# ---- schedule_prog_mp_flat ----
schedule_prog_mp_flat/layer_met1.png
(4 px per um) Supply wires on this layer in gray. Cells faint in the background.
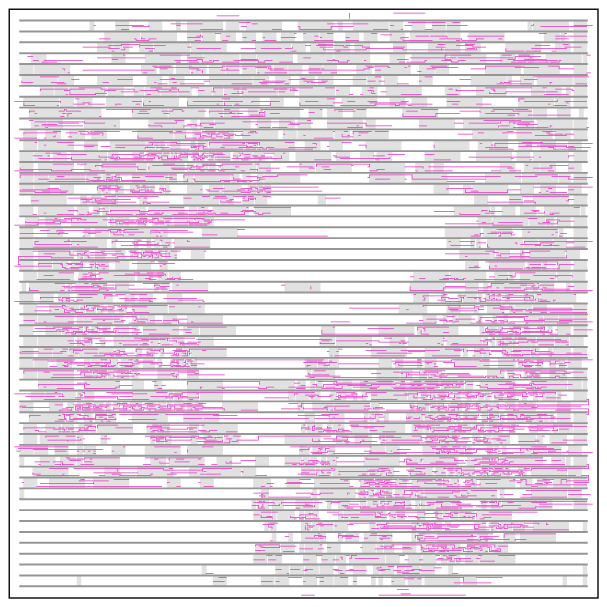

### src/rtl/schedule_prog_mp_if.sv
// Bundles the host command channel and the page-command channel of
// schedule_prog_mp. The host/engine side (master) drives the i_* signals
// and observes the o_* signals; the scheduler (slave) does the reverse.
interface schedule_prog_mp_if;
    // host write-command channel
    logic        i_cmd_valid;
    logic        o_cmd_ready;
    logic [15:0] i_wcmd_id;
    logic [47:0] i_waddr;
    logic [23:0] i_wlen;
    logic [15:0] i_wcmd;
    logic [23:0] i_wdata_avail;

    // page-command channel towards the die engine
    logic        i_page_cmd_ready;
    logic        o_page_cmd_valid;
    logic [15:0] o_page_cmd;
    logic        o_page_cmd_last;
    logic [15:0] o_page_cmd_id;
    logic [47:0] o_page_addr;
    logic [31:0] o_page_cmd_param;
    logic        o_busy;

    modport master (
        output i_cmd_valid, i_wcmd_id, i_waddr, i_wlen, i_wcmd, i_wdata_avail,
        output i_page_cmd_ready,
        input  o_cmd_ready, o_page_cmd_valid, o_page_cmd, o_page_cmd_last,
        input  o_page_cmd_id, o_page_addr, o_page_cmd_param, o_busy
    );

    modport slave (
        input  i_cmd_valid, i_wcmd_id, i_waddr, i_wlen, i_wcmd, i_wdata_avail,
        input  i_page_cmd_ready,
        output o_cmd_ready, o_page_cmd_valid, o_page_cmd, o_page_cmd_last,
        output o_page_cmd_id, o_page_addr, o_page_cmd_param, o_busy
    );
endinterface

### src/rtl/schedule_prog_mp.sv
// Program scheduler: splits a host program request into page-sized chunks,
// issuing each as a multi-plane (0x1180) or final (0x1080) page command and
// walking the plane/page address; copyback (0x85) passes through as 0x1085.
// Each chunk waits until enough write data is buffered.
module schedule_prog_mp #(
    parameter int          PAGE_BYTES = 16384,
    parameter int          PLANE_NUM  = 2,
    parameter int          PLANE_LSB  = 16,
    parameter logic [11:0] COL_FIELD  = 12'h800
) (
    input  logic               clk,
    input  logic               rst,
    schedule_prog_mp_if.slave  bus
);

    typedef enum logic [1:0] {
        IDLE = 2'd0,
        PROG = 2'd1,
        COPR = 2'd2,
        WAIT = 2'd3
    } state_t;

    localparam logic [7:0]  OP_PROGRAM  = 8'h80;
    localparam logic [7:0]  OP_COPYBACK = 8'h85;
    localparam logic [15:0] CMD_MULTI   = 16'h1180;
    localparam logic [15:0] CMD_FINAL   = 16'h1080;
    localparam logic [15:0] CMD_COPY    = 16'h1085;
    localparam logic [23:0] PAGE_LEN    = 24'(PAGE_BYTES);
    localparam logic [47:0] ADDR_STEP   = 48'd1 << PLANE_LSB;
    // a single-plane die still needs a 1-bit field to keep the slice legal
    localparam int          PLANE_W     = (PLANE_NUM > 1) ? $clog2(PLANE_NUM) : 1;
    localparam logic [15:0] PARAM_LO    = {COL_FIELD, 3'h6, 1'b1};

    state_t      state_q, state_d;
    logic [23:0] remaining_q, remaining_d;
    logic [47:0] addr_q, addr_d;
    logic [15:0] id_q, id_d;
    logic        valid_q, valid_d;
    logic [15:0] cmd_q, cmd_d;
    logic        last_q, last_d;
    logic [15:0] out_id_q, out_id_d;
    logic [47:0] page_addr_q, page_addr_d;
    logic [31:0] param_q, param_d;

    logic [23:0] chunk;
    logic        chunk_final;
    logic        plane_last;
    logic        accept;
    logic        unused_wcmd_hi;

    // the upper opcode byte carries nothing this block decodes
    assign unused_wcmd_hi = ^bus.i_wcmd[15:8];

    assign accept      = (state_q == IDLE) && bus.i_cmd_valid && bus.i_page_cmd_ready;
    assign chunk       = (remaining_q > PAGE_LEN) ? PAGE_LEN : remaining_q;
    assign chunk_final = (remaining_q == chunk);
    assign plane_last  = (PLANE_NUM == 1) ||
                         (addr_q[PLANE_LSB +: PLANE_W] == PLANE_W'(PLANE_NUM - 1));

    // Next-state and next-output logic for the request-splitting FSM.
    always_comb begin
        // NOTE: every _d gets its hold value first, so no path leaves a signal unassigned and no latch is inferred.
        state_d     = state_q;
        remaining_d = remaining_q;
        addr_d      = addr_q;
        id_d        = id_q;
        valid_d     = valid_q;
        cmd_d       = cmd_q;
        last_d      = last_q;
        out_id_d    = out_id_q;
        page_addr_d = page_addr_q;
        param_d     = param_q;

        case (state_q)
            IDLE: begin
                if (accept) begin
                    id_d        = bus.i_wcmd_id;
                    addr_d      = bus.i_waddr;
                    remaining_d = bus.i_wlen;
                    if (bus.i_wcmd[7:0] == OP_PROGRAM && bus.i_wlen != 24'd0) begin
                        state_d = PROG;
                    end else if (bus.i_wcmd[7:0] == OP_COPYBACK) begin
                        state_d = COPR;
                    end
                end
            end

            PROG: begin
                if (bus.i_page_cmd_ready && (bus.i_wdata_avail >= chunk)) begin
                    valid_d     = 1'b1;
                    out_id_d    = id_q;
                    page_addr_d = addr_q;
                    param_d     = {chunk[15:0], PARAM_LO};
                    last_d      = chunk_final;
                    cmd_d       = (chunk_final || plane_last) ? CMD_FINAL : CMD_MULTI;
                    remaining_d = remaining_q - chunk;
                    // plane carry ripples into the page field; wrap at 2^48 is silent
                    addr_d      = addr_q + ADDR_STEP;
                    state_d     = WAIT;
                end
            end

            COPR: begin
                if (bus.i_page_cmd_ready) begin
                    valid_d     = 1'b1;
                    out_id_d    = id_q;
                    page_addr_d = addr_q;
                    param_d     = {16'h0000, PARAM_LO};
                    last_d      = 1'b1;
                    cmd_d       = CMD_COPY;
                    // copyback is a single command regardless of i_wlen
                    remaining_d = 24'd0;
                    state_d     = WAIT;
                end
            end

            WAIT: begin
                valid_d = 1'b0;
                // the engine signals acceptance by dropping ready for a cycle
                if (!(bus.i_page_cmd_ready || valid_q)) begin
                    state_d = (remaining_q != 24'd0) ? PROG : IDLE;
                end
            end

            default: state_d = IDLE;
        endcase
    end

    // State and output registers; reset aborts any request in flight.
    always_ff @(posedge clk or posedge rst) begin
        if (rst) begin
            // NOTE: sequential state uses non-blocking assignments so every flop samples pre-edge values.
            state_q     <= IDLE;
            remaining_q <= '0;
            addr_q      <= '0;
            id_q        <= '0;
            valid_q     <= 1'b0;
            cmd_q       <= '0;
            last_q      <= 1'b0;
            out_id_q    <= '0;
            page_addr_q <= '0;
            param_q     <= '0;
        end else begin
            state_q     <= state_d;
            remaining_q <= remaining_d;
            addr_q      <= addr_d;
            id_q        <= id_d;
            valid_q     <= valid_d;
            cmd_q       <= cmd_d;
            last_q      <= last_d;
            out_id_q    <= out_id_d;
            page_addr_q <= page_addr_d;
            param_q     <= param_d;
        end
    end

    assign bus.o_cmd_ready      = (state_q == IDLE) && bus.i_page_cmd_ready;
    assign bus.o_busy           = (state_q != IDLE);
    assign bus.o_page_cmd_valid = valid_q;
    assign bus.o_page_cmd       = cmd_q;
    assign bus.o_page_cmd_last  = last_q;
    assign bus.o_page_cmd_id    = out_id_q;
    assign bus.o_page_addr      = page_addr_q;
    assign bus.o_page_cmd_param = param_q;

endmodule

### src/flat_wrapper.sv
// flat-port wrapper written by rule: the top's interface ports become plain ports
module schedule_prog_mp_flat 
#(
    parameter int          PAGE_BYTES = 16384,
    parameter int          PLANE_NUM  = 2,
    parameter int          PLANE_LSB  = 16,
    parameter logic [11:0] COL_FIELD  = 12'h800
)
  (clk, rst, bus_i_cmd_valid, bus_i_wcmd_id, bus_i_waddr, bus_i_wlen, bus_i_wcmd, bus_i_wdata_avail, bus_i_page_cmd_ready, bus_o_cmd_ready, bus_o_page_cmd_valid, bus_o_page_cmd, bus_o_page_cmd_last, bus_o_page_cmd_id, bus_o_page_addr, bus_o_page_cmd_param, bus_o_busy);
  schedule_prog_mp_if bus_i ();
  input  logic clk;
  input  logic rst;
  input wire logic [$bits(bus_i.i_cmd_valid)-1:0] bus_i_cmd_valid;
  input wire logic [$bits(bus_i.i_wcmd_id)-1:0] bus_i_wcmd_id;
  input wire logic [$bits(bus_i.i_waddr)-1:0] bus_i_waddr;
  input wire logic [$bits(bus_i.i_wlen)-1:0] bus_i_wlen;
  input wire logic [$bits(bus_i.i_wcmd)-1:0] bus_i_wcmd;
  input wire logic [$bits(bus_i.i_wdata_avail)-1:0] bus_i_wdata_avail;
  input wire logic [$bits(bus_i.i_page_cmd_ready)-1:0] bus_i_page_cmd_ready;
  output wire logic [$bits(bus_i.o_cmd_ready)-1:0] bus_o_cmd_ready;
  output wire logic [$bits(bus_i.o_page_cmd_valid)-1:0] bus_o_page_cmd_valid;
  output wire logic [$bits(bus_i.o_page_cmd)-1:0] bus_o_page_cmd;
  output wire logic [$bits(bus_i.o_page_cmd_last)-1:0] bus_o_page_cmd_last;
  output wire logic [$bits(bus_i.o_page_cmd_id)-1:0] bus_o_page_cmd_id;
  output wire logic [$bits(bus_i.o_page_addr)-1:0] bus_o_page_addr;
  output wire logic [$bits(bus_i.o_page_cmd_param)-1:0] bus_o_page_cmd_param;
  output wire logic [$bits(bus_i.o_busy)-1:0] bus_o_busy;
  assign bus_i.i_cmd_valid = bus_i_cmd_valid;
  assign bus_i.i_wcmd_id = bus_i_wcmd_id;
  assign bus_i.i_waddr = bus_i_waddr;
  assign bus_i.i_wlen = bus_i_wlen;
  assign bus_i.i_wcmd = bus_i_wcmd;
  assign bus_i.i_wdata_avail = bus_i_wdata_avail;
  assign bus_i.i_page_cmd_ready = bus_i_page_cmd_ready;
  assign bus_o_cmd_ready = bus_i.o_cmd_ready;
  assign bus_o_page_cmd_valid = bus_i.o_page_cmd_valid;
  assign bus_o_page_cmd = bus_i.o_page_cmd;
  assign bus_o_page_cmd_last = bus_i.o_page_cmd_last;
  assign bus_o_page_cmd_id = bus_i.o_page_cmd_id;
  assign bus_o_page_addr = bus_i.o_page_addr;
  assign bus_o_page_cmd_param = bus_i.o_page_cmd_param;
  assign bus_o_busy = bus_i.o_busy;
  schedule_prog_mp #(.PAGE_BYTES(PAGE_BYTES), .PLANE_NUM(PLANE_NUM), .PLANE_LSB(PLANE_LSB), .COL_FIELD(COL_FIELD)) u_core (.clk(clk), .rst(rst), .bus(bus_i));
endmodule
### config.mk
export PLATFORM = sky130hd
export DESIGN_NAME = schedule_prog_mp_flat
export DESIGN_NICKNAME = d
export VERILOG_FILES = /design/src/rtl/schedule_prog_mp_if.sv /design/src/rtl/schedule_prog_mp.sv /design/src/flat_wrapper.sv
export SDC_FILE = /design/constraint.sdc
export NUM_CORES = 1
export LEC_CHECK = 0
export CAP_MARGIN = 20
export CORE_MARGIN = 2
export CORE_UTILIZATION = 45
export CTS_CLUSTER_DIAMETER = 150
export DETAILED_ROUTE_END_ITERATION = 8
export PLACE_DENSITY = 0.86
export SLEW_MARGIN = 20
export SYNTH_ARGS = -nofsm -noshare
export SYNTH_HDL_FRONTEND = slang
export SYNTH_SLANG_ARGS = --single-unit
### constraint.sdc
create_clock -name clk -period 6.8 [get_ports clk]
set_input_delay 0.68 -clock clk [delete_from_list [all_inputs] [get_ports clk]]
set_output_delay 0.68 -clock clk [all_outputs]
set_load 0.02 [all_outputs]
# ---- imem_loader ----
File: src/rtl/imem_loader_pkg.sv
// Shared types and constants for the instruction-memory loader.
// Byte-stream framing and FSM state encoding live here.
package imem_loader_pkg;

    typedef enum logic [2:0] {
        IDLE,
        LEN_LO,
        LEN_HI,
        WORD,
        WRITE,
        RUN,
        ERROR
    } state_t;

    localparam int LEN_BYTES      = 2;
    localparam int BYTES_PER_WORD = 4;

    // States in which the loader is waiting for a byte from the stream.
    function automatic logic is_rx_state(input state_t s);
        return (s == LEN_LO) || (s == LEN_HI) || (s == WORD);
    endfunction

endpackage

File: src/rtl/imem_loader_word_assembler.sv
// Little-endian byte-to-word packer: the first byte pushed lands in bits 7:0.
// word_valid flags the push that completes a word, so the caller can react in the same cycle.
module word_assembler
    import imem_loader_pkg::*;
(
    input  logic        clk,
    input  logic        rst_n,
    input  logic        push,
    input  logic        clear,
    input  logic [7:0]  data,
    output logic        word_valid,
    output logic [31:0] word
);

    logic [1:0] cnt_q;

    // NOTE: synchronous reset inside the clocked block, and only non-blocking
    // assignments for state so every register samples pre-edge values.
    always_ff @(posedge clk) begin
        if (!rst_n) begin
            cnt_q <= '0;
            word  <= '0;
        end else if (clear) begin
            cnt_q <= '0;
            word  <= '0;
        end else if (push) begin
            word  <= {data, word[31:8]};
            cnt_q <= cnt_q + 2'd1;
        end
    end

    assign word_valid = push && (cnt_q == 2'(BYTES_PER_WORD - 1));

endmodule

File: src/rtl/imem_loader.sv
// Loads a length-prefixed byte stream into instruction memory as 32-bit words,
// holding the CPU in reset until the whole program has been written.
module imem_loader
    import imem_loader_pkg::*;
#(
    parameter int ADDR_W  = 12,
    parameter int TIMEOUT = 50000
) (
    input  logic              clk,
    input  logic              rst_n,
    input  logic              start,
    input  logic [7:0]        rx_data,
    input  logic              rx_valid,
    output logic              rx_ready,
    output logic              imem_we,
    output logic [ADDR_W-1:0] imem_addr,
    output logic [31:0]       imem_wdata,
    output logic              cpu_rst_n,
    output logic              busy,
    output logic              done,
    output logic              err,
    output logic [ADDR_W:0]   words_loaded
);

    localparam int LEN_W = LEN_BYTES * 8;
    localparam int CMP_W = (ADDR_W + 1 > LEN_W) ? ADDR_W + 1 : LEN_W;
    localparam int TMO_W = $clog2(TIMEOUT + 1);

    localparam logic [CMP_W-1:0] MAX_WORDS = CMP_W'(2 ** ADDR_W);
    localparam logic [TMO_W-1:0] TMO_LAST  = TMO_W'(TIMEOUT - 1);

    state_t            state_q, state_n;
    logic [7:0]        len_lo_q;
    logic [LEN_W-1:0]  len_q;
    logic [LEN_W-1:0]  len_full;
    logic [ADDR_W:0]   words_q;
    logic [ADDR_W:0]   words_inc;
    logic [TMO_W-1:0]  tmo_q, tmo_n;

    logic accept;
    logic tmo_hit;
    logic load_start;
    logic asm_clear;
    logic asm_word_valid;
    logic [31:0] asm_word;

    assign accept     = rx_valid && rx_ready;
    assign len_full   = {rx_data, len_lo_q};
    assign words_inc  = words_q + 1'b1;
    assign tmo_hit    = (tmo_q == TMO_LAST);
    assign load_start = start && (state_q == IDLE || state_q == RUN || state_q == ERROR);
    assign asm_clear  = load_start || (state_q == LEN_HI && accept);

    word_assembler u_asm (
        .clk        (clk),
        .rst_n      (rst_n),
        .push       (accept && state_q == WORD),
        .clear      (asm_clear),
        .data       (rx_data),
        .word_valid (asm_word_valid),
        .word       (asm_word)
    );

    always_ff @(posedge clk) begin
        if (!rst_n) begin
            state_q <= IDLE;
        end else begin
            state_q <= state_n;
        end
    end

    // NOTE: next-state and timer values get defaults before the case so no
    // path through the block leaves them unassigned (no latches).
    always_comb begin
        state_n = state_q;
        tmo_n   = '0;
        if (is_rx_state(state_q) && !accept) begin
            tmo_n = tmo_q + 1'b1;
        end

        case (state_q)
            IDLE: begin
                if (start) state_n = LEN_LO;
            end
            LEN_LO: begin
                if (accept)       state_n = LEN_HI;
                else if (tmo_hit) state_n = ERROR;
            end
            LEN_HI: begin
                if (accept) begin
                    if (len_full == '0)                      state_n = RUN;
                    else if (CMP_W'(len_full) > MAX_WORDS)   state_n = ERROR;
                    else                                     state_n = WORD;
                end else if (tmo_hit) begin
                    state_n = ERROR;
                end
            end
            WORD: begin
                if (accept) begin
                    if (asm_word_valid) state_n = WRITE;
                end else if (tmo_hit) begin
                    state_n = ERROR;
                end
            end
            WRITE: begin
                if (CMP_W'(words_inc) == CMP_W'(len_q)) state_n = RUN;
                else                                     state_n = WORD;
            end
            RUN, ERROR: begin
                if (start) state_n = LEN_LO;
            end
            default: state_n = IDLE;
        endcase
    end

    // Length capture, word index / count and inter-byte timer.
    always_ff @(posedge clk) begin
        if (!rst_n) begin
            len_lo_q <= '0;
            len_q    <= '0;
            words_q  <= '0;
            tmo_q    <= '0;
        end else begin
            tmo_q <= tmo_n;
            if (state_q == LEN_LO && accept) len_lo_q <= rx_data;
            if (state_q == LEN_HI && accept) len_q    <= len_full;
            if (load_start)                  words_q  <= '0;
            else if (state_q == WRITE)       words_q  <= words_inc;
        end
    end

    // Outputs are decoded from the next state so each one is a plain flop
    // that lines up with the state it describes.
    always_ff @(posedge clk) begin
        if (!rst_n) begin
            rx_ready  <= 1'b0;
            imem_we   <= 1'b0;
            imem_addr <= '0;
            cpu_rst_n <= 1'b0;
            busy      <= 1'b0;
            done      <= 1'b0;
            err       <= 1'b0;
        end else begin
            rx_ready  <= is_rx_state(state_n);
            imem_we   <= (state_n == WRITE);
            cpu_rst_n <= (state_n == RUN);
            busy      <= is_rx_state(state_n) || (state_n == WRITE);
            done      <= (state_n == RUN);
            err       <= (state_n == ERROR);
            if (state_n == WRITE) imem_addr <= words_q[ADDR_W-1:0];
        end
    end

    assign imem_wdata   = asm_word;
    assign words_loaded = words_q;

endmodule

File: config.mk
export PLATFORM = sky130hd
export DESIGN_NAME = imem_loader
export DESIGN_NICKNAME = d
export VERILOG_FILES = /design/src/rtl/imem_loader_pkg.sv /design/src/rtl/imem_loader_word_assembler.sv /design/src/rtl/imem_loader.sv
export SDC_FILE = /design/constraint.sdc
export NUM_CORES = 1
export LEC_CHECK = 0
export CAP_MARGIN = 20
export CELL_PAD_IN_SITES_DETAIL_PLACEMENT = 1
export CELL_PAD_IN_SITES_GLOBAL_PLACEMENT = 1
export CORE_AREA = 2 2 104 106
export DETAILED_ROUTE_END_ITERATION = 8
export DIE_AREA = 0 0 106 108
export DONT_BUFFER_PORTS = 1
export GPL_TIMING_DRIVEN = 0
export PLACE_DENSITY = 0.87
export SLEW_MARGIN = 20
export SYNTH_ARGS = -nofsm -noshare
export SYNTH_HDL_FRONTEND = slang
export SYNTH_SLANG_ARGS = --single-unit
export TNS_END_PERCENT = 10
File: constraint.sdc
create_clock -name clk -period 2.2 [get_ports clk]
set_input_delay 0.33 -clock clk [delete_from_list [all_inputs] [get_ports clk]]
set_output_delay 0.33 -clock clk [all_outputs]
set_load 0.01 [all_outputs]
# ---- mem8x8_ctrl ----
==> config.mk <==
export PLATFORM = sky130hd
export DESIGN_NAME = mem8x8_ctrl
export DESIGN_NICKNAME = d
export VERILOG_FILES = /design/src/rtl/mem8x8_ctrl.sv
export SDC_FILE = /design/constraint.sdc
export NUM_CORES = 1
export LEC_CHECK = 0
export ABC_AREA = 1
export CAP_MARGIN = 20
export CORE_ASPECT_RATIO = 0.5
export CORE_MARGIN = 4
export CORE_UTILIZATION = 47
export DETAILED_ROUTE_END_ITERATION = 7
export PLACE_DENSITY = 0.94
export REMOVE_ABC_BUFFERS = 1
export SYNTH_ARGS = -nofsm -noshare
export SYNTH_HDL_FRONTEND = slang
export SYNTH_SLANG_ARGS = --single-unit
==> constraint.sdc <==
create_clock -name clk -period 3.3 [get_ports clk]
set_clock_uncertainty 0.2 [all_clocks]
set_input_delay 0.66 -clock clk [delete_from_list [all_inputs] [get_ports clk]]
set_output_delay 0.66 -clock clk [all_outputs]
set_load 0.02 [all_outputs]
==> src/rtl/mem8x8_ctrl.sv <==
// mem8x8_ctrl: request/response controller for an 8-entry byte-cell array.
// Drives one-hot cell select and dual-rail data; captures the shared read bus.
module mem8x8_ctrl #(
  parameter int unsigned READ_WAIT = 2
) (
  input  logic       clk,
  input  logic       rst,
  input  logic       req_valid,
  output logic       req_ready,
  input  logic       req_we,
  input  logic [2:0] req_addr,
  input  logic [7:0] req_wdata,
  output logic       rsp_valid,
  input  logic       rsp_ready,
  output logic [7:0] rsp_rdata,
  output logic [7:0] cell_sel,
  output logic       cell_op,
  output logic [7:0] cell_inp,
  output logic [7:0] cell_inpn,
  input  logic [7:0] cell_bus
);

  typedef enum logic [1:0] {
    IDLE,
    WRITE,
    READ,
    RESP
  } state_t;

  localparam logic [2:0] CNT_LOAD = 3'(READ_WAIT - 1);

  state_t     state;
  logic [2:0] cnt;

  // Complement rail is always the exact inverse of the true rail.
  assign cell_inpn = ~cell_inp;

  always_ff @(posedge clk or posedge rst) begin
    if (rst) begin
      state     <= IDLE;
      cnt       <= 3'd0;
      req_ready <= 1'b1;
      rsp_valid <= 1'b0;
      rsp_rdata <= 8'h00;
      cell_sel  <= 8'h00;
      cell_op   <= 1'b1;
      cell_inp  <= 8'h00;
    end else begin
      unique case (state)
        IDLE: begin
          if (req_valid) begin
            req_ready <= 1'b0;
            cell_sel  <= 8'b1 << req_addr;
            cell_op   <= ~req_we;
            cell_inp  <= req_we ? req_wdata : 8'h00;
            if (req_we) begin
              state <= WRITE;
            end else begin
              state <= READ;
              cnt   <= CNT_LOAD;
            end
          end
        end
        WRITE: begin
          state     <= IDLE;
          req_ready <= 1'b1;
          cell_sel  <= 8'h00;
          cell_op   <= 1'b1;
          cell_inp  <= 8'h00;
        end
        READ: begin
          if (cnt == 3'd0) begin
            state     <= RESP;
            rsp_rdata <= cell_bus;
            rsp_valid <= 1'b1;
            cell_sel  <= 8'h00;
          end else begin
            cnt <= cnt - 3'd1;
          end
        end
        RESP: begin
          if (rsp_ready) begin
            state     <= IDLE;
            rsp_valid <= 1'b0;
            req_ready <= 1'b1;
          end
        end
        default: begin
          state <= IDLE;
        end
      endcase
    end
  end

endmodule

mem8x8_ctrl/layer_met3.png
(6 px per um) Cells faint in the background.
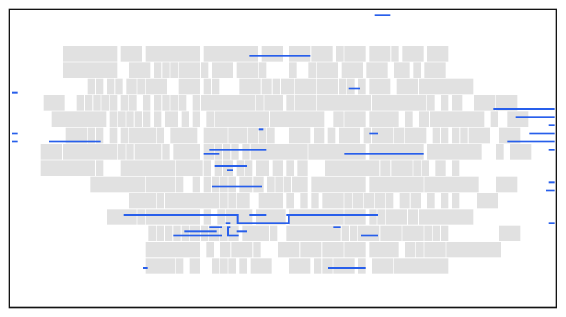
- longest straight run: 18.9 um
- nets with wire on the layer: 28
- share of all routed wire: 4.4%
GR Util met3: 0.04711
vias: 1529
routed wire length: 3.884 mm

==> flow_metrics.py, mem8x8_ctrl <==
# Metrics from the implementation run
metrics = {
    "status": {
        "status": "completed",
    },
    "layout": {
        "diodes": 0,
        "logic_area_sq_um": 676.9,
        "drive_gt1_frac": 0.07037,
        "n_all_inverters": 29,
        "final_layout_top_logic_cell": "nand2_1",
        "clkbuf_count": 6,
        "logic_gate_count": 142,
    },
    "yosys": {
        "yosysWarnings": 0,
        "adder_share": 0.06192,
        "yosys-mux-area-fraction": 0,
        "synthTopLogicFamily": "simple AND/OR/NAND/NOR gates",
        "common_cells": "nand2_1 (86), dfrtp_1 (30), inv_1 (29), nand3_1 (15), nor2_1 (12)",
        "syn_area_sq_mm": 0.001617,
    },
    "clock_tree": {
        "cts_buffer_depth": 2,
        "cts.sink_count": 32,
        "ctsResizeCount": 0,
    },
    "detailed_routing": {
        "first_iter_violations": 50,
        "firstDrtPassIters": 4,
        "top_layer_used": "met4",
        "drc": 0,
    },
    "die": {
        "num_tap_cells": 40,
        "die_w_um": 90.94,
        "rows": 14,
    },
    "grt": {
        "grt_util_all_layers": 0.1825,
        "grtUsageMet1": 0.1867,
        "grt_pass1_vias": 1534,
    },
    "power_and_ir_drop": {
        "irDropWorstVdd_v": 0.0004453,
        "p_leak_nw": 1.180,
        "maxPowerGroup": "combinational cells",
        "seqPwrFrac": 0.307,
        "p_int_w": 0.001179,
    },
    "final_timing": {
        "finalHoldViolations": 0,
        "fin_tns_setup_ns": 0,
    },
    "run": {
        "warnings": 30,
    },
    "critical_path": {
        "rr_worst_depth": 6,
        "path_buffers": 1,
        "critPathArrivalTime_ns": 1.42,
        "critPathKind": "flip-flop to output port",
        "max_stage_delay_ns": 0.61,
    },
}
==> mem8x8_ctrl: per-stage QoR <==
stage | total power (W) | worst slack (ns)
final | 0.002102 | 1.019
after global routing | 0.002261 | 0.9819
after CTS | 0.002115 | 1.009
after detailed placement | 0.001788 | 1.168
after global placement | 0.001735 | 1.243
after floorplan | 0.001315 | 1.628
==> mem8x8_ctrl: registers in the layout, summed over array words and instances, names as in the netlist <==
register	cells
cell_inp	8
cell_op	1
cell_sel	8
cnt	3
req_ready	1
rsp_rdata	8
rsp_valid	1
state	2
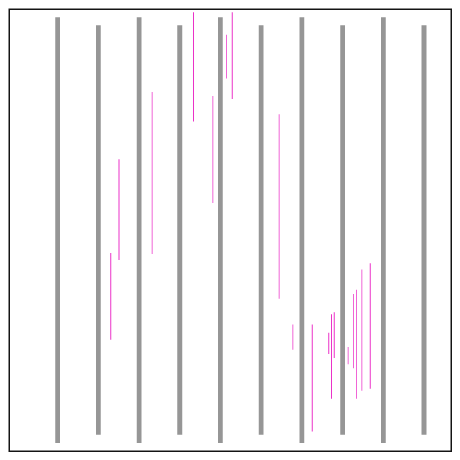
schedule_prog_mp_flat/layer_met4.png
(3 px per um) Supply wires on this layer in gray.
- nets with wire on the layer: 15
- longest straight run: 61.2 um
- wire length on this layer: 532 um
- share of all routed wire: 2.3%
routed wire length: 23.55 mm
vias: 7536

## Picture notes: schedule_prog_mp_flat/layer_met1.png
- main direction: horizontal
- share of all routed wire: 42%
- longest straight run: 33.6 um
- wire length on this layer: 9870 um
GR Util met1: 0.2895

==> flow_metrics.py, schedule_prog_mp_flat <==
# Metrics from the implementation run
metrics = {
    "layout": {
        "fillCellCount": 1619,
        "n_all_inverters": 26,
        "seq_share": 0.3630,
    },
    "critical_path": {
        "start_kind": "flip-flop",
        "r2r_slack_ns": 1.54,
        "crit_path_cell_trace": "or4_4, or3_4, nor2_4, and2_1, nand2_1, ha_1, a211oi_1, nor2_1, a2111oi_0, o21ai_1, a21oi_4, or3_4, buf_4, mux2_1",
        "path_buffers": 1,
        "critPathKind": "flip-flop to flip-flop",
        "crit_fanout": 41,
    },
    "status": {
        "status": "completed",
    },
    "final_timing": {
        "tightest_slew_ns": 0.9408,
        "rsz0062_at_grt": "false",
        "hold-worst-slack_ns": 0.4752,
        "setup_ws_ns": 1.541,
        "finalHoldViolations": 0,
        "fin_crit_ns": 5.259,
    },
    "detailed_routing": {
        "first_iter_violations": 525,
        "viasPerCell": 5.636,
    },
    "yosys": {
        "syn_area_sq_mm": 0.009176,
        "avgSynthCellArea_sq_um": 10.71,
    },
    "power_and_ir_drop": {
        "switchingPower_w": 0.002326,
        "p_int_w": 0.003402,
        "total_power_w": 0.005728,
        "sequentialPower_w": 0.00192,
        "clkPwrFrac": 0.172,
    },
    "die": {
        "initCoreUtil": 0.4564,
        "die_y_um": 146.8,
    },
    "clock_tree": {
        "hold_buffers": 0,
        "clockRootBuffer": "clkbuf_16",
    },
    "grt": {
        "grt_max_degree": 104,
    },
    "min_path": {
        "min-delay-start": "u_core.addr_q[15]",
    },
}
[schedule_prog_mp_flat: kinds of logic after synthesis]
kind of cell / count (synthesis) / synth area share
AND-OR/OR-AND: 198 / 0.1553
adder cells (fa/ha/maj): 30 / 0.04091
buffers and inverters: 103 / 0.05686
flip-flops: 175 / 0.4772
multiplexers: 117 / 0.1411
other: 2 / 0.0008184
AND/OR/NAND/NOR: 232 / 0.1278
imem_loader/flops_by_reg.png
(4 px per um)
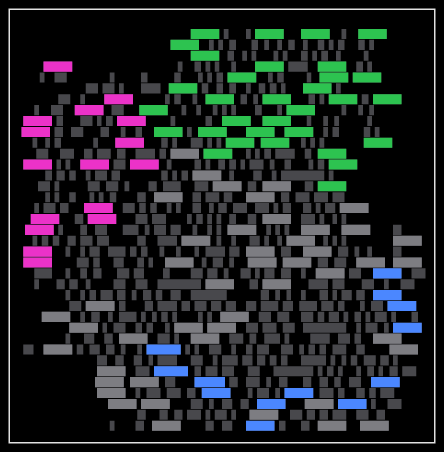
- green: u_asm.word (sequential cells 32)
- magenta: tmo_q (sequential cells 16)
- blue: words_loaded (sequential cells 13)
- not colored: 46
Layout Utilization: 0.5117
sequential share of cell area: 0.4109
seq pwr: 0.00196 W
FF+latch area: 0.002151 sq mm

imem_loader/layer_met4.png
(4 px per um) Supply wires on this layer in gray.
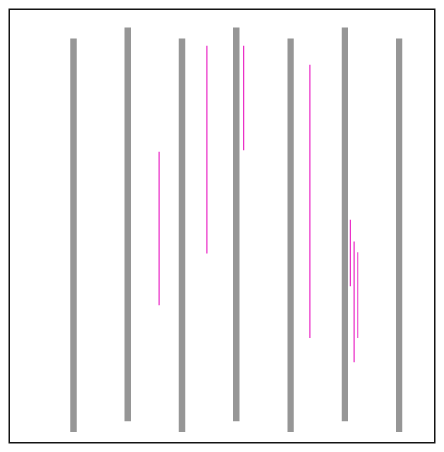
- wire length on this layer: 251 um
- longest straight run: 68.0 um
vias: 3942
routed wire length: 12.73 mm

==> flow_metrics.py, imem_loader <==
# Metrics from the implementation run
metrics = {
    "clock_tree": {
        "clk_latency_ns": 0.38,
    },
    "power_and_ir_drop": {
        "pg_clk_w": 0.00145,
        "clkPwrFrac": 0.406,
        "powerComb_w": 0.000163,
        "total_power_w": 0.003580,
        "power_frac_comb": 0.046,
    },
    "yosys": {
        "ys_seq_frac": 0.4485,
        "most_common_cell": "nand2_1",
        "ys_chip_area_sq_mm": 0.004776,
    },
    "layout": {
        "fillCellCount": 1229,
        "largest_class": "combinational gates",
        "largest_reg_flops": 32,
    },
    "final_timing": {
        "setup_viol": 0,
        "fin_tns_setup_ns": 0,
        "relSlewSlack": 0.4428,
        "finalHoldViolations": 0,
    },
    "detailed_routing": {
        "firstDrtPassIters": 4,
    },
    "placed_design": {
        "place_inst": 696,
    },
    "critical_path": {
        "critPathLaunch": "words_loaded[3]",
        "critPathKind": "flip-flop to flip-flop",
    },
    "grt": {
        "top_usage_layer": "met2",
    },
    "run": {
        "max_cap_violations": 0,
    },
    "status": {
        "status": "completed",
    },
    "die": {
        "num_tap_cells": 136,
    },
}
==> imem_loader: kinds of logic (layout without fill, tap and decap cells) <==
| kind of cell | count (synthesis) | count (layout) | synth area share |
|---|---|---|---|
| compound gates | 88 | 88 | 0.1226 |
| xor+xnor | 42 | 42 | 0.07703 |
| fa+ha+maj | 3 | 3 | 0.007860 |
| buf+inv | 40 | 56 | 0.03615 |
| flops | 107 | 107 | 0.4485 |
| mux | 21 | 21 | 0.04401 |
| simple gates | 259 | 259 | 0.2638 |

==> screenshots <==
Track usage over the die.
panel A
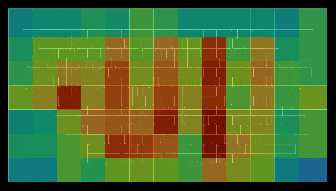
panel B
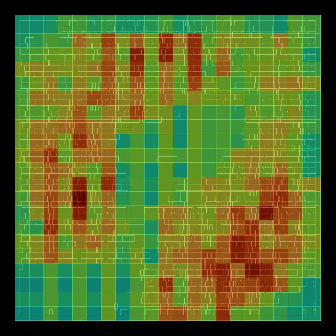
panel C
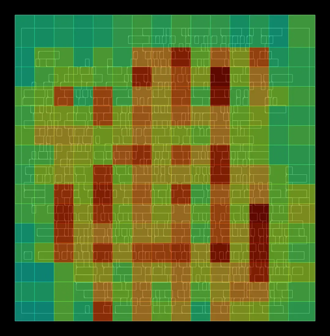
mem8x8_ctrl is panel A.
schedule_prog_mp_flat is panel B.
imem_loader is panel C.


# ---- usb_dev_protocol ----
usb_dev_protocol/flops_by_reg.png
(3 px per um)
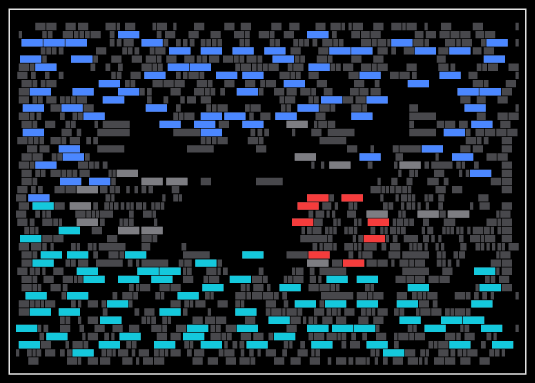

$ cat config.mk
export PLATFORM = sky130hd
export DESIGN_NAME = usb_dev_protocol
export DESIGN_NICKNAME = d
export VERILOG_FILES = /design/src/rtl/usb_pkg.sv /design/src/rtl/usb_dev_protocol_rsp_timer.sv /design/src/rtl/usb_dev_protocol.sv
export SDC_FILE = /design/constraint.sdc
export NUM_CORES = 1
export LEC_CHECK = 0
export ABC_AREA = 1
export CAP_MARGIN = 20
export CORE_ASPECT_RATIO = 0.7
export CORE_MARGIN = 1.5
export CORE_UTILIZATION = 33
export DETAILED_ROUTE_END_ITERATION = 16
export PLACE_DENSITY_LB_ADDON = 0.3
export SYNTH_ARGS = -nofsm -noshare
export SYNTH_HDL_FRONTEND = slang
export SYNTH_SLANG_ARGS = --single-unit
$ cat constraint.sdc
create_clock -name clk -period 4.51 [get_ports clk]
set_input_delay 0.902 -clock clk [delete_from_list [all_inputs] [get_ports clk]]
set_output_delay 0.902 -clock clk [all_outputs]
set_load 0.02 [all_outputs]
$ cat src/rtl/usb_pkg.sv
// Shared constants and types for the device-side USB protocol responder.
package usb_pkg;

    localparam logic [7:0]  PID_OUT   = 8'hE1;
    localparam logic [7:0]  PID_IN    = 8'h69;
    localparam logic [7:0]  PID_DATA0 = 8'hC3;
    localparam logic [7:0]  SYNC      = 8'h01;
    localparam logic [18:0] HS_ACK    = 19'h0014b;
    localparam logic [18:0] HS_NAK    = 19'h0015a;

    localparam int PKT_W   = 99;
    localparam int PID_HI  = 18;
    localparam int PID_LO  = 11;
    localparam int ADDR_HI = 10;
    localparam int ADDR_LO = 4;
    localparam int ENDP_HI = 3;
    localparam int ENDP_LO = 0;
    localparam int PAY_HI  = 81;
    localparam int PAY_LO  = 18;
    localparam int HS_HI   = 18;

    typedef enum logic [1:0] {
        KIND_TOKEN = 2'd0,
        KIND_DATA  = 2'd1,
        KIND_HS    = 2'd2
    } kind_e;

    typedef enum logic [2:0] {
        IDLE    = 3'd0,
        RX_DATA = 3'd1,
        SEND_HS = 3'd2,
        TX_DATA = 3'd3,
        WAIT_HS = 3'd4
    } state_e;

    function automatic logic [PKT_W-1:0] hs_pkt(input logic nak);
        return {80'd0, (nak ? HS_NAK : HS_ACK)};
    endfunction

    function automatic logic [PKT_W-1:0] data_pkt(input logic [63:0] d);
        return {1'b0, SYNC, PID_DATA0, d, 18'd0};
    endfunction

endpackage

$ cat src/rtl/usb_dev_protocol_rsp_timer.sv
// Response wait counter: cleared on request, counts while enabled,
// flags when the programmed length has been reached.
module rsp_timer #(
    parameter logic [7:0] LEN = 8'd255
) (
    input  logic clk,
    input  logic rst,
    input  logic clr,
    input  logic en,
    output logic done
);

    logic [7:0] count_q;
    logic [7:0] count_d;

    // Next count: clear wins over enable.
    always_comb begin
        count_d = count_q;
        if (clr) begin
            count_d = 8'd0;
        end else if (en) begin
            count_d = count_q + 8'd1;
        end else begin
            count_d = count_q;
        end
    end

    // Counter register.
    always_ff @(posedge clk) begin
        if (rst) begin
            count_q <= 8'd0;
        end else begin
            count_q <= count_d;
        end
    end

    assign done = (count_q == LEN);

endmodule

$ cat src/rtl/usb_dev_protocol.sv
// Device-side USB protocol responder: answers OUT/IN tokens for one
// address/endpoint, buffers one OUT payload and sends the IN payload.
module usb_dev_protocol
    import usb_pkg::*;
#(
    parameter logic [6:0] DEV_ADDR    = 7'h05,
    parameter logic [3:0] ENDP        = 4'h4,
    parameter logic [7:0] TIMEOUT_LEN = 8'd255
) (
    input  logic         clk,
    input  logic         rst,
    input  logic [98:0]  pkt_from_dec,
    input  logic [1:0]   pkt_from_dec_kind,
    input  logic         pkt_from_dec_avail,
    input  logic         pkt_from_dec_corrupt,
    input  logic         enc_ready,
    output logic [98:0]  pkt_to_enc,
    output logic         pkt_to_enc_avail,
    output logic         re,
    input  logic [63:0]  tx_data,
    input  logic         tx_data_avail,
    output logic         tx_data_taken,
    output logic [63:0]  rx_data,
    output logic         rx_data_avail,
    input  logic         rx_data_ack,
    output logic [7:0]   nak_count
);

    state_e             state_q, state_d;
    logic [PKT_W-1:0]   pkt_q, pkt_d;
    logic               avail_q, avail_d;
    logic               re_q, re_d;
    logic               nak_sel_q, nak_sel_d;
    logic               taken_q, taken_d;
    logic [63:0]        rx_q, rx_d;
    logic               full_q, full_d;
    logic [7:0]         nak_cnt_q, nak_cnt_d;

    logic               tok_ok_s;
    logic               xfer_s;
    logic               timeout_s;
    logic               timer_clr_s;
    logic               timer_en_s;
    logic [7:0]         pid_s;
    logic               unused_hi;

    assign pid_s     = pkt_from_dec[PID_HI:PID_LO];
    assign tok_ok_s  = pkt_from_dec_avail && (pkt_from_dec_kind == KIND_TOKEN)
                       && !pkt_from_dec_corrupt
                       && (pkt_from_dec[ADDR_HI:ADDR_LO] == DEV_ADDR)
                       && (pkt_from_dec[ENDP_HI:ENDP_LO] == ENDP);
    assign xfer_s    = avail_q && enc_ready;
    assign unused_hi = ^pkt_from_dec[98:82];

    assign timer_clr_s = (state_d != state_q);
    assign timer_en_s  = (state_q == RX_DATA) || (state_q == WAIT_HS);

    rsp_timer #(.LEN(TIMEOUT_LEN)) u_timer (
        .clk  (clk),
        .rst  (rst),
        .clr  (timer_clr_s),
        .en   (timer_en_s),
        .done (timeout_s)
    );

    // Protocol FSM, buffer and NAK counter next-state logic.
    always_comb begin
        state_d   = state_q;
        pkt_d     = pkt_q;
        nak_sel_d = nak_sel_q;
        taken_d   = 1'b0;
        rx_d      = rx_q;
        nak_cnt_d = nak_cnt_q;
        // Ack clears the flag; an accept below sets it again.
        if (rx_data_ack) begin
            full_d = 1'b0;
        end else begin
            full_d = full_q;
        end
        case (state_q)
            IDLE: begin
                if (tok_ok_s && (pid_s == PID_OUT)) begin
                    state_d = RX_DATA;
                end else if (tok_ok_s && (pid_s == PID_IN) && tx_data_avail) begin
                    state_d = TX_DATA;
                    pkt_d   = data_pkt(tx_data);
                end else if (tok_ok_s && (pid_s == PID_IN)) begin
                    state_d   = SEND_HS;
                    nak_sel_d = 1'b1;
                    pkt_d     = hs_pkt(1'b1);
                end else begin
                    state_d = IDLE;
                end
            end
            RX_DATA: begin
                if (pkt_from_dec_avail && (pkt_from_dec_kind == KIND_DATA)) begin
                    if (pkt_from_dec_corrupt) begin
                        state_d = IDLE;
                    end else if (!full_q) begin
                        rx_d      = pkt_from_dec[PAY_HI:PAY_LO];
                        full_d    = 1'b1;
                        state_d   = SEND_HS;
                        nak_sel_d = 1'b0;
                        pkt_d     = hs_pkt(1'b0);
                    end else begin
                        state_d   = SEND_HS;
                        nak_sel_d = 1'b1;
                        pkt_d     = hs_pkt(1'b1);
                    end
                end else if (pkt_from_dec_avail || timeout_s) begin
                    state_d = IDLE;
                end else begin
                    state_d = RX_DATA;
                end
            end
            SEND_HS: begin
                if (xfer_s) begin
                    state_d = IDLE;
                    if (nak_sel_q && (nak_cnt_q != 8'hFF)) begin
                        nak_cnt_d = nak_cnt_q + 8'd1;
                    end else begin
                        nak_cnt_d = nak_cnt_q;
                    end
                end else begin
                    state_d = SEND_HS;
                end
            end
            TX_DATA: begin
                if (xfer_s) begin
                    state_d = WAIT_HS;
                end else begin
                    state_d = TX_DATA;
                end
            end
            WAIT_HS: begin
                if (pkt_from_dec_avail) begin
                    state_d = IDLE;
                    if ((pkt_from_dec_kind == KIND_HS) && !pkt_from_dec_corrupt
                        && (pkt_from_dec[HS_HI:0] == HS_ACK)) begin
                        taken_d = 1'b1;
                    end else begin
                        taken_d = 1'b0;
                    end
                end else if (timeout_s) begin
                    state_d = IDLE;
                end else begin
                    state_d = WAIT_HS;
                end
            end
            default: begin
                state_d = IDLE;
            end
        endcase
    end

    // Transmitting states hold the encoder request; all others listen.
    always_comb begin
        if ((state_d == SEND_HS) || (state_d == TX_DATA)) begin
            re_d    = 1'b0;
            avail_d = 1'b1;
        end else begin
            re_d    = 1'b1;
            avail_d = 1'b0;
        end
    end

    // State and output registers.
    always_ff @(posedge clk) begin
        if (rst) begin
            state_q   <= IDLE;
            pkt_q     <= '0;
            avail_q   <= 1'b0;
            re_q      <= 1'b1;
            nak_sel_q <= 1'b0;
            taken_q   <= 1'b0;
            rx_q      <= 64'd0;
            full_q    <= 1'b0;
            nak_cnt_q <= 8'd0;
        end else begin
            state_q   <= state_d;
            pkt_q     <= pkt_d;
            avail_q   <= avail_d;
            re_q      <= re_d;
            nak_sel_q <= nak_sel_d;
            taken_q   <= taken_d;
            rx_q      <= rx_d;
            full_q    <= full_d;
            nak_cnt_q <= nak_cnt_d;
        end
    end

    assign pkt_to_enc       = pkt_q;
    assign pkt_to_enc_avail = avail_q;
    assign re               = re_q;
    assign tx_data_taken    = taken_q;
    assign rx_data          = rx_q;
    assign rx_data_avail    = full_q;
    assign nak_count        = nak_cnt_q;

endmodule

# ---- byte_lane_dly_seq ----
### src/rtl/byte_lane_dly_seq.sv
// Delay-table sequencer: holds IDELAY/ODELAY values for every byte lane and streams them out on apply.
// Optional BYTE_LANE_DLY_DIRTY_EN: only entries written since their last load are strobed.
module byte_lane_dly_seq #(
  parameter int NUM_LANES = 2,
  parameter int DQ_WIDTH  = 8,
  parameter int DLY_W     = 8,
  parameter int LANE_W    = 3
) (
  input  logic                 clk_div,
  input  logic                 rst_n,
  input  logic                 wr_en,
  input  logic [LANE_W-1:0]    wr_lane,
  input  logic [4:0]           wr_addr,
  input  logic [DLY_W-1:0]     wr_data,
  input  logic                 apply,
  input  logic                 clr_err,
  output logic                 busy,
  output logic                 done,
  output logic [1:0]           err,
  output logic [DLY_W-1:0]     lane_dly_data,
  output logic [4:0]           lane_dly_addr,
  output logic [NUM_LANES-1:0] lane_ld_delay,
  output logic                 lane_set
);

  // state  | meaning
  // S_IDLE | waiting for apply
  // S_LOAD | reading one table entry per cycle
  // S_SET  | last entry on the bus, lane_set issued next
  // S_DONE | lane_set on the bus, done issued next
  typedef enum logic [1:0] {S_IDLE, S_LOAD, S_SET, S_DONE} state_t;

  localparam int LW    = (NUM_LANES > 1) ? $clog2(NUM_LANES) : 1;
  localparam int IDX_W = LW + 5;
  localparam int DEPTH = 1 << IDX_W;
  localparam logic [3:0] O_LAST = 4'(DQ_WIDTH + 1);
  localparam logic [3:0] I_LAST = 4'(DQ_WIDTH);
  localparam logic [LANE_W-1:0] LANE_LAST = LANE_W'(NUM_LANES - 1);

  state_t            state;
  logic [DLY_W-1:0]  tbl [DEPTH];
  logic [LANE_W-1:0] rd_lane;
  logic [4:0]        rd_addr;
  logic [IDX_W-1:0]  rd_idx;
  logic [IDX_W-1:0]  wr_idx;
  logic              wr_lane_ok;
  logic              wr_ok;
  logic              strobe_en;
  logic              apply_err;

  assign wr_lane_ok = {1'b0, wr_lane} < (LANE_W + 1)'(NUM_LANES);
  assign wr_ok      = wr_lane_ok && (wr_addr[4] ? (wr_addr[3:0] <= I_LAST)
                                                : (wr_addr[3:0] <= O_LAST));
  assign wr_idx     = {wr_lane[LW-1:0], wr_addr};
  assign rd_idx     = {rd_lane[LW-1:0], rd_addr};
  assign apply_err  = apply && (state == S_LOAD || state == S_SET);

  always_ff @(posedge clk_div or negedge rst_n) begin
    if (!rst_n) begin
      for (int i = 0; i < DEPTH; i++) tbl[i] <= '0;
    end else if (wr_en && wr_ok) begin
      tbl[wr_idx] <= wr_data;
    end
  end

`ifdef BYTE_LANE_DLY_DIRTY_EN
  logic [DEPTH-1:0] dirty;

  // Clear on read first so a colliding write keeps the entry dirty.
  always_ff @(posedge clk_div or negedge rst_n) begin
    if (!rst_n) begin
      dirty <= '1;
    end else begin
      if (state == S_LOAD) dirty[rd_idx] <= 1'b0;
      if (wr_en && wr_ok) dirty[wr_idx] <= 1'b1;
    end
  end

  assign strobe_en = dirty[rd_idx];
`else
  assign strobe_en = 1'b1;
`endif

  always_ff @(posedge clk_div or negedge rst_n) begin
    if (!rst_n) begin
      err <= 2'b00;
    end else begin
      err[0] <= (wr_en && !wr_ok) || (err[0] && !clr_err);
      err[1] <= apply_err || (err[1] && !clr_err);
    end
  end

  always_ff @(posedge clk_div or negedge rst_n) begin
    if (!rst_n) begin
      state         <= S_IDLE;
      busy          <= 1'b0;
      done          <= 1'b0;
      lane_dly_data <= '0;
      lane_dly_addr <= '0;
      lane_ld_delay <= '0;
      lane_set      <= 1'b0;
      rd_lane       <= '0;
      rd_addr       <= '0;
    end else begin
      done          <= 1'b0;
      lane_ld_delay <= '0;
      lane_set      <= 1'b0;
      case (state)
        S_IDLE: begin
          if (apply) begin
            state   <= S_LOAD;
            busy    <= 1'b1;
            rd_lane <= '0;
            rd_addr <= '0;
          end
        end
        S_LOAD: begin
          lane_dly_data <= tbl[rd_idx];
          lane_dly_addr <= rd_addr;
          if (strobe_en) lane_ld_delay <= NUM_LANES'(1) << rd_lane;
          if (rd_addr == {1'b1, I_LAST}) begin
            rd_addr <= '0;
            rd_lane <= rd_lane + LANE_W'(1);
            if (rd_lane == LANE_LAST) state <= S_SET;
          end else if (rd_addr == {1'b0, O_LAST}) begin
            rd_addr <= 5'h10;
          end else begin
            rd_addr <= rd_addr + 5'd1;
          end
        end
        S_SET: begin
          lane_set <= 1'b1;
          state    <= S_DONE;
        end
        S_DONE: begin
          busy  <= 1'b0;
          done  <= 1'b1;
          state <= S_IDLE;
        end
        default: state <= S_IDLE;
      endcase
    end
  end

endmodule

### config.mk
export PLATFORM = sky130hd
export DESIGN_NAME = byte_lane_dly_seq
export DESIGN_NICKNAME = d
export VERILOG_FILES = /design/src/rtl/byte_lane_dly_seq.sv
export SDC_FILE = /design/constraint.sdc
export NUM_CORES = 1
export LEC_CHECK = 0
export ABC_CLOCK_PERIOD_IN_PS = 2750
export CAP_MARGIN = 20
export CELL_PAD_IN_SITES_DETAIL_PLACEMENT = 1
export CELL_PAD_IN_SITES_GLOBAL_PLACEMENT = 2
export CORE_MARGIN = 5
export CORE_UTILIZATION = 30
export DETAILED_ROUTE_END_ITERATION = 6
export HOLD_SLACK_MARGIN = 0.02
export PLACE_DENSITY_LB_ADDON = 0.1
export SLEW_MARGIN = 25
export SYNTH_ARGS = -nofsm -noshare
export SYNTH_HDL_FRONTEND = slang
export SYNTH_SLANG_ARGS = --single-unit
### constraint.sdc
create_clock -name clk_div -period 2.75 [get_ports clk_div]
set_input_delay 0.4125 -clock clk_div [delete_from_list [all_inputs] [get_ports clk_div]]
set_output_delay 0.4125 -clock clk_div [all_outputs]
set_load 0.01 [all_outputs]
# ---- arranque_ctrl_flat ----
### src/rtl/arranque_ctrl_pkg.sv
// arranque_ctrl shared package: state encoding, defaults, mode constants.
// Optional input synchronizer is selected with SINCRONIZADOR_EN.
package arranque_ctrl_pkg;

    localparam int N = 6;

    typedef enum logic [N-1:0] {
        ST_REPOSO = 6'b000001,
        ST_FILTRO = 6'b000010,
        ST_PULSO  = 6'b000100,
        ST_ESPERA = 6'b001000,
        ST_ACTIVO = 6'b010000,
        ST_FALLA  = 6'b100000
    } estado_t;

    localparam int DEB_CICLOS_DEF  = 4;
    localparam int ANCHO_PULSO_DEF = 2;
    localparam int TIMEOUT_DEF     = 8;
    localparam int REINTENTOS_DEF  = 2;

    localparam logic MODO_GAS  = 1'b1;
    localparam logic MODO_ELEC = 1'b0;

    // Feedback line that confirms engagement for the latched mode.
    function automatic logic retro_esperada(
        input logic modo,
        input logic m1,
        input logic m2
    );
        return (modo == MODO_GAS) ? m2 : m1;
    endfunction

endpackage

### src/rtl/arranque_ctrl_if.sv
// arranque_ctrl command interface toward the motor controller.
// master = start sequencer, slave = driver panel / motor controller side.
interface arranque_ctrl_if;

    logic BOTON;
    logic SELECTOR;
    logic MOTOR1;
    logic MOTOR2;
    logic ARRANQUE;
    logic MODO;
    logic LISTO;
    logic FALLA;

    modport master (
        input  BOTON,
        input  SELECTOR,
        input  MOTOR1,
        input  MOTOR2,
        output ARRANQUE,
        output MODO,
        output LISTO,
        output FALLA
    );

    modport slave (
        output BOTON,
        output SELECTOR,
        output MOTOR1,
        output MOTOR2,
        input  ARRANQUE,
        input  MODO,
        input  LISTO,
        input  FALLA
    );

endinterface

### src/rtl/arranque_ctrl_antirrebote.sv
// arranque_ctrl button debouncer; one-cycle aceptado strobe to the FSM.
// With SINCRONIZADOR_EN the button first passes a 2-flop synchronizer.
module arranque_ctrl_antirrebote
    import arranque_ctrl_pkg::*;
#(
    parameter int DEB_CICLOS = DEB_CICLOS_DEF
) (
    input  logic CLK,
    input  logic REINICIO,
    input  logic boton,
    input  logic habilitar,
    output logic boton_s,
    output logic aceptado
);

    logic [7:0] cnt;

`ifdef SINCRONIZADOR_EN
    logic [1:0] sinc;

    // Two-stage synchronizer for the asynchronous button.
    always_ff @(posedge CLK or negedge REINICIO) begin
        if (!REINICIO) sinc <= 2'b00;
        else           sinc <= {sinc[0], boton};
    end

    assign boton_s = sinc[1];
`else
    assign boton_s = boton;
`endif

    assign aceptado = habilitar & boton_s
                    & (cnt == 8'(DEB_CICLOS - 1));

    // Count consecutive high cycles while the FSM is filtering.
    always_ff @(posedge CLK or negedge REINICIO) begin
        if (!REINICIO)
            cnt <= 8'd0;
        else if (!boton_s || !habilitar || aceptado)
            cnt <= 8'd0;
        else
            cnt <= cnt + 8'd1;
    end

endmodule

### src/rtl/arranque_ctrl.sv
// arranque_ctrl: driver-side start sequencer (debounce, pulse, confirm).
// Define SINCRONIZADOR_EN to synchronize BOTON (+2 cycles latency).
module arranque_ctrl
    import arranque_ctrl_pkg::*;
#(
    parameter int DEB_CICLOS  = DEB_CICLOS_DEF,
    parameter int ANCHO_PULSO = ANCHO_PULSO_DEF,
    parameter int TIMEOUT     = TIMEOUT_DEF,
    parameter int REINTENTOS  = REINTENTOS_DEF
) (
    input  logic           CLK,
    input  logic           REINICIO,
    arranque_ctrl_if.master bus
);

    estado_t    estado, estado_sig;
    logic [7:0] cnt, cnt_sig;
    logic [2:0] intentos, intentos_sig;
    logic       modo_reg, modo_sig;
    logic       boton_s;
    logic       aceptado;
    logic       retro;

    arranque_ctrl_antirrebote #(
        .DEB_CICLOS (DEB_CICLOS)
    ) u_antirrebote (
        .CLK       (CLK),
        .REINICIO  (REINICIO),
        .boton     (bus.BOTON),
        .habilitar (estado == ST_FILTRO),
        .boton_s   (boton_s),
        .aceptado  (aceptado)
    );

    assign retro = retro_esperada(modo_reg, bus.MOTOR1, bus.MOTOR2);

    // State, shared counter, attempt count and latched mode.
    always_ff @(posedge CLK or negedge REINICIO) begin
        if (!REINICIO) begin
            estado   <= ST_REPOSO;
            cnt      <= 8'd0;
            intentos <= 3'd0;
            modo_reg <= 1'b0;
        end else begin
            estado   <= estado_sig;
            cnt      <= cnt_sig;
            intentos <= intentos_sig;
            modo_reg <= modo_sig;
        end
    end

    // Next-state logic; illegal encodings fall back to REPOSO.
    always_comb begin
        estado_sig   = estado;
        cnt_sig      = cnt;
        intentos_sig = intentos;
        modo_sig     = modo_reg;
        case (estado)
            ST_REPOSO: begin
                if (boton_s) begin
                    estado_sig   = ST_FILTRO;
                    cnt_sig      = 8'd0;
                    intentos_sig = 3'd0;
                end
            end
            ST_FILTRO: begin
                if (!boton_s) begin
                    estado_sig = ST_REPOSO;
                end else if (aceptado) begin
                    estado_sig = ST_PULSO;
                    modo_sig   = bus.SELECTOR;
                    cnt_sig    = 8'd0;
                end
            end
            ST_PULSO: begin
                if (cnt == 8'(ANCHO_PULSO - 1)) begin
                    estado_sig = ST_ESPERA;
                    cnt_sig    = 8'd0;
                end else begin
                    cnt_sig = cnt + 8'd1;
                end
            end
            ST_ESPERA: begin
                if (retro) begin
                    estado_sig = ST_ACTIVO;
                end else if (cnt == 8'(TIMEOUT - 1)) begin
                    if (intentos < 3'(REINTENTOS)) begin
                        estado_sig   = ST_PULSO;
                        intentos_sig = intentos + 3'd1;
                        cnt_sig      = 8'd0;
                    end else begin
                        estado_sig = ST_FALLA;
                    end
                end else begin
                    cnt_sig = cnt + 8'd1;
                end
            end
            ST_ACTIVO: begin
                if (!bus.MOTOR1 && !bus.MOTOR2)
                    estado_sig = ST_REPOSO;
            end
            ST_FALLA: begin
                estado_sig = ST_FALLA;
            end
            default: begin
                estado_sig = ST_REPOSO;
            end
        endcase
    end

    assign bus.ARRANQUE = (estado == ST_PULSO);
    assign bus.LISTO    = (estado == ST_ACTIVO);
    assign bus.FALLA    = (estado == ST_FALLA);
    assign bus.MODO     = modo_reg;

endmodule

### src/flat_wrapper.sv
// flat-port wrapper written by rule: the top's interface ports become plain ports
module arranque_ctrl_flat import arranque_ctrl_pkg::*;
#(
    parameter int DEB_CICLOS  = DEB_CICLOS_DEF,
    parameter int ANCHO_PULSO = ANCHO_PULSO_DEF,
    parameter int TIMEOUT     = TIMEOUT_DEF,
    parameter int REINTENTOS  = REINTENTOS_DEF
)
  (CLK, REINICIO, bus_BOTON, bus_SELECTOR, bus_MOTOR1, bus_MOTOR2, bus_ARRANQUE, bus_MODO, bus_LISTO, bus_FALLA);
  arranque_ctrl_if bus_i ();
  input  logic CLK;
  input  logic REINICIO;
  input wire logic [$bits(bus_i.BOTON)-1:0] bus_BOTON;
  input wire logic [$bits(bus_i.SELECTOR)-1:0] bus_SELECTOR;
  input wire logic [$bits(bus_i.MOTOR1)-1:0] bus_MOTOR1;
  input wire logic [$bits(bus_i.MOTOR2)-1:0] bus_MOTOR2;
  output wire logic [$bits(bus_i.ARRANQUE)-1:0] bus_ARRANQUE;
  output wire logic [$bits(bus_i.MODO)-1:0] bus_MODO;
  output wire logic [$bits(bus_i.LISTO)-1:0] bus_LISTO;
  output wire logic [$bits(bus_i.FALLA)-1:0] bus_FALLA;
  assign bus_i.BOTON = bus_BOTON;
  assign bus_i.SELECTOR = bus_SELECTOR;
  assign bus_i.MOTOR1 = bus_MOTOR1;
  assign bus_i.MOTOR2 = bus_MOTOR2;
  assign bus_ARRANQUE = bus_i.ARRANQUE;
  assign bus_MODO = bus_i.MODO;
  assign bus_LISTO = bus_i.LISTO;
  assign bus_FALLA = bus_i.FALLA;
  arranque_ctrl #(.DEB_CICLOS(DEB_CICLOS), .ANCHO_PULSO(ANCHO_PULSO), .TIMEOUT(TIMEOUT), .REINTENTOS(REINTENTOS)) u_core (.CLK(CLK), .REINICIO(REINICIO), .bus(bus_i));
endmodule
### config.mk
export PLATFORM = sky130hd
export DESIGN_NAME = arranque_ctrl_flat
export DESIGN_NICKNAME = d
export VERILOG_FILES = /design/src/rtl/arranque_ctrl_pkg.sv /design/src/rtl/arranque_ctrl_if.sv /design/src/rtl/arranque_ctrl_antirrebote.sv /design/src/rtl/arranque_ctrl.sv /design/src/flat_wrapper.sv
export SDC_FILE = /design/constraint.sdc
export NUM_CORES = 1
export LEC_CHECK = 0
export CORE_MARGIN = 4
export CORE_UTILIZATION = 50
export DETAILED_ROUTE_END_ITERATION = 16
export PLACE_DENSITY_LB_ADDON = 0.3
export RECOVER_POWER = 100
export SLEW_MARGIN = 20
export SYNTH_ARGS = -nofsm -noshare
export SYNTH_HDL_FRONTEND = slang
export SYNTH_SLANG_ARGS = --single-unit
export TNS_END_PERCENT = 30
### constraint.sdc
create_clock -name CLK -period 2.55 [get_ports CLK]
set_input_delay 0.51 -clock CLK [delete_from_list [all_inputs] [get_ports CLK]]
set_output_delay 0.51 -clock CLK [all_outputs]
set_load 0.01 [all_outputs]
# ---- pipeline_hazard_ctrl ----
File: config.mk
export PLATFORM = sky130hd
export DESIGN_NAME = pipeline_hazard_ctrl
export DESIGN_NICKNAME = d
export VERILOG_FILES = /design/src/rtl/pipeline_hazard_ctrl.sv
export SDC_FILE = /design/constraint.sdc
export NUM_CORES = 1
export LEC_CHECK = 0
export ABC_CLOCK_PERIOD_IN_PS = 2500
export CORE_AREA = 2 2 71 73
export DETAILED_ROUTE_END_ITERATION = 6
export DIE_AREA = 0 0 73 75
export GPL_TIMING_DRIVEN = 0
export PLACE_DENSITY = 0.79
export SLEW_MARGIN = 10
export SYNTH_ARGS = -nofsm -noshare
export SYNTH_HDL_FRONTEND = slang
export SYNTH_SLANG_ARGS = --single-unit
export TNS_END_PERCENT = 50
File: constraint.sdc
create_clock -name clk -period 2.5 [get_ports clk]
set_input_delay 0.375 -clock clk [delete_from_list [all_inputs] [get_ports clk]]
set_output_delay 0.375 -clock clk [all_outputs]
set_load 0.005 [all_outputs]
File: src/rtl/pipeline_hazard_ctrl.sv
// pipeline_hazard_ctrl
// Central hazard sequencer for the 5-stage RV32I core. It turns the EX redirect,
// load-use, shared-memory-port and ID halt conditions into PC and pipeline-register
// controls. A small FSM drains the pipe after a halt. Two saturating counters
// record redirect and stall cycles.
//
// state  | meaning
// -------+-------------------------------------------------------------
// RUN    | normal issue; redirect > load-use > mem port > halt priority
// DRAIN  | halt left ID; flushing fetch for DRAIN_CYCLES cycles
// HALTED | core stopped; left only by reset
module pipeline_hazard_ctrl #(
    parameter int DRAIN_CYCLES = 3,
    parameter int CNT_W        = 16
) (
    input  logic             clk,
    input  logic             rst,
    input  logic             branch_taken,
    input  logic             jump,
    input  logic             id_ex_mem_read,
    input  logic [4:0]       id_ex_rd,
    input  logic [4:0]       if_id_rs1,
    input  logic [4:0]       if_id_rs2,
    input  logic             if_id_use_rs2,
    input  logic             mem_port_busy,
    input  logic             halt_req,
    output logic             pc_write,
    output logic             pc_sel,
    output logic             if_id_write,
    output logic             if_id_flush,
    output logic             id_ex_flush,
    output logic             halted,
    output logic [CNT_W-1:0] redirect_cnt,
    output logic [CNT_W-1:0] stall_cnt
);

    typedef enum logic [1:0] {
        RUN    = 2'd0,
        DRAIN  = 2'd1,
        HALTED = 2'd2
    } st_t;

    localparam logic [3:0]       DRAIN_INIT = 4'(DRAIN_CYCLES);
    localparam logic [CNT_W-1:0] CNT_MAX    = {CNT_W{1'b1}};

    st_t        st;
    st_t        st_nxt;
    logic [3:0] dcnt;
    logic [3:0] dcnt_nxt;
    logic       lu;
    logic       redirect;
    logic       stall;
    logic       redirect_inc;
    logic       stall_inc;

    assign lu = id_ex_mem_read && (id_ex_rd != 5'd0) &&
                ((id_ex_rd == if_id_rs1) || (if_id_use_rs2 && (id_ex_rd == if_id_rs2)));
    assign redirect = branch_taken | jump;
    assign stall    = lu | mem_port_busy;

    // Redirect on a wrong-path halt or stall always wins, so only the top event counts.
    assign redirect_inc = (st == RUN) && redirect;
    assign stall_inc    = (st == RUN) && !redirect && stall;

    // State register and drain counter.
    always_ff @(posedge clk or negedge rst) begin
        if (!rst) begin
            st   <= RUN;
            dcnt <= 4'd0;
        end else begin
            st   <= st_nxt;
            dcnt <= dcnt_nxt;
        end
    end

    // Next-state: a halt is accepted only in a RUN cycle with no redirect or stall.
    always_comb begin
        st_nxt   = st;
        dcnt_nxt = dcnt;
        case (st)
            RUN: begin
                if (!redirect && !stall && halt_req) begin
                    st_nxt   = DRAIN;
                    dcnt_nxt = DRAIN_INIT;
                end
            end
            DRAIN: begin
                dcnt_nxt = dcnt - 4'd1;
                if (dcnt == 4'd1) begin
                    st_nxt = HALTED;
                end
            end
            HALTED: begin
                st_nxt = HALTED;
            end
            default: begin
                st_nxt   = RUN;
                dcnt_nxt = 4'd0;
            end
        endcase
    end

    // Output decode; everything is forced low while reset is held.
    always_comb begin
        pc_write    = 1'b0;
        pc_sel      = 1'b0;
        if_id_write = 1'b0;
        if_id_flush = 1'b0;
        id_ex_flush = 1'b0;
        halted      = 1'b0;
        if (rst) begin
            case (st)
                RUN: begin
                    if (redirect) begin
                        pc_sel      = 1'b1;
                        pc_write    = 1'b1;
                        if_id_write = 1'b1;
                        if_id_flush = 1'b1;
                        id_ex_flush = 1'b1;
                    end else if (lu) begin
                        id_ex_flush = 1'b1;
                    end else if (mem_port_busy || halt_req) begin
                        if_id_write = 1'b1;
                        if_id_flush = 1'b1;
                    end else begin
                        pc_write    = 1'b1;
                        if_id_write = 1'b1;
                    end
                end
                DRAIN: begin
                    if_id_write = 1'b1;
                    if_id_flush = 1'b1;
                end
                HALTED: begin
                    if_id_flush = 1'b1;
                    id_ex_flush = 1'b1;
                    halted      = 1'b1;
                end
                default: begin
                    pc_write    = 1'b0;
                end
            endcase
        end
    end

    // Saturating performance counters, cleared only by reset.
    always_ff @(posedge clk or negedge rst) begin
        if (!rst) begin
            redirect_cnt <= '0;
            stall_cnt    <= '0;
        end else begin
            if (redirect_inc && (redirect_cnt != CNT_MAX)) begin
                redirect_cnt <= redirect_cnt + 1'b1;
            end
            if (stall_inc && (stall_cnt != CNT_MAX)) begin
                stall_cnt <= stall_cnt + 1'b1;
            end
        end
    end

endmodule

arranque_ctrl_flat/wires.png
(8 px per um) Only two layers are drawn.
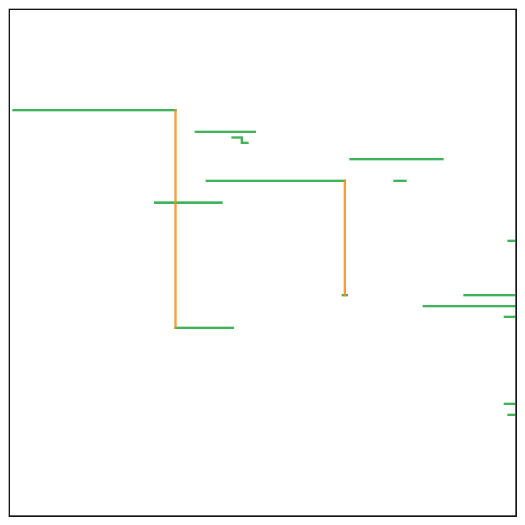
- green: metal 3 (wire length 97.0 um)
- orange: metal 4 (wire length 41.5 um)
GRT Util Overall: 0.1796
vias: 1248
routed wire length: 3.282 mm
DR WL/cell: 16.41 um

arranque_ctrl_flat/congestion.png
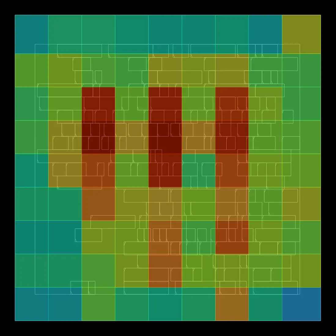
GR Util met3: 0.03375
GR peak layer: met2
met2 GRT Util: 0.2912
GR Util met1: 0.2384
Layout Utilization: 0.6112

==> flow_metrics.py, arranque_ctrl_flat <==
# Metrics from the implementation run
metrics = {
    "detailed_routing": {
        "viasPerCell": 6.240,
    },
    "layout": {
        "drive_gt1_frac": 0.1302,
        "layout.cells.non_filler": 200,
        "fin_area_sq_mm": 0.001729,
        "diodes": 0,
    },
    "final_timing": {
        "fmax_mhz": 410.6,
        "drv_slew": 0,
        "fin_tns_setup_ns": 0,
        "hold-worst-slack_ns": 0.5207,
    },
    "yosys": {
        "ys_cells": 150,
        "ff_type": "dfrtp_1",
        "edf_count": 0,
    },
    "status": {
        "status": "completed",
    },
    "clock_tree": {
        "htree_levels": 1,
        "cts_tree": "built",
    },
    "grt": {
        "grt_max_degree": 27,
    },
    "die": {
        "die_w_um": 63.19,
    },
    "min_path": {
        "min-delay-start": "u_core.u_antirrebote.cnt[0]",
    },
}
-- arranque_ctrl_flat: cell families (layout without fill, tap and decap cells) --
kind of cell    after synthesis  in the layout  share of synthesized area
simple gates                 71             71                     0.2745
compound gates               27             27                     0.1463
flops                        26             26                     0.4281
buf+inv                       8             27                    0.02301
xor+xnor                      7              7                    0.04026
mux                           7              7                    0.05505
fa+ha+maj                     4              4                    0.03287
-- arranque_ctrl_flat: report_power, final --
group	switching, W	internal (W)
sequential	0.0000542	0.000454
combinational	0.000360	0.000261
clock	0.000120	0.000159
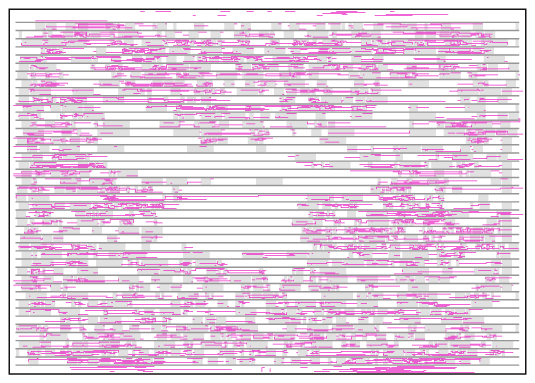
usb_dev_protocol/layer_met1.png
(3 px per um) Supply wires on this layer in gray. Cells faint in the background.
- longest straight run: 53.4 um
- main direction: horizontal
- nets with wire on the layer: 1115
- wire length on this layer: 9090 um
- share of all routed wire: 46%
GR Util met1: 0.2445
vias: 6313
routed wire length: 19.87 mm

Notes on usb_dev_protocol/flops_by_reg.png above:
- cyan: rx_data (sequential cells 64; where a band across the bottom)
- red: u_timer.count_q (sequential cells 8)
- blue: pkt_to_enc (sequential cells 68)
- not colored: 16
FF+latch area: 0.003123 sq mm
sequential share of cell area: 0.3059
seq pwr: 0.00138 W
Layout Utilization: 0.5323

==> flow_metrics.py, usb_dev_protocol <==
# Metrics from the implementation run
metrics = {
    "yosys": {
        "yosys-mux-area-fraction": 0.001523,
        "adder_share": 0.003807,
        "ys_chip_area_sq_mm": 0.006574,
        "ys_seq_frac": 0.4751,
        "avgSynthCellArea_sq_um": 8.007,
        "common_cells": "a21oi_1 (191), dfxtp_1 (156), inv_1 (101), o21ai_0 (69), nor3_1 (59)",
    },
    "layout": {
        "lay_top_cells": "clkdlybuf4s50_1 (304), a21oi_1 (191), dfxtp_1 (156), inv_1 (100), o21ai_0 (69)",
        "fillCellCount": 1801,
        "area_growth_syn_to_layout_pct": 55.31,
        "final-clk-cell-share": 0.05711,
        "layout.cells.non_filler": 1366,
        "seq_cells": 156,
    },
    "critical_path": {
        "critPathLaunch": "pkt_from_dec[18]",
        "crit_fanout": 59,
        "critPathArrivalTime_ns": 3.18,
        "crit_path_cell_trace": "clkdlybuf4s50_1, nor2_1, nand3_1, nor2_1, nand3_2, nand2_2, buf_4, a21oi_1, nor3_1",
    },
    "clock_tree": {
        "clockRootBuffer": "clkbuf_16",
    },
    "detailed_routing": {
        "wl_met3_mm": 1.182,
        "routedWlPerCell_um": 14.55,
    },
    "die": {
        "num_tap_cells": 264,
    },
    "status": {
        "status": "completed",
    },
    "grt": {
        "grt_pass1_vias": 6055,
    },
    "final_timing": {
        "setup_viol": 0,
    },
}
-- usb_dev_protocol: report_power, final --
| part | internal, W | switching (W) |
|---|---|---|
| registers | 0.00138 | 0.000000000248 |
| logic | 0.000127 | 0.0000755 |
| clock network | 0.000833 | 0.000586 |
-- usb_dev_protocol: registers in the layout, summed over array words and instances, names as in the netlist --
register and cells:
pkt_to_enc 68, rx_data 64, nak_count 8, u_timer.count_q 8, state_q 3, nak_sel_q 1
pkt_to_enc_avail 1, re 1, rx_data_avail 1, tx_data_taken 1
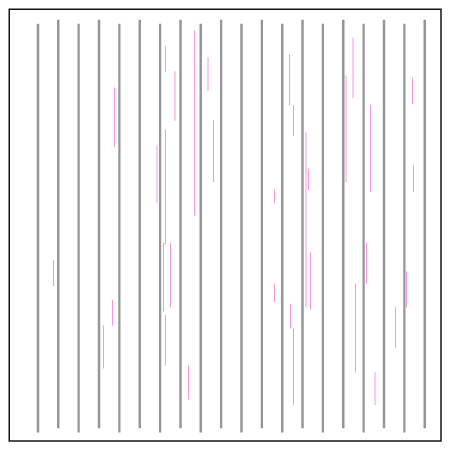
byte_lane_dly_seq/layer_met4.png
(1.5 px per um) Supply wires on this layer in gray.
- main direction: vertical
- wire length on this layer: 1270 um
- nets with wire on the layer: 11
vias: 12280
routed wire length: 63.07 mm

byte_lane_dly_seq/layer_met1.png
(2 px per um) Supply wires on this layer in gray. Cells faint in the background.
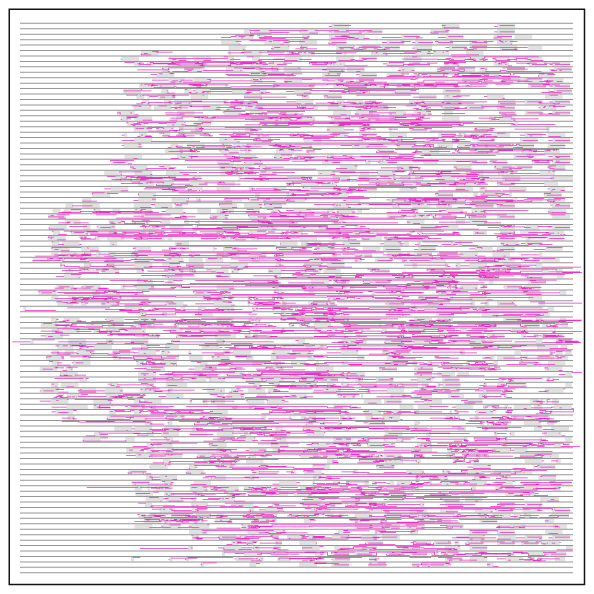
- main direction: horizontal
- share of all routed wire: 49%
GR Util met1: 0.2330

==> flow_metrics.py, byte_lane_dly_seq <==
# Metrics from the implementation run
metrics = {
    "status": {
        "status": "completed",
    },
    "grt": {
        "grt_max_degree": 83,
        "grt_pass1_vias": 13990,
        "overflow": 0,
    },
    "final_timing": {
        "fmax_mhz": 376.0,
        "drv_slew": 0,
        "setup_ws_ns": 0.09020,
    },
    "die": {
        "die_w_um": 286.8,
    },
    "run": {
        "max_cap_violations": 0,
    },
    "clock_tree": {
        "cts_buffer_depth": 3,
        "path_clk_slew_ns": 0.06,
    },
    "critical_path": {
        "critPathLaunch": "rd_addr[1]",
        "r2r_slack_ns": 0.09,
        "start_kind": "flip-flop",
    },
    "yosys": {
        "ys_sh_xor": 0,
        "edf_count": 0,
    },
    "detailed_routing": {
        "routedWlPerCell_um": 24.16,
    },
    "layout": {
        "fin_nets": 1554,
    },
    "power_and_ir_drop": {
        "total_power_w": 0.01825,
        "sequentialPower_w": 0.00821,
    },
}
## byte_lane_dly_seq: metal layers
| metal | part of all wire | track usage | up-vias |
|---|---|---|---|
| met1 | 0.49 | 0.2330 | 6572 |
| met4 | 0.020 | 0.03884 | 0 |
| met5 | 0 | 0 | - |
| li1 | - | - | 5450 |
| met3 | 0.034 | 0.02665 | 86 |
| met2 | 0.45 | 0.2411 | 168 |
## byte_lane_dly_seq: critical path, cell delays in order, from the launching register on
cell,delay (ns)
dfrtp_4,0.55
buf_12,0.21
buf_4,0.24
buf_12,0.21
mux4_2,0.36
a22oi_1,0.41
nand3_1,0.26
and3_1,0.27
pipeline_hazard_ctrl/wires.png
(6 px per um) Only two layers are drawn.
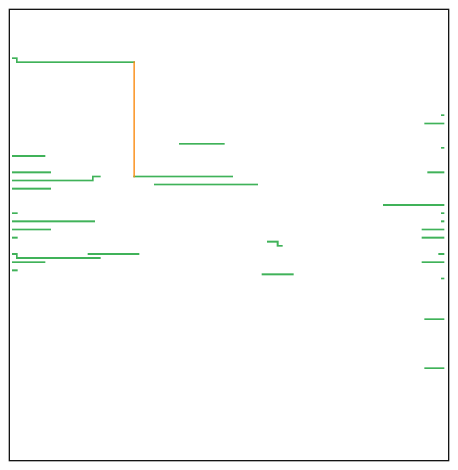
- green: metal 3 (wire length 187 um)
- orange: metal 4 (wire length 19.0 um)
DR WL/cell: 13.42 um
routed wire length: 4.671 mm
vias: 1813

==> flow_metrics.py, pipeline_hazard_ctrl <==
# Metrics from the implementation run
metrics = {
    "layout": {
        "buf_share": 0.2212,
        "fin_nets": 325,
        "largest_class": "combinational gates",
        "final_layout_top_logic_cell": "clkdlybuf4s50_1",
        "seq_share": 0.3177,
        "seq_cells": 38,
        "final-clk-cell-share": 0.03763,
        "buffers": 67,
        "fin_area_sq_mm": 0.002993,
    },
    "critical_path": {
        "crit_slowest_cell": "or4_1",
        "worstSetupEndpoint": "id_ex_flush",
        "critPathKind": "primary input to output port",
        "max_stage_delay_ns": 0.54,
    },
    "grt": {
        "top_usage_layer": "met2",
        "grtUsageMet1": 0.2391,
    },
    "yosys": {
        "common_cells": "dfrtp_1 (38), xnor2_1 (23), nand2_1 (20), nor2_1 (20), xor2_1 (16)",
        "yosysWarnings": 0,
        "ys_chip_area_sq_mm": 0.002161,
        "yosys-mux-area-fraction": 0.02200,
        "syn_area_sq_mm": 0.002161,
    },
    "clock_tree": {
        "htree_levels": 2,
        "hold_buffers": 0,
        "path_clk_slew_ns": 0.08,
        "cts.sink_count": 38,
        "clk_latency_ns": 0.28,
    },
    "final_timing": {
        "drv_slew": 0,
        "relSlewSlack": 0.6570,
        "hold-worst-slack_ns": 0.009708,
    },
    "power_and_ir_drop": {
        "irDropWorstVdd_v": 0.0002406,
        "clkPwrFrac": 0.424,
    },
    "placed_design": {
        "dp_slack_ns": -0.4084,
    },
    "status": {
        "status": "completed",
    },
}
==> pipeline_hazard_ctrl: state kept, by name, summed over array words and instances (netlist names) <==
signal and cells:
stall_cnt 16, redirect_cnt 16, dcnt 4, st 2
==> pipeline_hazard_ctrl: logic make-up (layout without fill, tap and decap cells) <==
kind of cell	Yosys count	count (layout)
flip-flops	38	38
adder cells (fa/ha/maj)	8	8
AND/OR/NAND/NOR	94	94
XOR/XNOR	39	39
AND-OR/OR-AND	23	23
buffers and inverters	16	88
multiplexers	4	4

==> layout pictures side by side <==
Register map, names as in the netlist.
(a)
(8 px per um)
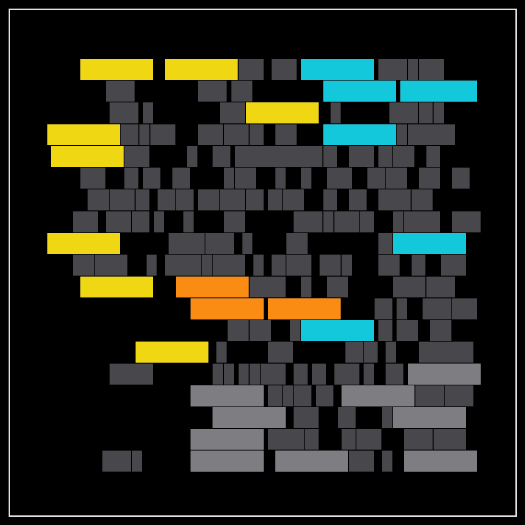
(b)
(1.5 px per um)
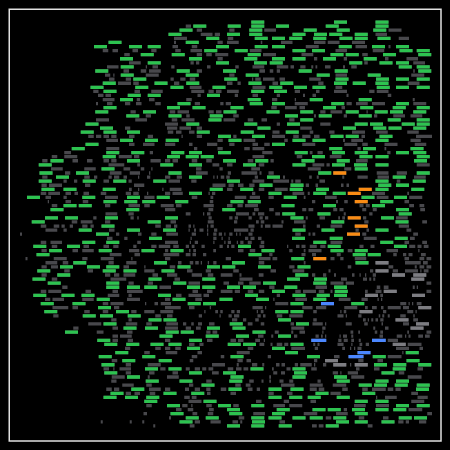
(c)
(6 px per um)
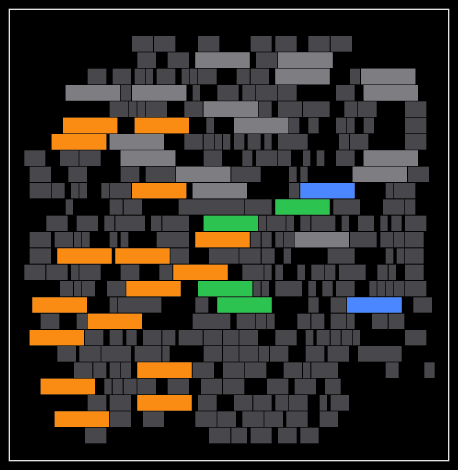
- fewest sequential cells: (a)
(c): pipeline_hazard_ctrl
(a): arranque_ctrl_flat
(b): byte_lane_dly_seq

Key to (a):
- cyan: u_core.estado (sequential cells 6)
- orange: u_core.intentos (sequential cells 3)
- yellow: u_core.cnt (sequential cells 8)


# ---- fetch_unit ----
fetch_unit/congestion.png
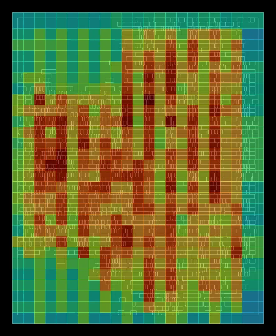

--- src/rtl/core_pkg.sv ---
// Shared definitions for the core front end: widths, reset PC, fetch FSM
// states and the word-alignment helper.
package core_pkg;

  localparam int unsigned     XLEN     = 32;
  localparam logic [XLEN-1:0] RESET_PC = 32'h0000_0000;

  // Widest address the alignment helper handles; callers cast in and out.
  localparam int unsigned     ALIGN_W  = 64;

  typedef enum logic [1:0] {
    IDLE,
    RUN,
    FLUSH
  } fetch_state_t;

  function automatic logic [ALIGN_W-1:0] align(input logic [ALIGN_W-1:0] addr);
    return {addr[ALIGN_W-1:2], 2'b00};
  endfunction

endpackage

--- src/rtl/fetch_queue.sv ---
// Synchronous FIFO of {pc, instr} entries with clear; head is read
// combinationally from storage so occupancy changes are visible next cycle.
module fetch_queue #(
  parameter int unsigned WIDTH = 64,
  parameter int unsigned DEPTH = 4
) (
  input  logic                     clk,
  input  logic                     rst,
  input  logic                     push,
  input  logic [WIDTH-1:0]         wdata,
  input  logic                     pop,
  input  logic                     clear,
  output logic [WIDTH-1:0]         rdata,
  output logic                     full,
  output logic                     empty,
  output logic [$clog2(DEPTH):0]   count
);

  localparam int unsigned AW = $clog2(DEPTH);

  logic [WIDTH-1:0] mem [DEPTH];
  logic [AW:0]      wr_ptr;
  logic [AW:0]      rd_ptr;
  logic             do_push;
  logic             do_pop;

  assign empty   = (wr_ptr == rd_ptr);
  assign full    = (wr_ptr[AW] != rd_ptr[AW]) && (wr_ptr[AW-1:0] == rd_ptr[AW-1:0]);
  assign count   = wr_ptr - rd_ptr;
  assign rdata   = mem[rd_ptr[AW-1:0]];

  // A pop frees the head slot in the same cycle, so push is allowed when full.
  assign do_pop  = pop && !empty;
  assign do_push = push && (!full || do_pop);

  always_ff @(posedge clk or negedge rst) begin
    if (!rst) begin
      wr_ptr <= '0;
      rd_ptr <= '0;
    end else if (clear) begin
      wr_ptr <= '0;
      rd_ptr <= '0;
    end else begin
      if (do_push) wr_ptr <= wr_ptr + (AW+1)'(1);
      if (do_pop)  rd_ptr <= rd_ptr + (AW+1)'(1);
    end
  end

  always_ff @(posedge clk) begin
    if (do_push && !clear) mem[wr_ptr[AW-1:0]] <= wdata;
  end

endmodule

--- src/rtl/fetch_unit.sv ---
// Instruction-fetch front end: credit-limited sequential fetch over a
// ready/valid memory port, in-order response queue, redirect with flush.
module fetch_unit #(
  parameter int unsigned     XLEN     = core_pkg::XLEN,
  parameter int unsigned     DEPTH    = 4,
  parameter logic [XLEN-1:0] RESET_PC = XLEN'(core_pkg::RESET_PC)
) (
  input  logic            clk,
  input  logic            rst,
  output logic            instr_read,
  output logic [XLEN-1:0] instr_addr,
  input  logic            instr_ready,
  input  logic            instr_rvalid,
  input  logic [XLEN-1:0] instr_out,
  input  logic            redirect_valid,
  input  logic [XLEN-1:0] redirect_pc,
  output logic            fetch_valid,
  output logic [XLEN-1:0] fetch_pc,
  output logic [XLEN-1:0] fetch_instr,
  input  logic            fetch_ready
);

  import core_pkg::*;

  localparam int unsigned     AW   = $clog2(DEPTH);
  localparam int unsigned     CW   = AW + 1;
  localparam logic [XLEN-1:0] STEP = XLEN'(4);

  fetch_state_t      state_q, state_d;
  logic [XLEN-1:0]   addr_q, addr_d;
  logic [XLEN-1:0]   rsp_pc_q, rsp_pc_d;
  logic [XLEN-1:0]   redirect_al;
  logic [CW-1:0]     outst_q, outst_d;
  logic [CW-1:0]     discard_q, discard_d;
  logic [CW-1:0]     q_count;
  logic              accept;
  logic              q_push;
  logic              q_pop;
  logic              q_full;
  logic              q_empty;
  logic [2*XLEN-1:0] q_rdata;

  assign redirect_al = XLEN'(align(ALIGN_W'(redirect_pc)));

  // Queued entries plus in-flight requests never exceed DEPTH, so every
  // response has a guaranteed slot.
  assign instr_read = (state_q == RUN) &&
                      (((CW+1)'(q_count) + (CW+1)'(outst_q)) < (CW+1)'(DEPTH));
  assign instr_addr = addr_q;
  assign accept     = instr_read && instr_ready;
  assign outst_d    = outst_q + CW'(accept) - CW'(instr_rvalid);

  assign q_pop      = !q_empty && fetch_ready;
  assign q_push     = (state_q == RUN) && instr_rvalid && !redirect_valid &&
                      (!q_full || q_pop);

  fetch_queue #(
    .WIDTH (2*XLEN),
    .DEPTH (DEPTH)
  ) u_queue (
    .clk   (clk),
    .rst   (rst),
    .push  (q_push),
    .wdata ({rsp_pc_q, instr_out}),
    .pop   (q_pop),
    .clear (redirect_valid),
    .rdata (q_rdata),
    .full  (q_full),
    .empty (q_empty),
    .count (q_count)
  );

  assign fetch_valid = !q_empty;
  assign fetch_pc    = q_empty ? '0 : q_rdata[2*XLEN-1:XLEN];
  assign fetch_instr = q_empty ? '0 : q_rdata[XLEN-1:0];

  always_comb begin
    state_d   = state_q;
    addr_d    = addr_q;
    rsp_pc_d  = rsp_pc_q;
    discard_d = discard_q;

    if (accept) addr_d   = addr_q + STEP;
    if (q_push) rsp_pc_d = rsp_pc_q + STEP;

    unique case (state_q)
      IDLE: state_d = RUN;
      RUN: begin
        // Everything still in flight, including a same-cycle accept, belongs
        // to the old path; a same-cycle response is already accounted for.
        if (redirect_valid) begin
          discard_d = outst_d;
          if (outst_d != '0) state_d = FLUSH;
        end
      end
      FLUSH: begin
        if (instr_rvalid) discard_d = discard_q - CW'(1);
        if (discard_d == '0) state_d = RUN;
      end
      default: state_d = IDLE;
    endcase

    if (redirect_valid) begin
      addr_d   = redirect_al;
      rsp_pc_d = redirect_al;
    end
  end

  always_ff @(posedge clk or negedge rst) begin
    if (!rst) begin
      state_q   <= IDLE;
      addr_q    <= RESET_PC;
      rsp_pc_q  <= RESET_PC;
      outst_q   <= '0;
      discard_q <= '0;
    end else begin
      state_q   <= state_d;
      addr_q    <= addr_d;
      rsp_pc_q  <= rsp_pc_d;
      outst_q   <= outst_d;
      discard_q <= discard_d;
    end
  end

endmodule

--- config.mk ---
export PLATFORM = sky130hd
export DESIGN_NAME = fetch_unit
export DESIGN_NICKNAME = d
export VERILOG_FILES = /design/src/rtl/core_pkg.sv /design/src/rtl/fetch_queue.sv /design/src/rtl/fetch_unit.sv
export SDC_FILE = /design/constraint.sdc
export NUM_CORES = 1
export LEC_CHECK = 0
export ABC_AREA = 1
export CORE_ASPECT_RATIO = 1.25
export CORE_MARGIN = 3
export CORE_UTILIZATION = 53
export CTS_BUF_LIST = sky130_fd_sc_hd__clkbuf_8
export DETAILED_ROUTE_END_ITERATION = 6
export GPL_TIMING_DRIVEN = 0
export HOLD_SLACK_MARGIN = 0.12
export PLACE_DENSITY = 0.88
export SYNTH_ARGS = -nofsm -noshare
export SYNTH_HDL_FRONTEND = slang
export SYNTH_HIERARCHICAL = 1
export SYNTH_SLANG_ARGS = --single-unit
--- constraint.sdc ---
create_clock -name clk -period 5.7 [get_ports clk]
set_input_delay 0.855 -clock clk [delete_from_list [all_inputs] [get_ports clk]]
set_output_delay 0.855 -clock clk [all_outputs]
set_load 0.02 [all_outputs]
# ---- sap1_loader_flat ----
<file path="config.mk">
export PLATFORM = sky130hd
export DESIGN_NAME = sap1_loader_flat
export DESIGN_NICKNAME = d
export VERILOG_FILES = /design/src/rtl/sap1_loader_if.sv /design/src/rtl/sap1_loader.sv /design/src/flat_wrapper.sv
export SDC_FILE = /design/constraint.sdc
export NUM_CORES = 1
export LEC_CHECK = 0
export CORE_AREA = 2 2 39 41
export CTS_BUF_LIST = sky130_fd_sc_hd__clkbuf_4
export DETAILED_ROUTE_END_ITERATION = 12
export DIE_AREA = 0 0 41 43
export DONT_BUFFER_PORTS = 1
export HOLD_SLACK_MARGIN = 0.05
export PLACE_DENSITY = 0.75
export SETUP_SLACK_MARGIN = 0.3
export SLEW_MARGIN = 20
export SYNTH_ARGS = -nofsm -noshare
export SYNTH_HDL_FRONTEND = slang
export SYNTH_SLANG_ARGS = --single-unit
</file>
<file path="constraint.sdc">
create_clock -name CLK -period 1.7 [get_ports CLK]
set_input_delay 0.34 -clock CLK [delete_from_list [all_inputs] [get_ports CLK]]
set_output_delay 0.34 -clock CLK [all_outputs]
set_load 0.1 [all_outputs]
</file>
<file path="src/rtl/sap1_loader_if.sv">
// sap1_loader_if: program-byte handshake plus the RAM, address-mux and CPU-clear
// controls driven by the SAP-1 loader.
interface sap1_loader_if #(
    parameter int ADDR_W = 4,
    parameter int DATA_W = 8
);
    logic              start;
    logic              byte_valid;
    logic [DATA_W-1:0] byte_in;
    logic              byte_ready;
    logic [ADDR_W-1:0] address;
    logic [DATA_W-1:0] prog_data;
    logic              WE_bar;
    logic              run_or_prog;
    logic              CPU_CLR_bar;
    logic              done;
    logic              error;
    modport master (
        output start, byte_valid, byte_in,
        input  byte_ready, address, prog_data, WE_bar, run_or_prog, CPU_CLR_bar, done, error
    );
    modport slave (
        input  start, byte_valid, byte_in,
        output byte_ready, address, prog_data, WE_bar, run_or_prog, CPU_CLR_bar, done, error
    );
endinterface

</file>
<file path="src/rtl/sap1_loader.sv">
// sap1_loader: writes N_WORDS program bytes into SAP-1 RAM, then hands the mux to MAR and
// releases the CPU. LOADER_CHECKSUM_EN adds a trailing checksum byte that must zero the sum.
module sap1_loader #(
    parameter int N_WORDS = 16,
    parameter int ADDR_W  = 4,
    parameter int DATA_W  = 8
) (
    input logic          CLK,
    input logic          CLR_bar,
    sap1_loader_if.slave bus
);
`ifdef LOADER_CHECKSUM_EN
    typedef enum logic [2:0] {IDLE, WAIT_BYTE, WRITE, HOLD, WAIT_SUM, RUN, ERROR} state_t;
    localparam state_t LAST_NEXT = WAIT_SUM;
`else
    typedef enum logic [2:0] {IDLE, WAIT_BYTE, WRITE, HOLD, RUN} state_t;
    localparam state_t LAST_NEXT = RUN;
`endif
    localparam logic [ADDR_W-1:0] LAST = ADDR_W'(N_WORDS - 1);
    state_t            state, state_n;
    logic [ADDR_W-1:0] address_n;
    logic [DATA_W-1:0] data_n;
    logic              take;
`ifdef LOADER_CHECKSUM_EN
    logic [DATA_W-1:0] sum, total;
    assign bus.byte_ready = (state == WAIT_BYTE || state == WAIT_SUM) && !bus.start;
    assign total = sum + bus.byte_in;
`else
    assign bus.byte_ready = state == WAIT_BYTE && !bus.start;
`endif
    assign take = bus.byte_ready && bus.byte_valid;
    always_comb begin
        state_n   = state;
        address_n = bus.address;
        data_n    = bus.prog_data;
        if (bus.start) begin
            state_n   = WAIT_BYTE;
            address_n = '0;
        end else begin
            case (state)
                WAIT_BYTE: if (take) begin state_n = WRITE; data_n = bus.byte_in; end
                WRITE:     state_n = HOLD;
                HOLD: begin
                    state_n   = bus.address < LAST ? WAIT_BYTE : LAST_NEXT;
                    address_n = bus.address < LAST ? bus.address + 1'b1 : bus.address;
                end
`ifdef LOADER_CHECKSUM_EN
                WAIT_SUM:  if (take) state_n = total == '0 ? RUN : ERROR;
`endif
                default: ;
            endcase
        end
    end
    // Outputs are registered from the next state so they line up with the state they describe.
    always_ff @(posedge CLK) begin
        if (!CLR_bar) begin
            state           <= IDLE;
            bus.address     <= '0;
            bus.prog_data   <= '0;
            bus.WE_bar      <= 1'b1;
            bus.run_or_prog <= 1'b0;
            bus.CPU_CLR_bar <= 1'b0;
            bus.done        <= 1'b0;
        end else begin
            state           <= state_n;
            bus.address     <= address_n;
            bus.prog_data   <= data_n;
            bus.WE_bar      <= state_n != WRITE;
            bus.run_or_prog <= state_n == RUN;
            bus.CPU_CLR_bar <= state_n == RUN;
            bus.done        <= state_n == RUN;
        end
    end
`ifdef LOADER_CHECKSUM_EN
    always_ff @(posedge CLK) begin
        sum       <= (!CLR_bar || bus.start) ? '0 : (state == WAIT_BYTE && take) ? total : sum;
        bus.error <= CLR_bar && state_n == ERROR;
    end
`else
    assign bus.error = 1'b0;
`endif
endmodule

</file>
<file path="src/flat_wrapper.sv">
// flat-port wrapper written by rule: the top's interface ports become plain ports
module sap1_loader_flat 
#(
    parameter int N_WORDS = 16,
    parameter int ADDR_W  = 4,
    parameter int DATA_W  = 8
)
  (CLK, CLR_bar, bus_start, bus_byte_valid, bus_byte_in, bus_byte_ready, bus_address, bus_prog_data, bus_WE_bar, bus_run_or_prog, bus_CPU_CLR_bar, bus_done, bus_error);
  sap1_loader_if #(.ADDR_W(ADDR_W), .DATA_W(DATA_W)) bus_i ();
  input logic CLK;
  input logic CLR_bar;
  input wire logic [$bits(bus_i.start)-1:0] bus_start;
  input wire logic [$bits(bus_i.byte_valid)-1:0] bus_byte_valid;
  input wire logic [$bits(bus_i.byte_in)-1:0] bus_byte_in;
  output wire logic [$bits(bus_i.byte_ready)-1:0] bus_byte_ready;
  output wire logic [$bits(bus_i.address)-1:0] bus_address;
  output wire logic [$bits(bus_i.prog_data)-1:0] bus_prog_data;
  output wire logic [$bits(bus_i.WE_bar)-1:0] bus_WE_bar;
  output wire logic [$bits(bus_i.run_or_prog)-1:0] bus_run_or_prog;
  output wire logic [$bits(bus_i.CPU_CLR_bar)-1:0] bus_CPU_CLR_bar;
  output wire logic [$bits(bus_i.done)-1:0] bus_done;
  output wire logic [$bits(bus_i.error)-1:0] bus_error;
  assign bus_i.start = bus_start;
  assign bus_i.byte_valid = bus_byte_valid;
  assign bus_i.byte_in = bus_byte_in;
  assign bus_byte_ready = bus_i.byte_ready;
  assign bus_address = bus_i.address;
  assign bus_prog_data = bus_i.prog_data;
  assign bus_WE_bar = bus_i.WE_bar;
  assign bus_run_or_prog = bus_i.run_or_prog;
  assign bus_CPU_CLR_bar = bus_i.CPU_CLR_bar;
  assign bus_done = bus_i.done;
  assign bus_error = bus_i.error;
  sap1_loader #(.N_WORDS(N_WORDS), .ADDR_W(ADDR_W), .DATA_W(DATA_W)) u_core (.CLK(CLK), .CLR_bar(CLR_bar), .bus(bus_i));
endmodule
</file>
sap1_loader_flat/flops_by_reg.png
(12 px per um)
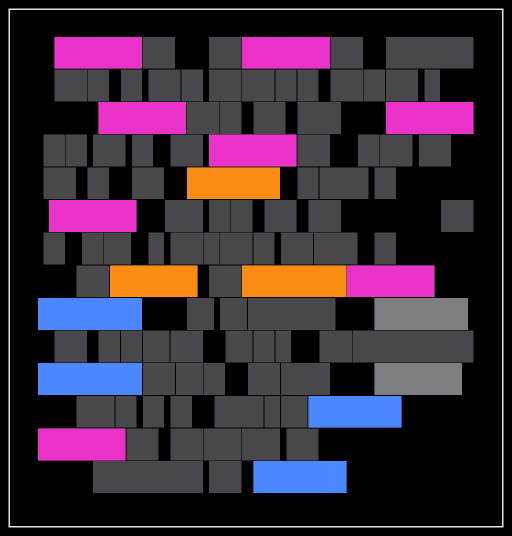
- orange: u_core.state (sequential cells 3)
- blue: u_core.bus.address (sequential cells 4)
- magenta: u_core.bus.prog_data (sequential cells 8)
- not colored: 2
FF+latch area: 356.6 sq um
seq pwr: 0.000405 W
Layout Utilization: 0.7360
sequential share of cell area: 0.3501

sap1_loader_flat/layer_met3.png
(8 px per um) Cells faint in the background.
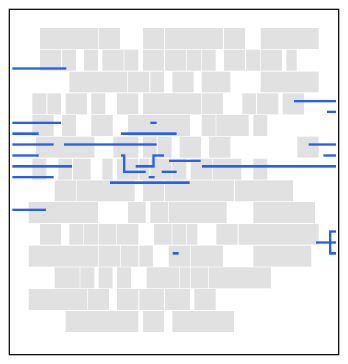
- wire length on this layer: 115 um
- longest straight run: 16.4 um
GR Util met3: 0.04188
vias: 696
routed wire length: 1.733 mm

==> flow_metrics.py, sap1_loader_flat <==
# Metrics from the implementation run
metrics = {
    "yosys": {
        "ys_cells": 87,
        "netlist_instances": 87,
        "yosysWarnings": 0,
        "ys_ff": 17,
        "top_cell_area_share": 0.4304,
    },
    "grt": {
        "antenna_found_initial": 0,
        "grtUsageMet1": 0.3056,
        "grt_max_degree": 13,
        "grt_util_all_layers": 0.2272,
    },
    "placed_design": {
        "dp_slack_ns": 0.3503,
        "place_area_sq_um": 964.7,
    },
    "critical_path": {
        "rr_worst_depth": 4,
        "path_buffers": 1,
        "reg2reg_to": "u_core.bus.address[1]",
        "critPathKind": "flip-flop to output port",
        "r2r_slack_ns": 0.41,
    },
    "clock_tree": {
        "cts_setup_buffers": 2,
        "path_clk_slew_ns": 0.10,
        "cts_tree": "built",
        "clk_latency_ns": 0.29,
    },
    "layout": {
        "final-clk-cell-share": 0.02948,
        "logic_gate_count": 61,
        "clkbuf_count": 4,
        "fin_area_sq_mm": 0.001018,
        "seq_cells": 17,
        "layout.cells.non_filler": 120,
        "buf_share": 0.1794,
        "diodes": 0,
        "buffers": 20,
        "lay_top_cells": "buf_4 (18), nand3_1 (13), o21ai_0 (10), dfxtp_1 (10), a21boi_0 (8)",
        "logic_area_sq_um": 421.7,
    },
    "die": {
        "die_area_sq_mm": 0.001763,
        "core_area_sq_mm": 0.001384,
    },
    "min_path": {
        "min-delay-start": "CLR_bar",
    },
    "run": {
        "max_cap_violations": 0,
    },
    "final_timing": {
        "fin_tns_setup_ns": 0,
    },
    "detailed_routing": {
        "firstDrtPassIters": 4,
    },
    "status": {
        "status": "completed",
    },
    "power_and_ir_drop": {
        "total_power_w": 0.0007668,
    },
}
## sap1_loader_flat: power breakdown
group | internal, W | switching (W)
combinational | 0.0000345 | 0.0000935
sequential | 0.000401 | 0.00000322
clock | 0.000107 | 0.000127
total | 0.000543 | 0.000224
## sap1_loader_flat: per-layer routing
layer  vias to the layer above  share of wire
li1                        351              -
met1                       311           0.44
met2                        27           0.47
met3                         7          0.066
met4                         0          0.018
met5                         -              0
## sap1_loader_flat: synth_stat cells, drive strengths merged, types with 2 or more instances
master  count
clkbuf      2
a21oi       4
and3        2
nor2        3
a21boi      9
nand3      13
buf         5
nand3b      2
o21ai      10
dfxtp      17
inv         2
fetch_unit/layer_met1.png
(3 px per um) Supply wires on this layer in gray. Cells faint in the background.
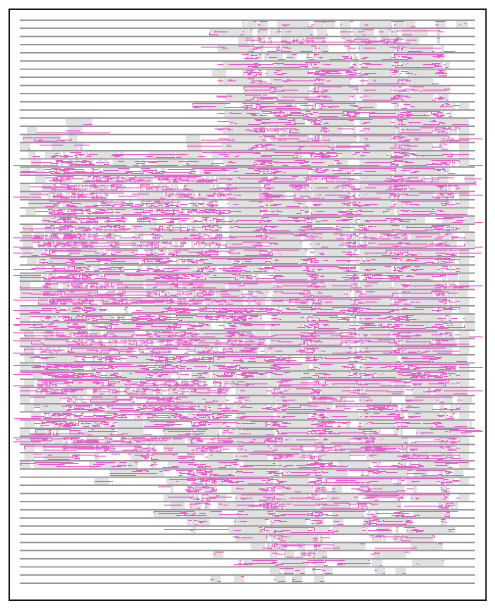
- main direction: horizontal
- wire length on this layer: 14300 um
routed wire length: 39.43 mm
vias: 12290
GR Util met1: 0.3053

Notes on fetch_unit/congestion.png above:
DR WL/cell: 18.17 um
met2 GRT Util: 0.4440
GR Util met3: 0.03822

==> flow_metrics.py, fetch_unit <==
# Metrics from the implementation run
metrics = {
    "yosys": {
        "synthTopLogicFamily": "simple AND/OR/NAND/NOR gates",
        "ff_type": "edfxtp_1",
        "ys_sh_xor": 0.01081,
        "avgSynthCellArea_sq_um": 9.954,
    },
    "final_timing": {
        "fin_skew_ns": 0.02213,
    },
    "layout": {
        "logic_area_sq_mm": 0.004850,
    },
    "power_and_ir_drop": {
        "clkPwrFrac": 0.324,
        "p_leak_nw": 7.417,
        "pg_clk_w": 0.00188,
        "p_int_w": 0.004150,
    },
    "die": {
        "die_area_sq_mm": 0.03113,
    },
    "clock_tree": {
        "cts_tree": "built",
        "clk_latency_ns": 0.58,
        "htree_levels": 2,
    },
    "placed_design": {
        "place_hpwl_mm": 26.54,
    },
    "run": {
        "warnings": 32,
    },
    "status": {
        "status": "completed",
    },
    "detailed_routing": {
        "top_layer_used": "met4",
        "drtAntennaViolNets": 0,
    },
}
-- fetch_unit: cell usage after synthesis, types with 9 or more instances --
cell type	n	area, sq um
inv_2	13	48.80
buf_4	11	82.58
ha_1	14	175.2
a21oi_1	16	80.08
o22ai_1	64	400.4
nand2_1	245	919.6
inv_1	159	596.8
nand3_1	82	410.4
nor2_4	14	157.7
o21ai_1	52	260.3
edfxtp_1	256	7687
a31oi_1	9	56.30
nand4_1	12	75.07
buf_2	14	70.07
o21ai_0	109	545.5
clkbuf_1	25	93.84
xor2_1	13	113.9
dfrtp_1	74	1852
buf_6	13	146.4
nor2_1	276	1036
nor3_1	14	70.07

## Gallery

Wiring by layer.
Plate I
(2 px per um) Only two layers are drawn.
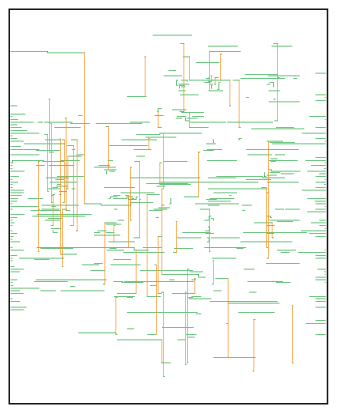
Plate II
(12 px per um) Only two layers are drawn.
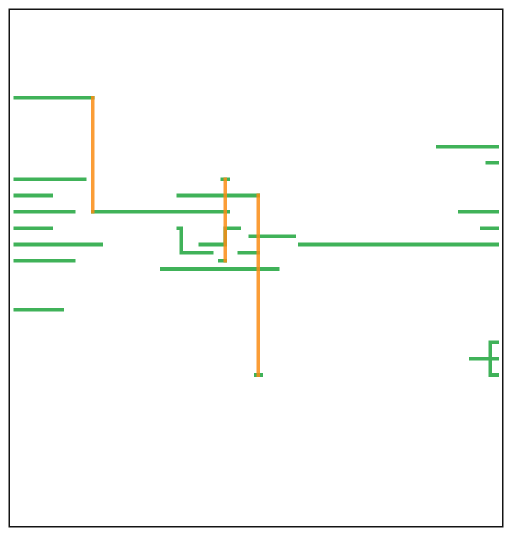
Plate I is fetch_unit.
Plate II is sap1_loader_flat.


# ---- ps2_line_interpreter ----
[src/rtl/ps2_line_interpreter.sv]
// Parses one latched 32-character text line per start event and applies
// velocity / angle / fire commands to held outputs.
module ps2_line_interpreter (
    input  logic         clock,
    input  logic         reset,
    input  logic [255:0] input_line,
    input  logic         line_ready,
    output logic [31:0]  velocity,
    output logic [31:0]  angle,
    output logic         fire
);

    typedef enum logic [2:0] {
        ST_IDLE,
        ST_CMD,
        ST_SKIP,
        ST_DIGITS,
        ST_DONE
    } state_t;

    typedef enum logic [1:0] {
        TGT_VEL,
        TGT_ANG,
        TGT_FIRE
    } target_t;

    state_t        state_q, state_d;
    target_t       target_q, target_d;
    logic [255:0]  line_buf_q, line_buf_d;
    logic [5:0]    index_q, index_d;
    logic [31:0]   acc_q, acc_d;
    logic [31:0]   velocity_q, velocity_d;
    logic [31:0]   angle_q, angle_d;
    logic          fire_q, fire_d;
    logic          ready_prev_q;

    logic [7:0]    line_chars [0:31];
    logic [7:0]    cur_char;
    logic [7:0]    folded_char;
    logic          is_space;
    logic          is_digit;
    logic          is_nul;
    logic [31:0]   digit_val;
    logic [31:0]   acc_times10;

    genvar gi;
    generate
        for (gi = 0; gi < 32; gi = gi + 1) begin : g_chars
            assign line_chars[gi] = line_buf_q[255 - 8*gi -: 8];
        end
    endgenerate

    // Running off the end of the buffer reads as a terminator.
    assign cur_char    = index_q[5] ? 8'h00 : line_chars[index_q[4:0]];
    assign folded_char = cur_char | 8'h20;
    assign is_space    = (cur_char == 8'h20);
    assign is_nul      = (cur_char == 8'h00);
    assign is_digit    = (cur_char >= 8'h30) && (cur_char <= 8'h39);
    assign digit_val   = {28'd0, cur_char[3:0]};
    assign acc_times10 = (acc_q << 3) + (acc_q << 1) + digit_val;

    always_comb begin
        state_d    = state_q;
        target_d   = target_q;
        line_buf_d = line_buf_q;
        index_d    = index_q;
        acc_d      = acc_q;
        velocity_d = velocity_q;
        angle_d    = angle_q;
        fire_d     = 1'b0;

        case (state_q)
            ST_IDLE: begin
                if (line_ready && !ready_prev_q) begin
                    line_buf_d = input_line;
                    index_d    = 6'd0;
                    acc_d      = 32'd0;
                    state_d    = ST_CMD;
                end
            end
            ST_CMD: begin
                index_d = index_q + 6'd1;
                if (is_space) begin
                    state_d = ST_CMD;
                end else if (folded_char == 8'h76) begin
                    target_d = TGT_VEL;
                    state_d  = ST_SKIP;
                end else if (folded_char == 8'h61) begin
                    target_d = TGT_ANG;
                    state_d  = ST_SKIP;
                end else if (folded_char == 8'h66) begin
                    target_d = TGT_FIRE;
                    state_d  = ST_DONE;
                end else begin
                    state_d = ST_IDLE;
                end
            end
            ST_SKIP: begin
                index_d = index_q + 6'd1;
                if (is_space) begin
                    state_d = ST_SKIP;
                end else if (is_digit) begin
                    acc_d   = digit_val;
                    state_d = ST_DIGITS;
                end else begin
                    state_d = ST_IDLE;
                end
            end
            ST_DIGITS: begin
                index_d = index_q + 6'd1;
                if (is_digit) begin
                    acc_d = acc_times10;
                end else if (is_nul || is_space) begin
                    state_d = ST_DONE;
                end else begin
                    state_d = ST_IDLE;
                end
            end
            ST_DONE: begin
                case (target_q)
                    TGT_VEL:  velocity_d = acc_q;
                    TGT_ANG:  if (acc_q <= 32'd359) angle_d = acc_q;
                    TGT_FIRE: fire_d = 1'b1;
                    default:  fire_d = 1'b0;
                endcase
                state_d = ST_IDLE;
            end
            default: state_d = ST_IDLE;
        endcase
    end

    always_ff @(posedge clock) begin
        if (reset) begin
            state_q      <= ST_IDLE;
            target_q     <= TGT_VEL;
            line_buf_q   <= '0;
            index_q      <= '0;
            acc_q        <= '0;
            velocity_q   <= '0;
            angle_q      <= '0;
            fire_q       <= 1'b0;
            ready_prev_q <= 1'b0;
        end else begin
            state_q      <= state_d;
            target_q     <= target_d;
            line_buf_q   <= line_buf_d;
            index_q      <= index_d;
            acc_q        <= acc_d;
            velocity_q   <= velocity_d;
            angle_q      <= angle_d;
            fire_q       <= fire_d;
            ready_prev_q <= line_ready;
        end
    end

    assign velocity = velocity_q;
    assign angle    = angle_q;
    assign fire     = fire_q;

endmodule

[config.mk]
export PLATFORM = sky130hd
export DESIGN_NAME = ps2_line_interpreter
export DESIGN_NICKNAME = d
export VERILOG_FILES = /design/src/rtl/ps2_line_interpreter.sv
export SDC_FILE = /design/constraint.sdc
export NUM_CORES = 1
export LEC_CHECK = 0
export ABC_AREA = 1
export CORE_ASPECT_RATIO = 0.8
export CORE_MARGIN = 4
export CORE_UTILIZATION = 40
export CTS_BUF_LIST = sky130_fd_sc_hd__clkbuf_16
export DETAILED_ROUTE_END_ITERATION = 8
export PLACE_DENSITY = 0.63
export SLEW_MARGIN = 15
export SYNTH_ARGS = -nofsm -noshare
export SYNTH_HDL_FRONTEND = slang
export SYNTH_SLANG_ARGS = --single-unit
export TNS_END_PERCENT = 5
[constraint.sdc]
create_clock -name clock -period 7.2 [get_ports clock]
set_input_delay 2.16 -clock clock [delete_from_list [all_inputs] [get_ports clock]]
set_output_delay 2.16 -clock clock [all_outputs]
set_load 0.005 [all_outputs]
# ---- div_seq_flat ----
## src/rtl/div_seq_if.sv

```systemverilog
// Operand/result bundle between the controller and the multicycle divider.
interface div_seq_if #(
  parameter int WIDTH = 32
);
  logic             load;
  logic             is_signed;
  logic [WIDTH-1:0] dividendo;
  logic [WIDTH-1:0] divisor;
  logic [WIDTH-1:0] lo;
  logic [WIDTH-1:0] hi;
  logic             busy;
  logic             done;
  logic             div_zero;

  modport master (
    output load, is_signed, dividendo, divisor,
    input  lo, hi, busy, done, div_zero
  );

  modport slave (
    input  load, is_signed, dividendo, divisor,
    output lo, hi, busy, done, div_zero
  );
endinterface

```

## src/rtl/div_seq.sv

```systemverilog
// Multicycle restoring divider for DIV/DIVU: quotient to LO, remainder to HI,
// one-cycle divide-by-zero flag alongside done.
//
// state | meaning
// IDLE  | waiting for load; operands latched on load
// CHECK | zero test, absolute values, result signs
// RUN   | one restoring step per cycle, WIDTH steps
// FIXUP | sign-correct and write hi/lo (write skipped on divide-by-zero)
// DONE  | done pulse, div_zero pulse if divisor was 0
module div_seq #(
  parameter int WIDTH = 32
) (
  input  logic    Clk,
  input  logic    Reset,
  div_seq_if.slave bus
);
  localparam int CW = $clog2(WIDTH + 1);

  typedef enum logic [2:0] {
    S_IDLE,
    S_CHECK,
    S_RUN,
    S_FIXUP,
    S_DONE
  } state_t;

  state_t           state_q, state_d;
  logic [WIDTH-1:0] dvd_q, dvd_d;
  logic [WIDTH-1:0] dvs_q, dvs_d;
  logic [WIDTH-1:0] rem_q, rem_d;
  logic [WIDTH-1:0] quo_q, quo_d;
  logic [CW-1:0]    cnt_q, cnt_d;
  logic             sgn_q, sgn_d;
  logic             neg_quo_q, neg_quo_d;
  logic             neg_rem_q, neg_rem_d;
  logic             zero_q, zero_d;
  logic [WIDTH-1:0] lo_q, lo_d;
  logic [WIDTH-1:0] hi_q, hi_d;

  // Working remainder is one bit wider than the stored one; after the
  // restore it is always below the divisor, so WIDTH bits hold it.
  logic [WIDTH:0]   rem_shift;
  logic [WIDTH:0]   rem_trial;

  always_ff @(posedge Clk or negedge Reset) begin
    if (!Reset) begin
      state_q   <= S_IDLE;
      dvd_q     <= '0;
      dvs_q     <= '0;
      rem_q     <= '0;
      quo_q     <= '0;
      cnt_q     <= '0;
      sgn_q     <= 1'b0;
      neg_quo_q <= 1'b0;
      neg_rem_q <= 1'b0;
      zero_q    <= 1'b0;
      lo_q      <= '0;
      hi_q      <= '0;
    end else begin
      state_q   <= state_d;
      dvd_q     <= dvd_d;
      dvs_q     <= dvs_d;
      rem_q     <= rem_d;
      quo_q     <= quo_d;
      cnt_q     <= cnt_d;
      sgn_q     <= sgn_d;
      neg_quo_q <= neg_quo_d;
      neg_rem_q <= neg_rem_d;
      zero_q    <= zero_d;
      lo_q      <= lo_d;
      hi_q      <= hi_d;
    end
  end

  always_comb begin
    state_d   = state_q;
    dvd_d     = dvd_q;
    dvs_d     = dvs_q;
    rem_d     = rem_q;
    quo_d     = quo_q;
    cnt_d     = cnt_q;
    sgn_d     = sgn_q;
    neg_quo_d = neg_quo_q;
    neg_rem_d = neg_rem_q;
    zero_d    = zero_q;
    lo_d      = lo_q;
    hi_d      = hi_q;
    rem_shift = {rem_q, quo_q[WIDTH-1]};
    rem_trial = rem_shift - {1'b0, dvs_q};

    unique case (state_q)
      S_IDLE: begin
        if (bus.load) begin
          dvd_d   = bus.dividendo;
          dvs_d   = bus.divisor;
          sgn_d   = bus.is_signed;
          zero_d  = 1'b0;
          state_d = S_CHECK;
        end
      end
      S_CHECK: begin
        if (dvs_q == '0) begin
          zero_d  = 1'b1;
          // Zero path still passes through FIXUP (with the write suppressed)
          // so that done lands two cycles after the load edge.
          state_d = S_FIXUP;
        end else begin
          quo_d     = (sgn_q && dvd_q[WIDTH-1]) ? -dvd_q : dvd_q;
          dvs_d     = (sgn_q && dvs_q[WIDTH-1]) ? -dvs_q : dvs_q;
          neg_quo_d = sgn_q && (dvd_q[WIDTH-1] ^ dvs_q[WIDTH-1]);
          neg_rem_d = sgn_q && dvd_q[WIDTH-1];
          rem_d     = '0;
          cnt_d     = CW'(WIDTH);
          state_d   = S_RUN;
        end
      end
      S_RUN: begin
        if (!rem_trial[WIDTH]) begin
          rem_d = rem_trial[WIDTH-1:0];
          quo_d = {quo_q[WIDTH-2:0], 1'b1};
        end else begin
          rem_d = rem_shift[WIDTH-1:0];
          quo_d = {quo_q[WIDTH-2:0], 1'b0};
        end
        cnt_d = cnt_q - 1'b1;
        if (cnt_q == CW'(1)) state_d = S_FIXUP;
      end
      S_FIXUP: begin
        if (!zero_q) begin
          lo_d = neg_quo_q ? -quo_q : quo_q;
          hi_d = neg_rem_q ? -rem_q : rem_q;
        end
        state_d = S_DONE;
      end
      S_DONE: begin
        state_d = S_IDLE;
      end
      default: begin
        state_d = S_IDLE;
      end
    endcase
  end

  assign bus.lo       = lo_q;
  assign bus.hi       = hi_q;
  assign bus.busy     = (state_q != S_IDLE);
  assign bus.done     = (state_q == S_DONE);
  assign bus.div_zero = (state_q == S_DONE) && zero_q;
endmodule

```

## src/flat_wrapper.sv

```systemverilog
// flat-port wrapper written by rule: the top's interface ports become plain ports
module div_seq_flat 
#(
  parameter int WIDTH = 32
)
  (Clk, Reset, bus_load, bus_is_signed, bus_dividendo, bus_divisor, bus_lo, bus_hi, bus_busy, bus_done, bus_div_zero);
  div_seq_if #(.WIDTH(WIDTH)) bus_i ();
  input  logic Clk;
  input  logic Reset;
  input wire logic [$bits(bus_i.load)-1:0] bus_load;
  input wire logic [$bits(bus_i.is_signed)-1:0] bus_is_signed;
  input wire logic [$bits(bus_i.dividendo)-1:0] bus_dividendo;
  input wire logic [$bits(bus_i.divisor)-1:0] bus_divisor;
  output wire logic [$bits(bus_i.lo)-1:0] bus_lo;
  output wire logic [$bits(bus_i.hi)-1:0] bus_hi;
  output wire logic [$bits(bus_i.busy)-1:0] bus_busy;
  output wire logic [$bits(bus_i.done)-1:0] bus_done;
  output wire logic [$bits(bus_i.div_zero)-1:0] bus_div_zero;
  assign bus_i.load = bus_load;
  assign bus_i.is_signed = bus_is_signed;
  assign bus_i.dividendo = bus_dividendo;
  assign bus_i.divisor = bus_divisor;
  assign bus_lo = bus_i.lo;
  assign bus_hi = bus_i.hi;
  assign bus_busy = bus_i.busy;
  assign bus_done = bus_i.done;
  assign bus_div_zero = bus_i.div_zero;
  div_seq #(.WIDTH(WIDTH)) u_core (.Clk(Clk), .Reset(Reset), .bus(bus_i));
endmodule
```

## config.mk

```make
export PLATFORM = sky130hd
export DESIGN_NAME = div_seq_flat
export DESIGN_NICKNAME = d
export VERILOG_FILES = /design/src/rtl/div_seq_if.sv /design/src/rtl/div_seq.sv /design/src/flat_wrapper.sv
export SDC_FILE = /design/constraint.sdc
export NUM_CORES = 1
export LEC_CHECK = 0
export CAP_MARGIN = 20
export CORE_UTILIZATION = 30
export CTS_BUF_LIST = sky130_fd_sc_hd__clkbuf_2
export CTS_CLUSTER_SIZE = 28
export DETAILED_ROUTE_END_ITERATION = 7
export PLACE_DENSITY = 0.49
export SYNTH_ARGS = -nofsm -noshare
export SYNTH_HDL_FRONTEND = slang
export SYNTH_SLANG_ARGS = --single-unit
```

## constraint.sdc

```tcl
create_clock -name Clk -period 3.7 [get_ports Clk]
set_input_delay 0.74 -clock Clk [delete_from_list [all_inputs] [get_ports Clk]]
set_output_delay 0.74 -clock Clk [all_outputs]
set_load 0.01 [all_outputs]
```

# ---- stage_sequencer ----
--- config.mk ---
export PLATFORM = sky130hd
export DESIGN_NAME = stage_sequencer
export DESIGN_NICKNAME = d
export VERILOG_FILES = /design/src/rtl/stage_seq_pkg.sv /design/src/rtl/stage_valid_pipe.sv /design/src/rtl/stage_sequencer.sv
export SDC_FILE = /design/constraint.sdc
export NUM_CORES = 1
export LEC_CHECK = 0
export CAP_MARGIN = 5
export CORE_MARGIN = 8
export CORE_UTILIZATION = 30
export CTS_CLUSTER_SIZE = 16
export DETAILED_ROUTE_END_ITERATION = 10
export GPL_TIMING_DRIVEN = 0
export PLACE_DENSITY = 0.82
export SETUP_SLACK_MARGIN = 0.1
export SYNTH_ARGS = -nofsm -noshare
export SYNTH_HDL_FRONTEND = slang
export SYNTH_HIERARCHICAL = 1
export SYNTH_SLANG_ARGS = --single-unit
export TNS_END_PERCENT = 20
--- constraint.sdc ---
create_clock -name clk -period 1.45 [get_ports clk]
set_input_delay 0.29 -clock clk [delete_from_list [all_inputs] [get_ports clk]]
set_output_delay 0.29 -clock clk [all_outputs]
set_load 0.02 [all_outputs]
--- src/rtl/stage_seq_pkg.sv ---
// Shared definitions for the stage sequencer: FSM state encoding and default
// pipeline geometry used by stage_sequencer and stage_valid_pipe.
package stage_seq_pkg;

    typedef enum logic [2:0] {
        ST_IDLE   = 3'd0,
        ST_RUN    = 3'd1,
        ST_STEP   = 3'd2,
        ST_DRAIN  = 3'd3,
        ST_HALTED = 3'd4
    } state_t;

    localparam int DEF_NSTAGE      = 5;
    localparam int DEF_STALL_STAGE = 1;
    localparam int DEF_FLUSH_STAGE = 2;
    localparam int DEF_CNT_W       = 16;

endpackage

--- src/rtl/stage_valid_pipe.sv ---
// Per-stage valid shift register: stalls hold the front stages and insert a
// bubble behind them; kill bits clear the next-cycle valid of selected stages.
module stage_valid_pipe
    import stage_seq_pkg::*;
#(
    parameter int NSTAGE      = DEF_NSTAGE,
    parameter int STALL_STAGE = DEF_STALL_STAGE
) (
    input  logic              clk,
    input  logic              rst_n,
    input  logic              in_valid,
    input  logic              stall,
    input  logic [NSTAGE-1:0] kill,
    output logic [NSTAGE-1:0] shift_en,
    output logic [NSTAGE-1:0] valid
);

    logic [NSTAGE-1:0] valid_q;
    logic [NSTAGE-1:0] valid_d;

    genvar gi;
    generate
        for (gi = 0; gi < NSTAGE; gi++) begin : g_stage
            localparam bit HOLD   = (gi <= STALL_STAGE);
            localparam bit BUBBLE = (gi == STALL_STAGE + 1);

            logic prev_valid;
            logic stage_d;

            if (gi == 0) begin : g_head
                assign prev_valid = in_valid;
            end else begin : g_body
                assign prev_valid = valid_q[gi-1];
            end

            // Kill wins over everything; the bubble replaces the held stage's copy.
            always_comb begin
                stage_d = prev_valid;
                if (stall && HOLD) begin
                    stage_d = valid_q[gi];
                end
                if (stall && BUBBLE) begin
                    stage_d = 1'b0;
                end
                if (kill[gi]) begin
                    stage_d = 1'b0;
                end
            end

            assign valid_d[gi]  = stage_d;
            assign shift_en[gi] = !(stall && HOLD);
        end
    endgenerate

    always_ff @(posedge clk or negedge rst_n) begin
        if (!rst_n) begin
            valid_q <= '0;
        end else begin
            valid_q <= valid_d;
        end
    end

    assign valid = valid_q;

endmodule

--- src/rtl/stage_sequencer.sv ---
// Single-clock pipeline controller: run/step/pause FSM, stall/flush/halt
// qualification and stage enables. Optional counters under STAGE_SEQ_PERF_EN.
module stage_sequencer
    import stage_seq_pkg::*;
#(
    parameter int NSTAGE      = DEF_NSTAGE,
    parameter int STALL_STAGE = DEF_STALL_STAGE,
    parameter int FLUSH_STAGE = DEF_FLUSH_STAGE,
    parameter int CNT_W       = DEF_CNT_W
) (
    input  logic              clk,
    input  logic              rst_n,
    input  logic              exec,
    input  logic              step_mode,
    input  logic              stall_req,
    input  logic              flush_req,
    input  logic              halt_req,
    output logic              fetch_en,
    output logic [NSTAGE-1:0] stage_en,
    output logic [NSTAGE-1:0] stage_valid,
    output logic              retire,
    output logic [2:0]        state,
    output logic              busy,
    output logic              halted,
    output logic [CNT_W-1:0]  retire_cnt,
    output logic [CNT_W-1:0]  stall_cnt
);

    state_t state_q;
    state_t state_d;
    logic   halt_q;
    logic   halt_d;

    logic [NSTAGE-1:0] valid;
    logic [NSTAGE-1:0] shift_en;
    logic [NSTAGE-1:0] kill;
    logic              flush_eff;
    logic              halt_eff;
    logic              stall_eff;

    // Flush > halt > stall; a request from an empty stage is ignored.
    assign flush_eff = flush_req & valid[FLUSH_STAGE];
    assign halt_eff  = halt_req  & valid[STALL_STAGE] & ~flush_eff;
    assign stall_eff = stall_req & valid[STALL_STAGE] & ~flush_eff & ~halt_eff;

    genvar gi;
    generate
        for (gi = 0; gi < NSTAGE; gi++) begin : g_kill
            localparam bit IN_FLUSH = (gi <= FLUSH_STAGE);
            localparam bit IN_HALT  = (gi <= STALL_STAGE);
            assign kill[gi] = (flush_eff & IN_FLUSH) | (halt_eff & IN_HALT);
        end
    endgenerate

    stage_valid_pipe #(
        .NSTAGE      (NSTAGE),
        .STALL_STAGE (STALL_STAGE)
    ) u_valid_pipe (
        .clk      (clk),
        .rst_n    (rst_n),
        .in_valid (fetch_en),
        .stall    (stall_eff),
        .kill     (kill),
        .shift_en (shift_en),
        .valid    (valid)
    );

    always_ff @(posedge clk or negedge rst_n) begin
        if (!rst_n) begin
            state_q <= ST_IDLE;
            halt_q  <= 1'b0;
        end else begin
            state_q <= state_d;
            halt_q  <= halt_d;
        end
    end

    always_comb begin
        state_d = state_q;
        halt_d  = halt_q;
        if (busy && halt_eff) begin
            halt_d = 1'b1;
        end
        case (state_q)
            ST_IDLE: begin
                if (exec) begin
                    state_d = step_mode ? ST_STEP : ST_RUN;
                end
            end
            ST_RUN: begin
                if (exec || halt_eff) begin
                    state_d = ST_DRAIN;
                end
            end
            // STEP lasts until its single fetch issues (or a halt arrives).
            ST_STEP: begin
                if (halt_eff || fetch_en) begin
                    state_d = ST_DRAIN;
                end
            end
            ST_DRAIN: begin
                if (valid == '0) begin
                    state_d = halt_q ? ST_HALTED : ST_IDLE;
                end
            end
            ST_HALTED: state_d = ST_HALTED;
            default:   state_d = ST_IDLE;
        endcase
    end

    always_comb begin
        busy     = (state_q == ST_RUN) || (state_q == ST_STEP) || (state_q == ST_DRAIN);
        halted   = (state_q == ST_HALTED);
        fetch_en = ((state_q == ST_RUN) || (state_q == ST_STEP))
                   & ~stall_eff & ~flush_eff & ~halt_eff;
        // The pipeline is empty outside busy states, so enables idle low there.
        stage_en = busy ? shift_en : '0;
    end

    assign stage_valid = valid;
    assign retire      = valid[NSTAGE-1];
    assign state       = state_q;

`ifdef STAGE_SEQ_PERF_EN
    logic [CNT_W-1:0] retire_cnt_q;
    logic [CNT_W-1:0] retire_cnt_d;
    logic [CNT_W-1:0] stall_cnt_q;
    logic [CNT_W-1:0] stall_cnt_d;

    always_comb begin
        retire_cnt_d = retire_cnt_q;
        stall_cnt_d  = stall_cnt_q;
        if (retire) begin
            retire_cnt_d = retire_cnt_q + CNT_W'(1);
        end
        if (stall_eff) begin
            stall_cnt_d = stall_cnt_q + CNT_W'(1);
        end
    end

    always_ff @(posedge clk or negedge rst_n) begin
        if (!rst_n) begin
            retire_cnt_q <= '0;
            stall_cnt_q  <= '0;
        end else begin
            retire_cnt_q <= retire_cnt_d;
            stall_cnt_q  <= stall_cnt_d;
        end
    end

    assign retire_cnt = retire_cnt_q;
    assign stall_cnt  = stall_cnt_q;
`else
    assign retire_cnt = '0;
    assign stall_cnt  = '0;
`endif

endmodule

ps2_line_interpreter/wires.png
(2 px per um) Only two layers are drawn.
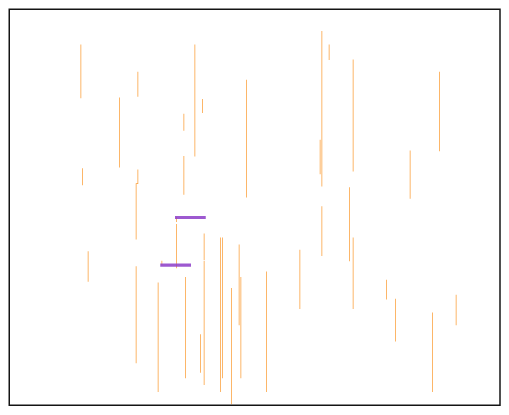
- purple: metal 5 (wire length 27.6 um)
- orange: metal 4 (wire length 1340 um)
GRT Util Overall: 0.2491
vias: 18210
DR WL/cell: 17.96 um
routed wire length: 62.25 mm

ps2_line_interpreter/layer_met4.png
(2 px per um) Supply wires on this layer in gray.
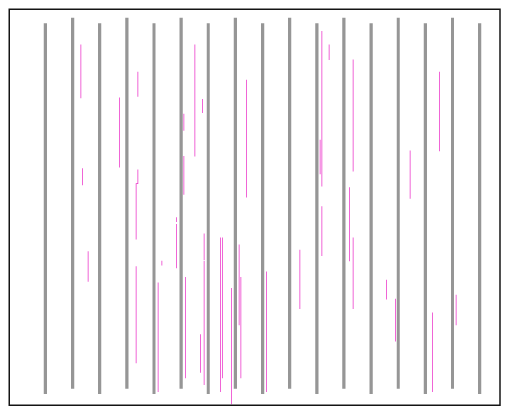
- wire length on this layer: 1340 um
- nets with wire on the layer: 26
- main direction: vertical
- longest straight run: 77.5 um
- share of all routed wire: 2.2%

==> flow_metrics.py, ps2_line_interpreter <==
# Metrics from the implementation run
metrics = {
    "run": {
        "warnings": 38,
    },
    "critical_path": {
        "critPathArrivalTime_ns": 6.00,
        "r2r-start": "index_q[0]",
        "crit_fanout": 72,
        "cp.required_ns": 7.67,
        "rr_worst_depth": 19,
    },
    "die": {
        "rows": 69,
    },
    "power_and_ir_drop": {
        "maxPowerGroup": "registers",
        "powerComb_w": 0.00132,
        "irDropWorstVdd_v": 0.0001439,
        "p_per_area_mw_per_mm2": 253.6,
    },
    "clock_tree": {
        "htree_levels": 2,
        "cts_tree": "built",
    },
    "layout": {
        "buf_share": 0.1500,
        "lay_top_cells": "nor2_1 (470), nand2_1 (430), dfxtp_1 (362), o21ai_0 (327), clkdlybuf4s50_1 (323)",
        "n_all_inverters": 220,
    },
    "detailed_routing": {
        "drtAntennaViolNets": 0,
        "firstDrtPassIters": 5,
    },
    "status": {
        "status": "completed",
    },
    "yosys": {
        "ys_chip_area_sq_mm": 0.01791,
    },
}
## ps2_line_interpreter: state kept, by name (all words and copies together) (netlist names)
register      count
angle            32
line_buf_q      256
state_q           3
fire              1
target_q          2
index_q           6
ready_prev_q      1
acc_q            32
velocity         32
## ps2_line_interpreter: through the flow
stage	cell area (sq um)	util	power (W)
floorplan	17910	-	0.003302
global placement	21260	0.4801	0.003700
detailed placement	21260	0.4801	0.003726
CTS	22540	0.5089	0.005745
global route	22540	0.5090	0.006029
finish	22540	0.5090	0.005717
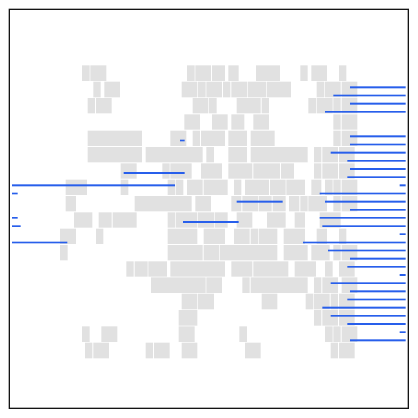
stage_sequencer/layer_met3.png
(6 px per um) Cells faint in the background.
- nets with wire on the layer: 37
- wire length on this layer: 355 um
- main direction: horizontal
GR Util met3: 0.05254
routed wire length: 2.121 mm
vias: 720

stage_sequencer/layer_met1.png
(8 px per um) Supply wires on this layer in gray. Cells faint in the background.
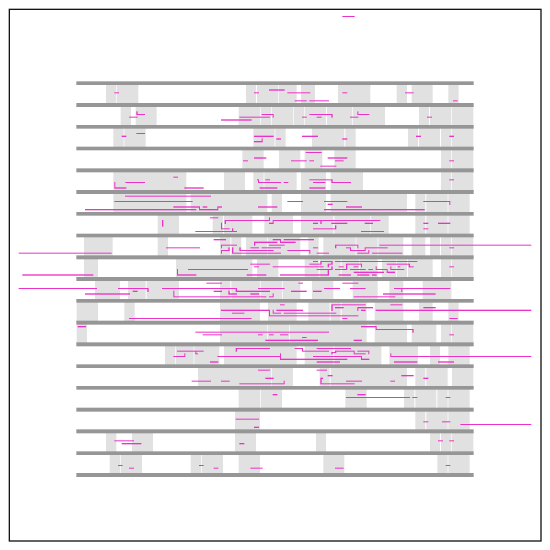
- nets with wire on the layer: 131
- main direction: horizontal
- wire length on this layer: 671 um
GR Util met1: 0.09403

==> flow_metrics.py, stage_sequencer <==
# Metrics from the implementation run
metrics = {
    "critical_path": {
        "path_buffers": 3,
        "worstSetupEndpoint": "stage_en[1]",
        "crit_slowest_cell": "dfrtp_2",
        "critPathKind": "flip-flop to output port",
        "critPathLaunch": "u_valid_pipe/valid[2]",
        "cp-end-kind": "output port",
        "cp.depth": 6,
        "cp_top_family": "simple AND/OR/NAND/NOR gates",
    },
    "final_timing": {
        "fin_crit_ns": 1.727,
        "setup_viol": 10,
        "finalClockPeriodUsage": 1.191,
        "drv_slew": 0,
        "finalHoldViolations": 0,
        "fin_tns_setup_ns": -1.233,
        "setup_ws_ns": -0.2769,
    },
    "die": {
        "ios": 56,
        "initCoreUtil": 0.3117,
        "die_area_sq_mm": 0.004392,
    },
    "yosys": {
        "syn_area_sq_um": 758.2,
        "edf_count": 0,
        "ys_seq_frac": 0.2970,
        "ys_sh_xor": 0.01155,
        "ys_ff": 9,
        "top_cells_by_area": "buf_4 (37%), dfrtp_1 (30%), and2_1 (4.1%)",
        "ys_cells": 88,
    },
    "status": {
        "status": "finished, violations left",
        "violations": "negative setup slack",
    },
    "power_and_ir_drop": {
        "p_int_w": 0.001109,
        "swShare": 0.4611,
        "power_frac_comb": 0.665,
    },
    "placed_design": {
        "place_area_sq_mm": 0.001187,
        "place_inst": 176,
    },
    "clock_tree": {
        "cts_tree": "built",
        "htree_levels": 1,
        "clk_latency_ns": 0.27,
    },
    "run": {
        "warnings": 29,
    },
    "detailed_routing": {
        "drc": 0,
    },
    "layout": {
        "fin_nets": 169,
        "clkbuf_count": 4,
        "final-clk-cell-share": 0.02013,
        "n_all_inverters": 4,
        "buf_share": 0.4353,
    },
    "grt": {
        "grt_util_all_layers": 0.09257,
    },
}
==> stage_sequencer: kinds of logic (layout without fill, tap and decap cells) <==
logic type | Yosys count | count (layout)
AOI/OAI and AO/OA | 9 | 9
buffers and inverters | 41 | 79
and+or+nand+nor | 24 | 24
DFF | 9 | 9
muxes | 2 | 2
xor gates and xnor gates | 1 | 1
other | 2 | 37
==> stage_sequencer: metal layers <==
| metal | up-vias | wire [um] |
|---|---|---|
| met4 | 0 | 13 |
| li1 | 363 | - |
| met3 | 3 | 354 |
| met1 | 314 | 671 |
| met5 | - | 0 |
| met2 | 40 | 1081 |
div_seq_flat/layer_met1.png
(3 px per um) Supply wires on this layer in gray. Cells faint in the background.
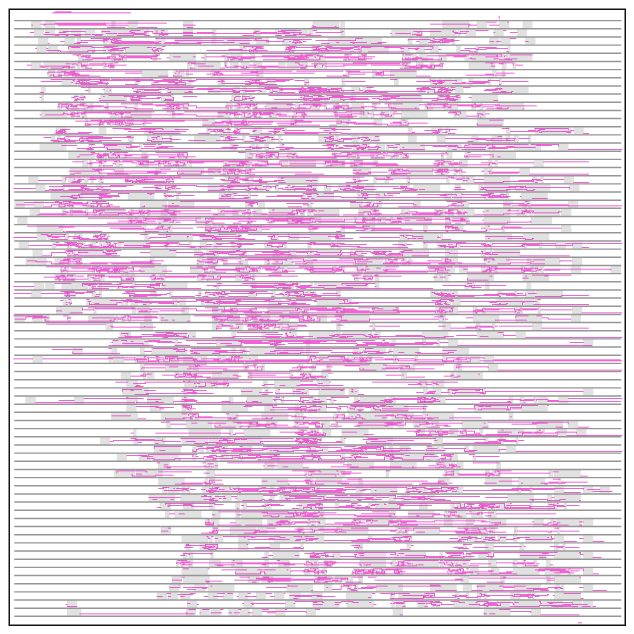
- wire length on this layer: 19800 um
- share of all routed wire: 53%
- nets with wire on the layer: 1556
- main direction: horizontal
vias: 10870
GR Util met1: 0.2755
routed wire length: 37.23 mm

==> flow_metrics.py, div_seq_flat <==
# Metrics from the implementation run
metrics = {
    "layout": {
        "seq_share": 0.3423,
        "area_growth_syn_to_layout_pct": 21.44,
        "largest_class": "combinational gates",
        "fin_nets": 1673,
        "final_layout_top_logic_cell": "dfrtp_1",
        "comb_share": 0.4495,
    },
    "placed_design": {
        "numPortBuffers": 134,
        "place_inst": 2030,
        "place_hpwl_mm": 27.27,
    },
    "power_and_ir_drop": {
        "powerComb_w": 0.00658,
        "seqPwrFrac": 0.334,
        "power_frac_comb": 0.524,
    },
    "yosys": {
        "ys_chip_area_sq_mm": 0.01234,
        "top_cell_area_share": 0.4157,
        "netlist_instances": 1414,
        "adder_share": 0.04015,
        "top_cells_by_area": "dfrtp_1 (42%), o21ai_0 (7.3%), xor2_1 (5.2%)",
        "async_flop_share": 1.000,
    },
    "detailed_routing": {
        "routedWlPerCell_um": 17.41,
        "firstDrtPassIters": 5,
    },
    "clock_tree": {
        "path_clk_slew_ns": 0.10,
        "htree_levels": 2,
        "cts_setup_buffers": 0,
        "cts_tree": "built",
    },
    "critical_path": {
        "max_stage_delay_ns": 0.56,
        "crit_slowest_cell": "or4_4",
        "start_kind": "flip-flop",
        "critPathLaunch": "u_core.quo_q[6]",
        "worstSetupEndpoint": "u_core.bus.lo[30]",
    },
    "final_timing": {
        "setup_ws_ns": 0.1899,
        "fmax_mhz": 284.9,
        "fin_crit_ns": 3.510,
        "hold-worst-slack_ns": 0.2945,
    },
    "status": {
        "status": "completed",
    },
    "die": {
        "rows": 73,
    },
}
## div_seq_flat: routing by layer
metal | wire length (um) | track usage | vias up
li1 | - | - | 5459
met1 | 19810 | 0.2755 | 5155
met2 | 15090 | 0.2417 | 207
met3 | 1691 | 0.03913 | 49
met4 | 631 | 0.04957 | 0
met5 | 0 | 0 | -
## div_seq_flat: critical path: cells and delay by family (launching register included)
| kind | cells | cell delay, ns |
|---|---|---|
| AND/OR/NAND/NOR | 6 | 2.39 |
| flip-flops | 1 | 0.43 |
| AND-OR/OR-AND | 2 | 0.39 |
| XOR/XNOR | 1 | 0.17 |

==> screenshots <==
Track usage over the die.
shot_01.png
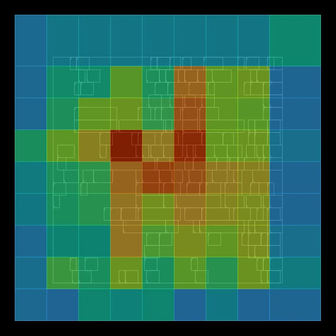
shot_02.png
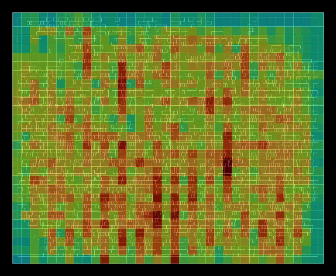
shot_03.png
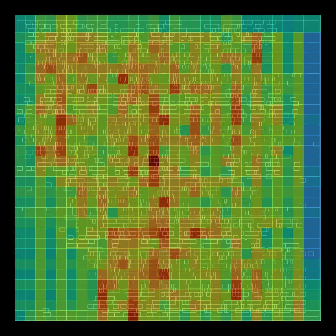
shot_01.png is stage_sequencer.
shot_03.png is div_seq_flat.
shot_02.png is ps2_line_interpreter.
- lowest track usage: shot_01.png



==> notes/layouts.md <==
Pictures saved along the way, in no particular order.

Register map, names as in the netlist.
image #1
(2 px per um)
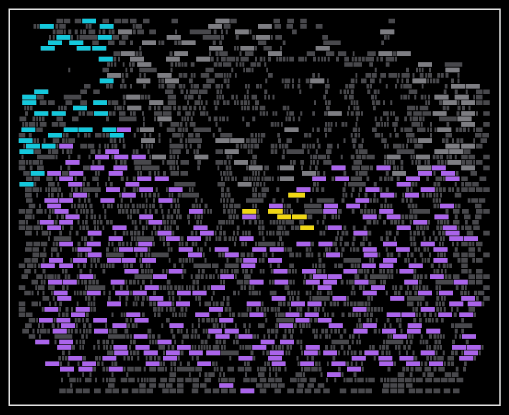
image #2
(2 px per um)
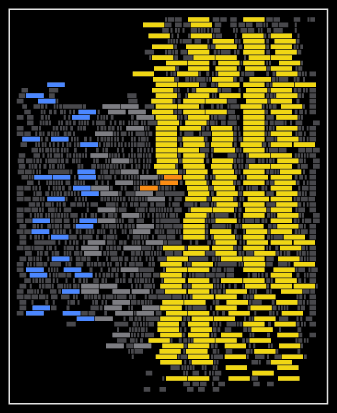
image #3
(3 px per um)
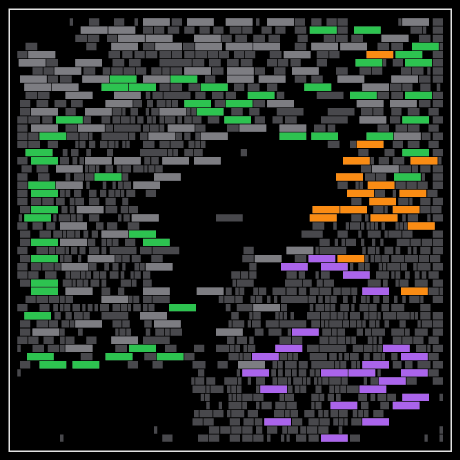
image #4
(6 px per um)
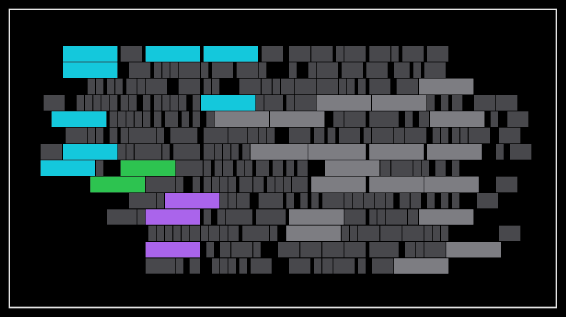
image #5
(8 px per um)
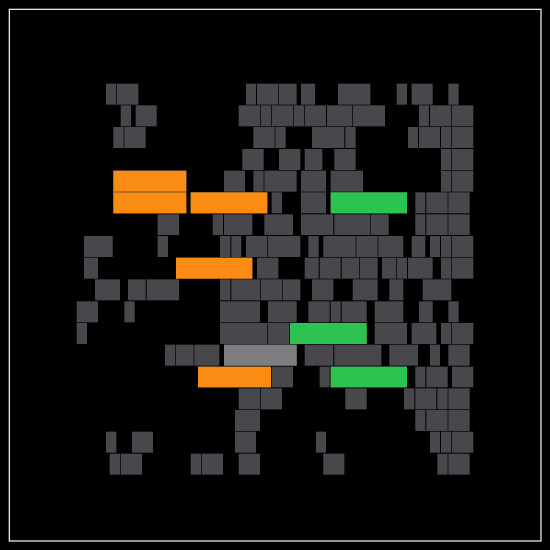
The one with the fewest cells is image #5.
The one with the fewest sequential cells is image #5.
image #5: stage_sequencer
image #2: fetch_unit
image #3: schedule_prog_mp_flat
image #4: mem8x8_ctrl
image #1: ps2_line_interpreter

Key to image #1:
- yellow: index_q (sequential cells 6; where center)
- cyan: angle (sequential cells 32; where north-west)
- purple: line_buf_q (sequential cells 256)
- not colored: 71


## Gallery

The metal 3 layer.
picture 1
(4 px per um) Cells faint in the background.
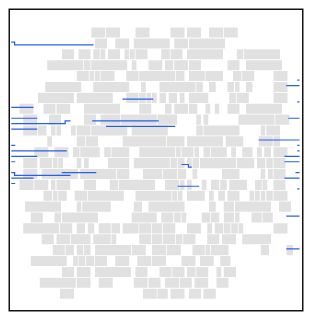
picture 2
(6 px per um) Cells faint in the background.
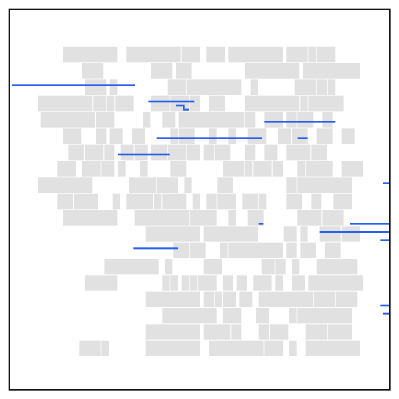
picture 3
(2 px per um) Cells faint in the background.
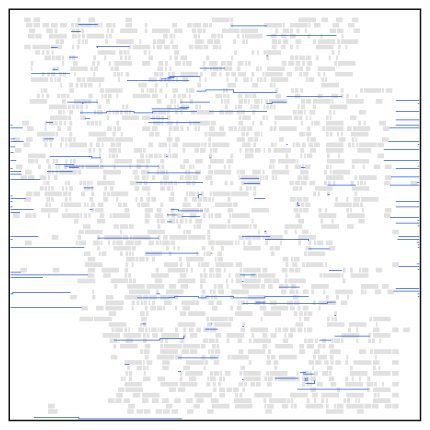
picture 4
(2 px per um) Cells faint in the background.
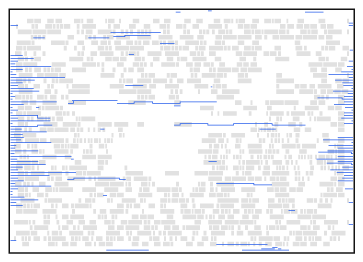
| from | picture |
|---|---|
| div_seq_flat | picture 3 |
| usb_dev_protocol | picture 4 |
| pipeline_hazard_ctrl | picture 1 |
| arranque_ctrl_flat | picture 2 |
- largest die: picture 3
- smallest die: picture 2

Key to picture 1:
- share of all routed wire: 4.0%
- longest straight run: 19.5 um

Power is estimated from default activity; no workload was simulated.
